# ---- parallel_operand_loader ----
**parallel_operand_loader: cell density map**

Bar = 50 microns. The die is cut into 19 by 19 equal tiles; white is low, dark blue is high, 0 to 100% covered.
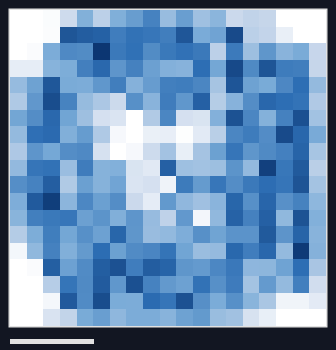

--- src/rtl/parallel_operand_loader.sv ---
// Collects a 24-byte serial frame into a staging buffer, then hands it to
// registered 4-lane operand vectors a..f with an out_valid/out_ready handshake.
module parallel_operand_loader #(
    parameter int WIDTH = 8
) (
    input  logic             clk,
    input  logic             rst,
    input  logic [WIDTH-1:0] in_data,
    input  logic             in_valid,
    output logic             in_ready,
    input  logic             in_last,
    output logic [WIDTH-1:0] a1, a2, a3, a4,
    output logic [WIDTH-1:0] b1, b2, b3, b4,
    output logic [WIDTH-1:0] c1, c2, c3, c4,
    output logic [WIDTH-1:0] d1, d2, d3, d4,
    output logic [WIDTH-1:0] e1, e2, e3, e4,
    output logic [WIDTH-1:0] f1, f2, f3, f4,
    output logic             out_valid,
    input  logic             out_ready,
    output logic             frame_err,
    output logic [7:0]       err_count
);
    localparam int NBYTES = 24;

    logic [4:0]       idx_reg;
    logic             stage_full_reg;
    logic             out_valid_reg;
    logic             frame_err_reg;
    logic [7:0]       err_count_reg;
    logic [WIDTH-1:0] stage_mem [NBYTES];
    logic [WIDTH-1:0] lane_reg  [NBYTES];

    logic accept;
    logic at_end;
    logic frame_ok;
    logic frame_bad;
    logic transfer;

    always_comb begin
        accept    = in_valid && !stage_full_reg;
        at_end    = (idx_reg == 5'(NBYTES - 1));
        frame_ok  = accept && in_last && at_end;
        // A frame is malformed when in_last and the final index disagree.
        frame_bad = accept && (in_last != at_end);
        transfer  = stage_full_reg && (!out_valid_reg || out_ready);
    end

    // Staging buffer needs no reset: stage_full gates every read of it.
    always_ff @(posedge clk) begin
        if (accept) begin
            stage_mem[idx_reg] <= in_data;
        end
    end

    generate
        for (genvar gi = 0; gi < NBYTES; gi++) begin : g_lane
            always_ff @(posedge clk) begin
                if (rst) begin
                    lane_reg[gi] <= '0;
                end else if (transfer) begin
                    lane_reg[gi] <= stage_mem[gi];
                end
            end
        end
    endgenerate

    always_ff @(posedge clk) begin
        if (rst) begin
            idx_reg        <= '0;
            stage_full_reg <= 1'b0;
            out_valid_reg  <= 1'b0;
            frame_err_reg  <= 1'b0;
            err_count_reg  <= '0;
        end else begin
            if (accept) begin
                idx_reg <= (in_last || at_end) ? 5'd0 : idx_reg + 5'd1;
            end

            // Accept and transfer are exclusive since accept needs !stage_full.
            if (frame_ok) begin
                stage_full_reg <= 1'b1;
            end else if (transfer) begin
                stage_full_reg <= 1'b0;
            end

            if (transfer) begin
                out_valid_reg <= 1'b1;
            end else if (out_ready) begin
                out_valid_reg <= 1'b0;
            end

            frame_err_reg <= frame_bad;
            if (frame_bad && err_count_reg != 8'hFF) begin
                err_count_reg <= err_count_reg + 8'd1;
            end
        end
    end

    assign in_ready  = !stage_full_reg;
    assign out_valid = out_valid_reg;
    assign frame_err = frame_err_reg;
    assign err_count = err_count_reg;

    assign a1 = lane_reg[0];  assign a2 = lane_reg[1];  assign a3 = lane_reg[2];  assign a4 = lane_reg[3];
    assign b1 = lane_reg[4];  assign b2 = lane_reg[5];  assign b3 = lane_reg[6];  assign b4 = lane_reg[7];
    assign c1 = lane_reg[8];  assign c2 = lane_reg[9];  assign c3 = lane_reg[10]; assign c4 = lane_reg[11];
    assign d1 = lane_reg[12]; assign d2 = lane_reg[13]; assign d3 = lane_reg[14]; assign d4 = lane_reg[15];
    assign e1 = lane_reg[16]; assign e2 = lane_reg[17]; assign e3 = lane_reg[18]; assign e4 = lane_reg[19];
    assign f1 = lane_reg[20]; assign f2 = lane_reg[21]; assign f3 = lane_reg[22]; assign f4 = lane_reg[23];

endmodule

--- config.mk ---
export PLATFORM = sky130hd
export DESIGN_NAME = parallel_operand_loader
export DESIGN_NICKNAME = d
export VERILOG_FILES = /design/src/rtl/parallel_operand_loader.sv
export SDC_FILE = /design/constraint.sdc
export NUM_CORES = 1
export LEC_CHECK = 0
export ABC_AREA = 1
export CAP_MARGIN = 10
export CORE_MARGIN = 2
export CORE_UTILIZATION = 42
export DETAILED_ROUTE_END_ITERATION = 10
export PLACE_DENSITY_LB_ADDON = 0.25
export SLEW_MARGIN = 5
export SYNTH_ARGS = -nofsm -noshare
export SYNTH_HDL_FRONTEND = slang
export SYNTH_SLANG_ARGS = --single-unit
--- constraint.sdc ---
create_clock -name clk -period 7.38 [get_ports clk]
set_input_delay 1.845 -clock clk [delete_from_list [all_inputs] [get_ports clk]]
set_output_delay 1.845 -clock clk [all_outputs]
set_load 0.01 [all_outputs]
# ---- rs232_to_axis ----
## src/rtl/rs232_to_axis.sv

```systemverilog
// RS-232 receiver (8N1) delivering bytes on an AXI-stream style valid/ready port.
// Define RS232_TO_AXIS_RTS_EN to drive rtsn_pin from the output-holding state.
module rs232_to_axis #(
    parameter int unsigned CLOCK_FREQ = 133000000,
    parameter int unsigned BAUD_RATE  = 115200
) (
    input  logic       clock,
    input  logic       reset,
    input  logic       rxd_pin,
    output logic       rtsn_pin,
    output logic [7:0] odata,
    output logic       ovalid,
    input  logic       oready,
    output logic       ferror,
    output logic       overrun
);

    localparam int unsigned P  = (CLOCK_FREQ + BAUD_RATE / 2) / BAUD_RATE;
    localparam int unsigned CW = $clog2(P);
    localparam logic [CW-1:0] FULL_LAST = CW'(P - 1);
    localparam logic [CW-1:0] HALF_LAST = CW'(P / 2 - 1);

    typedef enum logic [2:0] {StIdle, StStart, StData, StStop, StWaitHigh} state_e;

    state_e          r_state;
    logic            r_sync1, r_sync2;
    logic [1:0]      r_warm;
    logic            r_prev;
    logic [CW-1:0]   r_cnt;
    logic [2:0]      r_bit;
    logic [7:0]      r_shift;
    logic [7:0]      r_data;
    logic            r_valid;
    logic            r_ferror;
    logic            r_overrun;
    logic            r_rtsn;

    logic w_rx, w_fall, w_tick_full, w_tick_half;
    logic w_done, w_take, w_load, w_valid_d;

    always_comb begin
        w_rx        = r_sync2;
        w_fall      = r_prev & ~w_rx;
        w_tick_full = (r_cnt == FULL_LAST);
        w_tick_half = (r_cnt == HALF_LAST);
        w_done      = (r_state == StStop) && w_tick_full && w_rx;
        w_take      = r_valid && oready;
        // A completing byte may replace the held one only if it leaves this cycle.
        w_load      = w_done && (!r_valid || oready);
        w_valid_d   = w_load || (r_valid && !w_take);
    end

    always_ff @(posedge clock) begin
        if (reset) begin
            r_state   <= StIdle;
            r_sync1   <= 1'b1;
            r_sync2   <= 1'b1;
            r_warm    <= 2'b00;
            r_prev    <= 1'b0;
            r_cnt     <= '0;
            r_bit     <= 3'd0;
            r_shift   <= 8'h00;
            r_data    <= 8'h00;
            r_valid   <= 1'b0;
            r_ferror  <= 1'b0;
            r_overrun <= 1'b0;
            r_rtsn    <= 1'b1;
        end else begin
            r_sync1   <= rxd_pin;
            r_sync2   <= r_sync1;
            r_warm    <= {r_warm[0], 1'b1};
            // Edge history stays low until the synchronizer holds real line samples,
            // so a line that is low when reset releases is not taken as a start bit.
            r_prev    <= r_warm[1] & w_rx;
            r_ferror  <= 1'b0;
            r_overrun <= 1'b0;

            case (r_state)
                StIdle: begin
                    r_cnt <= '0;
                    if (w_fall) r_state <= StStart;
                end
                StStart: begin
                    if (w_tick_half) begin
                        r_cnt   <= '0;
                        r_bit   <= 3'd0;
                        r_state <= w_rx ? StIdle : StData;
                    end else begin
                        r_cnt <= r_cnt + 1'b1;
                    end
                end
                StData: begin
                    if (w_tick_full) begin
                        r_cnt   <= '0;
                        r_shift <= {w_rx, r_shift[7:1]};
                        r_bit   <= r_bit + 1'b1;
                        if (r_bit == 3'd7) r_state <= StStop;
                    end else begin
                        r_cnt <= r_cnt + 1'b1;
                    end
                end
                StStop: begin
                    if (w_tick_full) begin
                        r_cnt <= '0;
                        if (w_rx) begin
                            r_state <= StIdle;
                        end else begin
                            r_ferror <= 1'b1;
                            r_state  <= StWaitHigh;
                        end
                    end else begin
                        r_cnt <= r_cnt + 1'b1;
                    end
                end
                StWaitHigh: begin
                    if (w_rx) r_state <= StIdle;
                end
                default: r_state <= StIdle;
            endcase

            r_valid <= w_valid_d;
            if (w_load) r_data <= r_shift;
            if (w_done && !w_load) r_overrun <= 1'b1;
`ifdef RS232_TO_AXIS_RTS_EN
            r_rtsn <= w_valid_d;
`else
            r_rtsn <= 1'b0;
`endif
        end
    end

    assign odata    = r_data;
    assign ovalid   = r_valid;
    assign ferror   = r_ferror;
    assign overrun  = r_overrun;
    assign rtsn_pin = r_rtsn;

endmodule

```

## config.mk

```make
export PLATFORM = sky130hd
export DESIGN_NAME = rs232_to_axis
export DESIGN_NICKNAME = d
export VERILOG_FILES = /design/src/rtl/rs232_to_axis.sv
export SDC_FILE = /design/constraint.sdc
export NUM_CORES = 1
export LEC_CHECK = 0
export ABC_AREA = 1
export ABC_CLOCK_PERIOD_IN_PS = 1700
export CELL_PAD_IN_SITES_DETAIL_PLACEMENT = 0
export CELL_PAD_IN_SITES_GLOBAL_PLACEMENT = 1
export CORE_ASPECT_RATIO = 1.1
export CORE_MARGIN = 1.5
export CORE_UTILIZATION = 37
export DETAILED_ROUTE_END_ITERATION = 7
export GPL_TIMING_DRIVEN = 1
export PLACE_DENSITY = 0.85
export SYNTH_ARGS = -nofsm -noshare
export SYNTH_HDL_FRONTEND = slang
export SYNTH_SLANG_ARGS = --single-unit
```

## constraint.sdc

```tcl
create_clock -name clock -period 1.7 [get_ports clock]
set_clock_uncertainty 0.15 [all_clocks]
set_input_delay 0.255 -clock clock [delete_from_list [all_inputs] [get_ports clock]]
set_output_delay 0.255 -clock clock [all_outputs]
set_load 0.05 [all_outputs]
```

# ---- sw_led_debounce ----
File: src/rtl/sw_led_pkg.sv
// rtl/sw_led_pkg.sv - shared constants and helpers for the switch debounce / LED count block
// Optional sw_rise edge outputs are built in when SW_LED_EDGE_EN is defined.
package sw_led_pkg;

   localparam int DEB_CYCLES_DEF = 16;

   // Widest switch bank the popcount helper accepts; narrower vectors are zero-extended.
   localparam int POP_MAX_W = 64;
   localparam int POP_W     = $clog2(POP_MAX_W + 1);

   function automatic int cnt_w(input int n);
      return $clog2(n + 1);
   endfunction

   function automatic logic [POP_W-1:0] popcount(input logic [POP_MAX_W-1:0] v);
      logic [POP_W-1:0] n;
      n = '0;
      for (int i = 0; i < POP_MAX_W; i++) begin
         n = n + POP_W'(v[i]);
      end
      return n;
   endfunction

endpackage

File: src/rtl/sw_debounce.sv
// rtl/sw_debounce.sv - one switch channel: 2-flop synchroniser, stability counter, accepted level
// The o_rise edge pulse exists only when SW_LED_EDGE_EN is defined.
module sw_debounce
   import sw_led_pkg::*;
#(
   parameter int DEB_CYCLES = DEB_CYCLES_DEF
) (
   input  logic clk,
   input  logic rst,
   input  logic i_sw,
   output logic o_db,
   output logic o_chg
`ifdef SW_LED_EDGE_EN
   ,
   output logic o_rise
`endif
);

   localparam int CW = $clog2(DEB_CYCLES);
   localparam logic [CW-1:0] CNT_MAX = CW'(DEB_CYCLES - 1);

   logic          r_s1;
   logic          r_s2;
   logic [CW-1:0] r_cnt;
   logic          r_db;
   logic          r_chg;
   logic          w_accept;

   assign w_accept = (r_s2 != r_db) && (r_cnt == CNT_MAX);

   always_ff @(posedge clk or posedge rst) begin
      if (rst) begin
         r_s1  <= 1'b0;
         r_s2  <= 1'b0;
         r_cnt <= '0;
         r_db  <= 1'b0;
         r_chg <= 1'b0;
      end else begin
         r_s1  <= i_sw;
         r_s2  <= r_s1;
         r_chg <= w_accept;
         // Any return to the accepted level throws away partial progress.
         if (r_s2 == r_db) begin
            r_cnt <= '0;
         end else if (w_accept) begin
            r_db  <= r_s2;
            r_cnt <= '0;
         end else begin
            r_cnt <= r_cnt + 1'b1;
         end
      end
   end

`ifdef SW_LED_EDGE_EN
   logic r_rise;

   always_ff @(posedge clk or posedge rst) begin
      if (rst) begin
         r_rise <= 1'b0;
      end else begin
         r_rise <= w_accept & r_s2;
      end
   end

   assign o_rise = r_rise;
`endif

   assign o_db  = r_db;
   assign o_chg = r_chg;

endmodule

File: src/rtl/sw_led_debounce.sv
// rtl/sw_led_debounce.sv - debounced switch bank with registered LED count and update strobe
// Defining SW_LED_EDGE_EN adds the per-channel sw_rise pulse port.
module sw_led_debounce
   import sw_led_pkg::*;
#(
   parameter int  SW_W       = 8,
   parameter int  DEB_CYCLES = DEB_CYCLES_DEF,
   localparam int CNT_W      = cnt_w(SW_W)
) (
   input  logic             clk,
   input  logic             rst,
   input  logic [SW_W-1:0]  sw_in,
   output logic [SW_W-1:0]  sw_db,
   output logic [CNT_W-1:0] led_cnt,
   output logic             led_valid
`ifdef SW_LED_EDGE_EN
   ,
   output logic [SW_W-1:0]  sw_rise
`endif
);

   logic [SW_W-1:0]  w_chg;
   logic [CNT_W-1:0] r_led_cnt;
   logic             r_led_valid;

   for (genvar i = 0; i < SW_W; i++) begin : g_ch
      sw_debounce #(
         .DEB_CYCLES (DEB_CYCLES)
      ) u_deb (
         .clk    (clk),
         .rst    (rst),
         .i_sw   (sw_in[i]),
         .o_db   (sw_db[i]),
         .o_chg  (w_chg[i])
`ifdef SW_LED_EDGE_EN
         ,
         .o_rise (sw_rise[i])
`endif
      );
   end

   // w_chg is already registered alongside sw_db, so this strobe lines up with the reloaded count.
   always_ff @(posedge clk or posedge rst) begin
      if (rst) begin
         r_led_cnt   <= '0;
         r_led_valid <= 1'b0;
      end else begin
         r_led_cnt   <= CNT_W'(popcount(POP_MAX_W'(sw_db)));
         r_led_valid <= |w_chg;
      end
   end

   assign led_cnt   = r_led_cnt;
   assign led_valid = r_led_valid;

endmodule

File: config.mk
export PLATFORM = sky130hd
export DESIGN_NAME = sw_led_debounce
export DESIGN_NICKNAME = d
export VERILOG_FILES = /design/src/rtl/sw_led_pkg.sv /design/src/rtl/sw_debounce.sv /design/src/rtl/sw_led_debounce.sv
export SDC_FILE = /design/constraint.sdc
export NUM_CORES = 1
export LEC_CHECK = 0
export CAP_MARGIN = 40
export CORE_MARGIN = 3
export CORE_UTILIZATION = 25
export CTS_BUF_LIST = sky130_fd_sc_hd__clkbuf_2 sky130_fd_sc_hd__clkbuf_4 sky130_fd_sc_hd__clkbuf_8
export DETAILED_ROUTE_END_ITERATION = 6
export MAX_ROUTING_LAYER = met4
export PLACE_DENSITY = 0.46
export SETUP_SLACK_MARGIN = 0.5
export SLEW_MARGIN = 5
export SYNTH_ARGS = -nofsm -noshare
export SYNTH_HDL_FRONTEND = slang
export SYNTH_SLANG_ARGS = --single-unit
File: constraint.sdc
create_clock -name clk -period 5.3 [get_ports clk]
set_input_delay 1.59 -clock clk [delete_from_list [all_inputs] [get_ports clk]]
set_output_delay 1.59 -clock clk [all_outputs]
set_load 0.01 [all_outputs]

==> layout pictures side by side <==
Port wiring.
picture 1
Bar = 20 microns.
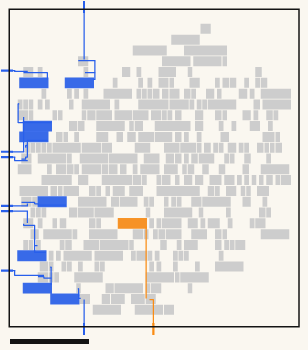
picture 2
Bar = 20 microns.
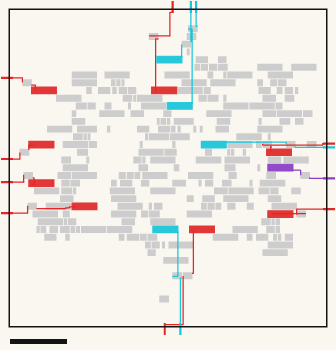
picture 3
Bar = 50 microns.
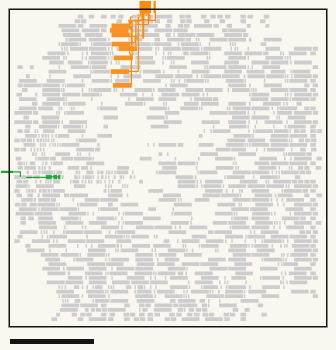
sw_led_debounce -> picture 2
rs232_to_axis -> picture 1
parallel_operand_loader -> picture 3
- largest die: picture 3
- most cells: picture 3

Key to picture 3:
[orange] d1 | bits: 8 | direction: output | edge: north | end cells: 8 | buffers: 8 | wire: 240 microns
[green] in_valid | bits: 1 | direction: input | edge: west | end cells: 3 | buffers: 1 | wire: 29.0 microns

**rs232_to_axis: cell placement**

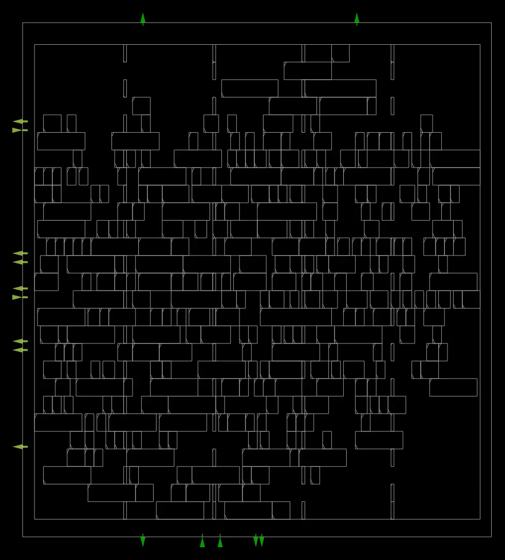
Post-Layout Cell Count: 378
Flops: 42

==> out/results.tsv, rs232_to_axis <==
metric	value	unit
ant_nets	0	
ff2ff_setup_slack	0.01	ns
place.gp.congestion	0.804	
final-clk-cell-share	5.59	%
cts_buffers	5	
grtUsageMet2	26.3	%
synth.area.top_cells	dfxtp_1 43%, nand2_1 13%, nor2_1 11%	
core-area	0.00507	sq mm
drc_errors	0	
cp-end-kind	register	
power.group.top	registers	
crit_path_end	r_shift[4]	
lay_top_count	nand2_1	
outcome	finished, final reports clean	
grt_max_degree	19	
hpwl	3010	microns
-- rs232_to_axis: metrics by stage --
| step | power (mW) | instance area (sq um) | utilization, % |
|---|---|---|---|
| after floorplan | 1.41 | 1970 | - |
| after global placement | 1.54 | 2220 | 43.8 |
| after detailed placement | 1.53 | 2220 | 43.8 |
| after CTS | 2.52 | 2370 | 46.7 |
| after global routing | 2.68 | 2550 | 50.4 |
| final | 2.56 | 2550 | 50.4 |
-- rs232_to_axis: cell families after synthesis --
family | Yosys count
AOI/OAI and AO/OA | 28
xor gates and xnor gates | 4
adders and majority gates | 5
buffers and inverters | 50
DFF | 42
and+or+nand+nor | 157
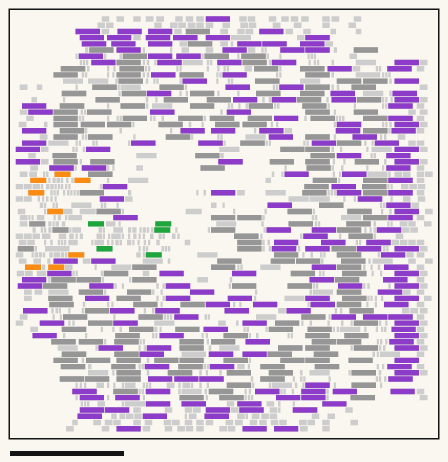
**Above:** parallel_operand_loader (where the registers sit).
Bar = 50 microns. Other sequential cells in the stronger grey, the rest of the logic in the fainter grey.
[green] idx_reg | placed flops: 5
[orange] err_count | placed flops: 8 | where: west
[purple] lane_reg | placed flops: 192 | where: widely spread
flop share of the area: 65.7%
Final Util: 54.1%
Flop area: 0.0119 sq mm

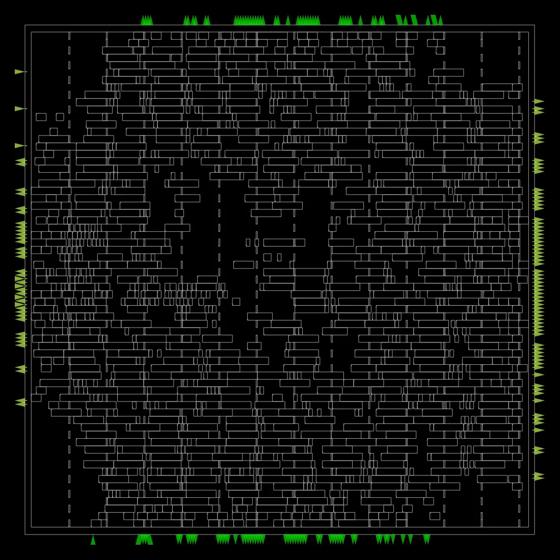
**Above:** parallel_operand_loader (cell placement).
Flops: 400
tap cell count: 448

Notes on 'cell density map' of parallel_operand_loader above:
mean over tiles: 50%
nearly empty tiles: 6.9%
tiles over 75% full: 15%
densest ninth of the die: east
emptiest ninth of the die: centre
fullest tile: 98%
Core ar.: 0.0334 sq mm
fp_density: 42.4%

==> out/results.tsv, parallel_operand_loader <==
metric	value	unit
outcome	finished, final reports clean	
top_logic_kind	simple AND/OR/NAND/NOR gates	
cts_max_path_buffers	3	
io_buffers	215	
hpwl	16200	microns
tns	0	ns
finalCritPeriodShare	48.5	%
grt_pass1_vias	7351	
clockRootBuffer	clkbuf_16	
p_int	3.75	mW
startpoint	rst	
reg2reg_depth	3	
adder_share	0.531	%
wirelength	28500	microns
edf_count	384	
grt_remaining_overflow	0	
lay_top_count	edfxtp_1	
final_layout_size_suffix_gt1_share	6.45	%
clock_sinks	400	
finalSetupViolCount	0	
wl_per_cell	17.0	microns
worstPathArrival	3.83	ns
vdd_drop_max	0.000154	V
fin_nets	1214	
yosys_most_used_dff	edfxtp_1	
final_hold_viol_count	0	
r2r-start	stage_full_reg	
[parallel_operand_loader: metal layers]
metal,GRT usage (%),share of wire (%),vias up
met4,4.39,1.9,0
li1,-,-,3579
met1,21.1,44,3564
met5,0,0,-
met3,3.11,5.6,39
met2,27.5,49,232
[parallel_operand_loader: area by class of cell]
| cell class | count | area (sq um) |
|---|---|---|
| Multi-Input combinational cell | 316 | 1330 |
| Sequential cell | 400 | 11900 |
| Clock buffer | 55 | 1100 |
| Tap cell | 448 | 561 |
| Inverter | 210 | 788 |
| Fill cell | 2755 | 15300 |
| Timing Repair Buffer | 226 | 2250 |
| Clock inverter | 17 | 164 |
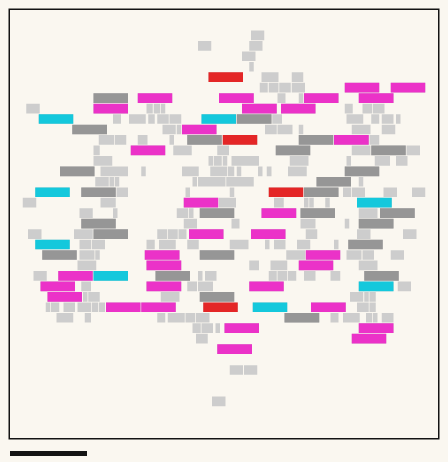
**Above:** sw_led_debounce (where the registers sit).
Bar = 20 microns. Other sequential cells in the stronger grey, the rest of the logic in the fainter grey.
[cyan] g_ch.u_deb.r_s1 | placed flops: 8
[red] led_cnt | placed flops: 4
[magenta] g_ch.u_deb.r_cnt | placed flops: 32
Final Util: 31.2%
flop share of the area: 52.4%
Seq group: 0.566 mW
Flop area: 0.00173 sq mm

==> out/results.tsv, sw_led_debounce <==
metric	value	unit
worstPathArrival	1.33	ns
rsz0062_at_grt	no	
relSlewSlack	57.9	%
comb_area_share	27.9	%
fin_nets	258	
clkbuf_count	13	
viasPerCell	4.02	
grt_max_degree	40	
outcome	finished, final reports clean	
min_from	g_ch[7].u_deb.r_s1	
power.density	306	mW/mm^2
synth.area.top_cells	dfrtp_1 62%, xnor2_1 5.4%, ha_1 5.0%	
final_layout_size_suffix_gt1_share	13.6	%
yosys_most_used_dff	dfrtp_1	
finalCritPeriodShare	55.0	%
lay_top_count	dfrtp_1	
finalSetupViolCount	0	
synth_cell_types	19	
syn_avg_cell_area	13.4	sq um
h-tree-depth	3	
n_all_buffers	23	
final_area	0.00329	sq mm
ys_sh_xor	5.37	%
cts_setup_buffers	0	
largest_register_ffs	32	
p_int	0.789	mW
cts_resized	0	
die_width	111	microns
ys_chip_area	0.00277	sq mm
-- sw_led_debounce: worst max-delay path by stage --
stage                                  end  cells after the start  slack [ns]
floorplan              g_ch[0].u_deb.o_chg                      1        1.97
global placement    g_ch[4].u_deb.r_cnt[2]                      3        2.23
detailed placement  g_ch[4].u_deb.r_cnt[2]                      3        2.24
CTS                               sw_db[2]                      1        2.32
global route                      sw_db[2]                      1        2.31
finish                            sw_db[2]                      1        2.38
-- sw_led_debounce: layer usage --
metal	wire, microns	track usage, %
met1	2200	10.7
met3	233	3.93
met4	58	3.41
met2	1860	11.4
met5	0	-

# ---- pmod_da4_spi_tx ----
**pmod_da4_spi_tx: cell placement**

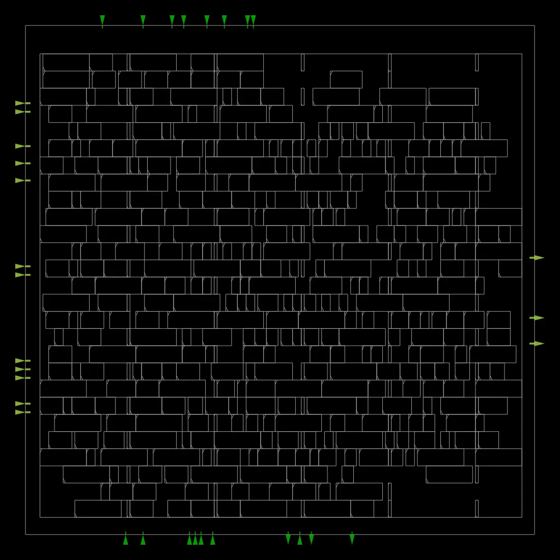

===== src/rtl/pmod_da4_spi_tx.sv =====
// SPI transmitter for the Pmod DA4 (AD5628): one reference-setup frame after reset,
// then a channel A / channel B frame pair for every accepted dac_start.
module pmod_da4_spi_tx #(
    parameter int HALF_PERIOD = 1
) (
    input  logic        clk,
    input  logic        rst,
    input  logic [11:0] dout1,
    input  logic [11:0] dout2,
    input  logic        dac_start,
    output logic        sclk,
    output logic        sync_n,
    output logic        din,
    output logic        busy,
    output logic        done,
    output logic        overrun
);

    localparam logic [1:0] S_IDLE  = 2'd0;
    localparam logic [1:0] S_LOAD  = 2'd1;
    localparam logic [1:0] S_SHIFT = 2'd2;
    localparam logic [1:0] S_GAP   = 2'd3;

    localparam logic [1:0] W_REF = 2'd0;
    localparam logic [1:0] W_A   = 2'd1;
    localparam logic [1:0] W_B   = 2'd2;

    localparam logic [7:0] HP_LAST = 8'(HALF_PERIOD - 1);

    function automatic logic [31:0] word_for(input logic [1:0] sel,
                                             input logic [11:0] a,
                                             input logic [11:0] b);
        logic [31:0] w;
        case (sel)
            W_A:     w = {4'b0000, 4'b0011, 4'b0000, a, 8'h00};
            W_B:     w = {4'b0000, 4'b0011, 4'b0001, b, 8'h00};
            default: w = 32'h0800_0001;
        endcase
        return w;
    endfunction

    logic [1:0]  state_q, state_d;
    logic [1:0]  word_sel_q, word_sel_d;
    logic        init_pending_q, init_pending_d;
    logic [11:0] lat1_q, lat1_d;
    logic [11:0] lat2_q, lat2_d;
    logic [30:0] shreg_q, shreg_d;
    logic [4:0]  bit_cnt_q, bit_cnt_d;
    logic [7:0]  hp_cnt_q, hp_cnt_d;
    logic        sclk_q, sclk_d;
    logic        sync_n_q, sync_n_d;
    logic        din_q, din_d;
    logic        busy_q, busy_d;
    logic        done_q, done_d;
    logic        overrun_q, overrun_d;

    logic        start_frame;
    logic [1:0]  frame_sel;
    logic [31:0] frame_word;
    logic        tick;

    always_comb begin
        state_d        = state_q;
        word_sel_d     = word_sel_q;
        init_pending_d = init_pending_q;
        lat1_d         = lat1_q;
        lat2_d         = lat2_q;
        shreg_d        = shreg_q;
        bit_cnt_d      = bit_cnt_q;
        hp_cnt_d       = hp_cnt_q;
        sclk_d         = sclk_q;
        sync_n_d       = sync_n_q;
        din_d          = din_q;
        done_d         = 1'b0;
        overrun_d      = dac_start & busy_q;
        start_frame    = 1'b0;
        frame_sel      = W_REF;
        frame_word     = 32'h0;
        tick           = (hp_cnt_q == HP_LAST);

        case (state_q)
            S_IDLE: begin
                if (init_pending_q) begin
                    init_pending_d = 1'b0;
                    start_frame    = 1'b1;
                    frame_sel      = W_REF;
                end else if (dac_start) begin
                    lat1_d      = dout1;
                    lat2_d      = dout2;
                    start_frame = 1'b1;
                    frame_sel   = W_A;
                end
            end
            S_LOAD, S_SHIFT: begin
                state_d = S_SHIFT;
                if (tick) begin
                    hp_cnt_d = 8'd0;
                    if (sclk_q) begin
                        sclk_d = 1'b0;
                    end else if (bit_cnt_q == 5'd31) begin
                        // frame ends on the rising edge after the 32nd falling edge
                        sclk_d    = 1'b1;
                        sync_n_d  = 1'b1;
                        din_d     = 1'b0;
                        bit_cnt_d = 5'd0;
                        state_d   = S_GAP;
                    end else begin
                        sclk_d    = 1'b1;
                        din_d     = shreg_q[30];
                        shreg_d   = {shreg_q[29:0], 1'b0};
                        bit_cnt_d = bit_cnt_q + 5'd1;
                    end
                end else begin
                    hp_cnt_d = hp_cnt_q + 8'd1;
                end
            end
            default: begin
                // the gap spans two half-periods; bit_cnt[0] marks the second one
                if (tick) begin
                    hp_cnt_d = 8'd0;
                    if (bit_cnt_q[0]) begin
                        if (word_sel_q == W_A) begin
                            start_frame = 1'b1;
                            frame_sel   = W_B;
                        end else begin
                            state_d = S_IDLE;
                            done_d  = (word_sel_q == W_B);
                        end
                    end else begin
                        bit_cnt_d = 5'd1;
                    end
                end else begin
                    hp_cnt_d = hp_cnt_q + 8'd1;
                end
            end
        endcase

        if (start_frame) begin
            frame_word = word_for(frame_sel, lat1_d, lat2_d);
            state_d    = S_LOAD;
            word_sel_d = frame_sel;
            shreg_d    = frame_word[30:0];
            din_d      = frame_word[31];
            sync_n_d   = 1'b0;
            sclk_d     = 1'b1;
            bit_cnt_d  = 5'd0;
            hp_cnt_d   = 8'd0;
        end

        busy_d = (state_d != S_IDLE);
    end

    always_ff @(posedge clk) begin
        if (rst) begin
            state_q        <= S_IDLE;
            word_sel_q     <= W_REF;
            init_pending_q <= 1'b1;
            lat1_q         <= 12'h0;
            lat2_q         <= 12'h0;
            shreg_q        <= 31'h0;
            bit_cnt_q      <= 5'd0;
            hp_cnt_q       <= 8'd0;
            sclk_q         <= 1'b1;
            sync_n_q       <= 1'b1;
            din_q          <= 1'b0;
            busy_q         <= 1'b1;
            done_q         <= 1'b0;
            overrun_q      <= 1'b0;
        end else begin
            state_q        <= state_d;
            word_sel_q     <= word_sel_d;
            init_pending_q <= init_pending_d;
            lat1_q         <= lat1_d;
            lat2_q         <= lat2_d;
            shreg_q        <= shreg_d;
            bit_cnt_q      <= bit_cnt_d;
            hp_cnt_q       <= hp_cnt_d;
            sclk_q         <= sclk_d;
            sync_n_q       <= sync_n_d;
            din_q          <= din_d;
            busy_q         <= busy_d;
            done_q         <= done_d;
            overrun_q      <= overrun_d;
        end
    end

    assign sclk    = sclk_q;
    assign sync_n  = sync_n_q;
    assign din     = din_q;
    assign busy    = busy_q;
    assign done    = done_q;
    assign overrun = overrun_q;

endmodule


===== config.mk =====
export PLATFORM = sky130hd
export DESIGN_NAME = pmod_da4_spi_tx
export DESIGN_NICKNAME = d
export VERILOG_FILES = /design/src/rtl/pmod_da4_spi_tx.sv
export SDC_FILE = /design/constraint.sdc
export NUM_CORES = 1
export LEC_CHECK = 0
export CAP_MARGIN = 20
export CORE_MARGIN = 2
export CORE_UTILIZATION = 60
export DETAILED_ROUTE_END_ITERATION = 16
export HOLD_SLACK_MARGIN = 0.15
export PLACE_DENSITY = 0.83
export SYNTH_ARGS = -nofsm -noshare
export SYNTH_HDL_FRONTEND = slang
export SYNTH_SLANG_ARGS = --single-unit

===== constraint.sdc =====
create_clock -name clk -period 5.5 [get_ports clk]
set_input_delay 1.1 -clock clk [delete_from_list [all_inputs] [get_ports clk]]
set_output_delay 1.1 -clock clk [all_outputs]
set_load 0.005 [all_outputs]

# ---- alu_cmd_fifo ----
**config.mk**
```make
export PLATFORM = sky130hd
export DESIGN_NAME = alu_cmd_fifo
export DESIGN_NICKNAME = d
export VERILOG_FILES = /design/src/rtl/alu_cmd_fifo_pkg.sv /design/src/rtl/alu_cmd_fifo.sv
export SDC_FILE = /design/constraint.sdc
export NUM_CORES = 1
export LEC_CHECK = 0
export ABC_AREA = 1
export CAP_MARGIN = 5
export CORE_ASPECT_RATIO = 0.6
export CORE_UTILIZATION = 50
export CTS_CLUSTER_DIAMETER = 150
export CTS_CLUSTER_SIZE = 28
export DETAILED_ROUTE_END_ITERATION = 16
export PLACE_DENSITY_LB_ADDON = 0.05
export SYNTH_ARGS = -nofsm -noshare
export SYNTH_HDL_FRONTEND = slang
export SYNTH_SLANG_ARGS = --single-unit
```
**constraint.sdc**
```tcl
create_clock -name clk -period 3.75 [get_ports clk]
set_input_delay 1.125 -clock clk [delete_from_list [all_inputs] [get_ports clk]]
set_output_delay 1.125 -clock clk [all_outputs]
set_load 0.01 [all_outputs]
```
**src/rtl/alu_cmd_fifo_pkg.sv**
```systemverilog
// rtl/alu_cmd_fifo_pkg.sv - shared ALU widths and ALUOp encodings for the command FIFO
package alu_cmd_fifo_pkg;

    localparam int ALU_DW  = 4;
    localparam int ALU_OPW = 2;

    // Encodings are owned by the alu; the FIFO carries them opaquely.
    typedef enum logic [ALU_OPW-1:0] {
        ALU_OP_0 = 2'b00,
        ALU_OP_1 = 2'b01,
        ALU_OP_2 = 2'b10,
        ALU_OP_3 = 2'b11
    } alu_op_e;

endpackage

```
**src/rtl/alu_cmd_fifo.sv**
```systemverilog
// rtl/alu_cmd_fifo.sv - show-ahead {op,a,b} command queue feeding the alu
// Optional combinational empty-bypass path enabled by defining ALU_CMD_BYPASS_EN.
module alu_cmd_fifo
    import alu_cmd_fifo_pkg::*;
#(
    parameter int DEPTH = 4,
    parameter int DW    = ALU_DW,
    parameter int OPW   = ALU_OPW
) (
    input  logic                       clk,
    input  logic                       reset,
    input  logic                       flush,
    input  logic                       in_valid,
    output logic                       in_ready,
    input  logic [DW-1:0]              in_a,
    input  logic [DW-1:0]              in_b,
    input  logic [OPW-1:0]             in_op,
    output logic                       out_valid,
    input  logic                       out_ready,
    output logic [DW-1:0]              alu_a,
    output logic [DW-1:0]              alu_b,
    output logic [OPW-1:0]             alu_op,
    output logic [$clog2(DEPTH+1)-1:0] count
);

    localparam int AW = $clog2(DEPTH);
    localparam int CW = $clog2(DEPTH+1);
    localparam int EW = OPW + 2*DW;

    logic [EW-1:0] mem [DEPTH];
    logic [AW-1:0] wr_ptr;
    logic [AW-1:0] rd_ptr;
    logic [EW-1:0] head;
    logic          empty;
    logic          full;
    logic          wr_en;
    logic          rd_en;
    logic          bypass;

    assign empty    = (count == '0);
    assign full     = (count == CW'(DEPTH));
    assign in_ready = !full;
    assign head     = mem[rd_ptr];
    assign rd_en    = !empty && out_ready;

`ifdef ALU_CMD_BYPASS_EN
    // An empty queue forwards the producer straight through; it is only
    // written if the consumer does not take it this cycle.
    assign bypass    = empty && in_valid && !flush;
    assign wr_en     = in_valid && in_ready && !flush && !(bypass && out_ready);
    assign out_valid = !empty || bypass;
`else
    assign bypass    = 1'b0;
    assign wr_en     = in_valid && in_ready && !flush;
    assign out_valid = !empty;
`endif

    always_comb begin
        alu_op = '0;
        alu_a  = '0;
        alu_b  = '0;
        if (bypass) begin
            alu_op = in_op;
            alu_a  = in_a;
            alu_b  = in_b;
        end else if (!empty) begin
            alu_op = head[EW-1 -: OPW];
            alu_a  = head[2*DW-1 -: DW];
            alu_b  = head[DW-1:0];
        end
    end

    // Storage is intentionally left uninitialised on reset.
    always_ff @(posedge clk) begin
        if (!reset && wr_en) begin
            mem[wr_ptr] <= {in_op, in_a, in_b};
        end
    end

    always_ff @(posedge clk) begin
        if (reset) begin
            wr_ptr <= '0;
            rd_ptr <= '0;
            count  <= '0;
        end else if (flush) begin
            rd_ptr <= wr_ptr;
            count  <= '0;
        end else begin
            if (wr_en) begin
                wr_ptr <= wr_ptr + AW'(1);
            end
            if (rd_en) begin
                rd_ptr <= rd_ptr + AW'(1);
            end
            if (wr_en && !rd_en) begin
                count <= count + CW'(1);
            end else if (rd_en && !wr_en) begin
                count <= count - CW'(1);
            end
        end
    end

endmodule

```
# ---- divisor_algoritmico ----
File: src/rtl/divisor_algoritmico.sv
// Multicycle restoring integer divider with a start/done handshake.
// One quotient bit per clock; a division takes tamanyo+2 clocks from IDLE back to IDLE.
// Optional feature: define DIVISOR_SIGNED_EN for two's complement signed operands and results.
// With the macro undefined the unit divides unsigned operands.
module divisor_algoritmico #(
   parameter int unsigned tamanyo = 32
) (
   input  logic               CLK,
   input  logic               RSTa,
   input  logic               Start,
   input  logic [tamanyo-1:0] Num,
   input  logic [tamanyo-1:0] Den,
   output logic [tamanyo-1:0] Coc,
   output logic [tamanyo-1:0] Res,
   output logic               Done
);

   localparam int unsigned W  = tamanyo;
   localparam int unsigned CW = (tamanyo > 2) ? $clog2(tamanyo) : 1;

   typedef enum logic [1:0] {
      IDLE = 2'd0,
      CALC = 2'd1,
      FIX  = 2'd2
   } state_t;

   state_t          state_q, state_d;
   logic [CW-1:0]   cnt_q,   cnt_d;
   logic [W:0]      rem_q,   rem_d;
   logic [W-1:0]    quo_q,   quo_d;
   logic [W-1:0]    dvs_q,   dvs_d;
   logic [W-1:0]    coc_q,   coc_d;
   logic [W-1:0]    res_q,   res_d;
   logic            done_q,  done_d;
`ifdef DIVISOR_SIGNED_EN
   logic            quo_neg_q, quo_neg_d;
   logic            rem_neg_q, rem_neg_d;
   logic            dz_q,      dz_d;
`endif

   // Trial subtraction: shifted partial remainder with the next dividend MSB minus the divisor.
   // The top bit of the result is set when the difference is negative.
   logic [W+1:0]    trial;
   assign trial = {rem_q, quo_q[W-1]} - {2'b00, dvs_q};

   // Next-state and datapath update.
   always_comb begin
      state_d = state_q;
      cnt_d   = cnt_q;
      rem_d   = rem_q;
      quo_d   = quo_q;
      dvs_d   = dvs_q;
      coc_d   = coc_q;
      res_d   = res_q;
      done_d  = 1'b0;
`ifdef DIVISOR_SIGNED_EN
      quo_neg_d = quo_neg_q;
      rem_neg_d = rem_neg_q;
      dz_d      = dz_q;
`endif
      unique case (state_q)
         IDLE: begin
            if (Start) begin
`ifdef DIVISOR_SIGNED_EN
               quo_d     = Num[W-1] ? (~Num + W'(1)) : Num;
               dvs_d     = Den[W-1] ? (~Den + W'(1)) : Den;
               quo_neg_d = Num[W-1] ^ Den[W-1];
               rem_neg_d = Num[W-1];
               dz_d      = (Den == '0);
`else
               quo_d     = Num;
               dvs_d     = Den;
`endif
               rem_d   = '0;
               cnt_d   = '0;
               state_d = CALC;
            end
         end
         CALC: begin
            if (!trial[W+1]) begin
               rem_d = trial[W:0];
               quo_d = {quo_q[W-2:0], 1'b1};
            end else begin
               rem_d = {rem_q[W-1:0], quo_q[W-1]};
               quo_d = {quo_q[W-2:0], 1'b0};
            end
            if (cnt_q == CW'(W-1)) begin
               state_d = FIX;
            end else begin
               cnt_d = cnt_q + CW'(1);
            end
         end
         FIX: begin
`ifdef DIVISOR_SIGNED_EN
            // Divide by zero reports all ones regardless of the dividend sign.
            if (dz_q) begin
               coc_d = '1;
            end else begin
               coc_d = quo_neg_q ? (~quo_q + W'(1)) : quo_q;
            end
            res_d = rem_neg_q ? (~rem_q[W-1:0] + W'(1)) : rem_q[W-1:0];
`else
            coc_d = quo_q;
            res_d = rem_q[W-1:0];
`endif
            done_d  = 1'b1;
            state_d = IDLE;
         end
         default: begin
            state_d = IDLE;
         end
      endcase
   end

   // State and datapath registers.
   always_ff @(posedge CLK or negedge RSTa) begin
      if (!RSTa) begin
         state_q <= IDLE;
         cnt_q   <= '0;
         rem_q   <= '0;
         quo_q   <= '0;
         dvs_q   <= '0;
         coc_q   <= '0;
         res_q   <= '0;
         done_q  <= 1'b0;
`ifdef DIVISOR_SIGNED_EN
         quo_neg_q <= 1'b0;
         rem_neg_q <= 1'b0;
         dz_q      <= 1'b0;
`endif
      end else begin
         state_q <= state_d;
         cnt_q   <= cnt_d;
         rem_q   <= rem_d;
         quo_q   <= quo_d;
         dvs_q   <= dvs_d;
         coc_q   <= coc_d;
         res_q   <= res_d;
         done_q  <= done_d;
`ifdef DIVISOR_SIGNED_EN
         quo_neg_q <= quo_neg_d;
         rem_neg_q <= rem_neg_d;
         dz_q      <= dz_d;
`endif
      end
   end

   assign Coc  = coc_q;
   assign Res  = res_q;
   assign Done = done_q;

endmodule

File: config.mk
export PLATFORM = sky130hd
export DESIGN_NAME = divisor_algoritmico
export DESIGN_NICKNAME = d
export VERILOG_FILES = /design/src/rtl/divisor_algoritmico.sv
export SDC_FILE = /design/constraint.sdc
export NUM_CORES = 1
export LEC_CHECK = 0
export CAP_MARGIN = 30
export CORE_UTILIZATION = 56
export CTS_BUF_LIST = sky130_fd_sc_hd__clkbuf_4
export DETAILED_ROUTE_END_ITERATION = 10
export PLACE_DENSITY = 0.88
export SLEW_MARGIN = 10
export SYNTH_ARGS = -nofsm -noshare
export SYNTH_HDL_FRONTEND = slang
export SYNTH_SLANG_ARGS = --single-unit
File: constraint.sdc
create_clock -name CLK -period 3.1 [get_ports CLK]
set_input_delay 0.62 -clock CLK [delete_from_list [all_inputs] [get_ports CLK]]
set_output_delay 0.62 -clock CLK [all_outputs]
set_load 0.05 [all_outputs]
**alu_cmd_fifo: cell placement**

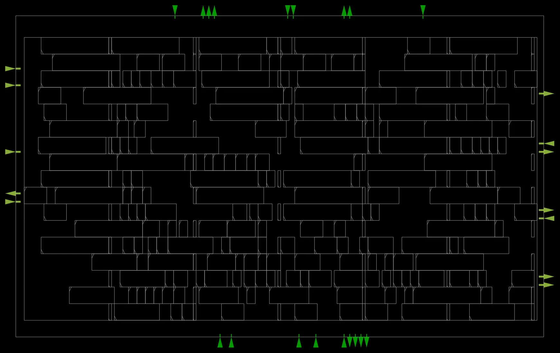
# fillers: 316
row cnt: 17
Post-Layout Cell Count: 279
tap cell count: 57
Flops: 49

==> out/results.tsv, alu_cmd_fifo <==
metric	value	unit
ant_nets	0	
cp-end-kind	output pin	
mux_area_share	0	%
first_iter_violations	48	
outcome	finished, final reports clean	
grt_pass1_wl	6590	microns
ys_cells	189	
area.sequential	0.00138	sq mm
fp.dieArea	0.00452	sq mm
io_pins	30	
maxCapViolCount	0	
wl_per_cell	14.3	microns
worstPathArrival	2.12	ns
cp-start-kind	register	
n_all_buffers	30	
hpwl	2720	microns
comb_area_share	24.3	%
cpPeakStageDelay	0.63	ns
cts_resized	0	
relSlewSlack	56.2	%
whs	0.526	ns
largest_class	sequential cells	
p_total	1.14	mW
fmax	308	MHz
grtUsageMet2	33.5	%
vias	1363	
cp_num_cells	5	
seq-power	0.614	mW
alu_cmd_fifo: stage by stage:
step | std cells | setup slack [ns] | instance area (sq um)
floorplan | 189 | 1.24 | 2130
global placement | 271 | 0.716 | 2460
detailed placement | 271 | 0.633 | 2460
CTS | 279 | 0.475 | 2560
global route | 279 | 0.313 | 2560
finish | 279 | 0.506 | 2560
alu_cmd_fifo: registers in the layout (all words and copies together), names as in the netlist, named ones only:
| name | count |
|---|---|
| mem | 40 |
| wr_ptr | 2 |
| rd_ptr | 2 |
| count | 3 |
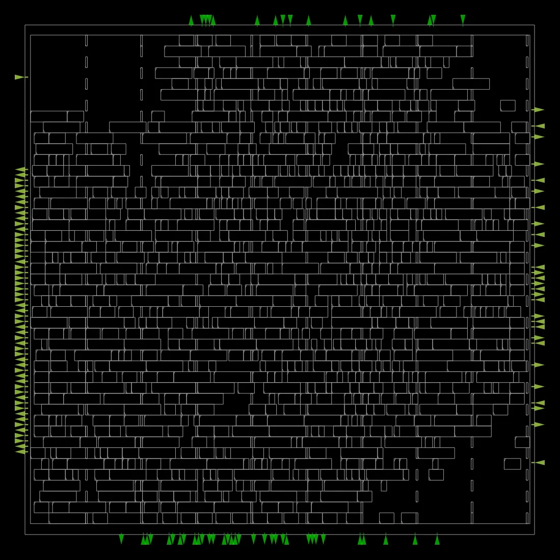
**Above:** divisor_algoritmico (cell placement).
Post-Layout Cell Count: 1215
Core ar.: 0.0153 sq mm
row cnt: 45
Flops: 169
tap cell count: 211

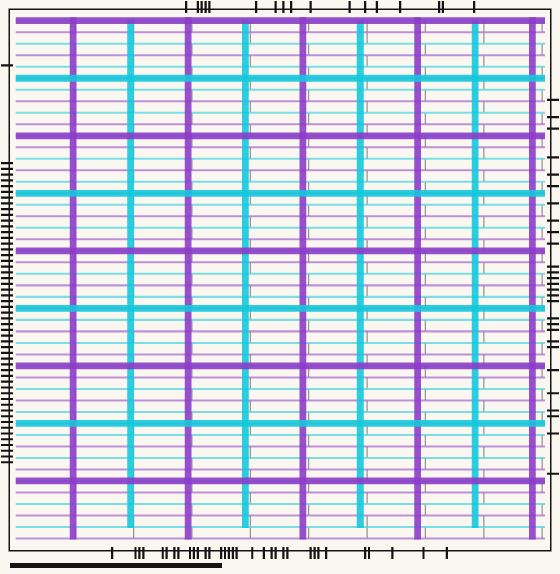
**Above:** divisor_algoritmico (floorplan with the power grid).
Bar = 50 microns. Pins as bars on the die edge. Tap cells in grey.
[purple] VSS
[cyan] VDD
met1 rails: 46
met5 straps: 9
tap cells: 211
rows: 45
Worst VDD drop: 0.000584 V
Die Y: 128 microns
DIE WIDTH: 128 microns

==> out/results.tsv, divisor_algoritmico <==
metric	value	unit
crit_top_cell	o211ai_1	
leakagePower	5.01	nW
ys_seq_elements	169	
p_int	7.40	mW
cp-start-kind	register	
top_logic_kind	AND-OR/OR-AND gates	
path_delay_family	AND-OR/OR-AND gates	
lay_top_count	dfrtp_1	
warnings	27	
wirelength	19400	microns
dr_wl_met2	9050	microns
wl_per_cell	16.0	microns
cts_buffers	17	
outcome	finished, final reports clean	
finalCriticalPeriod	2.97	ns
utilization	70.6	%
-- divisor_algoritmico: per-layer routing --
| metal | global-route usage (%) | up-vias |
|---|---|---|
| met3 | 8.35 | 19 |
| met5 | 0 | - |
| li1 | - | 3282 |
| met2 | 41.5 | 186 |
| met1 | 32.9 | 3253 |
| met4 | 6.64 | 0 |
-- divisor_algoritmico: repair_timing --
| action | 4_1_cts | 5_1_grt |
|---|---|---|
| endpoints found under the hold margin | 55 | 0 |
| hold buffers | 1 | 0 |
| setup buffers | 0 | 3 |
| endpoints found under the setup margin | 2 | 25 |
| resized | 2 | 6 |
| pin swaps | 0 | 3 |
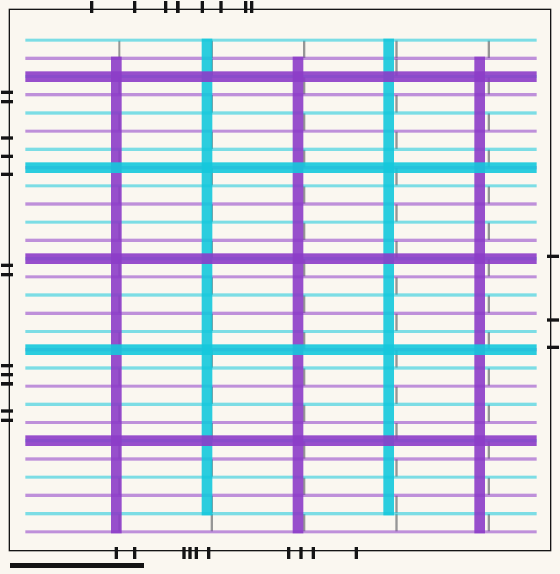
**Above:** pmod_da4_spi_tx (floorplan with the power grid).
Bar = 20 microns. Pins as bars on the die edge. Tap cells in grey.
[purple] VSS
[cyan] VDD
met1 rails: 28
rows: 27
signal pins: 33
tap cells: 72
DIE WIDTH: 80.7 microns
Die Y: 80.7 microns

About 'cell placement' of pmod_da4_spi_tx:
Post-Layout Cell Count: 459
# fillers: 456
tap cell count: 72

==> out/results.tsv, pmod_da4_spi_tx <==
metric	value	unit
outcome	finished, final reports clean	
cts_setup_buffers	0	
fp.dieArea	0.00651	sq mm
placed_cells	443	
area.sequential	0.00158	sq mm
syn_area	0.00353	sq mm
cp-end-kind	register	
n_all_buffers	33	
crit_fanout	25	
relSlewSlack	35.6	%
rsz0062_at_grt	no	
grt_max_degree	42	
ff_count	79	
worst_pin_slew	0.965	ns
sh_seq_area	39.8	%
crit_required	5.75	ns
fp_nets	395	
drc_errors	0	
top_area_share	44.9	%
insertion_delay	0.35	ns
syn_avg_cell_area	9.82	sq um
final-clk-cell-share	4.60	%
ff2ff_setup_slack	2.73	ns
final_hold_viol_count	0	
hpwl	4400	microns
warnings	30	
final_cell_mix	79 x dfxtp_1, 45 x nand2_1, 38 x mux2i_1, 34 x nor2_1, 32 x clkdlybuf4s50_1	
r2r-start	hp_cnt_q[0]	
cp_slowest_cell	inv_2	
## pmod_da4_spi_tx: cell families (layout without fill, tap and decap cells)
group	count (synthesis)	in the layout	synth area share, %
flops	79	79	44.9
simple gates	124	124	18.4
fa+ha+maj	9	9	3.19
buf+inv	31	59	5.57
compound gates	72	72	15.6
xor+xnor	5	5	1.24
mux	39	39	11.1
## pmod_da4_spi_tx: routing by layer
layer  up-vias  routed length [microns]  global-route usage, %
met5         -                        0                      0
met1      1242                     3060                   26.4
met2        47                     3380                   40.2
li1       1320                        -                      -
met3         8                      240                   6.40
met4         0                       68                   6.78

# ---- vend_change_dispenser ----
**vend_change_dispenser: port wiring**

Bar = 20 microns.
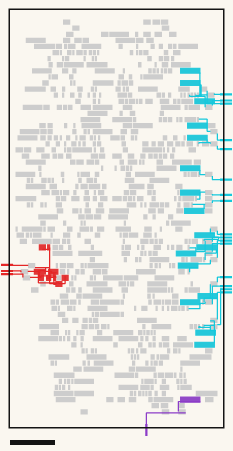

<file path="src/rtl/vend_pkg.sv">
// Shared definitions for the change dispenser: coin table, coin indices and FSM encoding.
package vend_pkg;

  localparam int NUM_COINS = 5;

  localparam logic [2:0] COIN_100 = 3'd0;
  localparam logic [2:0] COIN_25  = 3'd1;
  localparam logic [2:0] COIN_10  = 3'd2;
  localparam logic [2:0] COIN_5   = 3'd3;
  localparam logic [2:0] COIN_1   = 3'd4;

  localparam int unsigned COIN_VALUE [NUM_COINS] = '{100, 25, 10, 5, 1};

  typedef enum logic [1:0] {
    S_IDLE,
    S_SELECT,
    S_REQ,
    S_DONE
  } state_e;

  // Out-of-range indices map to 0 so a stray index can never subtract anything.
  function automatic int unsigned coin_value(input logic [2:0] idx);
    coin_value = (idx < 3'(NUM_COINS)) ? COIN_VALUE[idx] : 32'd0;
  endfunction

endpackage

</file>
<file path="src/rtl/vend_coin_select.sv">
// Combinational largest-coin-first picker: finds the biggest coin that fits the
// remaining amount and still has stock.
module vend_coin_select
  import vend_pkg::*;
#(
  parameter int W = 16
) (
  input  logic [W-1:0]         rem_i,
  input  logic [NUM_COINS-1:0] inv_empty_i,
  output logic                 found_o,
  output logic [2:0]           idx_o
);

  // Scan smallest to largest so the last hit, the largest coin, wins.
  always_comb begin
    found_o = 1'b0;
    idx_o   = 3'd0;
    for (int i = NUM_COINS - 1; i >= 0; i--) begin
      if (!inv_empty_i[i] && (rem_i >= W'(COIN_VALUE[i]))) begin
        found_o = 1'b1;
        idx_o   = 3'(i);
      end
    end
  end

endmodule

</file>
<file path="src/rtl/vend_change_dispenser.sv">
// Coin return sequencer: drives the hopper one coin at a time, tracks per-coin
// inventory and reports shortfall and hopper timeouts.
module vend_change_dispenser
  import vend_pkg::*;
#(
  parameter int W        = 16,
  parameter int INV_W    = 8,
  parameter int INIT_CNT = 20,
  parameter int TIMEOUT  = 255
) (
  input  logic                 clk_i,
  input  logic                 rst_ni,
  input  logic                 start_i,
  input  logic [W-1:0]         amount_i,
  input  logic                 load_i,
  input  logic [2:0]           load_sel_i,
  input  logic [INV_W-1:0]     load_cnt_i,
  input  logic                 eject_ack_i,
  output logic                 eject_req_o,
  output logic [2:0]           eject_sel_o,
  output logic                 busy_o,
  output logic                 done_o,
  output logic [W-1:0]         short_o,
  output logic                 err_o,
  output logic [NUM_COINS-1:0] inv_empty_o
);

  localparam int TW = $clog2(TIMEOUT + 1);

  state_e                 state_q, state_d;
  logic [W-1:0]           rem_q;
  logic [W-1:0]           short_q;
  logic                   err_q;
  logic [2:0]             sel_q;
  logic [TW-1:0]          timer_q;
  logic [INV_W-1:0]       inv_q [NUM_COINS];
  logic [NUM_COINS-1:0]   inv_empty;
  logic                   pick_found;
  logic [2:0]             pick_idx;
  logic                   accept, acked, timed_out;

  always_comb begin
    for (int i = 0; i < NUM_COINS; i++) begin
      inv_empty[i] = (inv_q[i] == '0);
    end
  end

  vend_coin_select #(.W(W)) u_select (
    .rem_i       (rem_q),
    .inv_empty_i (inv_empty),
    .found_o     (pick_found),
    .idx_o       (pick_idx)
  );

  assign accept    = (state_q == S_IDLE) && start_i;
  assign acked     = (state_q == S_REQ) && eject_ack_i;
  assign timed_out = (state_q == S_REQ) && !eject_ack_i && (timer_q == TW'(TIMEOUT - 1));

  always_ff @(posedge clk_i or negedge rst_ni) begin
    if (!rst_ni) state_q <= S_IDLE;
    else         state_q <= state_d;
  end

  always_comb begin
    state_d = state_q;
    case (state_q)
      S_IDLE:   if (start_i) state_d = (amount_i != '0) ? S_SELECT : S_DONE;
      S_SELECT: state_d = (rem_q != '0 && pick_found) ? S_REQ : S_DONE;
      S_REQ: begin
        if (acked)          state_d = S_SELECT;
        else if (timed_out) state_d = S_DONE;
      end
      S_DONE:   state_d = S_IDLE;
      default:  state_d = S_IDLE;
    endcase
  end

  always_comb begin
    eject_req_o = 1'b0;
    eject_sel_o = 3'd0;
    busy_o      = 1'b0;
    done_o      = 1'b0;
    case (state_q)
      S_SELECT: busy_o = 1'b1;
      S_REQ: begin
        busy_o      = 1'b1;
        eject_req_o = 1'b1;
        eject_sel_o = sel_q;
      end
      S_DONE:   done_o = 1'b1;
      default:  ;
    endcase
  end

  // Inventory loads share the IDLE cycle with a start, so SELECT already sees them.
  always_ff @(posedge clk_i or negedge rst_ni) begin
    if (!rst_ni) begin
      rem_q   <= '0;
      short_q <= '0;
      err_q   <= 1'b0;
      sel_q   <= 3'd0;
      timer_q <= '0;
      for (int i = 0; i < NUM_COINS; i++) inv_q[i] <= INV_W'(INIT_CNT);
    end else begin
      case (state_q)
        S_IDLE: begin
          if (accept) begin
            rem_q   <= amount_i;
            short_q <= '0;
            err_q   <= 1'b0;
          end
          if (load_i && (load_sel_i < 3'(NUM_COINS))) inv_q[load_sel_i] <= load_cnt_i;
        end
        S_SELECT: begin
          timer_q <= '0;
          if (pick_found) sel_q <= pick_idx;
          else if (rem_q != '0) short_q <= rem_q;
        end
        S_REQ: begin
          if (acked) begin
            rem_q   <= rem_q - W'(coin_value(sel_q));
            timer_q <= '0;
            if (inv_q[sel_q] != '0) inv_q[sel_q] <= inv_q[sel_q] - 1'b1;
          end else if (timed_out) begin
            err_q   <= 1'b1;
            short_q <= rem_q;
          end else begin
            timer_q <= timer_q + 1'b1;
          end
        end
        default: ;
      endcase
    end
  end

  assign short_o     = short_q;
  assign err_o       = err_q;
  assign inv_empty_o = inv_empty;

endmodule

</file>
<file path="config.mk">
export PLATFORM = sky130hd
export DESIGN_NAME = vend_change_dispenser
export DESIGN_NICKNAME = d
export VERILOG_FILES = /design/src/rtl/vend_pkg.sv /design/src/rtl/vend_coin_select.sv /design/src/rtl/vend_change_dispenser.sv
export SDC_FILE = /design/constraint.sdc
export NUM_CORES = 1
export LEC_CHECK = 0
export CORE_ASPECT_RATIO = 2
export CORE_MARGIN = 2
export CORE_UTILIZATION = 35
export CTS_BUF_LIST = sky130_fd_sc_hd__clkbuf_8 sky130_fd_sc_hd__clkbuf_16
export DETAILED_ROUTE_END_ITERATION = 16
export GPL_TIMING_DRIVEN = 0
export MAX_ROUTING_LAYER = met4
export PLACE_DENSITY_LB_ADDON = 0.08
export REMOVE_ABC_BUFFERS = 1
export SLEW_MARGIN = 20
export SYNTH_ARGS = -nofsm -noshare
export SYNTH_HDL_FRONTEND = slang
export SYNTH_SLANG_ARGS = --single-unit
</file>
<file path="constraint.sdc">
create_clock -name clk_i -period 5.03 [get_ports clk_i]
set_input_delay 1.006 -clock clk_i [delete_from_list [all_inputs] [get_ports clk_i]]
set_output_delay 1.006 -clock clk_i [all_outputs]
set_load 0.01 [all_outputs]
</file>
# ---- wb_exc_ctrl ----
--- src/rtl/wb_exc_ctrl_pkg.sv ---
// -----------------------------------------------------------------------------
// wb_exc_ctrl_pkg
//   Shared CPU definitions used by the write-back exception controller and the
//   CP0 register file it feeds:
//     virt_t            32-bit virtual address
//     exception_t       {ex, bd, exccode, badvaddr} carried down the pipeline
//     ws_to_c0_bus_t    {eret_flush, exception, wb_pc} presented to CP0
//     wb_exc_state_t    controller FSM state (IDLE, FLUSH, DRAIN)
//   Also provides the exception codes used by the controller and a helper
//   that builds the exception record handed to CP0.
// -----------------------------------------------------------------------------
package wb_exc_ctrl_pkg;

    typedef logic [31:0] virt_t;

    typedef struct packed {
        logic       ex;
        logic       bd;
        logic [4:0] exccode;
        virt_t      badvaddr;
    } exception_t;

    typedef struct packed {
        logic       eret_flush;
        exception_t exception;
        virt_t      wb_pc;
    } ws_to_c0_bus_t;

    // MIPS32 exception codes seen by this stage
    localparam logic [4:0] EXCCODE_INT  = 5'h00;
    localparam logic [4:0] EXCCODE_ADEL = 5'h04;
    localparam logic [4:0] EXCCODE_ADES = 5'h05;
    localparam logic [4:0] EXCCODE_SYS  = 5'h08;
    localparam logic [4:0] EXCCODE_BP   = 5'h09;
    localparam logic [4:0] EXCCODE_RI   = 5'h0a;
    localparam logic [4:0] EXCCODE_OV   = 5'h0c;

    // FSM encodings kept as plain constants so older code can compare raw bits
    localparam logic [1:0] ST_IDLE  = 2'd0;
    localparam logic [1:0] ST_FLUSH = 2'd1;
    localparam logic [1:0] ST_DRAIN = 2'd2;

    typedef enum logic [1:0] {
        IDLE  = ST_IDLE,
        FLUSH = ST_FLUSH,
        DRAIN = ST_DRAIN
    } wb_exc_state_t;

    // Builds the exception record for CP0. An interrupt reports EXCCODE_INT and
    // no bad address; a taken exception forwards the upstream code/address.
    // The bd flag always reflects the WB instruction's own delay-slot status.
    function automatic exception_t make_c0_exception(
        input logic       take_int,
        input logic       take_exc,
        input logic       wb_bd,
        input exception_t upstream
    );
        exception_t rec;
        rec.ex       = take_int | take_exc;
        rec.bd       = wb_bd;
        rec.exccode  = take_int ? EXCCODE_INT : upstream.exccode;
        rec.badvaddr = take_exc ? upstream.badvaddr : 32'h0000_0000;
        return rec;
    endfunction

endpackage : wb_exc_ctrl_pkg

--- src/rtl/wb_exc_ctrl.sv ---
// -----------------------------------------------------------------------------
// wb_exc_ctrl
//   Write-back-stage exception / interrupt controller sitting directly in front
//   of CP0. For the instruction in WB it arbitrates interrupts, pipeline
//   exceptions and ERET (in that priority), builds the CP0 bus, gates commit,
//   and issues a one-cycle flush with a redirect target. After the flush a
//   drain window squashes stale instructions until the refetched stream
//   arrives in WB.
//
// Ports:
//   clk           in   clock
//   resetn        in   asynchronous active-low reset
//   ws_valid      in   WB holds a valid instruction
//   ws_pc         in   PC of the WB instruction
//   ws_bd         in   WB instruction sits in a branch delay slot
//   ws_exc_in     in   exception collected upstream (its bd field is ignored)
//   ws_eret       in   WB instruction is ERET
//   c0_hw         in   masked hardware interrupt requests
//   c0_sw         in   masked software interrupt requests
//   epc           in   current CP0 EPC
//   ws_to_c0_bus  out  {eret_flush, exception, wb_pc} to CP0 (combinational)
//   ws_commit     out  WB instruction may update regfile / CP0
//   flush         out  one-cycle flush pulse
//   flush_target  out  redirect PC, valid while flush=1
//   exc_busy      out  controller is flushing or draining
// -----------------------------------------------------------------------------
module wb_exc_ctrl
    import wb_exc_ctrl_pkg::*;
#(
    parameter virt_t       EXC_VECTOR   = 32'hBFC0_0380,
    parameter int unsigned DRAIN_CYCLES = 4
) (
    input  logic          clk,
    input  logic          resetn,
    input  logic          ws_valid,
    input  virt_t         ws_pc,
    input  logic          ws_bd,
    input  exception_t    ws_exc_in,
    input  logic          ws_eret,
    input  logic [5:0]    c0_hw,
    input  logic [1:0]    c0_sw,
    input  virt_t         epc,
    output ws_to_c0_bus_t ws_to_c0_bus,
    output logic          ws_commit,
    output logic          flush,
    output virt_t         flush_target,
    output logic          exc_busy
);

    // Out-of-range drain lengths are clamped into the 1..15 window the 4-bit
    // counter can represent.
    localparam int unsigned DRAIN_LEN  = (DRAIN_CYCLES < 1)  ? 1  :
                                         (DRAIN_CYCLES > 15) ? 15 : DRAIN_CYCLES;
    localparam logic [3:0]  DRAIN_LOAD = 4'(DRAIN_LEN - 1);

    wb_exc_state_t state_q, state_d;
    logic [3:0]    drain_cnt_q, drain_cnt_d;
    virt_t         target_q, target_d;
    logic          int_q, int_d;
    logic          flush_q, flush_d;
    logic          busy_q, busy_d;

    logic          event_window_s;
    logic          take_int_s;
    logic          take_exc_s;
    logic          take_eret_s;
    logic          any_take_s;

    // The upstream bd bit is superseded by ws_bd.
    logic          unused_bd_s;
    assign unused_bd_s = ws_exc_in.bd;

    // Interrupt request level, registered once per cycle
    always_comb begin
        int_d = |{c0_hw, c0_sw};
    end

    // Event arbitration: only an IDLE controller with a valid WB instruction
    // may take anything. resetn is folded in so nothing commits or traps
    // while reset is held.
    always_comb begin
        event_window_s = 1'b0;
        if (resetn && (state_q == IDLE) && ws_valid) begin
            event_window_s = 1'b1;
        end else begin
            event_window_s = 1'b0;
        end
        take_int_s  = event_window_s & int_q;
        take_exc_s  = event_window_s & ~int_q & ws_exc_in.ex;
        take_eret_s = event_window_s & ~int_q & ~ws_exc_in.ex & ws_eret;
        any_take_s  = take_int_s | take_exc_s | take_eret_s;
    end

    // CP0 bus and commit gate, sampled by CP0 at the same edge as the event
    always_comb begin
        ws_to_c0_bus.eret_flush = take_eret_s;
        ws_to_c0_bus.exception  = make_c0_exception(take_int_s, take_exc_s,
                                                    ws_bd, ws_exc_in);
        ws_to_c0_bus.wb_pc      = ws_pc;
        ws_commit               = event_window_s & ~any_take_s;
    end

    // FSM next state, drain counter and redirect target
    always_comb begin
        state_d     = state_q;
        drain_cnt_d = drain_cnt_q;
        target_d    = target_q;
        case (state_q)
            IDLE: begin
                if (any_take_s) begin
                    state_d = FLUSH;
                    // ERET returns to the EPC visible in the event cycle
                    target_d = take_eret_s ? epc : EXC_VECTOR;
                end else begin
                    state_d = IDLE;
                end
            end
            FLUSH: begin
                state_d     = DRAIN;
                drain_cnt_d = DRAIN_LOAD;
            end
            DRAIN: begin
                if (drain_cnt_q == 4'd0) begin
                    state_d = IDLE;
                end else begin
                    drain_cnt_d = drain_cnt_q - 4'd1;
                end
            end
            default: begin
                state_d     = IDLE;
                drain_cnt_d = 4'd0;
            end
        endcase
    end

    // Output flags decoded from the next state so they leave a flop
    always_comb begin
        flush_d = (state_d == FLUSH);
        busy_d  = (state_d != IDLE);
    end

    // State registers with asynchronous reset; reset aborts any flush/drain
    always_ff @(posedge clk or negedge resetn) begin
        if (!resetn) begin
            state_q     <= IDLE;
            drain_cnt_q <= 4'd0;
            target_q    <= EXC_VECTOR;
            int_q       <= 1'b0;
            flush_q     <= 1'b0;
            busy_q      <= 1'b0;
        end else begin
            state_q     <= state_d;
            drain_cnt_q <= drain_cnt_d;
            target_q    <= target_d;
            int_q       <= int_d;
            flush_q     <= flush_d;
            busy_q      <= busy_d;
        end
    end

    assign flush        = flush_q;
    assign flush_target = target_q;
    assign exc_busy     = busy_q;

endmodule : wb_exc_ctrl

--- config.mk ---
export PLATFORM = sky130hd
export DESIGN_NAME = wb_exc_ctrl
export DESIGN_NICKNAME = d
export VERILOG_FILES = /design/src/rtl/wb_exc_ctrl_pkg.sv /design/src/rtl/wb_exc_ctrl.sv
export SDC_FILE = /design/constraint.sdc
export NUM_CORES = 1
export LEC_CHECK = 0
export CAP_MARGIN = 15
export CORE_AREA = 2 2 88 90
export DETAILED_ROUTE_END_ITERATION = 10
export DIE_AREA = 0 0 90 92
export MAX_ROUTING_LAYER = met4
export PLACE_DENSITY = 0.94
export REMOVE_ABC_BUFFERS = 1
export SLEW_MARGIN = 0
export SYNTH_ARGS = -nofsm -noshare
export SYNTH_HDL_FRONTEND = slang
export SYNTH_SLANG_ARGS = --single-unit
--- constraint.sdc ---
create_clock -name clk -period 5 [get_ports clk]
set_clock_uncertainty 0.05 [all_clocks]
set_input_delay 0.75 -clock clk [delete_from_list [all_inputs] [get_ports clk]]
set_output_delay 0.75 -clock clk [all_outputs]
set_load 0.03 [all_outputs]
# ---- div_pwm_gen ----
$ cat config.mk
export PLATFORM = sky130hd
export DESIGN_NAME = div_pwm_gen
export DESIGN_NICKNAME = d
export VERILOG_FILES = /design/src/rtl/div_pwm_pkg.sv /design/src/rtl/div_pwm_gen_tick.sv /design/src/rtl/div_pwm_gen.sv
export SDC_FILE = /design/constraint.sdc
export NUM_CORES = 1
export LEC_CHECK = 0
export ABC_AREA = 1
export CAP_MARGIN = 10
export CORE_MARGIN = 1.5
export CORE_UTILIZATION = 45
export DETAILED_ROUTE_END_ITERATION = 7
export PLACE_DENSITY = 0.77
export SYNTH_ARGS = -nofsm -noshare
export SYNTH_HDL_FRONTEND = slang
export SYNTH_SLANG_ARGS = --single-unit
$ cat constraint.sdc
create_clock -name clk -period 1.2 [get_ports clk]
set_input_delay 0.24 -clock clk [delete_from_list [all_inputs] [get_ports clk]]
set_output_delay 0.24 -clock clk [all_outputs]
set_load 0.01 [all_outputs]
$ cat src/rtl/div_pwm_pkg.sv
// Shared definitions for the divider-driven PWM generator.
package div_pwm_pkg;
  localparam int DEF_WIDTH = 8;

  localparam logic [1:0] SEL_DIV2  = 2'b00;
  localparam logic [1:0] SEL_DIV4  = 2'b01;
  localparam logic [1:0] SEL_DIV8  = 2'b10;
  localparam logic [1:0] SEL_DIV16 = 2'b11;
endpackage

$ cat src/rtl/div_pwm_gen_tick.sv
// Prescale select and rising-edge tick generation from the clock-divider outputs.
module tick_edge_sel
  import div_pwm_pkg::*;
(
  input  logic       clk,
  input  logic       rst,
  input  logic       dby2,
  input  logic       dby4,
  input  logic       dby8,
  input  logic       dby16,
  input  logic [1:0] sel,
  output logic       tick
);
  logic       src, src_q;
  logic [1:0] sel_q;

  always_comb begin
    src = dby16;
    case (sel)
      SEL_DIV2:  src = dby2;
      SEL_DIV4:  src = dby4;
      SEL_DIV8:  src = dby8;
      SEL_DIV16: src = dby16;
      default:   src = dby16;
    endcase
  end

  always_ff @(posedge clk or posedge rst) begin
    if (rst) begin
      src_q <= 1'b0;
      sel_q <= 2'b00;
    end else begin
      src_q <= src;
      sel_q <= sel;
    end
  end

  // src_q holds the previous source when sel moves, so that cycle's edge is untrustworthy
  assign tick = src & ~src_q & (sel == sel_q);
endmodule

$ cat src/rtl/div_pwm_gen.sv
// PWM generator clocked by prescaler ticks; duty is double-buffered and
// swapped into the active register only at period wrap (or while disabled).
module div_pwm_gen
  import div_pwm_pkg::*;
#(
  parameter int WIDTH = DEF_WIDTH
) (
  input  logic             clk,
  input  logic             rst,
  input  logic             dby2,
  input  logic             dby4,
  input  logic             dby8,
  input  logic             dby16,
  input  logic [1:0]       sel,
  input  logic             en,
  input  logic [WIDTH-1:0] duty,
  input  logic             duty_load,
  output logic             pwm_out,
  output logic             period_end
);
  localparam logic [WIDTH-1:0] CNT_MAX = '1;

  logic             tick;
  logic             wrap;
  logic [WIDTH-1:0] cnt, shadow, active, shadow_nxt;

  tick_edge_sel u_tick (
    .clk   (clk),
    .rst   (rst),
    .dby2  (dby2),
    .dby4  (dby4),
    .dby8  (dby8),
    .dby16 (dby16),
    .sel   (sel),
    .tick  (tick)
  );

  // A strobe coincident with the wrap tick bypasses straight into active
  assign shadow_nxt = duty_load ? duty : shadow;
  assign wrap       = en & tick & (cnt == CNT_MAX);

  always_ff @(posedge clk or posedge rst) begin
    if (rst) begin
      cnt        <= '0;
      shadow     <= '0;
      active     <= '0;
      pwm_out    <= 1'b0;
      period_end <= 1'b0;
    end else begin
      shadow     <= shadow_nxt;
      pwm_out    <= en & (cnt < active);
      period_end <= wrap;
      if (!en) begin
        cnt    <= '0;
        active <= shadow_nxt;
      end else if (tick) begin
        cnt <= cnt + WIDTH'(1);
        if (wrap) active <= shadow_nxt;
      end
    end
  end
endmodule

# ---- emg_request_conditioner ----
<file path="config.mk">
export PLATFORM = sky130hd
export DESIGN_NAME = emg_request_conditioner
export DESIGN_NICKNAME = d
export VERILOG_FILES = /design/src/rtl/emg_request_conditioner.sv
export SDC_FILE = /design/constraint.sdc
export NUM_CORES = 1
export LEC_CHECK = 0
export CAP_MARGIN = 15
export CORE_MARGIN = 2
export CORE_UTILIZATION = 50
export CTS_CLUSTER_DIAMETER = 120
export DETAILED_ROUTE_END_ITERATION = 8
export PLACE_DENSITY = 0.74
export SETUP_SLACK_MARGIN = 0.05
export SKIP_LAST_GASP = 1
export SYNTH_ARGS = -nofsm -noshare
export SYNTH_HDL_FRONTEND = slang
export SYNTH_SLANG_ARGS = --single-unit
</file>
<file path="constraint.sdc">
create_clock -name clk -period 2.05 [get_ports clk]
set_input_delay 0.5125 -clock clk [delete_from_list [all_inputs] [get_ports clk]]
set_output_delay 0.5125 -clock clk [all_outputs]
set_load 0.02 [all_outputs]
</file>
<file path="src/rtl/emg_request_conditioner.sv">
// Emergency request conditioner: sync, debounce, minimum hold and cooldown
// in front of the traffic light controller's emg input.
module emg_request_conditioner #(
  parameter int SYNC_STAGES     = 2,
  parameter int DEBOUNCE_CYCLES = 4,
  parameter int HOLD_CYCLES     = 15,
  parameter int COOLDOWN_CYCLES = 32
) (
  input  logic       clk,
  input  logic       rst_n,
  input  logic       emg_raw,
  output logic       emg,
  output logic       busy,
  output logic [7:0] event_cnt
);

  localparam int M1 =
    (DEBOUNCE_CYCLES > HOLD_CYCLES) ?
    DEBOUNCE_CYCLES : HOLD_CYCLES;
  localparam int CMAX =
    (M1 > COOLDOWN_CYCLES) ?
    M1 : COOLDOWN_CYCLES;
  localparam int CW = $clog2(CMAX + 1);

  localparam logic [CW-1:0] DB_N  = CW'(DEBOUNCE_CYCLES);
  localparam logic [CW-1:0] HLD_N = CW'(HOLD_CYCLES);
  localparam logic [CW-1:0] CD_N  = CW'(COOLDOWN_CYCLES);
  localparam logic [CW-1:0] ONE   = CW'(1);

  typedef enum logic [1:0] {
    IDLE,
    DEBOUNCE,
    ACTIVE,
    COOLDOWN
  } state_t;

  logic [SYNC_STAGES-1:0] sync_q;
  logic                   s;
  state_t                 state;
  state_t                 state_d;
  logic [CW-1:0]          cnt;
  logic [CW-1:0]          cnt_d;
  logic                   evt_inc;
  logic                   emg_d;
  logic                   busy_d;

  always_ff @(posedge clk or negedge rst_n) begin
    if (!rst_n) begin
      sync_q <= '0;
    end else begin
      sync_q <= {sync_q[SYNC_STAGES-2:0], emg_raw};
    end
  end

  assign s = sync_q[SYNC_STAGES-1];

  always_ff @(posedge clk or negedge rst_n) begin
    if (!rst_n) begin
      state <= IDLE;
      cnt   <= '0;
    end else begin
      state <= state_d;
      cnt   <= cnt_d;
    end
  end

  always_comb begin
    state_d = state;
    cnt_d   = cnt;
    evt_inc = 1'b0;
    unique case (state)
      IDLE: begin
        if (s) begin
          state_d = DEBOUNCE;
          cnt_d   = ONE;
        end
      end
      DEBOUNCE: begin
        if (!s) begin
          state_d = IDLE;
          cnt_d   = '0;
        end else if (cnt == DB_N) begin
          state_d = ACTIVE;
          cnt_d   = ONE;
          evt_inc = 1'b1;
        end else begin
          cnt_d = cnt + ONE;
        end
      end
      ACTIVE: begin
        // cnt parks at HOLD so a held input keeps emg up
        if (cnt == HLD_N) begin
          if (!s) begin
            state_d = COOLDOWN;
            cnt_d   = ONE;
          end
        end else begin
          cnt_d = cnt + ONE;
        end
      end
      COOLDOWN: begin
        if (cnt == CD_N) begin
          state_d = IDLE;
          cnt_d   = '0;
        end else begin
          cnt_d = cnt + ONE;
        end
      end
    endcase
  end

  always_comb begin
    emg_d  = (state_d == ACTIVE);
    busy_d = (state_d != IDLE);
  end

  always_ff @(posedge clk or negedge rst_n) begin
    if (!rst_n) begin
      emg  <= 1'b0;
      busy <= 1'b0;
    end else begin
      emg  <= emg_d;
      busy <= busy_d;
    end
  end

  always_ff @(posedge clk or negedge rst_n) begin
    if (!rst_n) begin
      event_cnt <= '0;
    end else if (evt_inc && event_cnt != 8'hFF) begin
      event_cnt <= event_cnt + 8'd1;
    end
  end

endmodule

</file>
**div_pwm_gen: where the registers sit**

Bar = 20 microns. Other sequential cells in the stronger grey, the rest of the logic in the fainter grey.
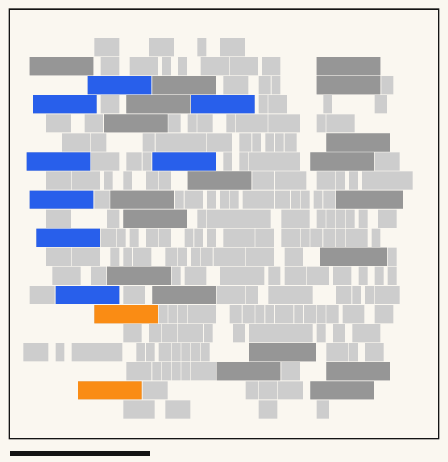
[orange] u_tick.sel_q | placed flops: 2
[blue] shadow | placed flops: 8
not coloured: 19
Final Util: 66.4%
Seq group: 1.08 mW
Flop area: 729 sq um

==> out/results.tsv, div_pwm_gen <==
metric	value	unit
hpwl	2180	microns
layout_setup_ws	-0.0701	ns
rsz0062_at_grt	yes	
gr-usage-met3	5.25	%
synthCells	173	
io_pins	20	
ys_seq_elements	29	
wl_met3	170	microns
crit_path_end	active[7]	
syn_area	0.00152	sq mm
grt_pass1_vias	1281	
cts_setup_buffers	2	
p_int	1.44	mW
first_iter_violations	62	
fp.dieArea	0.00373	sq mm
violations	negative setup slack	
synth_top_cell_by_area	dfrtp_1	
fin_nets	240	
nFillCells	255	
crit_required	1.43	ns
synth_cell_types	24	
outcome	complete, but fails checks	
p_sw	0.578	mW
clock-skew-final	0.00640	ns
dr.pass1.iters	4	
cp_slowest_cell	dfrtp_2	
finalSetupViolCount	12	
synth.area.top_cells	dfrtp_1 48%, nand2_1 12%, nand3_1 7.6%	
holdBufCountCts	0	
ff2ff_setup_slack	-0.07	ns
div_pwm_gen: layout make-up:
type / count / area [sq um] / area share, %
Timing Repair Buffer: 36 / 354 / 17.0
Clock inverter: 3 / 17.5 / 0.843
Inverter: 23 / 86.3 / 4.16
Clock buffer: 5 / 37.5 / 1.81
Multi-Input combinational cell: 119 / 797 / 38.4
Tap cell: 44 / 55.1 / 2.65
Sequential cell: 29 / 729 / 35.1
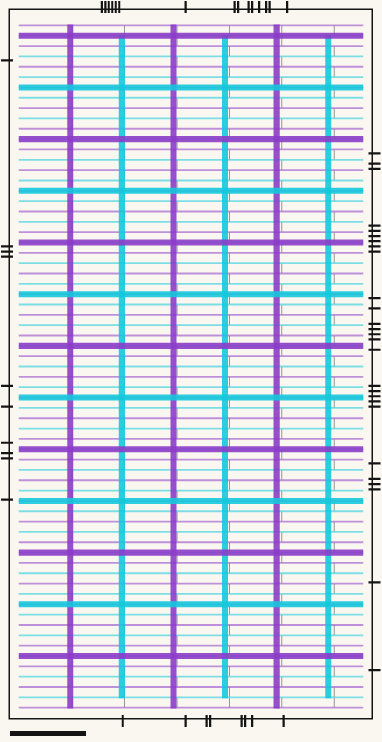
**Above:** vend_change_dispenser (floorplan with the power grid).
Bar = 20 microns. Pins as bars on the die edge. Tap cells in grey.
[purple] VSS
[cyan] VDD
met1 rails: 67
rows: 66
met4 straps: 6
met5 straps: 13
tap cells: 204
Worst VDD drop: 0.000216 V
DIE WIDTH: 95.2 microns
Core ar.: 0.0163 sq mm

## Picture notes: 'port wiring' of vend_change_dispenser
[purple] err_o | bits: 1 | direction: output | edge: south | end cells: 1 | buffers: 1 | wire: 37.5 microns
[cyan] short_o | bits: 16 | direction: output | edge: east | end cells: 16 | buffers: 16 | wire: 298 microns
[red] load_sel_i | bits: 3 | direction: input | edge: west | end cells: 10 | buffers: 3 | wire: 113 microns
Ports: 60
PortBufs: 59

==> out/results.tsv, vend_change_dispenser <==
metric	value	unit
outcome	finished, final reports clean	
clock_sinks	86	
wl_per_cell	21.4	microns
grt_pass1_wl	30200	microns
synth.area.top_cells	dfrtp_1 33%, nand2_1 6.0%, dfstp_2 4.5%	
fmax	214	MHz
power.group.top	combinational logic	
path_delay_family	AND-OR/OR-AND gates	
clock-skew-final	0.00695	ns
p_clk_share	15.3	%
compound_area_share	24.6	%
top_cells_by_count	93 x nand2_1, 76 x dfrtp_1, 51 x nor2_1	
place.gp.congestion	0.972	
largest_register_ffs	40	
grt_pass1_vias	5328	
final_cell_mix	93 x nand2_1, 76 x dfrtp_1, 58 x clkdlybuf4s50_1, 51 x nor2_1, 47 x o21ai_0	
rsz0062_at_grt	no	
wirelength	19500	microns
top_logic_kind	AND-OR/OR-AND gates	
grt_antenna_before_repair	0	
==> vend_change_dispenser: routing by layer <==
metal | track usage (%) | vias up | part of all wire [%]
li1 | - | 2542 | -
met1 | 22.1 | 2565 | 34
met2 | 44.1 | 170 | 56
met3 | 3.02 | 57 | 3.4
met4 | 14.0 | 0 | 6.4
met5 | - | - | 0
==> vend_change_dispenser: final cells by class <==
type                       count  share of cell area, %
tap                          204                   3.72
inverter                      15                  0.821
timing repair buffer          64                   9.81
multi-input combinational    528                   49.7
sequential                    86                   31.5
clock buffer                  10                   3.48
clock inverter                 6                  0.894
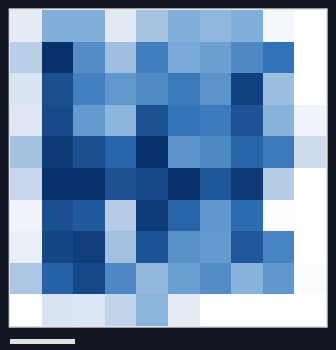
**Above:** emg_request_conditioner (cell density map).
Bar = 10 microns. The die is cut into 10 by 10 equal tiles; white is low, dark blue is high, 0 to 100% covered.
tiles over 75% full: 29%
emptiest ninth of the die: south-east
nearly empty tiles: 12%
mean over tiles: 51%
fullest tile: 100%
densest ninth of the die: centre
fp_density: 52.3%
Final Util: 65.3%
Core ar.: 0.00192 sq mm

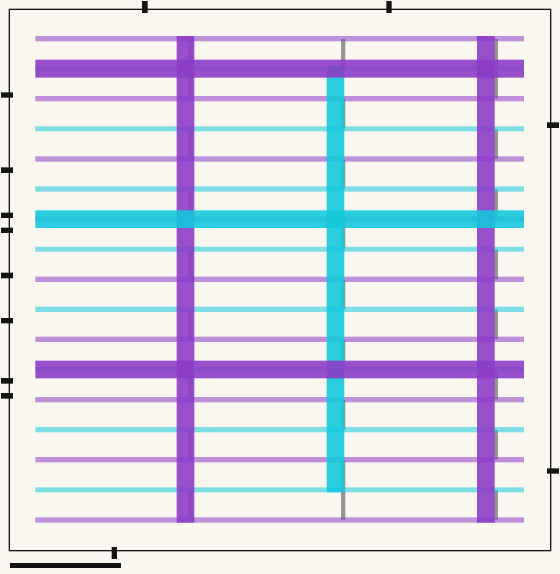
**Above:** emg_request_conditioner (floorplan with the power grid).
Bar = 10 microns. Pins as bars on the die edge. Tap cells in grey.
[purple] VSS
[cyan] VDD
rows: 16
signal pins: 13
tap cells: 27
met5 straps: 3
met1 rails: 17
Worst VDD drop: 0.000607 V
DIE WIDTH: 48.8 microns

==> out/results.tsv, emg_request_conditioner <==
metric	value	unit
outcome	finished, final reports clean	
h-tree-depth	1	
adder_share	3.74	%
grtUsageMet1	24.1	%
holdBufCountCts	0	
path_buffers	0	
p_sw	0.398	mW
viasPerCell	5.63	
crit_chain	nor2_1, nand3_4, a311oi_4, mux2_2	
synth.area.top_cells	dfrtp_1 50%, xnor2_1 5.2%, o21ai_0 4.5%	
power.group.top	registers	
cts_tree	yes	
path_delay_family	simple AND/OR/NAND/NOR gates	
pg_comb	0.413	mW
ant_nets	0	
compound_area_share	16.7	%
## emg_request_conditioner: placed cells by master (no fill, tap or decap), types with 2 or more instances in the layout
cell type / instances
dfrtp_1: 20
clkdlybuf4s50_1: 12
mux2_2: 2
buf_4: 6
nand3_1: 6
a21oi_1: 2
nor3_1: 3
nand2_1: 8
nor3b_1: 2
nand2b_1: 2
nor2_1: 4
o21ai_0: 9
xnor2_1: 6
o22ai_1: 2
a22oi_1: 2
clkbuf_4: 3
a21o_1: 2
and3_1: 2
ha_1: 3
inv_1: 3
nand4_1: 3
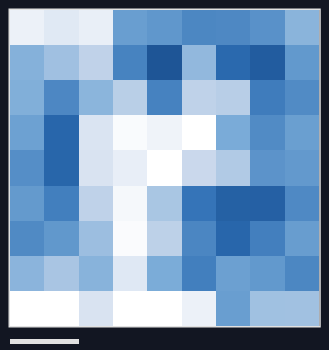
**Above:** wb_exc_ctrl (cell density map).
Bar = 20 microns. The die is cut into 9 by 9 equal tiles; white is low, dark blue is high, 0 to 100% covered.
nearly empty tiles: 7.4%
fullest tile: 85%
tiles over 75% full: 9.9%
emptiest ninth of the die: centre
mean over tiles: 44%
fp_density: 30.4%
Core ar.: 0.00745 sq mm
Final Util: 50.3%

==> out/results.tsv, wb_exc_ctrl <==
metric	value	unit
drc_errors	0	
wl_per_cell	18.8	microns
path_delay_family	buffers and inverters	
p_clk_share	29.7	%
fin_nets	449	
syn_to_final_growth	65.5	%
reg2reg_depth	6	
whs	0.463	ns
nFillCells	654	
cp-end-kind	output pin	
outcome	finished, final reports clean	
ys_chip_area	0.00226	sq mm
holdBufCountCts	0	
p_clk	0.235	mW
final_cell_mix	154 x clkdlybuf4s50_1, 37 x and2_1, 29 x dfrtp_1, 20 x a22o_1	
top_area_share	32.0	%
final_layout_size_suffix_gt1_share	10.4	%
rows	32	
top_cells_by_count	37 x and2_1, 34 x buf_4, 29 x dfrtp_1	
crit_top_cell	clkdlybuf4s50_1	
relSlewSlack	42.6	%
grtUsageMet2	30.3	%
final-max-slew-violation-count	0	
ant_nets	0	
leakagePower	1.51	nW
insertion_delay	0.28	ns
finalCriticalPeriod	3.95	ns
==> wb_exc_ctrl: flip-flops by register name (all words and copies together), names as in the netlist <==
signal,flops
flush_target,32
drain_cnt_q,4
state_q,2
exc_busy,1
flush,1
int_q,1
==> wb_exc_ctrl: cell type report <==
cell class	count	area (sq um)	area share [%]
Multi-Input combinational cell	117	897	23.9
Tap cell	102	128	3.41
Clock buffer	7	96.3	2.57
Clock inverter	1	5.00	0.134
Timing Repair Buffer	157	1560	41.7
Inverter	5	18.8	0.501
Sequential cell	41	1040	27.8

==> screenshots <==
Port wiring.
(a)
Bar = 20 microns.
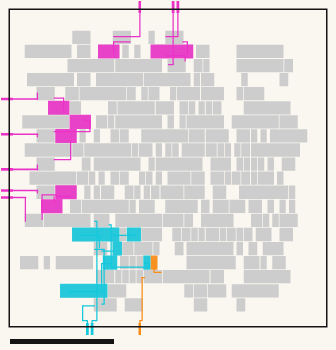
(b)
Bar = 10 microns.
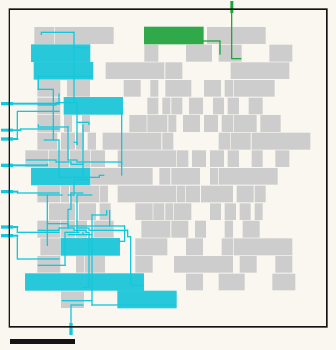
(c)
Bar = 20 microns.
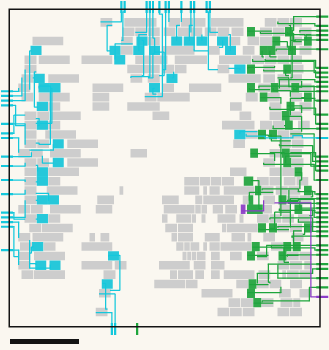
- div_pwm_gen = (a)
- emg_request_conditioner = (b)
- wb_exc_ctrl = (c)
The one with the largest die is (c).
The one with the fewest cells is (b).

Key to (b):
[cyan] event_cnt | bits: 8 | direction: output | edge: 7 west, 1 south | end cells: 8 | buffers: 8 | wire: 318 microns
[green] busy | bits: 1 | direction: output | edge: north | end cells: 1 | buffers: 1 | wire: 13.5 microns


# ---- mb8_arb_flat ----
**mb8_arb_flat: port wiring**

Bar = 20 microns.
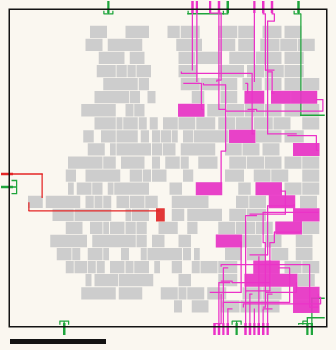

==> src/rtl/mb8_arb_pkg.sv <==
// mb8_arb_pkg -- shared types and constants for the byte-memory arbiter.
//   arb_own_t        : which requester currently owns the memory port
//   IU / U8          : byte-address and data widths of the mb8 memory bus
//   MB8_MAX_WAIT_DEF : default host refusal limit before it preempts the core
//   MB8_BURST_DEF    : default host burst length while the core is requesting
package mb8_arb_pkg;

  localparam int IU = 17;
  localparam int U8 = 8;

  localparam int MB8_MAX_WAIT_DEF = 8;
  localparam int MB8_BURST_DEF    = 4;

  typedef enum logic {OWN_CORE, OWN_HOST} arb_own_t;

endpackage

==> src/rtl/mb8_arb_if.sv <==
// mb8_arb_if -- bundle of the core port, host port and memory bus around mb8_arb.
//   core : c_req, c_we, c_addr, c_wdata -> arbiter; c_rdata, c_hold <- arbiter
//   host : h_req, h_we, h_addr, h_wdata -> arbiter; h_ack, h_rdata <- arbiter
//   mem  : m_we, m_addr, m_wdata <- arbiter; m_rdata -> arbiter
// modport slave is the arbiter's view; modport master is the environment's view
// (requesters plus the memory model).
interface mb8_arb_if;
  import mb8_arb_pkg::*;

  logic          c_req;
  logic          c_we;
  logic [IU-1:0] c_addr;
  logic [U8-1:0] c_wdata;
  logic [U8-1:0] c_rdata;
  logic          c_hold;

  logic          h_req;
  logic          h_we;
  logic [IU-1:0] h_addr;
  logic [U8-1:0] h_wdata;
  logic          h_ack;
  logic [U8-1:0] h_rdata;

  logic          m_we;
  logic [IU-1:0] m_addr;
  logic [U8-1:0] m_wdata;
  logic [U8-1:0] m_rdata;

  modport slave (
    input  c_req, c_we, c_addr, c_wdata,
    output c_rdata, c_hold,
    input  h_req, h_we, h_addr, h_wdata,
    output h_ack, h_rdata,
    output m_we, m_addr, m_wdata,
    input  m_rdata
  );

  modport master (
    output c_req, c_we, c_addr, c_wdata,
    input  c_rdata, c_hold,
    output h_req, h_we, h_addr, h_wdata,
    input  h_ack, h_rdata,
    input  m_we, m_addr, m_wdata,
    output m_rdata
  );

endinterface

==> src/rtl/mb8_arb_stat.sv <==
// mb8_arb_stat -- statistics counters for mb8_arb (only built with MB8_ARB_STAT_EN).
//   clk, rst  : clock, synchronous active-low reset (clears both counters)
//   stall_i   : core is held this cycle
//   hgnt_i    : host is granted this cycle
//   stall_cnt : count of held cycles, wraps at 2^32
//   hgnt_cnt  : count of host grants, wraps at 2^32
module mb8_arb_stat (
  input  logic        clk,
  input  logic        rst,
  input  logic        stall_i,
  input  logic        hgnt_i,
  output logic [31:0] stall_cnt,
  output logic [31:0] hgnt_cnt
);

  logic [31:0] stall_cnt_q, stall_cnt_d;
  logic [31:0] hgnt_cnt_q,  hgnt_cnt_d;

  always_comb begin
    stall_cnt_d = stall_cnt_q;
    hgnt_cnt_d  = hgnt_cnt_q;
    if (stall_i) stall_cnt_d = stall_cnt_q + 32'd1;
    if (hgnt_i)  hgnt_cnt_d  = hgnt_cnt_q + 32'd1;
  end

  always_ff @(posedge clk) begin
    if (!rst) begin
      stall_cnt_q <= '0;
      hgnt_cnt_q  <= '0;
    end else begin
      stall_cnt_q <= stall_cnt_d;
      hgnt_cnt_q  <= hgnt_cnt_d;
    end
  end

  assign stall_cnt = stall_cnt_q;
  assign hgnt_cnt  = hgnt_cnt_q;

endmodule

==> src/rtl/mb8_arb.sv <==
// mb8_arb -- shares the single 8-bit memory port between the eJ32 core and a
// host requester. The core has priority; a refused host preempts the core after
// MAX_WAIT cycles and then keeps the port for up to BURST grants while the core
// is requesting. With the core idle the host streams without limit.
//   clk, rst : clock, synchronous active-low reset
//   bus      : mb8_arb_if.slave (core port, host port, memory bus)
//   stall_cnt, hgnt_cnt : statistics outputs, present only with MB8_ARB_STAT_EN
// Optional feature macro: MB8_ARB_STAT_EN
module mb8_arb
  import mb8_arb_pkg::*;
#(
  parameter int MAX_WAIT = MB8_MAX_WAIT_DEF,
  parameter int BURST    = MB8_BURST_DEF
) (
  input  logic        clk,
  input  logic        rst,
  mb8_arb_if.slave    bus
`ifdef MB8_ARB_STAT_EN
  ,
  output logic [31:0] stall_cnt,
  output logic [31:0] hgnt_cnt
`endif
);

  localparam logic [7:0] MAX_WAIT_C = 8'(MAX_WAIT);
  localparam logic [7:0] BURST_C    = 8'(BURST);

  arb_own_t   owner_q, owner_d;
  logic [7:0] wait_cnt_q, wait_cnt_d;
  logic [7:0] burst_cnt_q, burst_cnt_d;

  logic host_gnt;
  logic core_gnt;
  logic c_hold;

  // Grant decision; nothing is granted while reset is asserted so a burst
  // interrupted by reset never writes its pending byte.
  always_comb begin
    host_gnt = 1'b0;
    if (rst && bus.h_req) begin
      if (owner_q == OWN_HOST) host_gnt = !bus.c_req || (burst_cnt_q < BURST_C);
      else                     host_gnt = !bus.c_req || (wait_cnt_q == MAX_WAIT_C);
    end
    core_gnt = rst && bus.c_req && !host_gnt;
    c_hold   = rst && bus.c_req && !core_gnt;
  end

  assign bus.m_we    = host_gnt ? bus.h_we    : (core_gnt ? bus.c_we : 1'b0);
  assign bus.m_addr  = host_gnt ? bus.h_addr  : bus.c_addr;
  assign bus.m_wdata = host_gnt ? bus.h_wdata : bus.c_wdata;
  assign bus.c_hold  = c_hold;
  assign bus.h_ack   = host_gnt;
  assign bus.c_rdata = bus.m_rdata;
  assign bus.h_rdata = bus.m_rdata;

  // A non-granted cycle always hands ownership back to the core, so dropping
  // h_req mid-burst ends the burst at once and restarts the wait count.
  always_comb begin
    owner_d     = owner_q;
    wait_cnt_d  = wait_cnt_q;
    burst_cnt_d = burst_cnt_q;
    if (host_gnt) begin
      owner_d     = OWN_HOST;
      wait_cnt_d  = '0;
      if (burst_cnt_q != BURST_C) burst_cnt_d = burst_cnt_q + 8'd1;
    end else begin
      owner_d     = OWN_CORE;
      burst_cnt_d = '0;
      if (!bus.h_req)                    wait_cnt_d = '0;
      else if (wait_cnt_q != MAX_WAIT_C) wait_cnt_d = wait_cnt_q + 8'd1;
    end
  end

  always_ff @(posedge clk) begin
    if (!rst) begin
      owner_q     <= OWN_CORE;
      wait_cnt_q  <= '0;
      burst_cnt_q <= '0;
    end else begin
      owner_q     <= owner_d;
      wait_cnt_q  <= wait_cnt_d;
      burst_cnt_q <= burst_cnt_d;
    end
  end

`ifdef MB8_ARB_STAT_EN
  mb8_arb_stat u_stat (
    .clk       (clk),
    .rst       (rst),
    .stall_i   (c_hold),
    .hgnt_i    (host_gnt),
    .stall_cnt (stall_cnt),
    .hgnt_cnt  (hgnt_cnt)
  );
`endif

endmodule

==> src/flat_wrapper.sv <==
// flat-port wrapper written by rule: the top's interface ports become plain ports
module mb8_arb_flat import mb8_arb_pkg::*;
#(
  parameter int MAX_WAIT = MB8_MAX_WAIT_DEF,
  parameter int BURST    = MB8_BURST_DEF
)
  (clk, rst, bus_c_req, bus_c_we, bus_c_addr, bus_c_wdata, bus_c_rdata, bus_c_hold, bus_h_req, bus_h_we, bus_h_addr, bus_h_wdata, bus_h_ack, bus_h_rdata, bus_m_we, bus_m_addr, bus_m_wdata, bus_m_rdata);
  mb8_arb_if bus_i ();
  input  logic clk;
  input  logic rst;
  input wire logic [$bits(bus_i.c_req)-1:0] bus_c_req;
  input wire logic [$bits(bus_i.c_we)-1:0] bus_c_we;
  input wire logic [$bits(bus_i.c_addr)-1:0] bus_c_addr;
  input wire logic [$bits(bus_i.c_wdata)-1:0] bus_c_wdata;
  output wire logic [$bits(bus_i.c_rdata)-1:0] bus_c_rdata;
  output wire logic [$bits(bus_i.c_hold)-1:0] bus_c_hold;
  input wire logic [$bits(bus_i.h_req)-1:0] bus_h_req;
  input wire logic [$bits(bus_i.h_we)-1:0] bus_h_we;
  input wire logic [$bits(bus_i.h_addr)-1:0] bus_h_addr;
  input wire logic [$bits(bus_i.h_wdata)-1:0] bus_h_wdata;
  output wire logic [$bits(bus_i.h_ack)-1:0] bus_h_ack;
  output wire logic [$bits(bus_i.h_rdata)-1:0] bus_h_rdata;
  output wire logic [$bits(bus_i.m_we)-1:0] bus_m_we;
  output wire logic [$bits(bus_i.m_addr)-1:0] bus_m_addr;
  output wire logic [$bits(bus_i.m_wdata)-1:0] bus_m_wdata;
  input wire logic [$bits(bus_i.m_rdata)-1:0] bus_m_rdata;
  assign bus_i.c_req = bus_c_req;
  assign bus_i.c_we = bus_c_we;
  assign bus_i.c_addr = bus_c_addr;
  assign bus_i.c_wdata = bus_c_wdata;
  assign bus_c_rdata = bus_i.c_rdata;
  assign bus_c_hold = bus_i.c_hold;
  assign bus_i.h_req = bus_h_req;
  assign bus_i.h_we = bus_h_we;
  assign bus_i.h_addr = bus_h_addr;
  assign bus_i.h_wdata = bus_h_wdata;
  assign bus_h_ack = bus_i.h_ack;
  assign bus_h_rdata = bus_i.h_rdata;
  assign bus_m_we = bus_i.m_we;
  assign bus_m_addr = bus_i.m_addr;
  assign bus_m_wdata = bus_i.m_wdata;
  assign bus_i.m_rdata = bus_m_rdata;
  mb8_arb #(.MAX_WAIT(MAX_WAIT), .BURST(BURST)) u_core (.clk(clk), .rst(rst), .bus(bus_i));
endmodule
==> config.mk <==
export PLATFORM = sky130hd
export DESIGN_NAME = mb8_arb_flat
export DESIGN_NICKNAME = d
export VERILOG_FILES = /design/src/rtl/mb8_arb_pkg.sv /design/src/rtl/mb8_arb_if.sv /design/src/rtl/mb8_arb_stat.sv /design/src/rtl/mb8_arb.sv /design/src/flat_wrapper.sv
export SDC_FILE = /design/constraint.sdc
export NUM_CORES = 1
export LEC_CHECK = 0
export ABC_AREA = 0
export CAP_MARGIN = 20
export CORE_UTILIZATION = 32
export CTS_CLUSTER_SIZE = 14
export DETAILED_ROUTE_END_ITERATION = 7
export PLACE_DENSITY = 0.8
export SETUP_SLACK_MARGIN = 0.2
export SYNTH_ARGS = -nofsm -noshare
export SYNTH_HDL_FRONTEND = slang
export SYNTH_HIERARCHICAL = 1
export SYNTH_SLANG_ARGS = --single-unit
==> constraint.sdc <==
create_clock -name clk -period 3.1 [get_ports clk]
set_clock_uncertainty 0.05 [all_clocks]
set_input_delay 0.31 -clock clk [delete_from_list [all_inputs] [get_ports clk]]
set_output_delay 0.31 -clock clk [all_outputs]
set_load 0.03 [all_outputs]
# ---- serial_par_buffer_flat ----
==> src/rtl/serial_par_buffer_pkg.sv <==
// serial_par_pkg: shared types and helpers for the serial-to-parallel frame
// buffer (FSM state encoding, count-width helper).
package serial_par_pkg;

    // Buffer FSM: FILL collects samples, PRESENT holds a complete frame.
    typedef enum logic {
        FILL    = 1'b0,
        PRESENT = 1'b1
    } spb_state_e;

    // Width of a counter that must reach DEPTH inclusive.
    function automatic int spb_cnt_w(input int depth);
        return $clog2(depth + 1);
    endfunction

endpackage

==> src/rtl/serial_par_buffer_if.sv <==
// serial_par_buffer_if: producer/consumer handshake bundle for the buffer.
// master = environment side (drives samples, flush and frame ready),
// slave  = the buffer itself.
interface serial_par_buffer_if #(
    parameter int WIDTH = 8,
    parameter int DEPTH = 80
);
    import serial_par_pkg::*;

    localparam int CNT_W = spb_cnt_w(DEPTH);

    logic                   clear;
    logic                   in_valid;
    logic [WIDTH-1:0]       in_data;
    logic                   in_ready;
    logic                   out_valid;
    logic                   out_ready;
    logic [DEPTH*WIDTH-1:0] out_data;
    logic [CNT_W-1:0]       count;
    logic                   drop_err;

    modport master (
        output clear, in_valid, in_data, out_ready,
        input  in_ready, out_valid, out_data, count, drop_err
    );

    modport slave (
        input  clear, in_valid, in_data, out_ready,
        output in_ready, out_valid, out_data, count, drop_err
    );

endinterface

==> src/rtl/serial_par_buffer_store.sv <==
// spb_store: sample entry array for serial_par_buffer. Supports an indexed
// write of one sample, a down-shift by STEP entries, and a flattened frame
// output that reads as zero unless 'show' is high. Entries are never reset;
// the controller only exposes them once all DEPTH slots have been written.
module spb_store #(
    parameter int WIDTH = 8,
    parameter int DEPTH = 80,
    parameter int STEP  = 1,
    parameter int IDX_W = 7
) (
    input  logic                   clk,
    input  logic                   wr_en,
    input  logic [IDX_W-1:0]       wr_idx,
    input  logic [WIDTH-1:0]       wr_data,
    input  logic                   shift_en,
    input  logic                   show,
    output logic [DEPTH*WIDTH-1:0] frame
);

    logic [DEPTH-1:0][WIDTH-1:0] entry;
    logic [DEPTH-1:0][WIDTH-1:0] entry_d;
    logic [DEPTH*WIDTH-1:0]      flat;
    logic [DEPTH*WIDTH-1:0]      shifted;

    // entry[0] sits in the low bits, so a right shift moves entry[i+STEP]
    // into entry[i]; the vacated top entries are refilled before reuse.
    assign flat    = entry;
    assign shifted = flat >> (STEP * WIDTH);

    // Next-value selection: shift wins, otherwise a single indexed write.
    always_comb begin
        entry_d = entry;
        if (shift_en) begin
            entry_d = shifted;
        end else if (wr_en) begin
            for (int i = 0; i < DEPTH; i++) begin
                if (wr_idx == IDX_W'(i)) entry_d[i] = wr_data;
            end
        end
    end

    // Storage register, deliberately without reset.
    always_ff @(posedge clk) begin
        entry <= entry_d;
    end

    // Frame is masked to zero while a frame is being collected.
    always_comb begin
        frame = '0;
        if (show) frame = flat;
    end

endmodule

==> src/rtl/serial_par_buffer.sv <==
// serial_par_buffer: collects DEPTH serial samples of WIDTH bits and presents
// them as one parallel frame with a valid/ready handshake.
// Build option: define SERIAL_PAR_BUFFER_SLIDE_EN for slide mode, where a
// consumed frame discards only the STEP oldest samples and the next frame is
// ready after STEP more accepts. Without it each frame needs DEPTH fresh
// samples and STEP is ignored.
module serial_par_buffer
    import serial_par_pkg::*;
#(
    parameter int WIDTH = 8,
    parameter int DEPTH = 80,
    parameter int STEP  = 1
) (
    input logic                clk,
    input logic                rst,
    serial_par_buffer_if.slave bus
);

    localparam int CNT_W = spb_cnt_w(DEPTH);

    spb_state_e       state_q, state_d;
    logic [CNT_W-1:0] cnt_q, cnt_d;
    logic             drop_q;
    logic             accept, handshake;
    logic             wr_en, shift_en;
    logic             in_ready, out_valid;

    assign in_ready  = (state_q == FILL);
    assign out_valid = (state_q == PRESENT);
    assign accept    = bus.in_valid && in_ready;
    assign handshake = bus.out_ready && out_valid;

    // Next state / count: clear beats accept and handshake.
    always_comb begin
        state_d  = state_q;
        cnt_d    = cnt_q;
        wr_en    = 1'b0;
        shift_en = 1'b0;
        if (bus.clear) begin
            state_d = FILL;
            cnt_d   = '0;
        end else if (accept) begin
            wr_en = 1'b1;
            cnt_d = cnt_q + CNT_W'(1);
            if (cnt_q == CNT_W'(DEPTH - 1)) state_d = PRESENT;
        end else if (handshake) begin
            state_d = FILL;
`ifdef SERIAL_PAR_BUFFER_SLIDE_EN
            shift_en = 1'b1;
            cnt_d    = CNT_W'(DEPTH - STEP);
`else
            cnt_d    = '0;
`endif
        end
    end

    // State, count and sticky drop flag; rst overrides everything.
    always_ff @(posedge clk) begin
        if (rst) begin
            state_q <= FILL;
            cnt_q   <= '0;
            drop_q  <= 1'b0;
        end else begin
            state_q <= state_d;
            cnt_q   <= cnt_d;
            drop_q  <= drop_q | (bus.in_valid & ~in_ready);
        end
    end

    spb_store #(
        .WIDTH (WIDTH),
        .DEPTH (DEPTH),
        .STEP  (STEP),
        .IDX_W (CNT_W)
    ) u_store (
        .clk      (clk),
        .wr_en    (wr_en),
        .wr_idx   (cnt_q),
        .wr_data  (bus.in_data),
        .shift_en (shift_en),
        .show     (out_valid),
        .frame    (bus.out_data)
    );

    assign bus.in_ready  = in_ready;
    assign bus.out_valid = out_valid;
    assign bus.count     = cnt_q;
    assign bus.drop_err  = drop_q;

endmodule

==> src/flat_wrapper.sv <==
// flat-port wrapper written by rule: the top's interface ports become plain ports
module serial_par_buffer_flat import serial_par_pkg::*;
#(
    parameter int WIDTH = 8,
    parameter int DEPTH = 80,
    parameter int STEP  = 1
)
  (clk, rst, bus_clear, bus_in_valid, bus_in_data, bus_out_ready, bus_in_ready, bus_out_valid, bus_out_data, bus_count, bus_drop_err);
  serial_par_buffer_if #(.WIDTH(WIDTH), .DEPTH(DEPTH)) bus_i ();
  input logic clk;
  input logic rst;
  input wire logic [$bits(bus_i.clear)-1:0] bus_clear;
  input wire logic [$bits(bus_i.in_valid)-1:0] bus_in_valid;
  input wire logic [$bits(bus_i.in_data)-1:0] bus_in_data;
  input wire logic [$bits(bus_i.out_ready)-1:0] bus_out_ready;
  output wire logic [$bits(bus_i.in_ready)-1:0] bus_in_ready;
  output wire logic [$bits(bus_i.out_valid)-1:0] bus_out_valid;
  output wire logic [$bits(bus_i.out_data)-1:0] bus_out_data;
  output wire logic [$bits(bus_i.count)-1:0] bus_count;
  output wire logic [$bits(bus_i.drop_err)-1:0] bus_drop_err;
  assign bus_i.clear = bus_clear;
  assign bus_i.in_valid = bus_in_valid;
  assign bus_i.in_data = bus_in_data;
  assign bus_i.out_ready = bus_out_ready;
  assign bus_in_ready = bus_i.in_ready;
  assign bus_out_valid = bus_i.out_valid;
  assign bus_out_data = bus_i.out_data;
  assign bus_count = bus_i.count;
  assign bus_drop_err = bus_i.drop_err;
  serial_par_buffer #(.WIDTH(WIDTH), .DEPTH(DEPTH), .STEP(STEP)) u_core (.clk(clk), .rst(rst), .bus(bus_i));
endmodule
==> config.mk <==
export PLATFORM = sky130hd
export DESIGN_NAME = serial_par_buffer_flat
export DESIGN_NICKNAME = d
export VERILOG_FILES = /design/src/rtl/serial_par_buffer_pkg.sv /design/src/rtl/serial_par_buffer_if.sv /design/src/rtl/serial_par_buffer_store.sv /design/src/rtl/serial_par_buffer.sv /design/src/flat_wrapper.sv
export SDC_FILE = /design/constraint.sdc
export NUM_CORES = 1
export LEC_CHECK = 0
export CAP_MARGIN = 20
export CORE_ASPECT_RATIO = 0.8
export CORE_UTILIZATION = 40
export CTS_CLUSTER_SIZE = 30
export DETAILED_ROUTE_END_ITERATION = 12
export PLACE_DENSITY = 0.68
export SYNTH_ARGS = -nofsm -noshare
export SYNTH_HDL_FRONTEND = slang
export SYNTH_SLANG_ARGS = --single-unit
==> constraint.sdc <==
create_clock -name clk -period 4.3 [get_ports clk]
set_clock_uncertainty 0.05 [all_clocks]
set_input_delay 0.645 -clock clk [delete_from_list [all_inputs] [get_ports clk]]
set_output_delay 0.645 -clock clk [all_outputs]
set_load 0.005 [all_outputs]
# ---- mem_access_sequencer ----
## config.mk

```make
export PLATFORM = sky130hd
export DESIGN_NAME = mem_access_sequencer
export DESIGN_NICKNAME = d
export VERILOG_FILES = /design/src/rtl/mem_access_sequencer.sv
export SDC_FILE = /design/constraint.sdc
export NUM_CORES = 1
export LEC_CHECK = 0
export ABC_AREA = 1
export ABC_CLOCK_PERIOD_IN_PS = 4200
export CORE_ASPECT_RATIO = 0.9
export CORE_MARGIN = 1.5
export CORE_UTILIZATION = 40
export CTS_CLUSTER_DIAMETER = 200
export DETAILED_ROUTE_END_ITERATION = 10
export PLACE_DENSITY = 0.71
export SLEW_MARGIN = 20
export SYNTH_ARGS = -nofsm -noshare
export SYNTH_HDL_FRONTEND = slang
export SYNTH_SLANG_ARGS = --single-unit
```

## constraint.sdc

```tcl
create_clock -name clk -period 4.2 [get_ports clk]
set_input_delay 0.84 -clock clk [delete_from_list [all_inputs] [get_ports clk]]
set_output_delay 0.84 -clock clk [all_outputs]
set_load 0.05 [all_outputs]
```

## src/rtl/mem_access_sequencer.sv

```systemverilog
// mem_access_sequencer: runs one RV32I load or store against a word-wide data
// memory. It produces lane-aligned byte enables and write data, holds the
// request until mem_ack, and returns extended read data with a one-cycle done.
// Optional build macro MISALIGNED_SPLIT_EN: accesses that cross a word
// boundary become two back-to-back requests instead of being rejected.
module mem_access_sequencer (
    input  logic        clk,
    input  logic        rst,
    input  logic        start,
    input  logic        is_store,
    input  logic [2:0]  funct3,
    input  logic [31:0] addr,
    input  logic [31:0] wdata,
    output logic        busy,
    output logic        done,
    output logic        err,
    output logic [31:0] rdata,
    output logic        mem_req,
    output logic        mem_we,
    output logic [31:0] mem_addr,
    output logic [3:0]  mem_be,
    output logic [31:0] mem_wdata,
    input  logic        mem_ack,
    input  logic [31:0] mem_rdata
);

    typedef enum logic [1:0] {IDLE, REQ1, REQ2, DONE} state_t;

    state_t      state;
    logic [1:0]  off_q;
    logic [2:0]  f3_q;
    logic        split_q;
    logic [3:0]  hi_be_q;
    logic [31:0] hi_wdata_q;
    logic [31:0] rd_lo_q;

    logic [1:0]  in_off;
    logic [3:0]  in_mask;
    logic [7:0]  in_be8;
    logic [63:0] in_wd64;
    logic        in_illegal_f3;
    logic        in_misalign;
    logic        in_split;

    // Shift a byte/half/word out of a (possibly two-word) read and extend it.
    function automatic logic [31:0] extract(input logic [63:0] w,
                                            input logic [1:0]  off,
                                            input logic [2:0]  f3);
        logic [31:0] s;
        s = 32'(w >> {off, 3'b000});
        case (f3[1:0])
            2'b00:   return {{24{s[7]  & ~f3[2]}}, s[7:0]};
            2'b01:   return {{16{s[15] & ~f3[2]}}, s[15:0]};
            default: return s;
        endcase
    endfunction

    assign in_off  = addr[1:0];
    // 8-lane views: low nibble/word is the first request, high part spills over.
    assign in_be8  = {4'b0000, in_mask} << in_off;
    assign in_wd64 = {32'b0, wdata} << {in_off, 3'b000};
    assign busy    = (state != IDLE);

    // Decode size mask and legality of the incoming request.
    always_comb begin
        case (funct3[1:0])
            2'b00:   in_mask = 4'b0001;
            2'b01:   in_mask = 4'b0011;
            default: in_mask = 4'b1111;
        endcase
        if (is_store)
            in_illegal_f3 = (funct3 > 3'b010);
        else
            in_illegal_f3 = (funct3 == 3'b011) || (funct3 == 3'b110) || (funct3 == 3'b111);
`ifdef MISALIGNED_SPLIT_EN
        in_misalign = 1'b0;
        in_split    = |in_be8[7:4];
`else
        in_misalign = ((funct3[1:0] == 2'b01) && in_off[0]) ||
                      ((funct3[1:0] == 2'b10) && (in_off != 2'b00));
        in_split    = 1'b0;
`endif
    end

    // Transaction FSM with all outputs registered.
    always_ff @(posedge clk or posedge rst) begin
        if (rst) begin
            state      <= IDLE;
            done       <= 1'b0;
            err        <= 1'b0;
            rdata      <= '0;
            mem_req    <= 1'b0;
            mem_we     <= 1'b0;
            mem_addr   <= '0;
            mem_be     <= '0;
            mem_wdata  <= '0;
            off_q      <= '0;
            f3_q       <= '0;
            split_q    <= 1'b0;
            hi_be_q    <= '0;
            hi_wdata_q <= '0;
            rd_lo_q    <= '0;
        end else begin
            case (state)
                IDLE: begin
                    done <= 1'b0;
                    err  <= 1'b0;
                    if (start) begin
                        off_q      <= in_off;
                        f3_q       <= funct3;
                        split_q    <= in_split;
                        hi_be_q    <= in_be8[7:4];
                        hi_wdata_q <= in_wd64[63:32];
                        if (in_illegal_f3 || in_misalign) begin
                            state <= DONE;
                            done  <= 1'b1;
                            err   <= 1'b1;
                        end else begin
                            state     <= REQ1;
                            mem_req   <= 1'b1;
                            mem_we    <= is_store;
                            mem_addr  <= {addr[31:2], 2'b00};
                            mem_be    <= in_be8[3:0];
                            mem_wdata <= in_wd64[31:0];
                        end
                    end
                end
                REQ1: begin
                    if (mem_ack) begin
                        if (split_q) begin
                            // mem_req stays high straight into the second word.
                            state     <= REQ2;
                            rd_lo_q   <= mem_rdata;
                            mem_addr  <= mem_addr + 32'd4;
                            mem_be    <= hi_be_q;
                            mem_wdata <= hi_wdata_q;
                        end else begin
                            state     <= DONE;
                            done      <= 1'b1;
                            if (!mem_we)
                                rdata <= extract({32'b0, mem_rdata}, off_q, f3_q);
                            mem_req   <= 1'b0;
                            mem_we    <= 1'b0;
                            mem_addr  <= '0;
                            mem_be    <= '0;
                            mem_wdata <= '0;
                        end
                    end
                end
                REQ2: begin
                    if (mem_ack) begin
                        state     <= DONE;
                        done      <= 1'b1;
                        if (!mem_we)
                            rdata <= extract({mem_rdata, rd_lo_q}, off_q, f3_q);
                        mem_req   <= 1'b0;
                        mem_we    <= 1'b0;
                        mem_addr  <= '0;
                        mem_be    <= '0;
                        mem_wdata <= '0;
                    end
                end
                default: begin
                    state <= IDLE;
                    done  <= 1'b0;
                    err   <= 1'b0;
                end
            endcase
        end
    end

endmodule
```

**mem_access_sequencer: port wiring**

Bar = 50 microns.
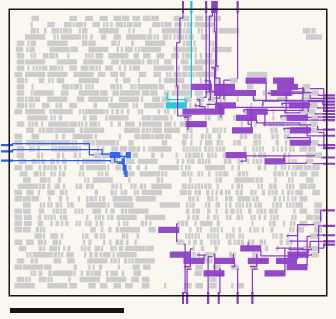
[blue] funct3 | bits: 3 | direction: input | edge: west | end cells: 6 | buffers: 3 | wire: 157 microns
[purple] rdata | bits: 32 | direction: output | edge: 20 east, 6 south, 6 north | end cells: 32 | buffers: 32 | wire: 1080 microns
[cyan] done | bits: 1 | direction: output | edge: north | end cells: 1 | buffers: 1 | wire: 51.0 microns
PortBufs: 206
Ports: 209

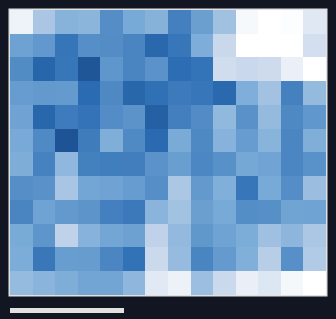
**Above:** mem_access_sequencer (cell density map).
Bar = 50 microns. The die is cut into 14 by 12 equal tiles; white is low, dark blue is high, 0 to 100% covered.
emptiest ninth of the die: north-east
fullest tile: 85%
nearly empty tiles: 4.2%
tiles over 75% full: 6.5%
mean over tiles: 50%
Final Util: 55.5%
fp_density: 40.8%
Core ar.: 0.0161 sq mm

==> out/results.tsv, mem_access_sequencer <==
metric	value	unit
outcome	finished, final reports clean	
fmax	347	MHz
grt_pass1_vias	6197	
synthCells	960	
place_area	0.00864	sq mm
grt_usage	23.6	%
wl_per_cell	15.3	microns
clock-skew-final	0.00642	ns
cts_resized	0	
crit_fanout	5	
r2r-start	state[1]	
finalCritPeriodShare	68.6	%
startpoint	state[0]	
place.gp.congestion	0.891	
final_hold_viol_count	0	
mux_area_share	0	%
reg2reg_to	done	
top_cell	nand2_1	
wl_met1	8800	microns
[mem_access_sequencer: worst max-delay path, cell delays in order (launching register included)]
cell and delay (ns):
dfrtp_1 0.43, inv_1 0.08, ha_1 0.25, inv_2 0.09, clkdlybuf4s50_1 0.83
[mem_access_sequencer: power breakdown]
part	internal, mW	leakage (nW)	switching [mW]
Clock	0.431	0.150	0.476
Combinational	1.45	2.89	3.24
Sequential	1.46	1.42	0.285
[mem_access_sequencer: metal layers]
layer	vias up	GRT usage [%]
met3	19	7.96
met2	265	37.9
met1	3109	30.9
li1	3365	-
met4	0	4.95
met5	-	0
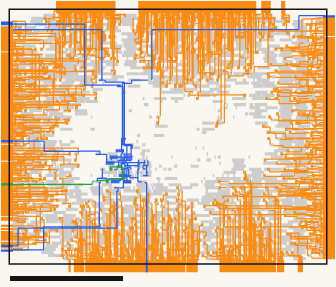
**Above:** serial_par_buffer_flat (port wiring).
Bar = 100 microns.
[orange] bus_out_data | bits: 640 | direction: output | edge: 178 north, 175 south, 156 east, 131 west | end cells: 640 | buffers: 640 | wire: 23.2 mm
[green] bus_out_ready | bits: 1 | direction: input | edge: west | end cells: 5 | buffers: 1 | wire: 123 microns
[blue] bus_count | bits: 7 | direction: output | edge: 5 west, 1 south, 1 east | end cells: 7 | buffers: 7 | wire: 1560 microns
Ports: 663
PortBufs: 662

==> out/results.tsv, serial_par_buffer_flat <==
metric	value	unit
outcome	finished, final reports clean	
comb_area	0.00478	sq mm
finalCritPeriodShare	80.1	%
r2r-start	u_core.bus.out_valid	
final_area	0.0343	sq mm
n_all_buffers	706	
n_all_inverters	3	
pg_comb	0.173	mW
final_hold_viol_count	0	
synth_cell_types	29	
wl_met1	31700	microns
cp-end-kind	output pin	
top_cell	and2_1	
final-max-slew-violation-count	0	
post-place-ws	0.764	ns
seq-power	6.95	mW
clock_sinks	649	
switching_share	20.2	%
place.gp.congestion	0.801	
largest_class	sequential cells	
vdd_drop_max	0.000345	V
clkbuf_count	85	
vias	14800	
buf_share	20.4	%
comb_area_share	13.9	%
leakagePower	11.5	nW
wl_met3	5990	microns
serial_par_buffer_flat: logic make-up (layout without fill, tap and decap cells):
family	Yosys count	after routing	share of synthesized area, %
simple gates	775	775	18.8
flops	649	649	79.0
buf+inv	88	830	1.56
compound gates	6	6	0.168
mux	6	6	0.245
fa+ha+maj	4	4	0.204
xor+xnor	1	1	0.0357
other cells	0	1	0
serial_par_buffer_flat: sequential cells by signal, summed over array words and instances, names as in the netlist:
name	count
u_core.bus.drop_err	1
u_core.u_store.entry	640
u_core.bus.count	7
u_core.bus.out_valid	1
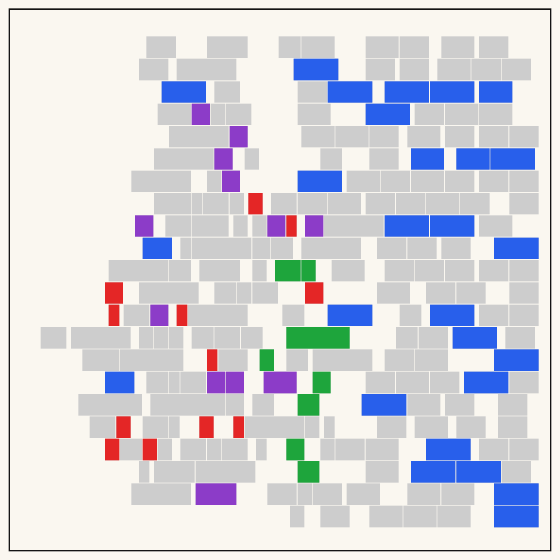
**Above:** mb8_arb_flat (gate families picked out).
[purple] AND and OR gates | cells: 12
[red] NOR gates | cells: 12
[green] inverting AOI/OAI gates | cells: 8
[blue] multiplexers | cells: 27
Top cell excl fill/tap: clkdlybuf4s50_1
Post-Layout Cell Count: 271
combinational share of cell area: 37.8%

Notes on 'port wiring' of mb8_arb_flat above:
[magenta] bus_m_addr | bits: 17 | direction: output | edge: 10 south, 7 north | end cells: 17 | buffers: 17 | wire: 534 microns
[red] bus_c_hold | bits: 1 | direction: output | edge: west | end cells: 1 | buffers: 1 | wire: 40.0 microns
[green] bus_h_rdata | bits: 8 | direction: output | edge: 4 south, 3 north, 1 west | end cells: 0 | buffers: 0 | wire: 72.4 microns
Ports: 108
PortBufs: 83

==> out/results.tsv, mb8_arb_flat <==
metric	value	unit
p_comb_share	41.0	%
async_flop_share	0	%
grt_usage	19.2	%
p_sw	0.201	mW
synthCells	140	
syn_area	0.00130	sq mm
p_total	0.673	mW
h-tree-depth	1	
post-place-ws	-0.149	ns
hp-class	register to register	
mux_area_share	23.2	%
outcome	finished, final reports clean	
grtUsageMet1	21.3	%
layout_setup_ws	0.0736	ns
syn_to_final_growth	80.9	%
worstPathArrival	2.67	ns
fp_util	34.5	%
p_int	0.471	mW
rsz0062_at_grt	yes	
grt.busiest_layer	met2	
wl_met3	354	microns
cp_num_cells	8	
die_h	65.7	microns
power.density	286	mW/mm^2
gr-usage-met3	4.34	%
==> mb8_arb_flat: repair_timing <==
action / 4_1_cts / 5_1_grt
gates cloned: 2 / 0
pin swaps: 2 / 0
gates resized: 179 / 19
hold endpoints to repair: 0 / 0
setup buffers: 4 / 0
endpoints found under the setup margin: 27 / 28
==> mb8_arb_flat: area by class of cell <==
type	instances	area, sq um
fillers	311	1420
repair buffers	100	1000
multi-input cells	98	888
flip-flops and latches	17	343
well taps	48	60.1
clock buffers	3	41.3
inverters	4	15.0
clock inverters	1	5.00

# ---- chip8_alu_sequencer ----
**chip8_alu_sequencer: port wiring**

Bar = 20 microns.
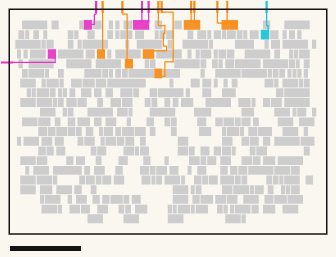

==> src/rtl/chip8_alu_sequencer.sv <==
// CHIP-8 8XYN register-register ALU sequencer.
// Accepts one 8XYN instruction at a time. It reads Vx and Vy through the
// register file's two registered read ports and computes the result. It
// then writes Vx and, for flag-producing ops, VF through the single write
// port.
module chip8_alu_sequencer #(
    parameter bit VF_RESET_QUIRK = 1'b0,
    parameter bit SHIFT_USE_VY   = 1'b0
) (
    input  logic        clk,
    input  logic        reset,
    input  logic        start,
    input  logic [15:0] opcode,
    output logic        busy,
    output logic        done,
    output logic        illegal,
    output logic [3:0]  rf_select_output1,
    output logic [3:0]  rf_select_output2,
    input  logic [7:0]  rf_output1_data,
    input  logic [7:0]  rf_output2_data,
    output logic        rf_write_enable,
    output logic [3:0]  rf_select_input,
    output logic [7:0]  rf_input_data
);

    typedef enum logic [2:0] {
        S_IDLE,
        S_READ,
        S_EXEC,
        S_WB_X,
        S_WB_F,
        S_DONE
    } state_t;

    state_t      state_q, state_d;
    logic [3:0]  x_q, x_d;
    logic [3:0]  y_q, y_d;
    logic [3:0]  n_q, n_d;
    logic        illegal_q, illegal_d;
    logic [7:0]  result_q, result_d;
    logic        flag_q, flag_d;

    logic        opLegal;
    logic        writesFlag;
    logic [7:0]  aluR;
    logic        aluF;
    logic [7:0]  shiftSrc;
    logic [8:0]  sum;

    // Decode whether the incoming instruction word is a supported 8XYN op.
    always_comb begin
        opLegal = 1'b0;
        if (opcode[15:12] == 4'h8) begin
            case (opcode[3:0])
                4'h0, 4'h1, 4'h2, 4'h3, 4'h4,
                4'h5, 4'h6, 4'h7, 4'hE: opLegal = 1'b1;
                default:                opLegal = 1'b0;
            endcase
        end
    end

    // Ops 4-7 and E always update VF; the logic ops do so only under the quirk.
    always_comb begin
        case (n_q)
            4'h1, 4'h2, 4'h3:              writesFlag = VF_RESET_QUIRK;
            4'h4, 4'h5, 4'h6, 4'h7, 4'hE:  writesFlag = 1'b1;
            default:                       writesFlag = 1'b0;
        endcase
    end

    // Combinational ALU on the read-port data that is valid during EXEC.
    always_comb begin
        shiftSrc = SHIFT_USE_VY ? rf_output2_data : rf_output1_data;
        sum      = {1'b0, rf_output1_data} + {1'b0, rf_output2_data};
        aluR     = 8'h00;
        aluF     = 1'b0;
        case (n_q)
            4'h0: aluR = rf_output2_data;
            4'h1: aluR = rf_output1_data | rf_output2_data;
            4'h2: aluR = rf_output1_data & rf_output2_data;
            4'h3: aluR = rf_output1_data ^ rf_output2_data;
            4'h4: begin
                aluR = sum[7:0];
                aluF = sum[8];
            end
            4'h5: begin
                aluR = rf_output1_data - rf_output2_data;
                aluF = (rf_output1_data >= rf_output2_data);
            end
            4'h6: begin
                aluR = {1'b0, shiftSrc[7:1]};
                aluF = shiftSrc[0];
            end
            4'h7: begin
                aluR = rf_output2_data - rf_output1_data;
                aluF = (rf_output2_data >= rf_output1_data);
            end
            4'hE: begin
                aluR = {shiftSrc[6:0], 1'b0};
                aluF = shiftSrc[7];
            end
            default: begin
                aluR = 8'h00;
                aluF = 1'b0;
            end
        endcase
    end

    // Next-state logic: sequence READ, EXEC, writeback(s), DONE.
    always_comb begin
        state_d   = state_q;
        x_d       = x_q;
        y_d       = y_q;
        n_d       = n_q;
        illegal_d = illegal_q;
        result_d  = result_q;
        flag_d    = flag_q;
        case (state_q)
            S_IDLE: begin
                if (start) begin
                    x_d       = opcode[11:8];
                    y_d       = opcode[7:4];
                    n_d       = opcode[3:0];
                    illegal_d = ~opLegal;
                    state_d   = opLegal ? S_READ : S_DONE;
                end
            end
            S_READ: state_d = S_EXEC;
            S_EXEC: begin
                result_d = aluR;
                flag_d   = aluF;
                state_d  = S_WB_X;
            end
            S_WB_X: state_d = writesFlag ? S_WB_F : S_DONE;
            S_WB_F: state_d = S_DONE;
            S_DONE: state_d = S_IDLE;
            default: state_d = S_IDLE;
        endcase
    end

    // State and latched-instruction registers; reset drops any pending write.
    always_ff @(posedge clk) begin
        if (reset) begin
            state_q   <= S_IDLE;
            x_q       <= 4'h0;
            y_q       <= 4'h0;
            n_q       <= 4'h0;
            illegal_q <= 1'b0;
            result_q  <= 8'h00;
            flag_q    <= 1'b0;
        end else begin
            state_q   <= state_d;
            x_q       <= x_d;
            y_q       <= y_d;
            n_q       <= n_d;
            illegal_q <= illegal_d;
            result_q  <= result_d;
            flag_q    <= flag_d;
        end
    end

    // Outputs are decoded from the current state so no write leaks outside WB_X/WB_F.
    always_comb begin
        busy              = 1'b0;
        done              = 1'b0;
        illegal           = 1'b0;
        rf_select_output1 = 4'h0;
        rf_select_output2 = 4'h0;
        rf_write_enable   = 1'b0;
        rf_select_input   = 4'h0;
        rf_input_data     = 8'h00;
        case (state_q)
            S_READ, S_EXEC: begin
                busy              = 1'b1;
                rf_select_output1 = x_q;
                rf_select_output2 = y_q;
            end
            S_WB_X: begin
                busy            = 1'b1;
                rf_write_enable = 1'b1;
                rf_select_input = x_q;
                rf_input_data   = result_q;
            end
            S_WB_F: begin
                busy            = 1'b1;
                rf_write_enable = 1'b1;
                rf_select_input = 4'hF;
                rf_input_data   = {7'b0, flag_q};
            end
            S_DONE: begin
                done    = 1'b1;
                illegal = illegal_q;
            end
            default: begin
                busy = 1'b0;
            end
        endcase
    end

endmodule

==> config.mk <==
export PLATFORM = sky130hd
export DESIGN_NAME = chip8_alu_sequencer
export DESIGN_NICKNAME = d
export VERILOG_FILES = /design/src/rtl/chip8_alu_sequencer.sv
export SDC_FILE = /design/constraint.sdc
export NUM_CORES = 1
export LEC_CHECK = 0
export CAP_MARGIN = 10
export CORE_ASPECT_RATIO = 0.7
export CORE_MARGIN = 1
export CORE_UTILIZATION = 57
export CTS_CLUSTER_SIZE = 20
export DETAILED_ROUTE_END_ITERATION = 7
export DONT_BUFFER_PORTS = 1
export PLACE_DENSITY_LB_ADDON = 0.15
export SYNTH_ARGS = -nofsm -noshare
export SYNTH_HDL_FRONTEND = slang
export SYNTH_SLANG_ARGS = --single-unit
==> constraint.sdc <==
create_clock -name clk -period 2.9 [get_ports clk]
set_input_delay 0.725 -clock clk [delete_from_list [all_inputs] [get_ports clk]]
set_output_delay 0.725 -clock clk [all_outputs]
set_load 0.02 [all_outputs]
# ---- count_sequencer ----
$ cat src/rtl/count_sequencer_pkg.sv
// Shared types and default sizes for the count sequencer slice.
package count_sequencer_pkg;

  localparam int unsigned DEF_WIDTH = 4;
  localparam int unsigned DEF_LOOPW = 3;

  typedef enum logic [1:0] {
    ST_IDLE = 2'd0,
    ST_UP   = 2'd1,
    ST_DOWN = 2'd2,
    ST_DONE = 2'd3
  } state_t;

endpackage

$ cat src/rtl/count_sequencer_updown_counter.sv
// Up/down counter datapath: clear has priority, then enable steps in the chosen direction.
module updown_counter
  import count_sequencer_pkg::*;
#(
  parameter int unsigned WIDTH = DEF_WIDTH
) (
  input  logic             clk,
  input  logic             reset,
  input  logic             clr,
  input  logic             en,
  input  logic             up,
  output logic [WIDTH-1:0] q
);

  logic [WIDTH-1:0] r_q;

  always_ff @(posedge clk or posedge reset) begin
    if (reset) begin
      r_q <= '0;
    end else if (clr) begin
      r_q <= '0;
    end else if (en) begin
      if (up) r_q <= r_q + 1'b1;
      else    r_q <= r_q - 1'b1;
    end
  end

  assign q = r_q;

endmodule

$ cat src/rtl/count_sequencer.sv
// Triangle-wave count sequencer: (loops+1) ramps 0..target..0, then a one-cycle done pulse.
module count_sequencer
  import count_sequencer_pkg::*;
#(
  parameter int unsigned WIDTH = DEF_WIDTH,
  parameter int unsigned LOOPW = DEF_LOOPW
) (
  input  logic             clk,
  input  logic             reset,
  input  logic             start,
  input  logic             abort,
  input  logic [WIDTH-1:0] target,
  input  logic [LOOPW-1:0] loops,
  output logic [WIDTH-1:0] q,
  output logic             busy,
  output logic             dir,
  output logic             done
);

  state_t           r_state;
  state_t           w_next_state;
  logic [WIDTH-1:0] r_target;
  logic [LOOPW-1:0] r_loop_cnt;
  logic [WIDTH-1:0] w_q_inc;
  logic [WIDTH-1:0] w_q_dec;
  logic             w_clr;
  logic             w_en;
  logic             w_up;

  assign w_q_inc = q + 1'b1;
  assign w_q_dec = q - 1'b1;

  updown_counter #(
    .WIDTH (WIDTH)
  ) u_counter (
    .clk   (clk),
    .reset (reset),
    .clr   (w_clr),
    .en    (w_en),
    .up    (w_up),
    .q     (q)
  );

  always_ff @(posedge clk or posedge reset) begin
    if (reset) begin
      r_state    <= ST_IDLE;
      r_target   <= '0;
      r_loop_cnt <= '0;
    end else begin
      r_state <= w_next_state;
      if (!abort) begin
        if (r_state == ST_IDLE && start) begin
          r_target   <= target;
          r_loop_cnt <= loops;
        end else if (r_state == ST_DOWN && w_q_dec == '0 && r_loop_cnt != '0) begin
          r_loop_cnt <= r_loop_cnt - 1'b1;
        end
      end
    end
  end

  always_comb begin
    w_next_state = r_state;
    unique case (r_state)
      ST_IDLE: if (start) w_next_state = (target == '0) ? ST_DONE : ST_UP;
      ST_UP:   if (w_q_inc == r_target) w_next_state = ST_DOWN;
      ST_DOWN: if (w_q_dec == '0) w_next_state = (r_loop_cnt == '0) ? ST_DONE : ST_UP;
      ST_DONE: w_next_state = ST_IDLE;
      default: w_next_state = ST_IDLE;
    endcase
    if (abort) w_next_state = ST_IDLE;
  end

  // Status decodes only registered state; counter controls may also see start/abort.
  always_comb begin
    busy  = 1'b0;
    dir   = 1'b0;
    done  = 1'b0;
    w_clr = 1'b0;
    w_en  = 1'b0;
    w_up  = 1'b0;
    unique case (r_state)
      ST_IDLE: w_clr = start;
      ST_UP: begin
        busy = 1'b1;
        dir  = 1'b1;
        w_en = 1'b1;
        w_up = 1'b1;
      end
      ST_DOWN: begin
        busy = 1'b1;
        w_en = 1'b1;
      end
      ST_DONE: done = 1'b1;
      default: ;
    endcase
    if (abort) w_clr = 1'b1;
  end

endmodule

$ cat config.mk
export PLATFORM = sky130hd
export DESIGN_NAME = count_sequencer
export DESIGN_NICKNAME = d
export VERILOG_FILES = /design/src/rtl/count_sequencer_pkg.sv /design/src/rtl/count_sequencer_updown_counter.sv /design/src/rtl/count_sequencer.sv
export SDC_FILE = /design/constraint.sdc
export NUM_CORES = 1
export LEC_CHECK = 0
export CAP_MARGIN = 20
export CORE_ASPECT_RATIO = 0.7
export CORE_MARGIN = 1.5
export CORE_UTILIZATION = 25
export CTS_CLUSTER_SIZE = 20
export DETAILED_ROUTE_END_ITERATION = 16
export PLACE_DENSITY = 0.46
export SYNTH_ARGS = -nofsm -noshare
export SYNTH_HDL_FRONTEND = slang
export SYNTH_SLANG_ARGS = --single-unit
$ cat constraint.sdc
create_clock -name clk -period 3.95 [get_ports clk]
set_clock_uncertainty 0.1 [all_clocks]
set_input_delay 0.79 -clock clk [delete_from_list [all_inputs] [get_ports clk]]
set_output_delay 0.79 -clock clk [all_outputs]
set_load 0.1 [all_outputs]
# ---- mac_acc_ctrl ----
### config.mk
export PLATFORM = sky130hd
export DESIGN_NAME = mac_acc_ctrl
export DESIGN_NICKNAME = d
export VERILOG_FILES = /design/src/rtl/mac_acc_ctrl_pkg.sv /design/src/rtl/mac_tap_counter.sv /design/src/rtl/mac_acc_ctrl.sv
export SDC_FILE = /design/constraint.sdc
export NUM_CORES = 1
export LEC_CHECK = 0
export ABC_CLOCK_PERIOD_IN_PS = 2800
export CAP_MARGIN = 30
export CORE_ASPECT_RATIO = 0.8
export CORE_MARGIN = 1.5
export CORE_UTILIZATION = 51
export CTS_CLUSTER_DIAMETER = 60
export DETAILED_ROUTE_END_ITERATION = 8
export PLACE_DENSITY = 0.8
export SYNTH_ARGS = -nofsm -noshare
export SYNTH_HDL_FRONTEND = slang
export SYNTH_HIERARCHICAL = 1
export SYNTH_SLANG_ARGS = --single-unit
### constraint.sdc
create_clock -name clk -period 2.8 [get_ports clk]
set_clock_uncertainty 0.1 [all_clocks]
set_input_delay 0.56 -clock clk [delete_from_list [all_inputs] [get_ports clk]]
set_output_delay 0.56 -clock clk [all_outputs]
set_load 0.02 [all_outputs]
### src/rtl/mac_acc_ctrl_pkg.sv
// Shared definitions for the MAC accumulator slice: state encodings,
// default sizing and a constant-capable clog2.
package mac_defs;

    localparam int unsigned DEF_PROD_WIDTH = 16;
    localparam int unsigned DEF_ACC_WIDTH  = 19;
    localparam int unsigned DEF_N_TAPS     = 8;

    typedef enum logic [1:0] {
        IDLE  = 2'd0,
        ACCUM = 2'd1,
        DONE  = 2'd2
    } state_t;

    function automatic int unsigned clog2(input int unsigned v);
        int unsigned r;
        r = 0;
        while ((64'd1 << r) < 64'(v)) r++;
        return r;
    endfunction

endpackage

### src/rtl/mac_tap_counter.sv
// Tap counter for one accumulation: clears on start, advances per accepted
// product and flags the accept that completes the last tap.
module mac_tap_counter
    import mac_defs::*;
#(
    parameter int unsigned N_TAPS = DEF_N_TAPS,
    parameter int unsigned CNT_W  = clog2(N_TAPS)
) (
    input  logic clk,
    input  logic rst,
    input  logic clear,
    input  logic inc,
    output logic last
);

    logic [CNT_W-1:0] cnt;

    assign last = inc && (cnt == CNT_W'(N_TAPS - 1));

    // Wraps to zero on the terminal accept so cnt never exceeds N_TAPS-1.
    always_ff @(posedge clk or posedge rst) begin
        if (rst) begin
            cnt <= '0;
        end else if (clear) begin
            cnt <= '0;
        end else if (inc) begin
            cnt <= last ? '0 : cnt + 1'b1;
        end
    end

endmodule

### src/rtl/mac_acc_ctrl.sv
// Accumulator register and sequencing FSM for the MAC datapath.
// Define MAC_SAT_EN to saturate the accumulation instead of wrapping.
module mac_acc_ctrl
    import mac_defs::*;
#(
    parameter int unsigned PROD_WIDTH = DEF_PROD_WIDTH,
    parameter int unsigned ACC_WIDTH  = DEF_ACC_WIDTH,
    parameter int unsigned N_TAPS     = DEF_N_TAPS
) (
    input  logic                         clk,
    input  logic                         rst,
    input  logic                         start,
    input  logic                         prod_valid,
    input  logic signed [PROD_WIDTH-1:0] prod_in,
    output logic                         prod_ready,
    output logic signed [ACC_WIDTH-1:0]  acc_out,
    output logic                         out_valid,
    input  logic                         out_ready,
    output logic                         busy
);

    state_t                       state;
    logic signed [ACC_WIDTH-1:0]  acc;
    logic signed [ACC_WIDTH-1:0]  prod_ext;
    logic signed [ACC_WIDTH-1:0]  sum_wrap;
    logic signed [ACC_WIDTH-1:0]  sum_next;
    logic                         accept;
    logic                         handshake;
    logic                         clear;
    logic                         last;

    assign accept    = prod_valid && prod_ready;
    assign handshake = out_valid && out_ready;
    assign clear     = start && ((state == IDLE) || ((state == DONE) && out_ready));
    assign acc_out   = acc;

    always_comb begin
        prod_ext = ACC_WIDTH'(prod_in);
        sum_wrap = acc + prod_ext;
`ifdef MAC_SAT_EN
        // Overflow only when both operands share a sign the result lacks.
        if ((acc[ACC_WIDTH-1] == prod_ext[ACC_WIDTH-1]) &&
            (sum_wrap[ACC_WIDTH-1] != acc[ACC_WIDTH-1])) begin
            sum_next = acc[ACC_WIDTH-1] ? {1'b1, {(ACC_WIDTH-1){1'b0}}}
                                        : {1'b0, {(ACC_WIDTH-1){1'b1}}};
        end else begin
            sum_next = sum_wrap;
        end
`else
        sum_next = sum_wrap;
`endif
    end

    mac_tap_counter #(
        .N_TAPS (N_TAPS)
    ) u_tap_counter (
        .clk   (clk),
        .rst   (rst),
        .clear (clear),
        .inc   (accept),
        .last  (last)
    );

    always_ff @(posedge clk or posedge rst) begin
        if (rst) begin
            state      <= IDLE;
            acc        <= '0;
            prod_ready <= 1'b0;
            out_valid  <= 1'b0;
            busy       <= 1'b0;
        end else begin
            case (state)
                IDLE: begin
                    if (start) begin
                        state      <= ACCUM;
                        acc        <= '0;
                        prod_ready <= 1'b1;
                        busy       <= 1'b1;
                    end
                end
                ACCUM: begin
                    if (accept) begin
                        acc <= sum_next;
                        if (last) begin
                            state      <= DONE;
                            prod_ready <= 1'b0;
                            out_valid  <= 1'b1;
                        end
                    end
                end
                DONE: begin
                    if (handshake) begin
                        out_valid <= 1'b0;
                        // Back-to-back restart skips IDLE entirely.
                        if (start) begin
                            state      <= ACCUM;
                            acc        <= '0;
                            prod_ready <= 1'b1;
                        end else begin
                            state <= IDLE;
                            busy  <= 1'b0;
                        end
                    end
                end
                default: begin
                    state      <= IDLE;
                    prod_ready <= 1'b0;
                    out_valid  <= 1'b0;
                    busy       <= 1'b0;
                end
            endcase
        end
    end

endmodule

# ---- param_sp_ram ----
<file path="src/rtl/param_sp_ram_pkg.sv">
// param_sp_ram_pkg: shared definitions for the parametrised single-port RAM.
//   - Read-during-write mode codes used by the RD_MODE parameter.
//   - State encoding of the post-reset clear sequencer.
//   - byte_merge(): lane-wise merge of new write data into an old word.
// byte_merge works on a fixed maximum width; callers zero-extend their words
// into it and slice the result back down to their own width.
package param_sp_ram_pkg;

  localparam int unsigned RD_NO_CHANGE   = 0;
  localparam int unsigned RD_READ_FIRST  = 1;
  localparam int unsigned RD_WRITE_FIRST = 2;

  localparam int unsigned MAX_DATA_W = 1024;
  localparam int unsigned MAX_BYTES  = MAX_DATA_W / 8;

  typedef enum logic [0:0] {
    StClear,
    StReady
  } init_state_e;

  // Replace byte lane i of old_word with lane i of new_word wherever be[i] is set.
  function automatic logic [MAX_DATA_W-1:0] byte_merge(
    input logic [MAX_DATA_W-1:0] old_word,
    input logic [MAX_DATA_W-1:0] new_word,
    input logic [MAX_BYTES-1:0]  be
  );
    logic [MAX_DATA_W-1:0] res;
    res = old_word;
    for (int i = 0; i < MAX_BYTES; i++) begin
      if (be[i]) begin
        res[8*i +: 8] = new_word[8*i +: 8];
      end
    end
    return res;
  endfunction

endpackage

</file>
<file path="src/rtl/param_sp_ram_init_seq.sv">
// ram_init_seq: clear sequencer for param_sp_ram.
// After reset it walks an address counter from 0 to DEPTH-1, requesting one
// zero-write per cycle, then parks in READY. busy is a registered copy of
// "the state after this edge is CLEAR", so it is glitch-free and depends on
// the FSM state only.
// Ports:
//   clk      in   clock, rising edge
//   rst      in   asynchronous active-high reset
//   clr_we   out  clear write request for this cycle
//   clr_addr out  address to clear this cycle
//   busy     out  clear sequence running
module ram_init_seq
  import param_sp_ram_pkg::*;
#(
  parameter int unsigned ADDR_W         = 4,
  parameter int unsigned DEPTH          = 16,
  parameter int unsigned CLEAR_ON_RESET = 1
) (
  input  logic              clk,
  input  logic              rst,
  output logic              clr_we,
  output logic [ADDR_W-1:0] clr_addr,
  output logic              busy
);

  localparam init_state_e       ResetState = (CLEAR_ON_RESET != 0) ? StClear : StReady;
  localparam logic              ResetBusy  = (CLEAR_ON_RESET != 0);
  localparam logic [ADDR_W-1:0] LastAddr   = ADDR_W'(DEPTH - 1);

  init_state_e       state_q, state_d;
  logic [ADDR_W-1:0] cnt_q, cnt_d;
  logic              busy_q, busy_d;

  always_comb begin
    state_d = state_q;
    cnt_d   = cnt_q;
    unique case (state_q)
      StClear: begin
        if (cnt_q == LastAddr) begin
          state_d = StReady;
          cnt_d   = '0;
        end else begin
          cnt_d = cnt_q + ADDR_W'(1);
        end
      end
      StReady: begin
        state_d = StReady;
      end
    endcase
    busy_d = (state_d == StClear);
  end

  always_ff @(posedge clk or posedge rst) begin
    if (rst) begin
      state_q <= ResetState;
      cnt_q   <= '0;
      busy_q  <= ResetBusy;
    end else begin
      state_q <= state_d;
      cnt_q   <= cnt_d;
      busy_q  <= busy_d;
    end
  end

  assign clr_we   = (state_q == StClear);
  assign clr_addr = cnt_q;
  assign busy     = busy_q;

endmodule

</file>
<file path="src/rtl/param_sp_ram.sv">
// param_sp_ram: parametrised single-port synchronous RAM.
// Byte-lane writes, selectable read-during-write output, optional output
// pipeline stage, read-valid strobe and a zeroing sequence after reset.
// Ports:
//   clk      in   clock, rising edge
//   rst      in   asynchronous active-high reset
//   en       in   access request
//   wr_en    in   1 write, 0 read (qualified by en)
//   be       in   byte-lane write enables, bit i covers data_in[8i+7:8i]
//   address  in   word address
//   data_in  in   write data
//   data_out out  read data, held between reads
//   rd_valid out  one-cycle pulse, data_out updated this cycle
//   busy     out  clear sequence running; requests ignored
module param_sp_ram
  import param_sp_ram_pkg::*;
#(
  parameter int unsigned DATA_W         = 8,
  parameter int unsigned ADDR_W         = 4,
  parameter int unsigned DEPTH          = 1 << ADDR_W,
  parameter int unsigned RD_MODE        = 0,
  parameter int unsigned OUT_REG        = 0,
  parameter int unsigned CLEAR_ON_RESET = 1
) (
  input  logic                clk,
  input  logic                rst,
  input  logic                en,
  input  logic                wr_en,
  input  logic [DATA_W/8-1:0] be,
  input  logic [ADDR_W-1:0]   address,
  input  logic [DATA_W-1:0]   data_in,
  output logic [DATA_W-1:0]   data_out,
  output logic                rd_valid,
  output logic                busy
);

  localparam int unsigned     NumBytes = DATA_W / 8;
  localparam logic [ADDR_W:0] DepthW   = (ADDR_W + 1)'(DEPTH);

  if ((DATA_W % 8) != 0 || DATA_W == 0 || DATA_W > MAX_DATA_W) begin : g_bad_data_w
    $error("param_sp_ram: DATA_W must be a non-zero multiple of 8 up to MAX_DATA_W");
  end
  if (DEPTH > (1 << ADDR_W) || DEPTH == 0) begin : g_bad_depth
    $error("param_sp_ram: DEPTH must be in 1..2**ADDR_W");
  end
  if (RD_MODE > RD_WRITE_FIRST) begin : g_bad_rd_mode
    $error("param_sp_ram: RD_MODE must be 0, 1 or 2");
  end

  // Clear sequencer
  logic              clr_we;
  logic [ADDR_W-1:0] clr_addr;
  logic              init_busy;

  ram_init_seq #(
    .ADDR_W        (ADDR_W),
    .DEPTH         (DEPTH),
    .CLEAR_ON_RESET(CLEAR_ON_RESET)
  ) u_init_seq (
    .clk     (clk),
    .rst     (rst),
    .clr_we  (clr_we),
    .clr_addr(clr_addr),
    .busy    (init_busy)
  );

  assign busy = init_busy;

  // Request decode and write merge
  logic [DATA_W-1:0]     mem_q [DEPTH];
  logic                  addr_ok;
  logic                  accept;
  logic                  rd_req;
  logic                  wr_req;
  logic [DATA_W-1:0]     old_word;
  logic [MAX_DATA_W-1:0] merged_full;
  logic [DATA_W-1:0]     merged_word;

  always_comb begin
    addr_ok = ({1'b0, address} < DepthW);
    accept  = en & ~init_busy & ~rst;
    rd_req  = accept & ~wr_en;
    wr_req  = accept & wr_en;
    // Out-of-range addresses read as zero and never reach the array.
    old_word    = addr_ok ? mem_q[address] : '0;
    merged_full = byte_merge(MAX_DATA_W'(old_word), MAX_DATA_W'(data_in),
                             MAX_BYTES'(be));
    merged_word = merged_full[DATA_W-1:0];
  end

  // Memory array: clear writes take priority; user writes are blocked while busy anyway.
  logic              mem_we;
  logic [ADDR_W-1:0] mem_waddr;
  logic [DATA_W-1:0] mem_wdata;

  always_comb begin
    mem_we    = 1'b0;
    mem_waddr = address;
    mem_wdata = merged_word;
    if (clr_we) begin
      mem_we    = 1'b1;
      mem_waddr = clr_addr;
      mem_wdata = '0;
    end else if (wr_req && addr_ok && (be != '0)) begin
      mem_we = 1'b1;
    end
  end

  // No reset on the storage itself; the clear sequence does that job.
  always_ff @(posedge clk) begin
    if (mem_we) begin
      mem_q[mem_waddr] <= mem_wdata;
    end
  end

  // First output stage: captures read data or the write-cycle word.
  logic              s1_fire;
  logic [DATA_W-1:0] s1_word;
  logic [DATA_W-1:0] s1_data_q, s1_data_d;
  logic              s1_valid_q, s1_valid_d;

  always_comb begin
    s1_fire = 1'b0;
    s1_word = old_word;
    if (rd_req) begin
      s1_fire = 1'b1;
    end else if (wr_req) begin
      if (RD_MODE == RD_READ_FIRST) begin
        s1_fire = 1'b1;
        s1_word = old_word;
      end else if (RD_MODE == RD_WRITE_FIRST) begin
        s1_fire = 1'b1;
        s1_word = addr_ok ? merged_word : '0;
      end
    end
    s1_data_d  = s1_fire ? s1_word : s1_data_q;
    s1_valid_d = s1_fire;
  end

  always_ff @(posedge clk or posedge rst) begin
    if (rst) begin
      s1_data_q  <= '0;
      s1_valid_q <= 1'b0;
    end else begin
      s1_data_q  <= s1_data_d;
      s1_valid_q <= s1_valid_d;
    end
  end

  // Optional second stage keeps data_out and rd_valid aligned one cycle later.
  if (OUT_REG != 0) begin : g_out_reg
    logic [DATA_W-1:0] s2_data_q, s2_data_d;
    logic              s2_valid_q, s2_valid_d;

    always_comb begin
      s2_data_d  = s1_valid_q ? s1_data_q : s2_data_q;
      s2_valid_d = s1_valid_q;
    end

    always_ff @(posedge clk or posedge rst) begin
      if (rst) begin
        s2_data_q  <= '0;
        s2_valid_q <= 1'b0;
      end else begin
        s2_data_q  <= s2_data_d;
        s2_valid_q <= s2_valid_d;
      end
    end

    assign data_out = s2_data_q;
    assign rd_valid = s2_valid_q;
  end else begin : g_no_out_reg
    assign data_out = s1_data_q;
    assign rd_valid = s1_valid_q;
  end

  logic unused_bytes;
  assign unused_bytes = (NumBytes == 0);

endmodule
</file>
<file path="config.mk">
export PLATFORM = sky130hd
export DESIGN_NAME = param_sp_ram
export DESIGN_NICKNAME = d
export VERILOG_FILES = /design/src/rtl/param_sp_ram_pkg.sv /design/src/rtl/param_sp_ram_init_seq.sv /design/src/rtl/param_sp_ram.sv
export SDC_FILE = /design/constraint.sdc
export NUM_CORES = 1
export LEC_CHECK = 0
export CORE_ASPECT_RATIO = 0.8
export CORE_MARGIN = 4
export CORE_UTILIZATION = 64
export CTS_CLUSTER_DIAMETER = 150
export DETAILED_ROUTE_END_ITERATION = 16
export GPL_TIMING_DRIVEN = 0
export PLACE_DENSITY = 0.95
export SETUP_SLACK_MARGIN = 0.02
export SYNTH_ARGS = -nofsm -noshare
export SYNTH_HDL_FRONTEND = slang
export SYNTH_HIERARCHICAL = 1
export SYNTH_SLANG_ARGS = --single-unit
</file>
<file path="constraint.sdc">
create_clock -name clk -period 2.98 [get_ports clk]
set_input_delay 0.596 -clock clk [delete_from_list [all_inputs] [get_ports clk]]
set_output_delay 0.596 -clock clk [all_outputs]
set_load 0.01 [all_outputs]
</file>
**count_sequencer: where the registers sit**

Bar = 20 microns. Other sequential cells in the stronger grey, the rest of the logic in the fainter grey.
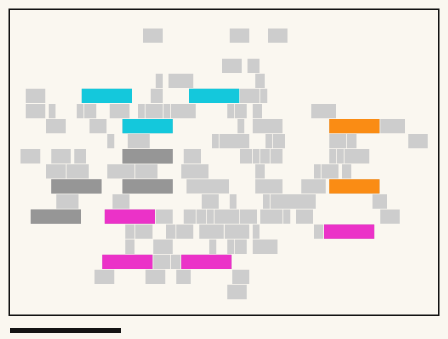
[cyan] r_loop_cnt | placed flops: 3
[magenta] u_counter.q | placed flops: 4
[orange] r_state | placed flops: 2
Flop area: 325 sq um
flop share of the area: 26.9%
Final Util: 33.5%

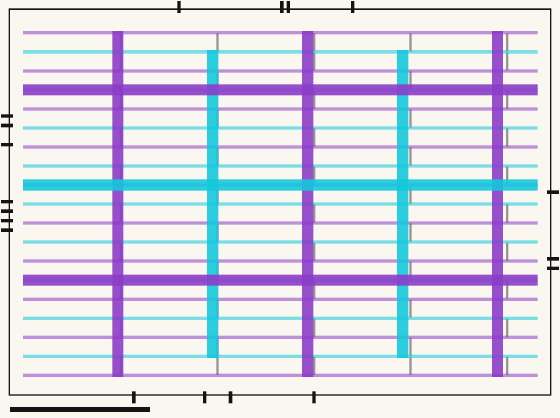
**Above:** count_sequencer (floorplan with the power grid).
Bar = 20 microns. Pins as bars on the die edge. Tap cells in grey.
[purple] VSS
[cyan] VDD
signal pins: 18
met5 straps: 3
Worst VDD drop: 0.000325 V
Core ar.: 0.00360 sq mm
Die Y: 54.9 microns
DIE WIDTH: 77.2 microns

==> out/results.tsv, count_sequencer <==
metric	value	unit
synth_warnings	0	
fp_util	26.7	%
wirelength	2060	microns
grt_max_degree	14	
p_int	0.511	mW
min_path_cells	1	
min_to	r_loop_cnt[1]	
cp-end-kind	output pin	
clock_sinks	13	
syn_avg_cell_area	10.0	sq um
tns	0	ns
cts_max_path_buffers	2	
seq-power	0.269	mW
outcome	finished, final reports clean	
worstPathArrival	1.99	ns
adder_share	11.7	%
layout_setup_ws	1.07	ns
[count_sequencer: stage by stage]
| step | util [%] | hold slack (ns) | instances |
|---|---|---|---|
| after detailed placement | 32.2 | 0.397 | 159 |
| after floorplan | - | 0.382 | 96 |
| after global placement | 32.2 | 0.389 | 159 |
| after CTS | 33.5 | 0.410 | 163 |
| after global routing | 33.5 | 0.450 | 163 |
| final | 33.5 | 0.409 | 163 |
[count_sequencer: per-layer routing]
layer	part of all wire [%]	GRT usage, %
met5	0	0
met3	4.8	4.43
met1	53	14.6
met2	42	14.9
met4	0.63	2.73
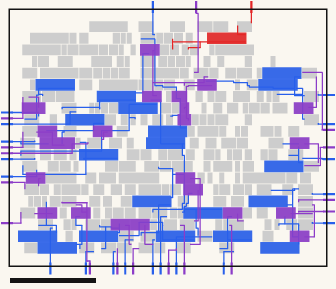
**Above:** mac_acc_ctrl (port wiring).
Bar = 20 microns.
[blue] acc_out | bits: 19 | direction: output | edge: 8 south, 5 west, 5 east, 1 north | end cells: 19 | buffers: 19 | wire: 572 microns
[red] prod_ready | bits: 1 | direction: output | edge: north | end cells: 1 | buffers: 1 | wire: 30.5 microns
[purple] prod_in | bits: 16 | direction: input | edge: 6 south, 5 west, 4 east, 1 north | end cells: 22 | buffers: 17 | wire: 297 microns
PortBufs: 42
Ports: 43

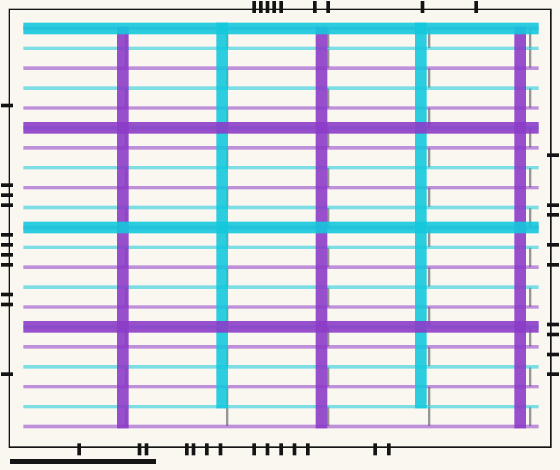
**Above:** mac_acc_ctrl (floorplan with the power grid).
Bar = 20 microns. Pins as bars on the die edge. Tap cells in grey.
[cyan] VDD
[purple] VSS
met4 straps: 5
met1 rails: 21
Die Y: 59.6 microns
Core ar.: 0.00383 sq mm
DIE WIDTH: 73.8 microns
Worst VDD drop: 0.000721 V

==> out/results.tsv, mac_acc_ctrl <==
metric	value	unit
reg2reg_to	acc_out[12]	
cts_buffers	3	
path_delay_family	AND-OR/OR-AND gates	
hp-class	input port to asynchronous set/reset pin	
well_tap_count	55	
viasPerCell	5.73	
power.density	1170	mW/mm^2
vias	1961	
drc_errors	0	
grt_usage	25.2	%
place.gp.congestion	0.860	
leakagePower	1.22	nW
ff_count	27	
fp_util	53.4	%
insertion_delay	0.29	ns
syn_area	0.00204	sq mm
grt_remaining_overflow	0	
outcome	finished, final reports clean	
cts_tree	yes	
comb_area	0.00136	sq mm
finalCriticalPeriod	2.68	ns
p_int	1.75	mW
grt_pass1_wl	8470	microns
comb_area_share	49.1	%
wl_per_cell	15.3	microns
r2r-start	acc_out[0]	
-- mac_acc_ctrl: layer usage --
metal / vias to the layer above / track usage (%) / part of all wire, %
li1: 984 / - / -
met1: 903 / 34.5 / 47
met2: 61 / 38.9 / 46
met3: 13 / 6.12 / 5.3
met4: 0 / 8.99 / 2.1
met5: - / 0 / 0
-- mac_acc_ctrl: kinds of logic after synthesis --
kind of cell,count (synthesis),synth area share [%]
AOI/OAI and AO/OA,88,30.5
and+or+nand+nor,64,15.7
DFF,27,33.0
adders and majority gates,21,13.2
buffers and inverters,14,2.63
xor gates and xnor gates,7,3.00
muxes,4,1.96
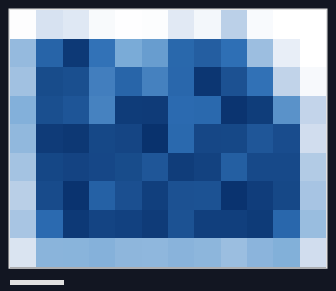
**Above:** param_sp_ram (cell density map).
Bar = 20 microns. The die is cut into 12 by 9 equal tiles; white is low, dark blue is high, 0 to 100% covered.
fullest tile: 99%
tiles over 75% full: 54%
emptiest ninth of the die: north-east
Final Util: 77.9%
Core ar.: 0.00908 sq mm
fp_density: 65.9%

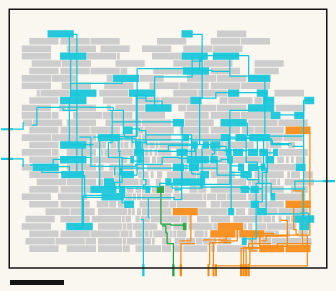
**Above:** param_sp_ram (port wiring).
Bar = 20 microns.
[orange] data_out | bits: 8 | direction: output | edge: south | end cells: 8 | buffers: 8 | wire: 347 microns
[green] wr_en | bits: 1 | direction: input | edge: south | end cells: 2 | buffers: 1 | wire: 40.5 microns
[cyan] address | bits: 4 | direction: input | edge: 2 west, 1 south, 1 east | end cells: 84 | buffers: 14 | wire: 1770 microns
Ports: 27
PortBufs: 24

==> out/results.tsv, param_sp_ram <==
metric	value	unit
outcome	finished, final reports clean	
ys_seq_elements	143	
final_area	0.00707	sq mm
grt.busiest_layer	met2	
worst-setup-path-type	input port to register	
synth_top_cell_by_area	edfxtp_1	
ant_nets	0	
yosys_most_used_dff	edfxtp_1	
worstPathArrival	3.01	ns
hp-class	input port to asynchronous set/reset pin	
fmax	351	MHz
fp_nets	362	
synth_warnings	6	
worst_pin_slew	0.838	ns
tns	0	ns
fin_nets	410	
top_area_share	64.3	%
synth.area.top_cells	edfxtp_1 64%, mux4_1 7.9%, dfrtp_1 5.9%	
dr.pass1.iters	9	
finalCriticalPeriod	2.85	ns
lay_top_count	edfxtp_1	
grt_remaining_overflow	0	
crit_path_end	mem_q[9][0]	
p_clk	2.05	mW
place_area	0.00644	sq mm
cp_num_cells	7	
wirelength	15000	microns
==> param_sp_ram: kinds of logic after synthesis <==
group / Yosys count / synth area share, %
buffers and inverters: 29 / 3.49
DFF: 143 / 70.6
muxes: 51 / 14.7
adders and majority gates: 1 / 0.209
xor gates and xnor gates: 1 / 0.146
and+or+nand+nor: 69 / 5.29
AOI/OAI and AO/OA: 50 / 5.61
==> param_sp_ram: worst register-to-register path: stages (launching register included) <==
cell and delay (ns):
dfrtp_1 0.45, inv_1 0.16, clkbuf_1 0.40, nand2_1 0.16, o32ai_1 0.14, nand2_1 0.21
nor2_1 0.64
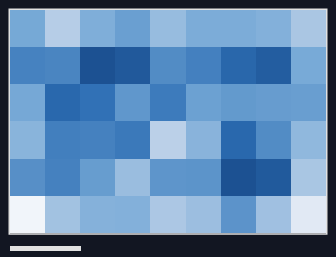
**Above:** chip8_alu_sequencer (cell density map).
Bar = 20 microns. The die is cut into 9 by 6 equal tiles; white is low, dark blue is high, 0 to 100% covered.
tiles over 75% full: 15%
fullest tile: 87%
mean over tiles: 55%
Final Util: 63.9%
Core ar.: 0.00491 sq mm
fp_density: 61.0%

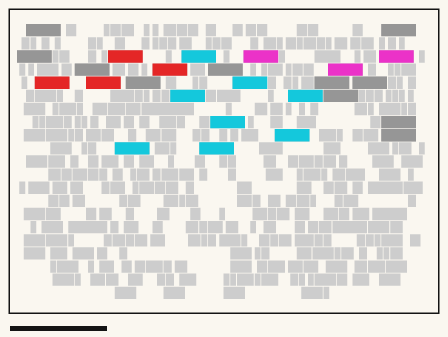
**Above:** chip8_alu_sequencer (where the registers sit).
Bar = 20 microns. Other sequential cells in the stronger grey, the rest of the logic in the fainter grey.
[cyan] result_q | placed flops: 8
[magenta] state_q | placed flops: 3
[red] x_q | placed flops: 4 | where: north-west
not coloured: 11
Seq group: 0.444 mW
flop share of the area: 16.6%
Flop area: 520 sq um

About 'port wiring' of chip8_alu_sequencer:
[cyan] done | bits: 1 | direction: output | edge: north | end cells: 1 | buffers: 0 | wire: 6.10 microns
[orange] rf_input_data | bits: 8 | direction: output | edge: north | end cells: 8 | buffers: 0 | wire: 90.2 microns
[magenta] rf_select_output1 | bits: 4 | direction: output | edge: 3 north, 1 west | end cells: 4 | buffers: 0 | wire: 24.9 microns
PortBufs: 0
Ports: 59

==> out/results.tsv, chip8_alu_sequencer <==
metric	value	unit
crit_path_end	flag_q	
h-tree-depth	1	
p_comb_share	42.1	%
leakagePower	1.29	nW
p_sw	0.505	mW
grt_max_degree	23	
ff2ff_setup_slack	0.50	ns
synth_top_cell_by_area	dfxtp_1	
async_flop_share	0	%
min_path_cells	2	
stdcell_count	456	
first_iter_violations	241	
final_cell_mix	45 x nand2_1, 40 x a21oi_1, 35 x ha_1, 27 x inv_1, 26 x dfxtp_1	
outcome	finished, final reports clean	
cpPeakStageDelay	0.47	ns
n_all_buffers	12	
post-place-ws	0.192	ns
grtUsageMet2	48.8	%
final-max-slew-violation-count	0	
synth_cell_types	62	
startpoint	rf_output1_data[3]	
comb_area_share	72.2	%
dr_wl_met2	3610	microns
placed_cells	452	
syn_area	0.00300	sq mm
finalCriticalPeriod	2.49	ns
syn_to_final_growth	4.72	%
==> chip8_alu_sequencer: kinds of logic (layout without fill, tap and decap cells) <==
kind of cell | after synthesis | count (layout) | synth area share [%]
buffers and inverters | 54 | 44 | 7.26
XOR/XNOR | 8 | 8 | 2.34
flip-flops | 26 | 26 | 17.4
AND-OR/OR-AND | 123 | 123 | 26.8
multiplexers | 16 | 16 | 5.80
AND/OR/NAND/NOR | 132 | 132 | 23.8
adder cells (fa/ha/maj) | 38 | 38 | 16.6


==> gallery <==
Where the registers sit.
shot_01.png
Bar = 20 microns. Other sequential cells in the stronger grey, the rest of the logic in the fainter grey.
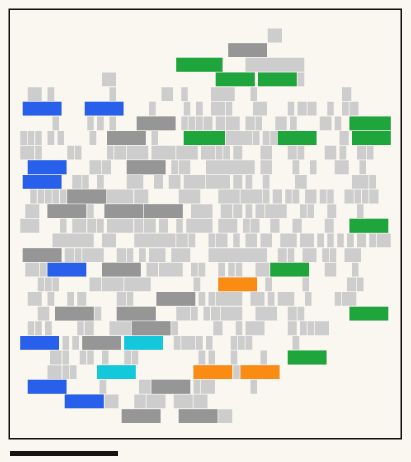
shot_02.png
Bar = 20 microns. Other sequential cells in the stronger grey, the rest of the logic in the fainter grey.
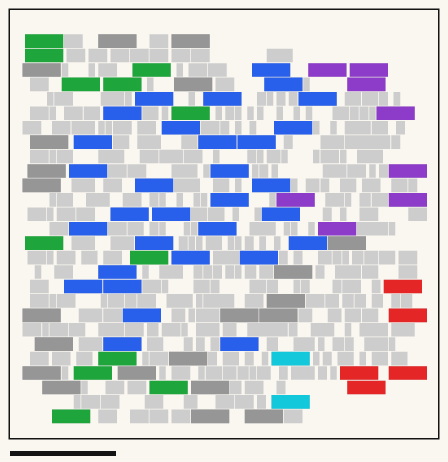
shot_03.png
Bar = 50 microns. Other sequential cells in the stronger grey, the rest of the logic in the fainter grey.
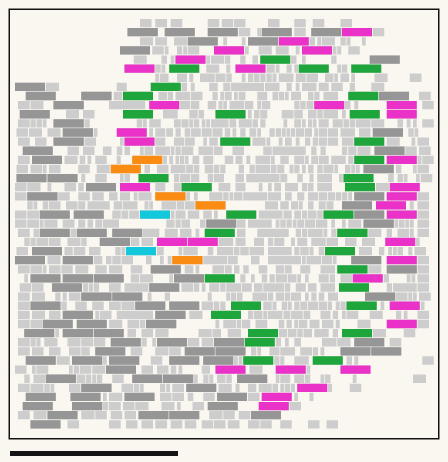
shot_04.png
Bar = 10 microns. Other sequential cells in the stronger grey, the rest of the logic in the fainter grey.
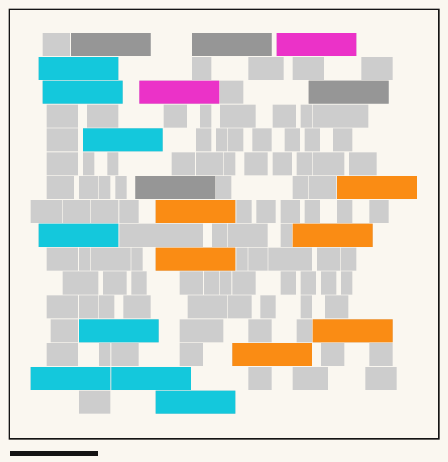
shot_05.png
Bar = 20 microns. Other sequential cells in the stronger grey, the rest of the logic in the fainter grey.
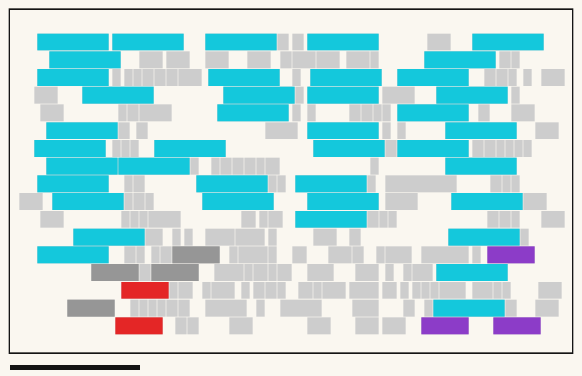
shot_06.png
Bar = 20 microns. Other sequential cells in the stronger grey, the rest of the logic in the fainter grey.
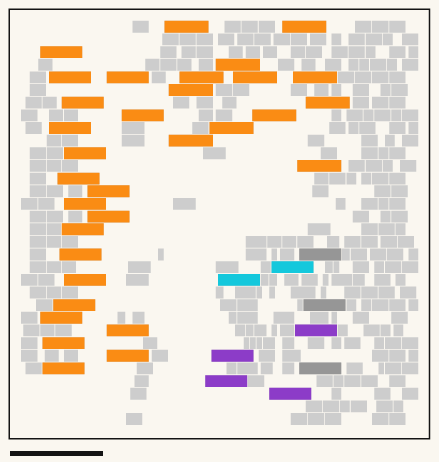
pmod_da4_spi_tx is shot_02.png.
alu_cmd_fifo is shot_05.png.
wb_exc_ctrl is shot_06.png.
emg_request_conditioner is shot_04.png.
rs232_to_axis is shot_01.png.
divisor_algoritmico is shot_03.png.


==> screenshots <==
Cell placement.
image #1
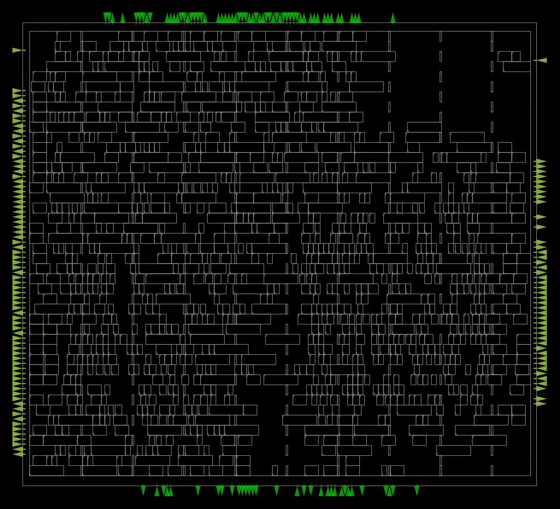
image #2
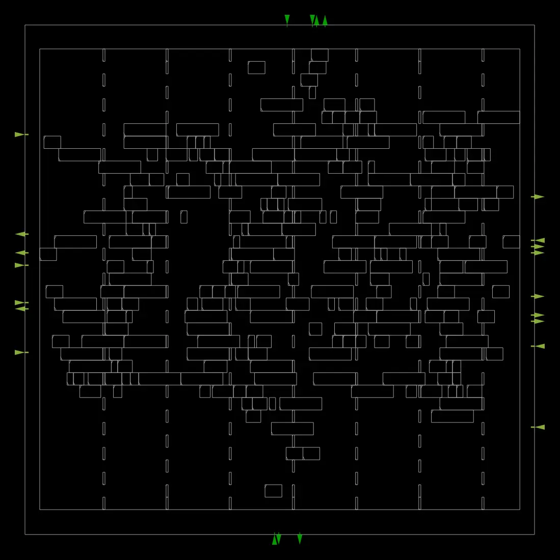
image #3
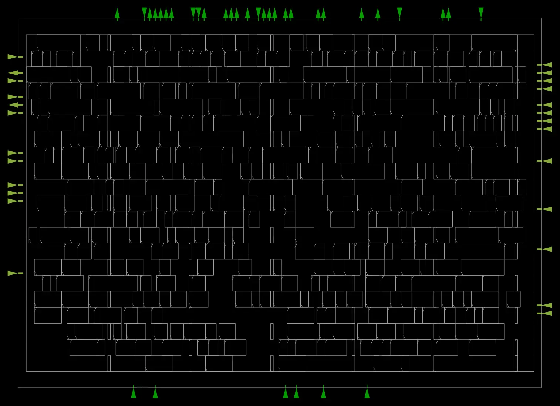
image #4
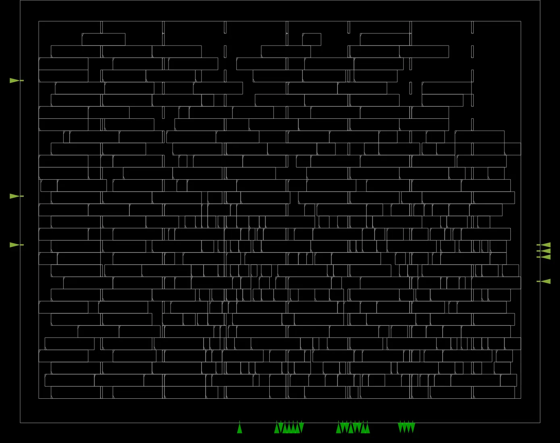
image #5
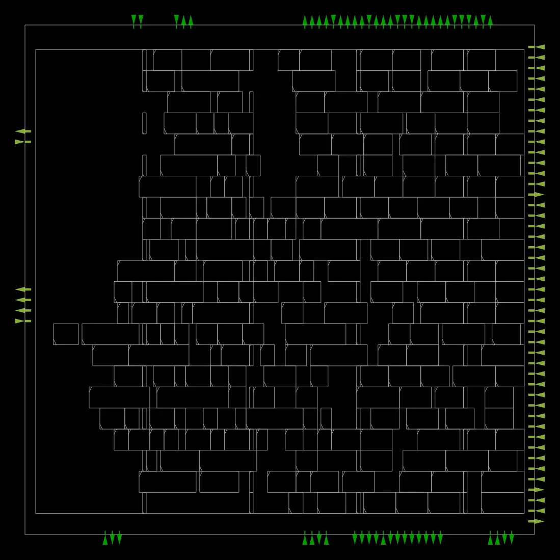
image #6
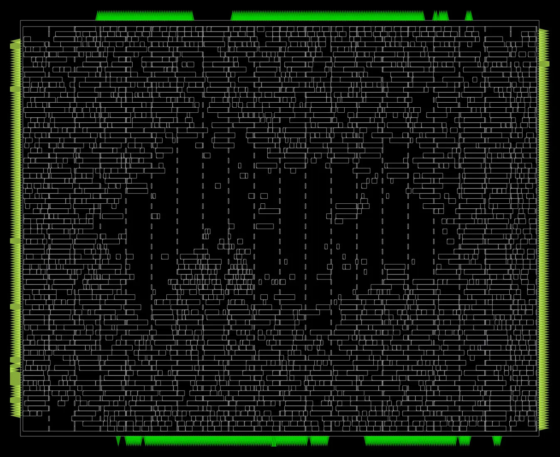
The one with the most sequential cells is image #6.
param_sp_ram -> image #4
sw_led_debounce -> image #2
mb8_arb_flat -> image #5
chip8_alu_sequencer -> image #3
serial_par_buffer_flat -> image #6
mem_access_sequencer -> image #1

No activity file was given, so power comes from the tool's default toggle rates.
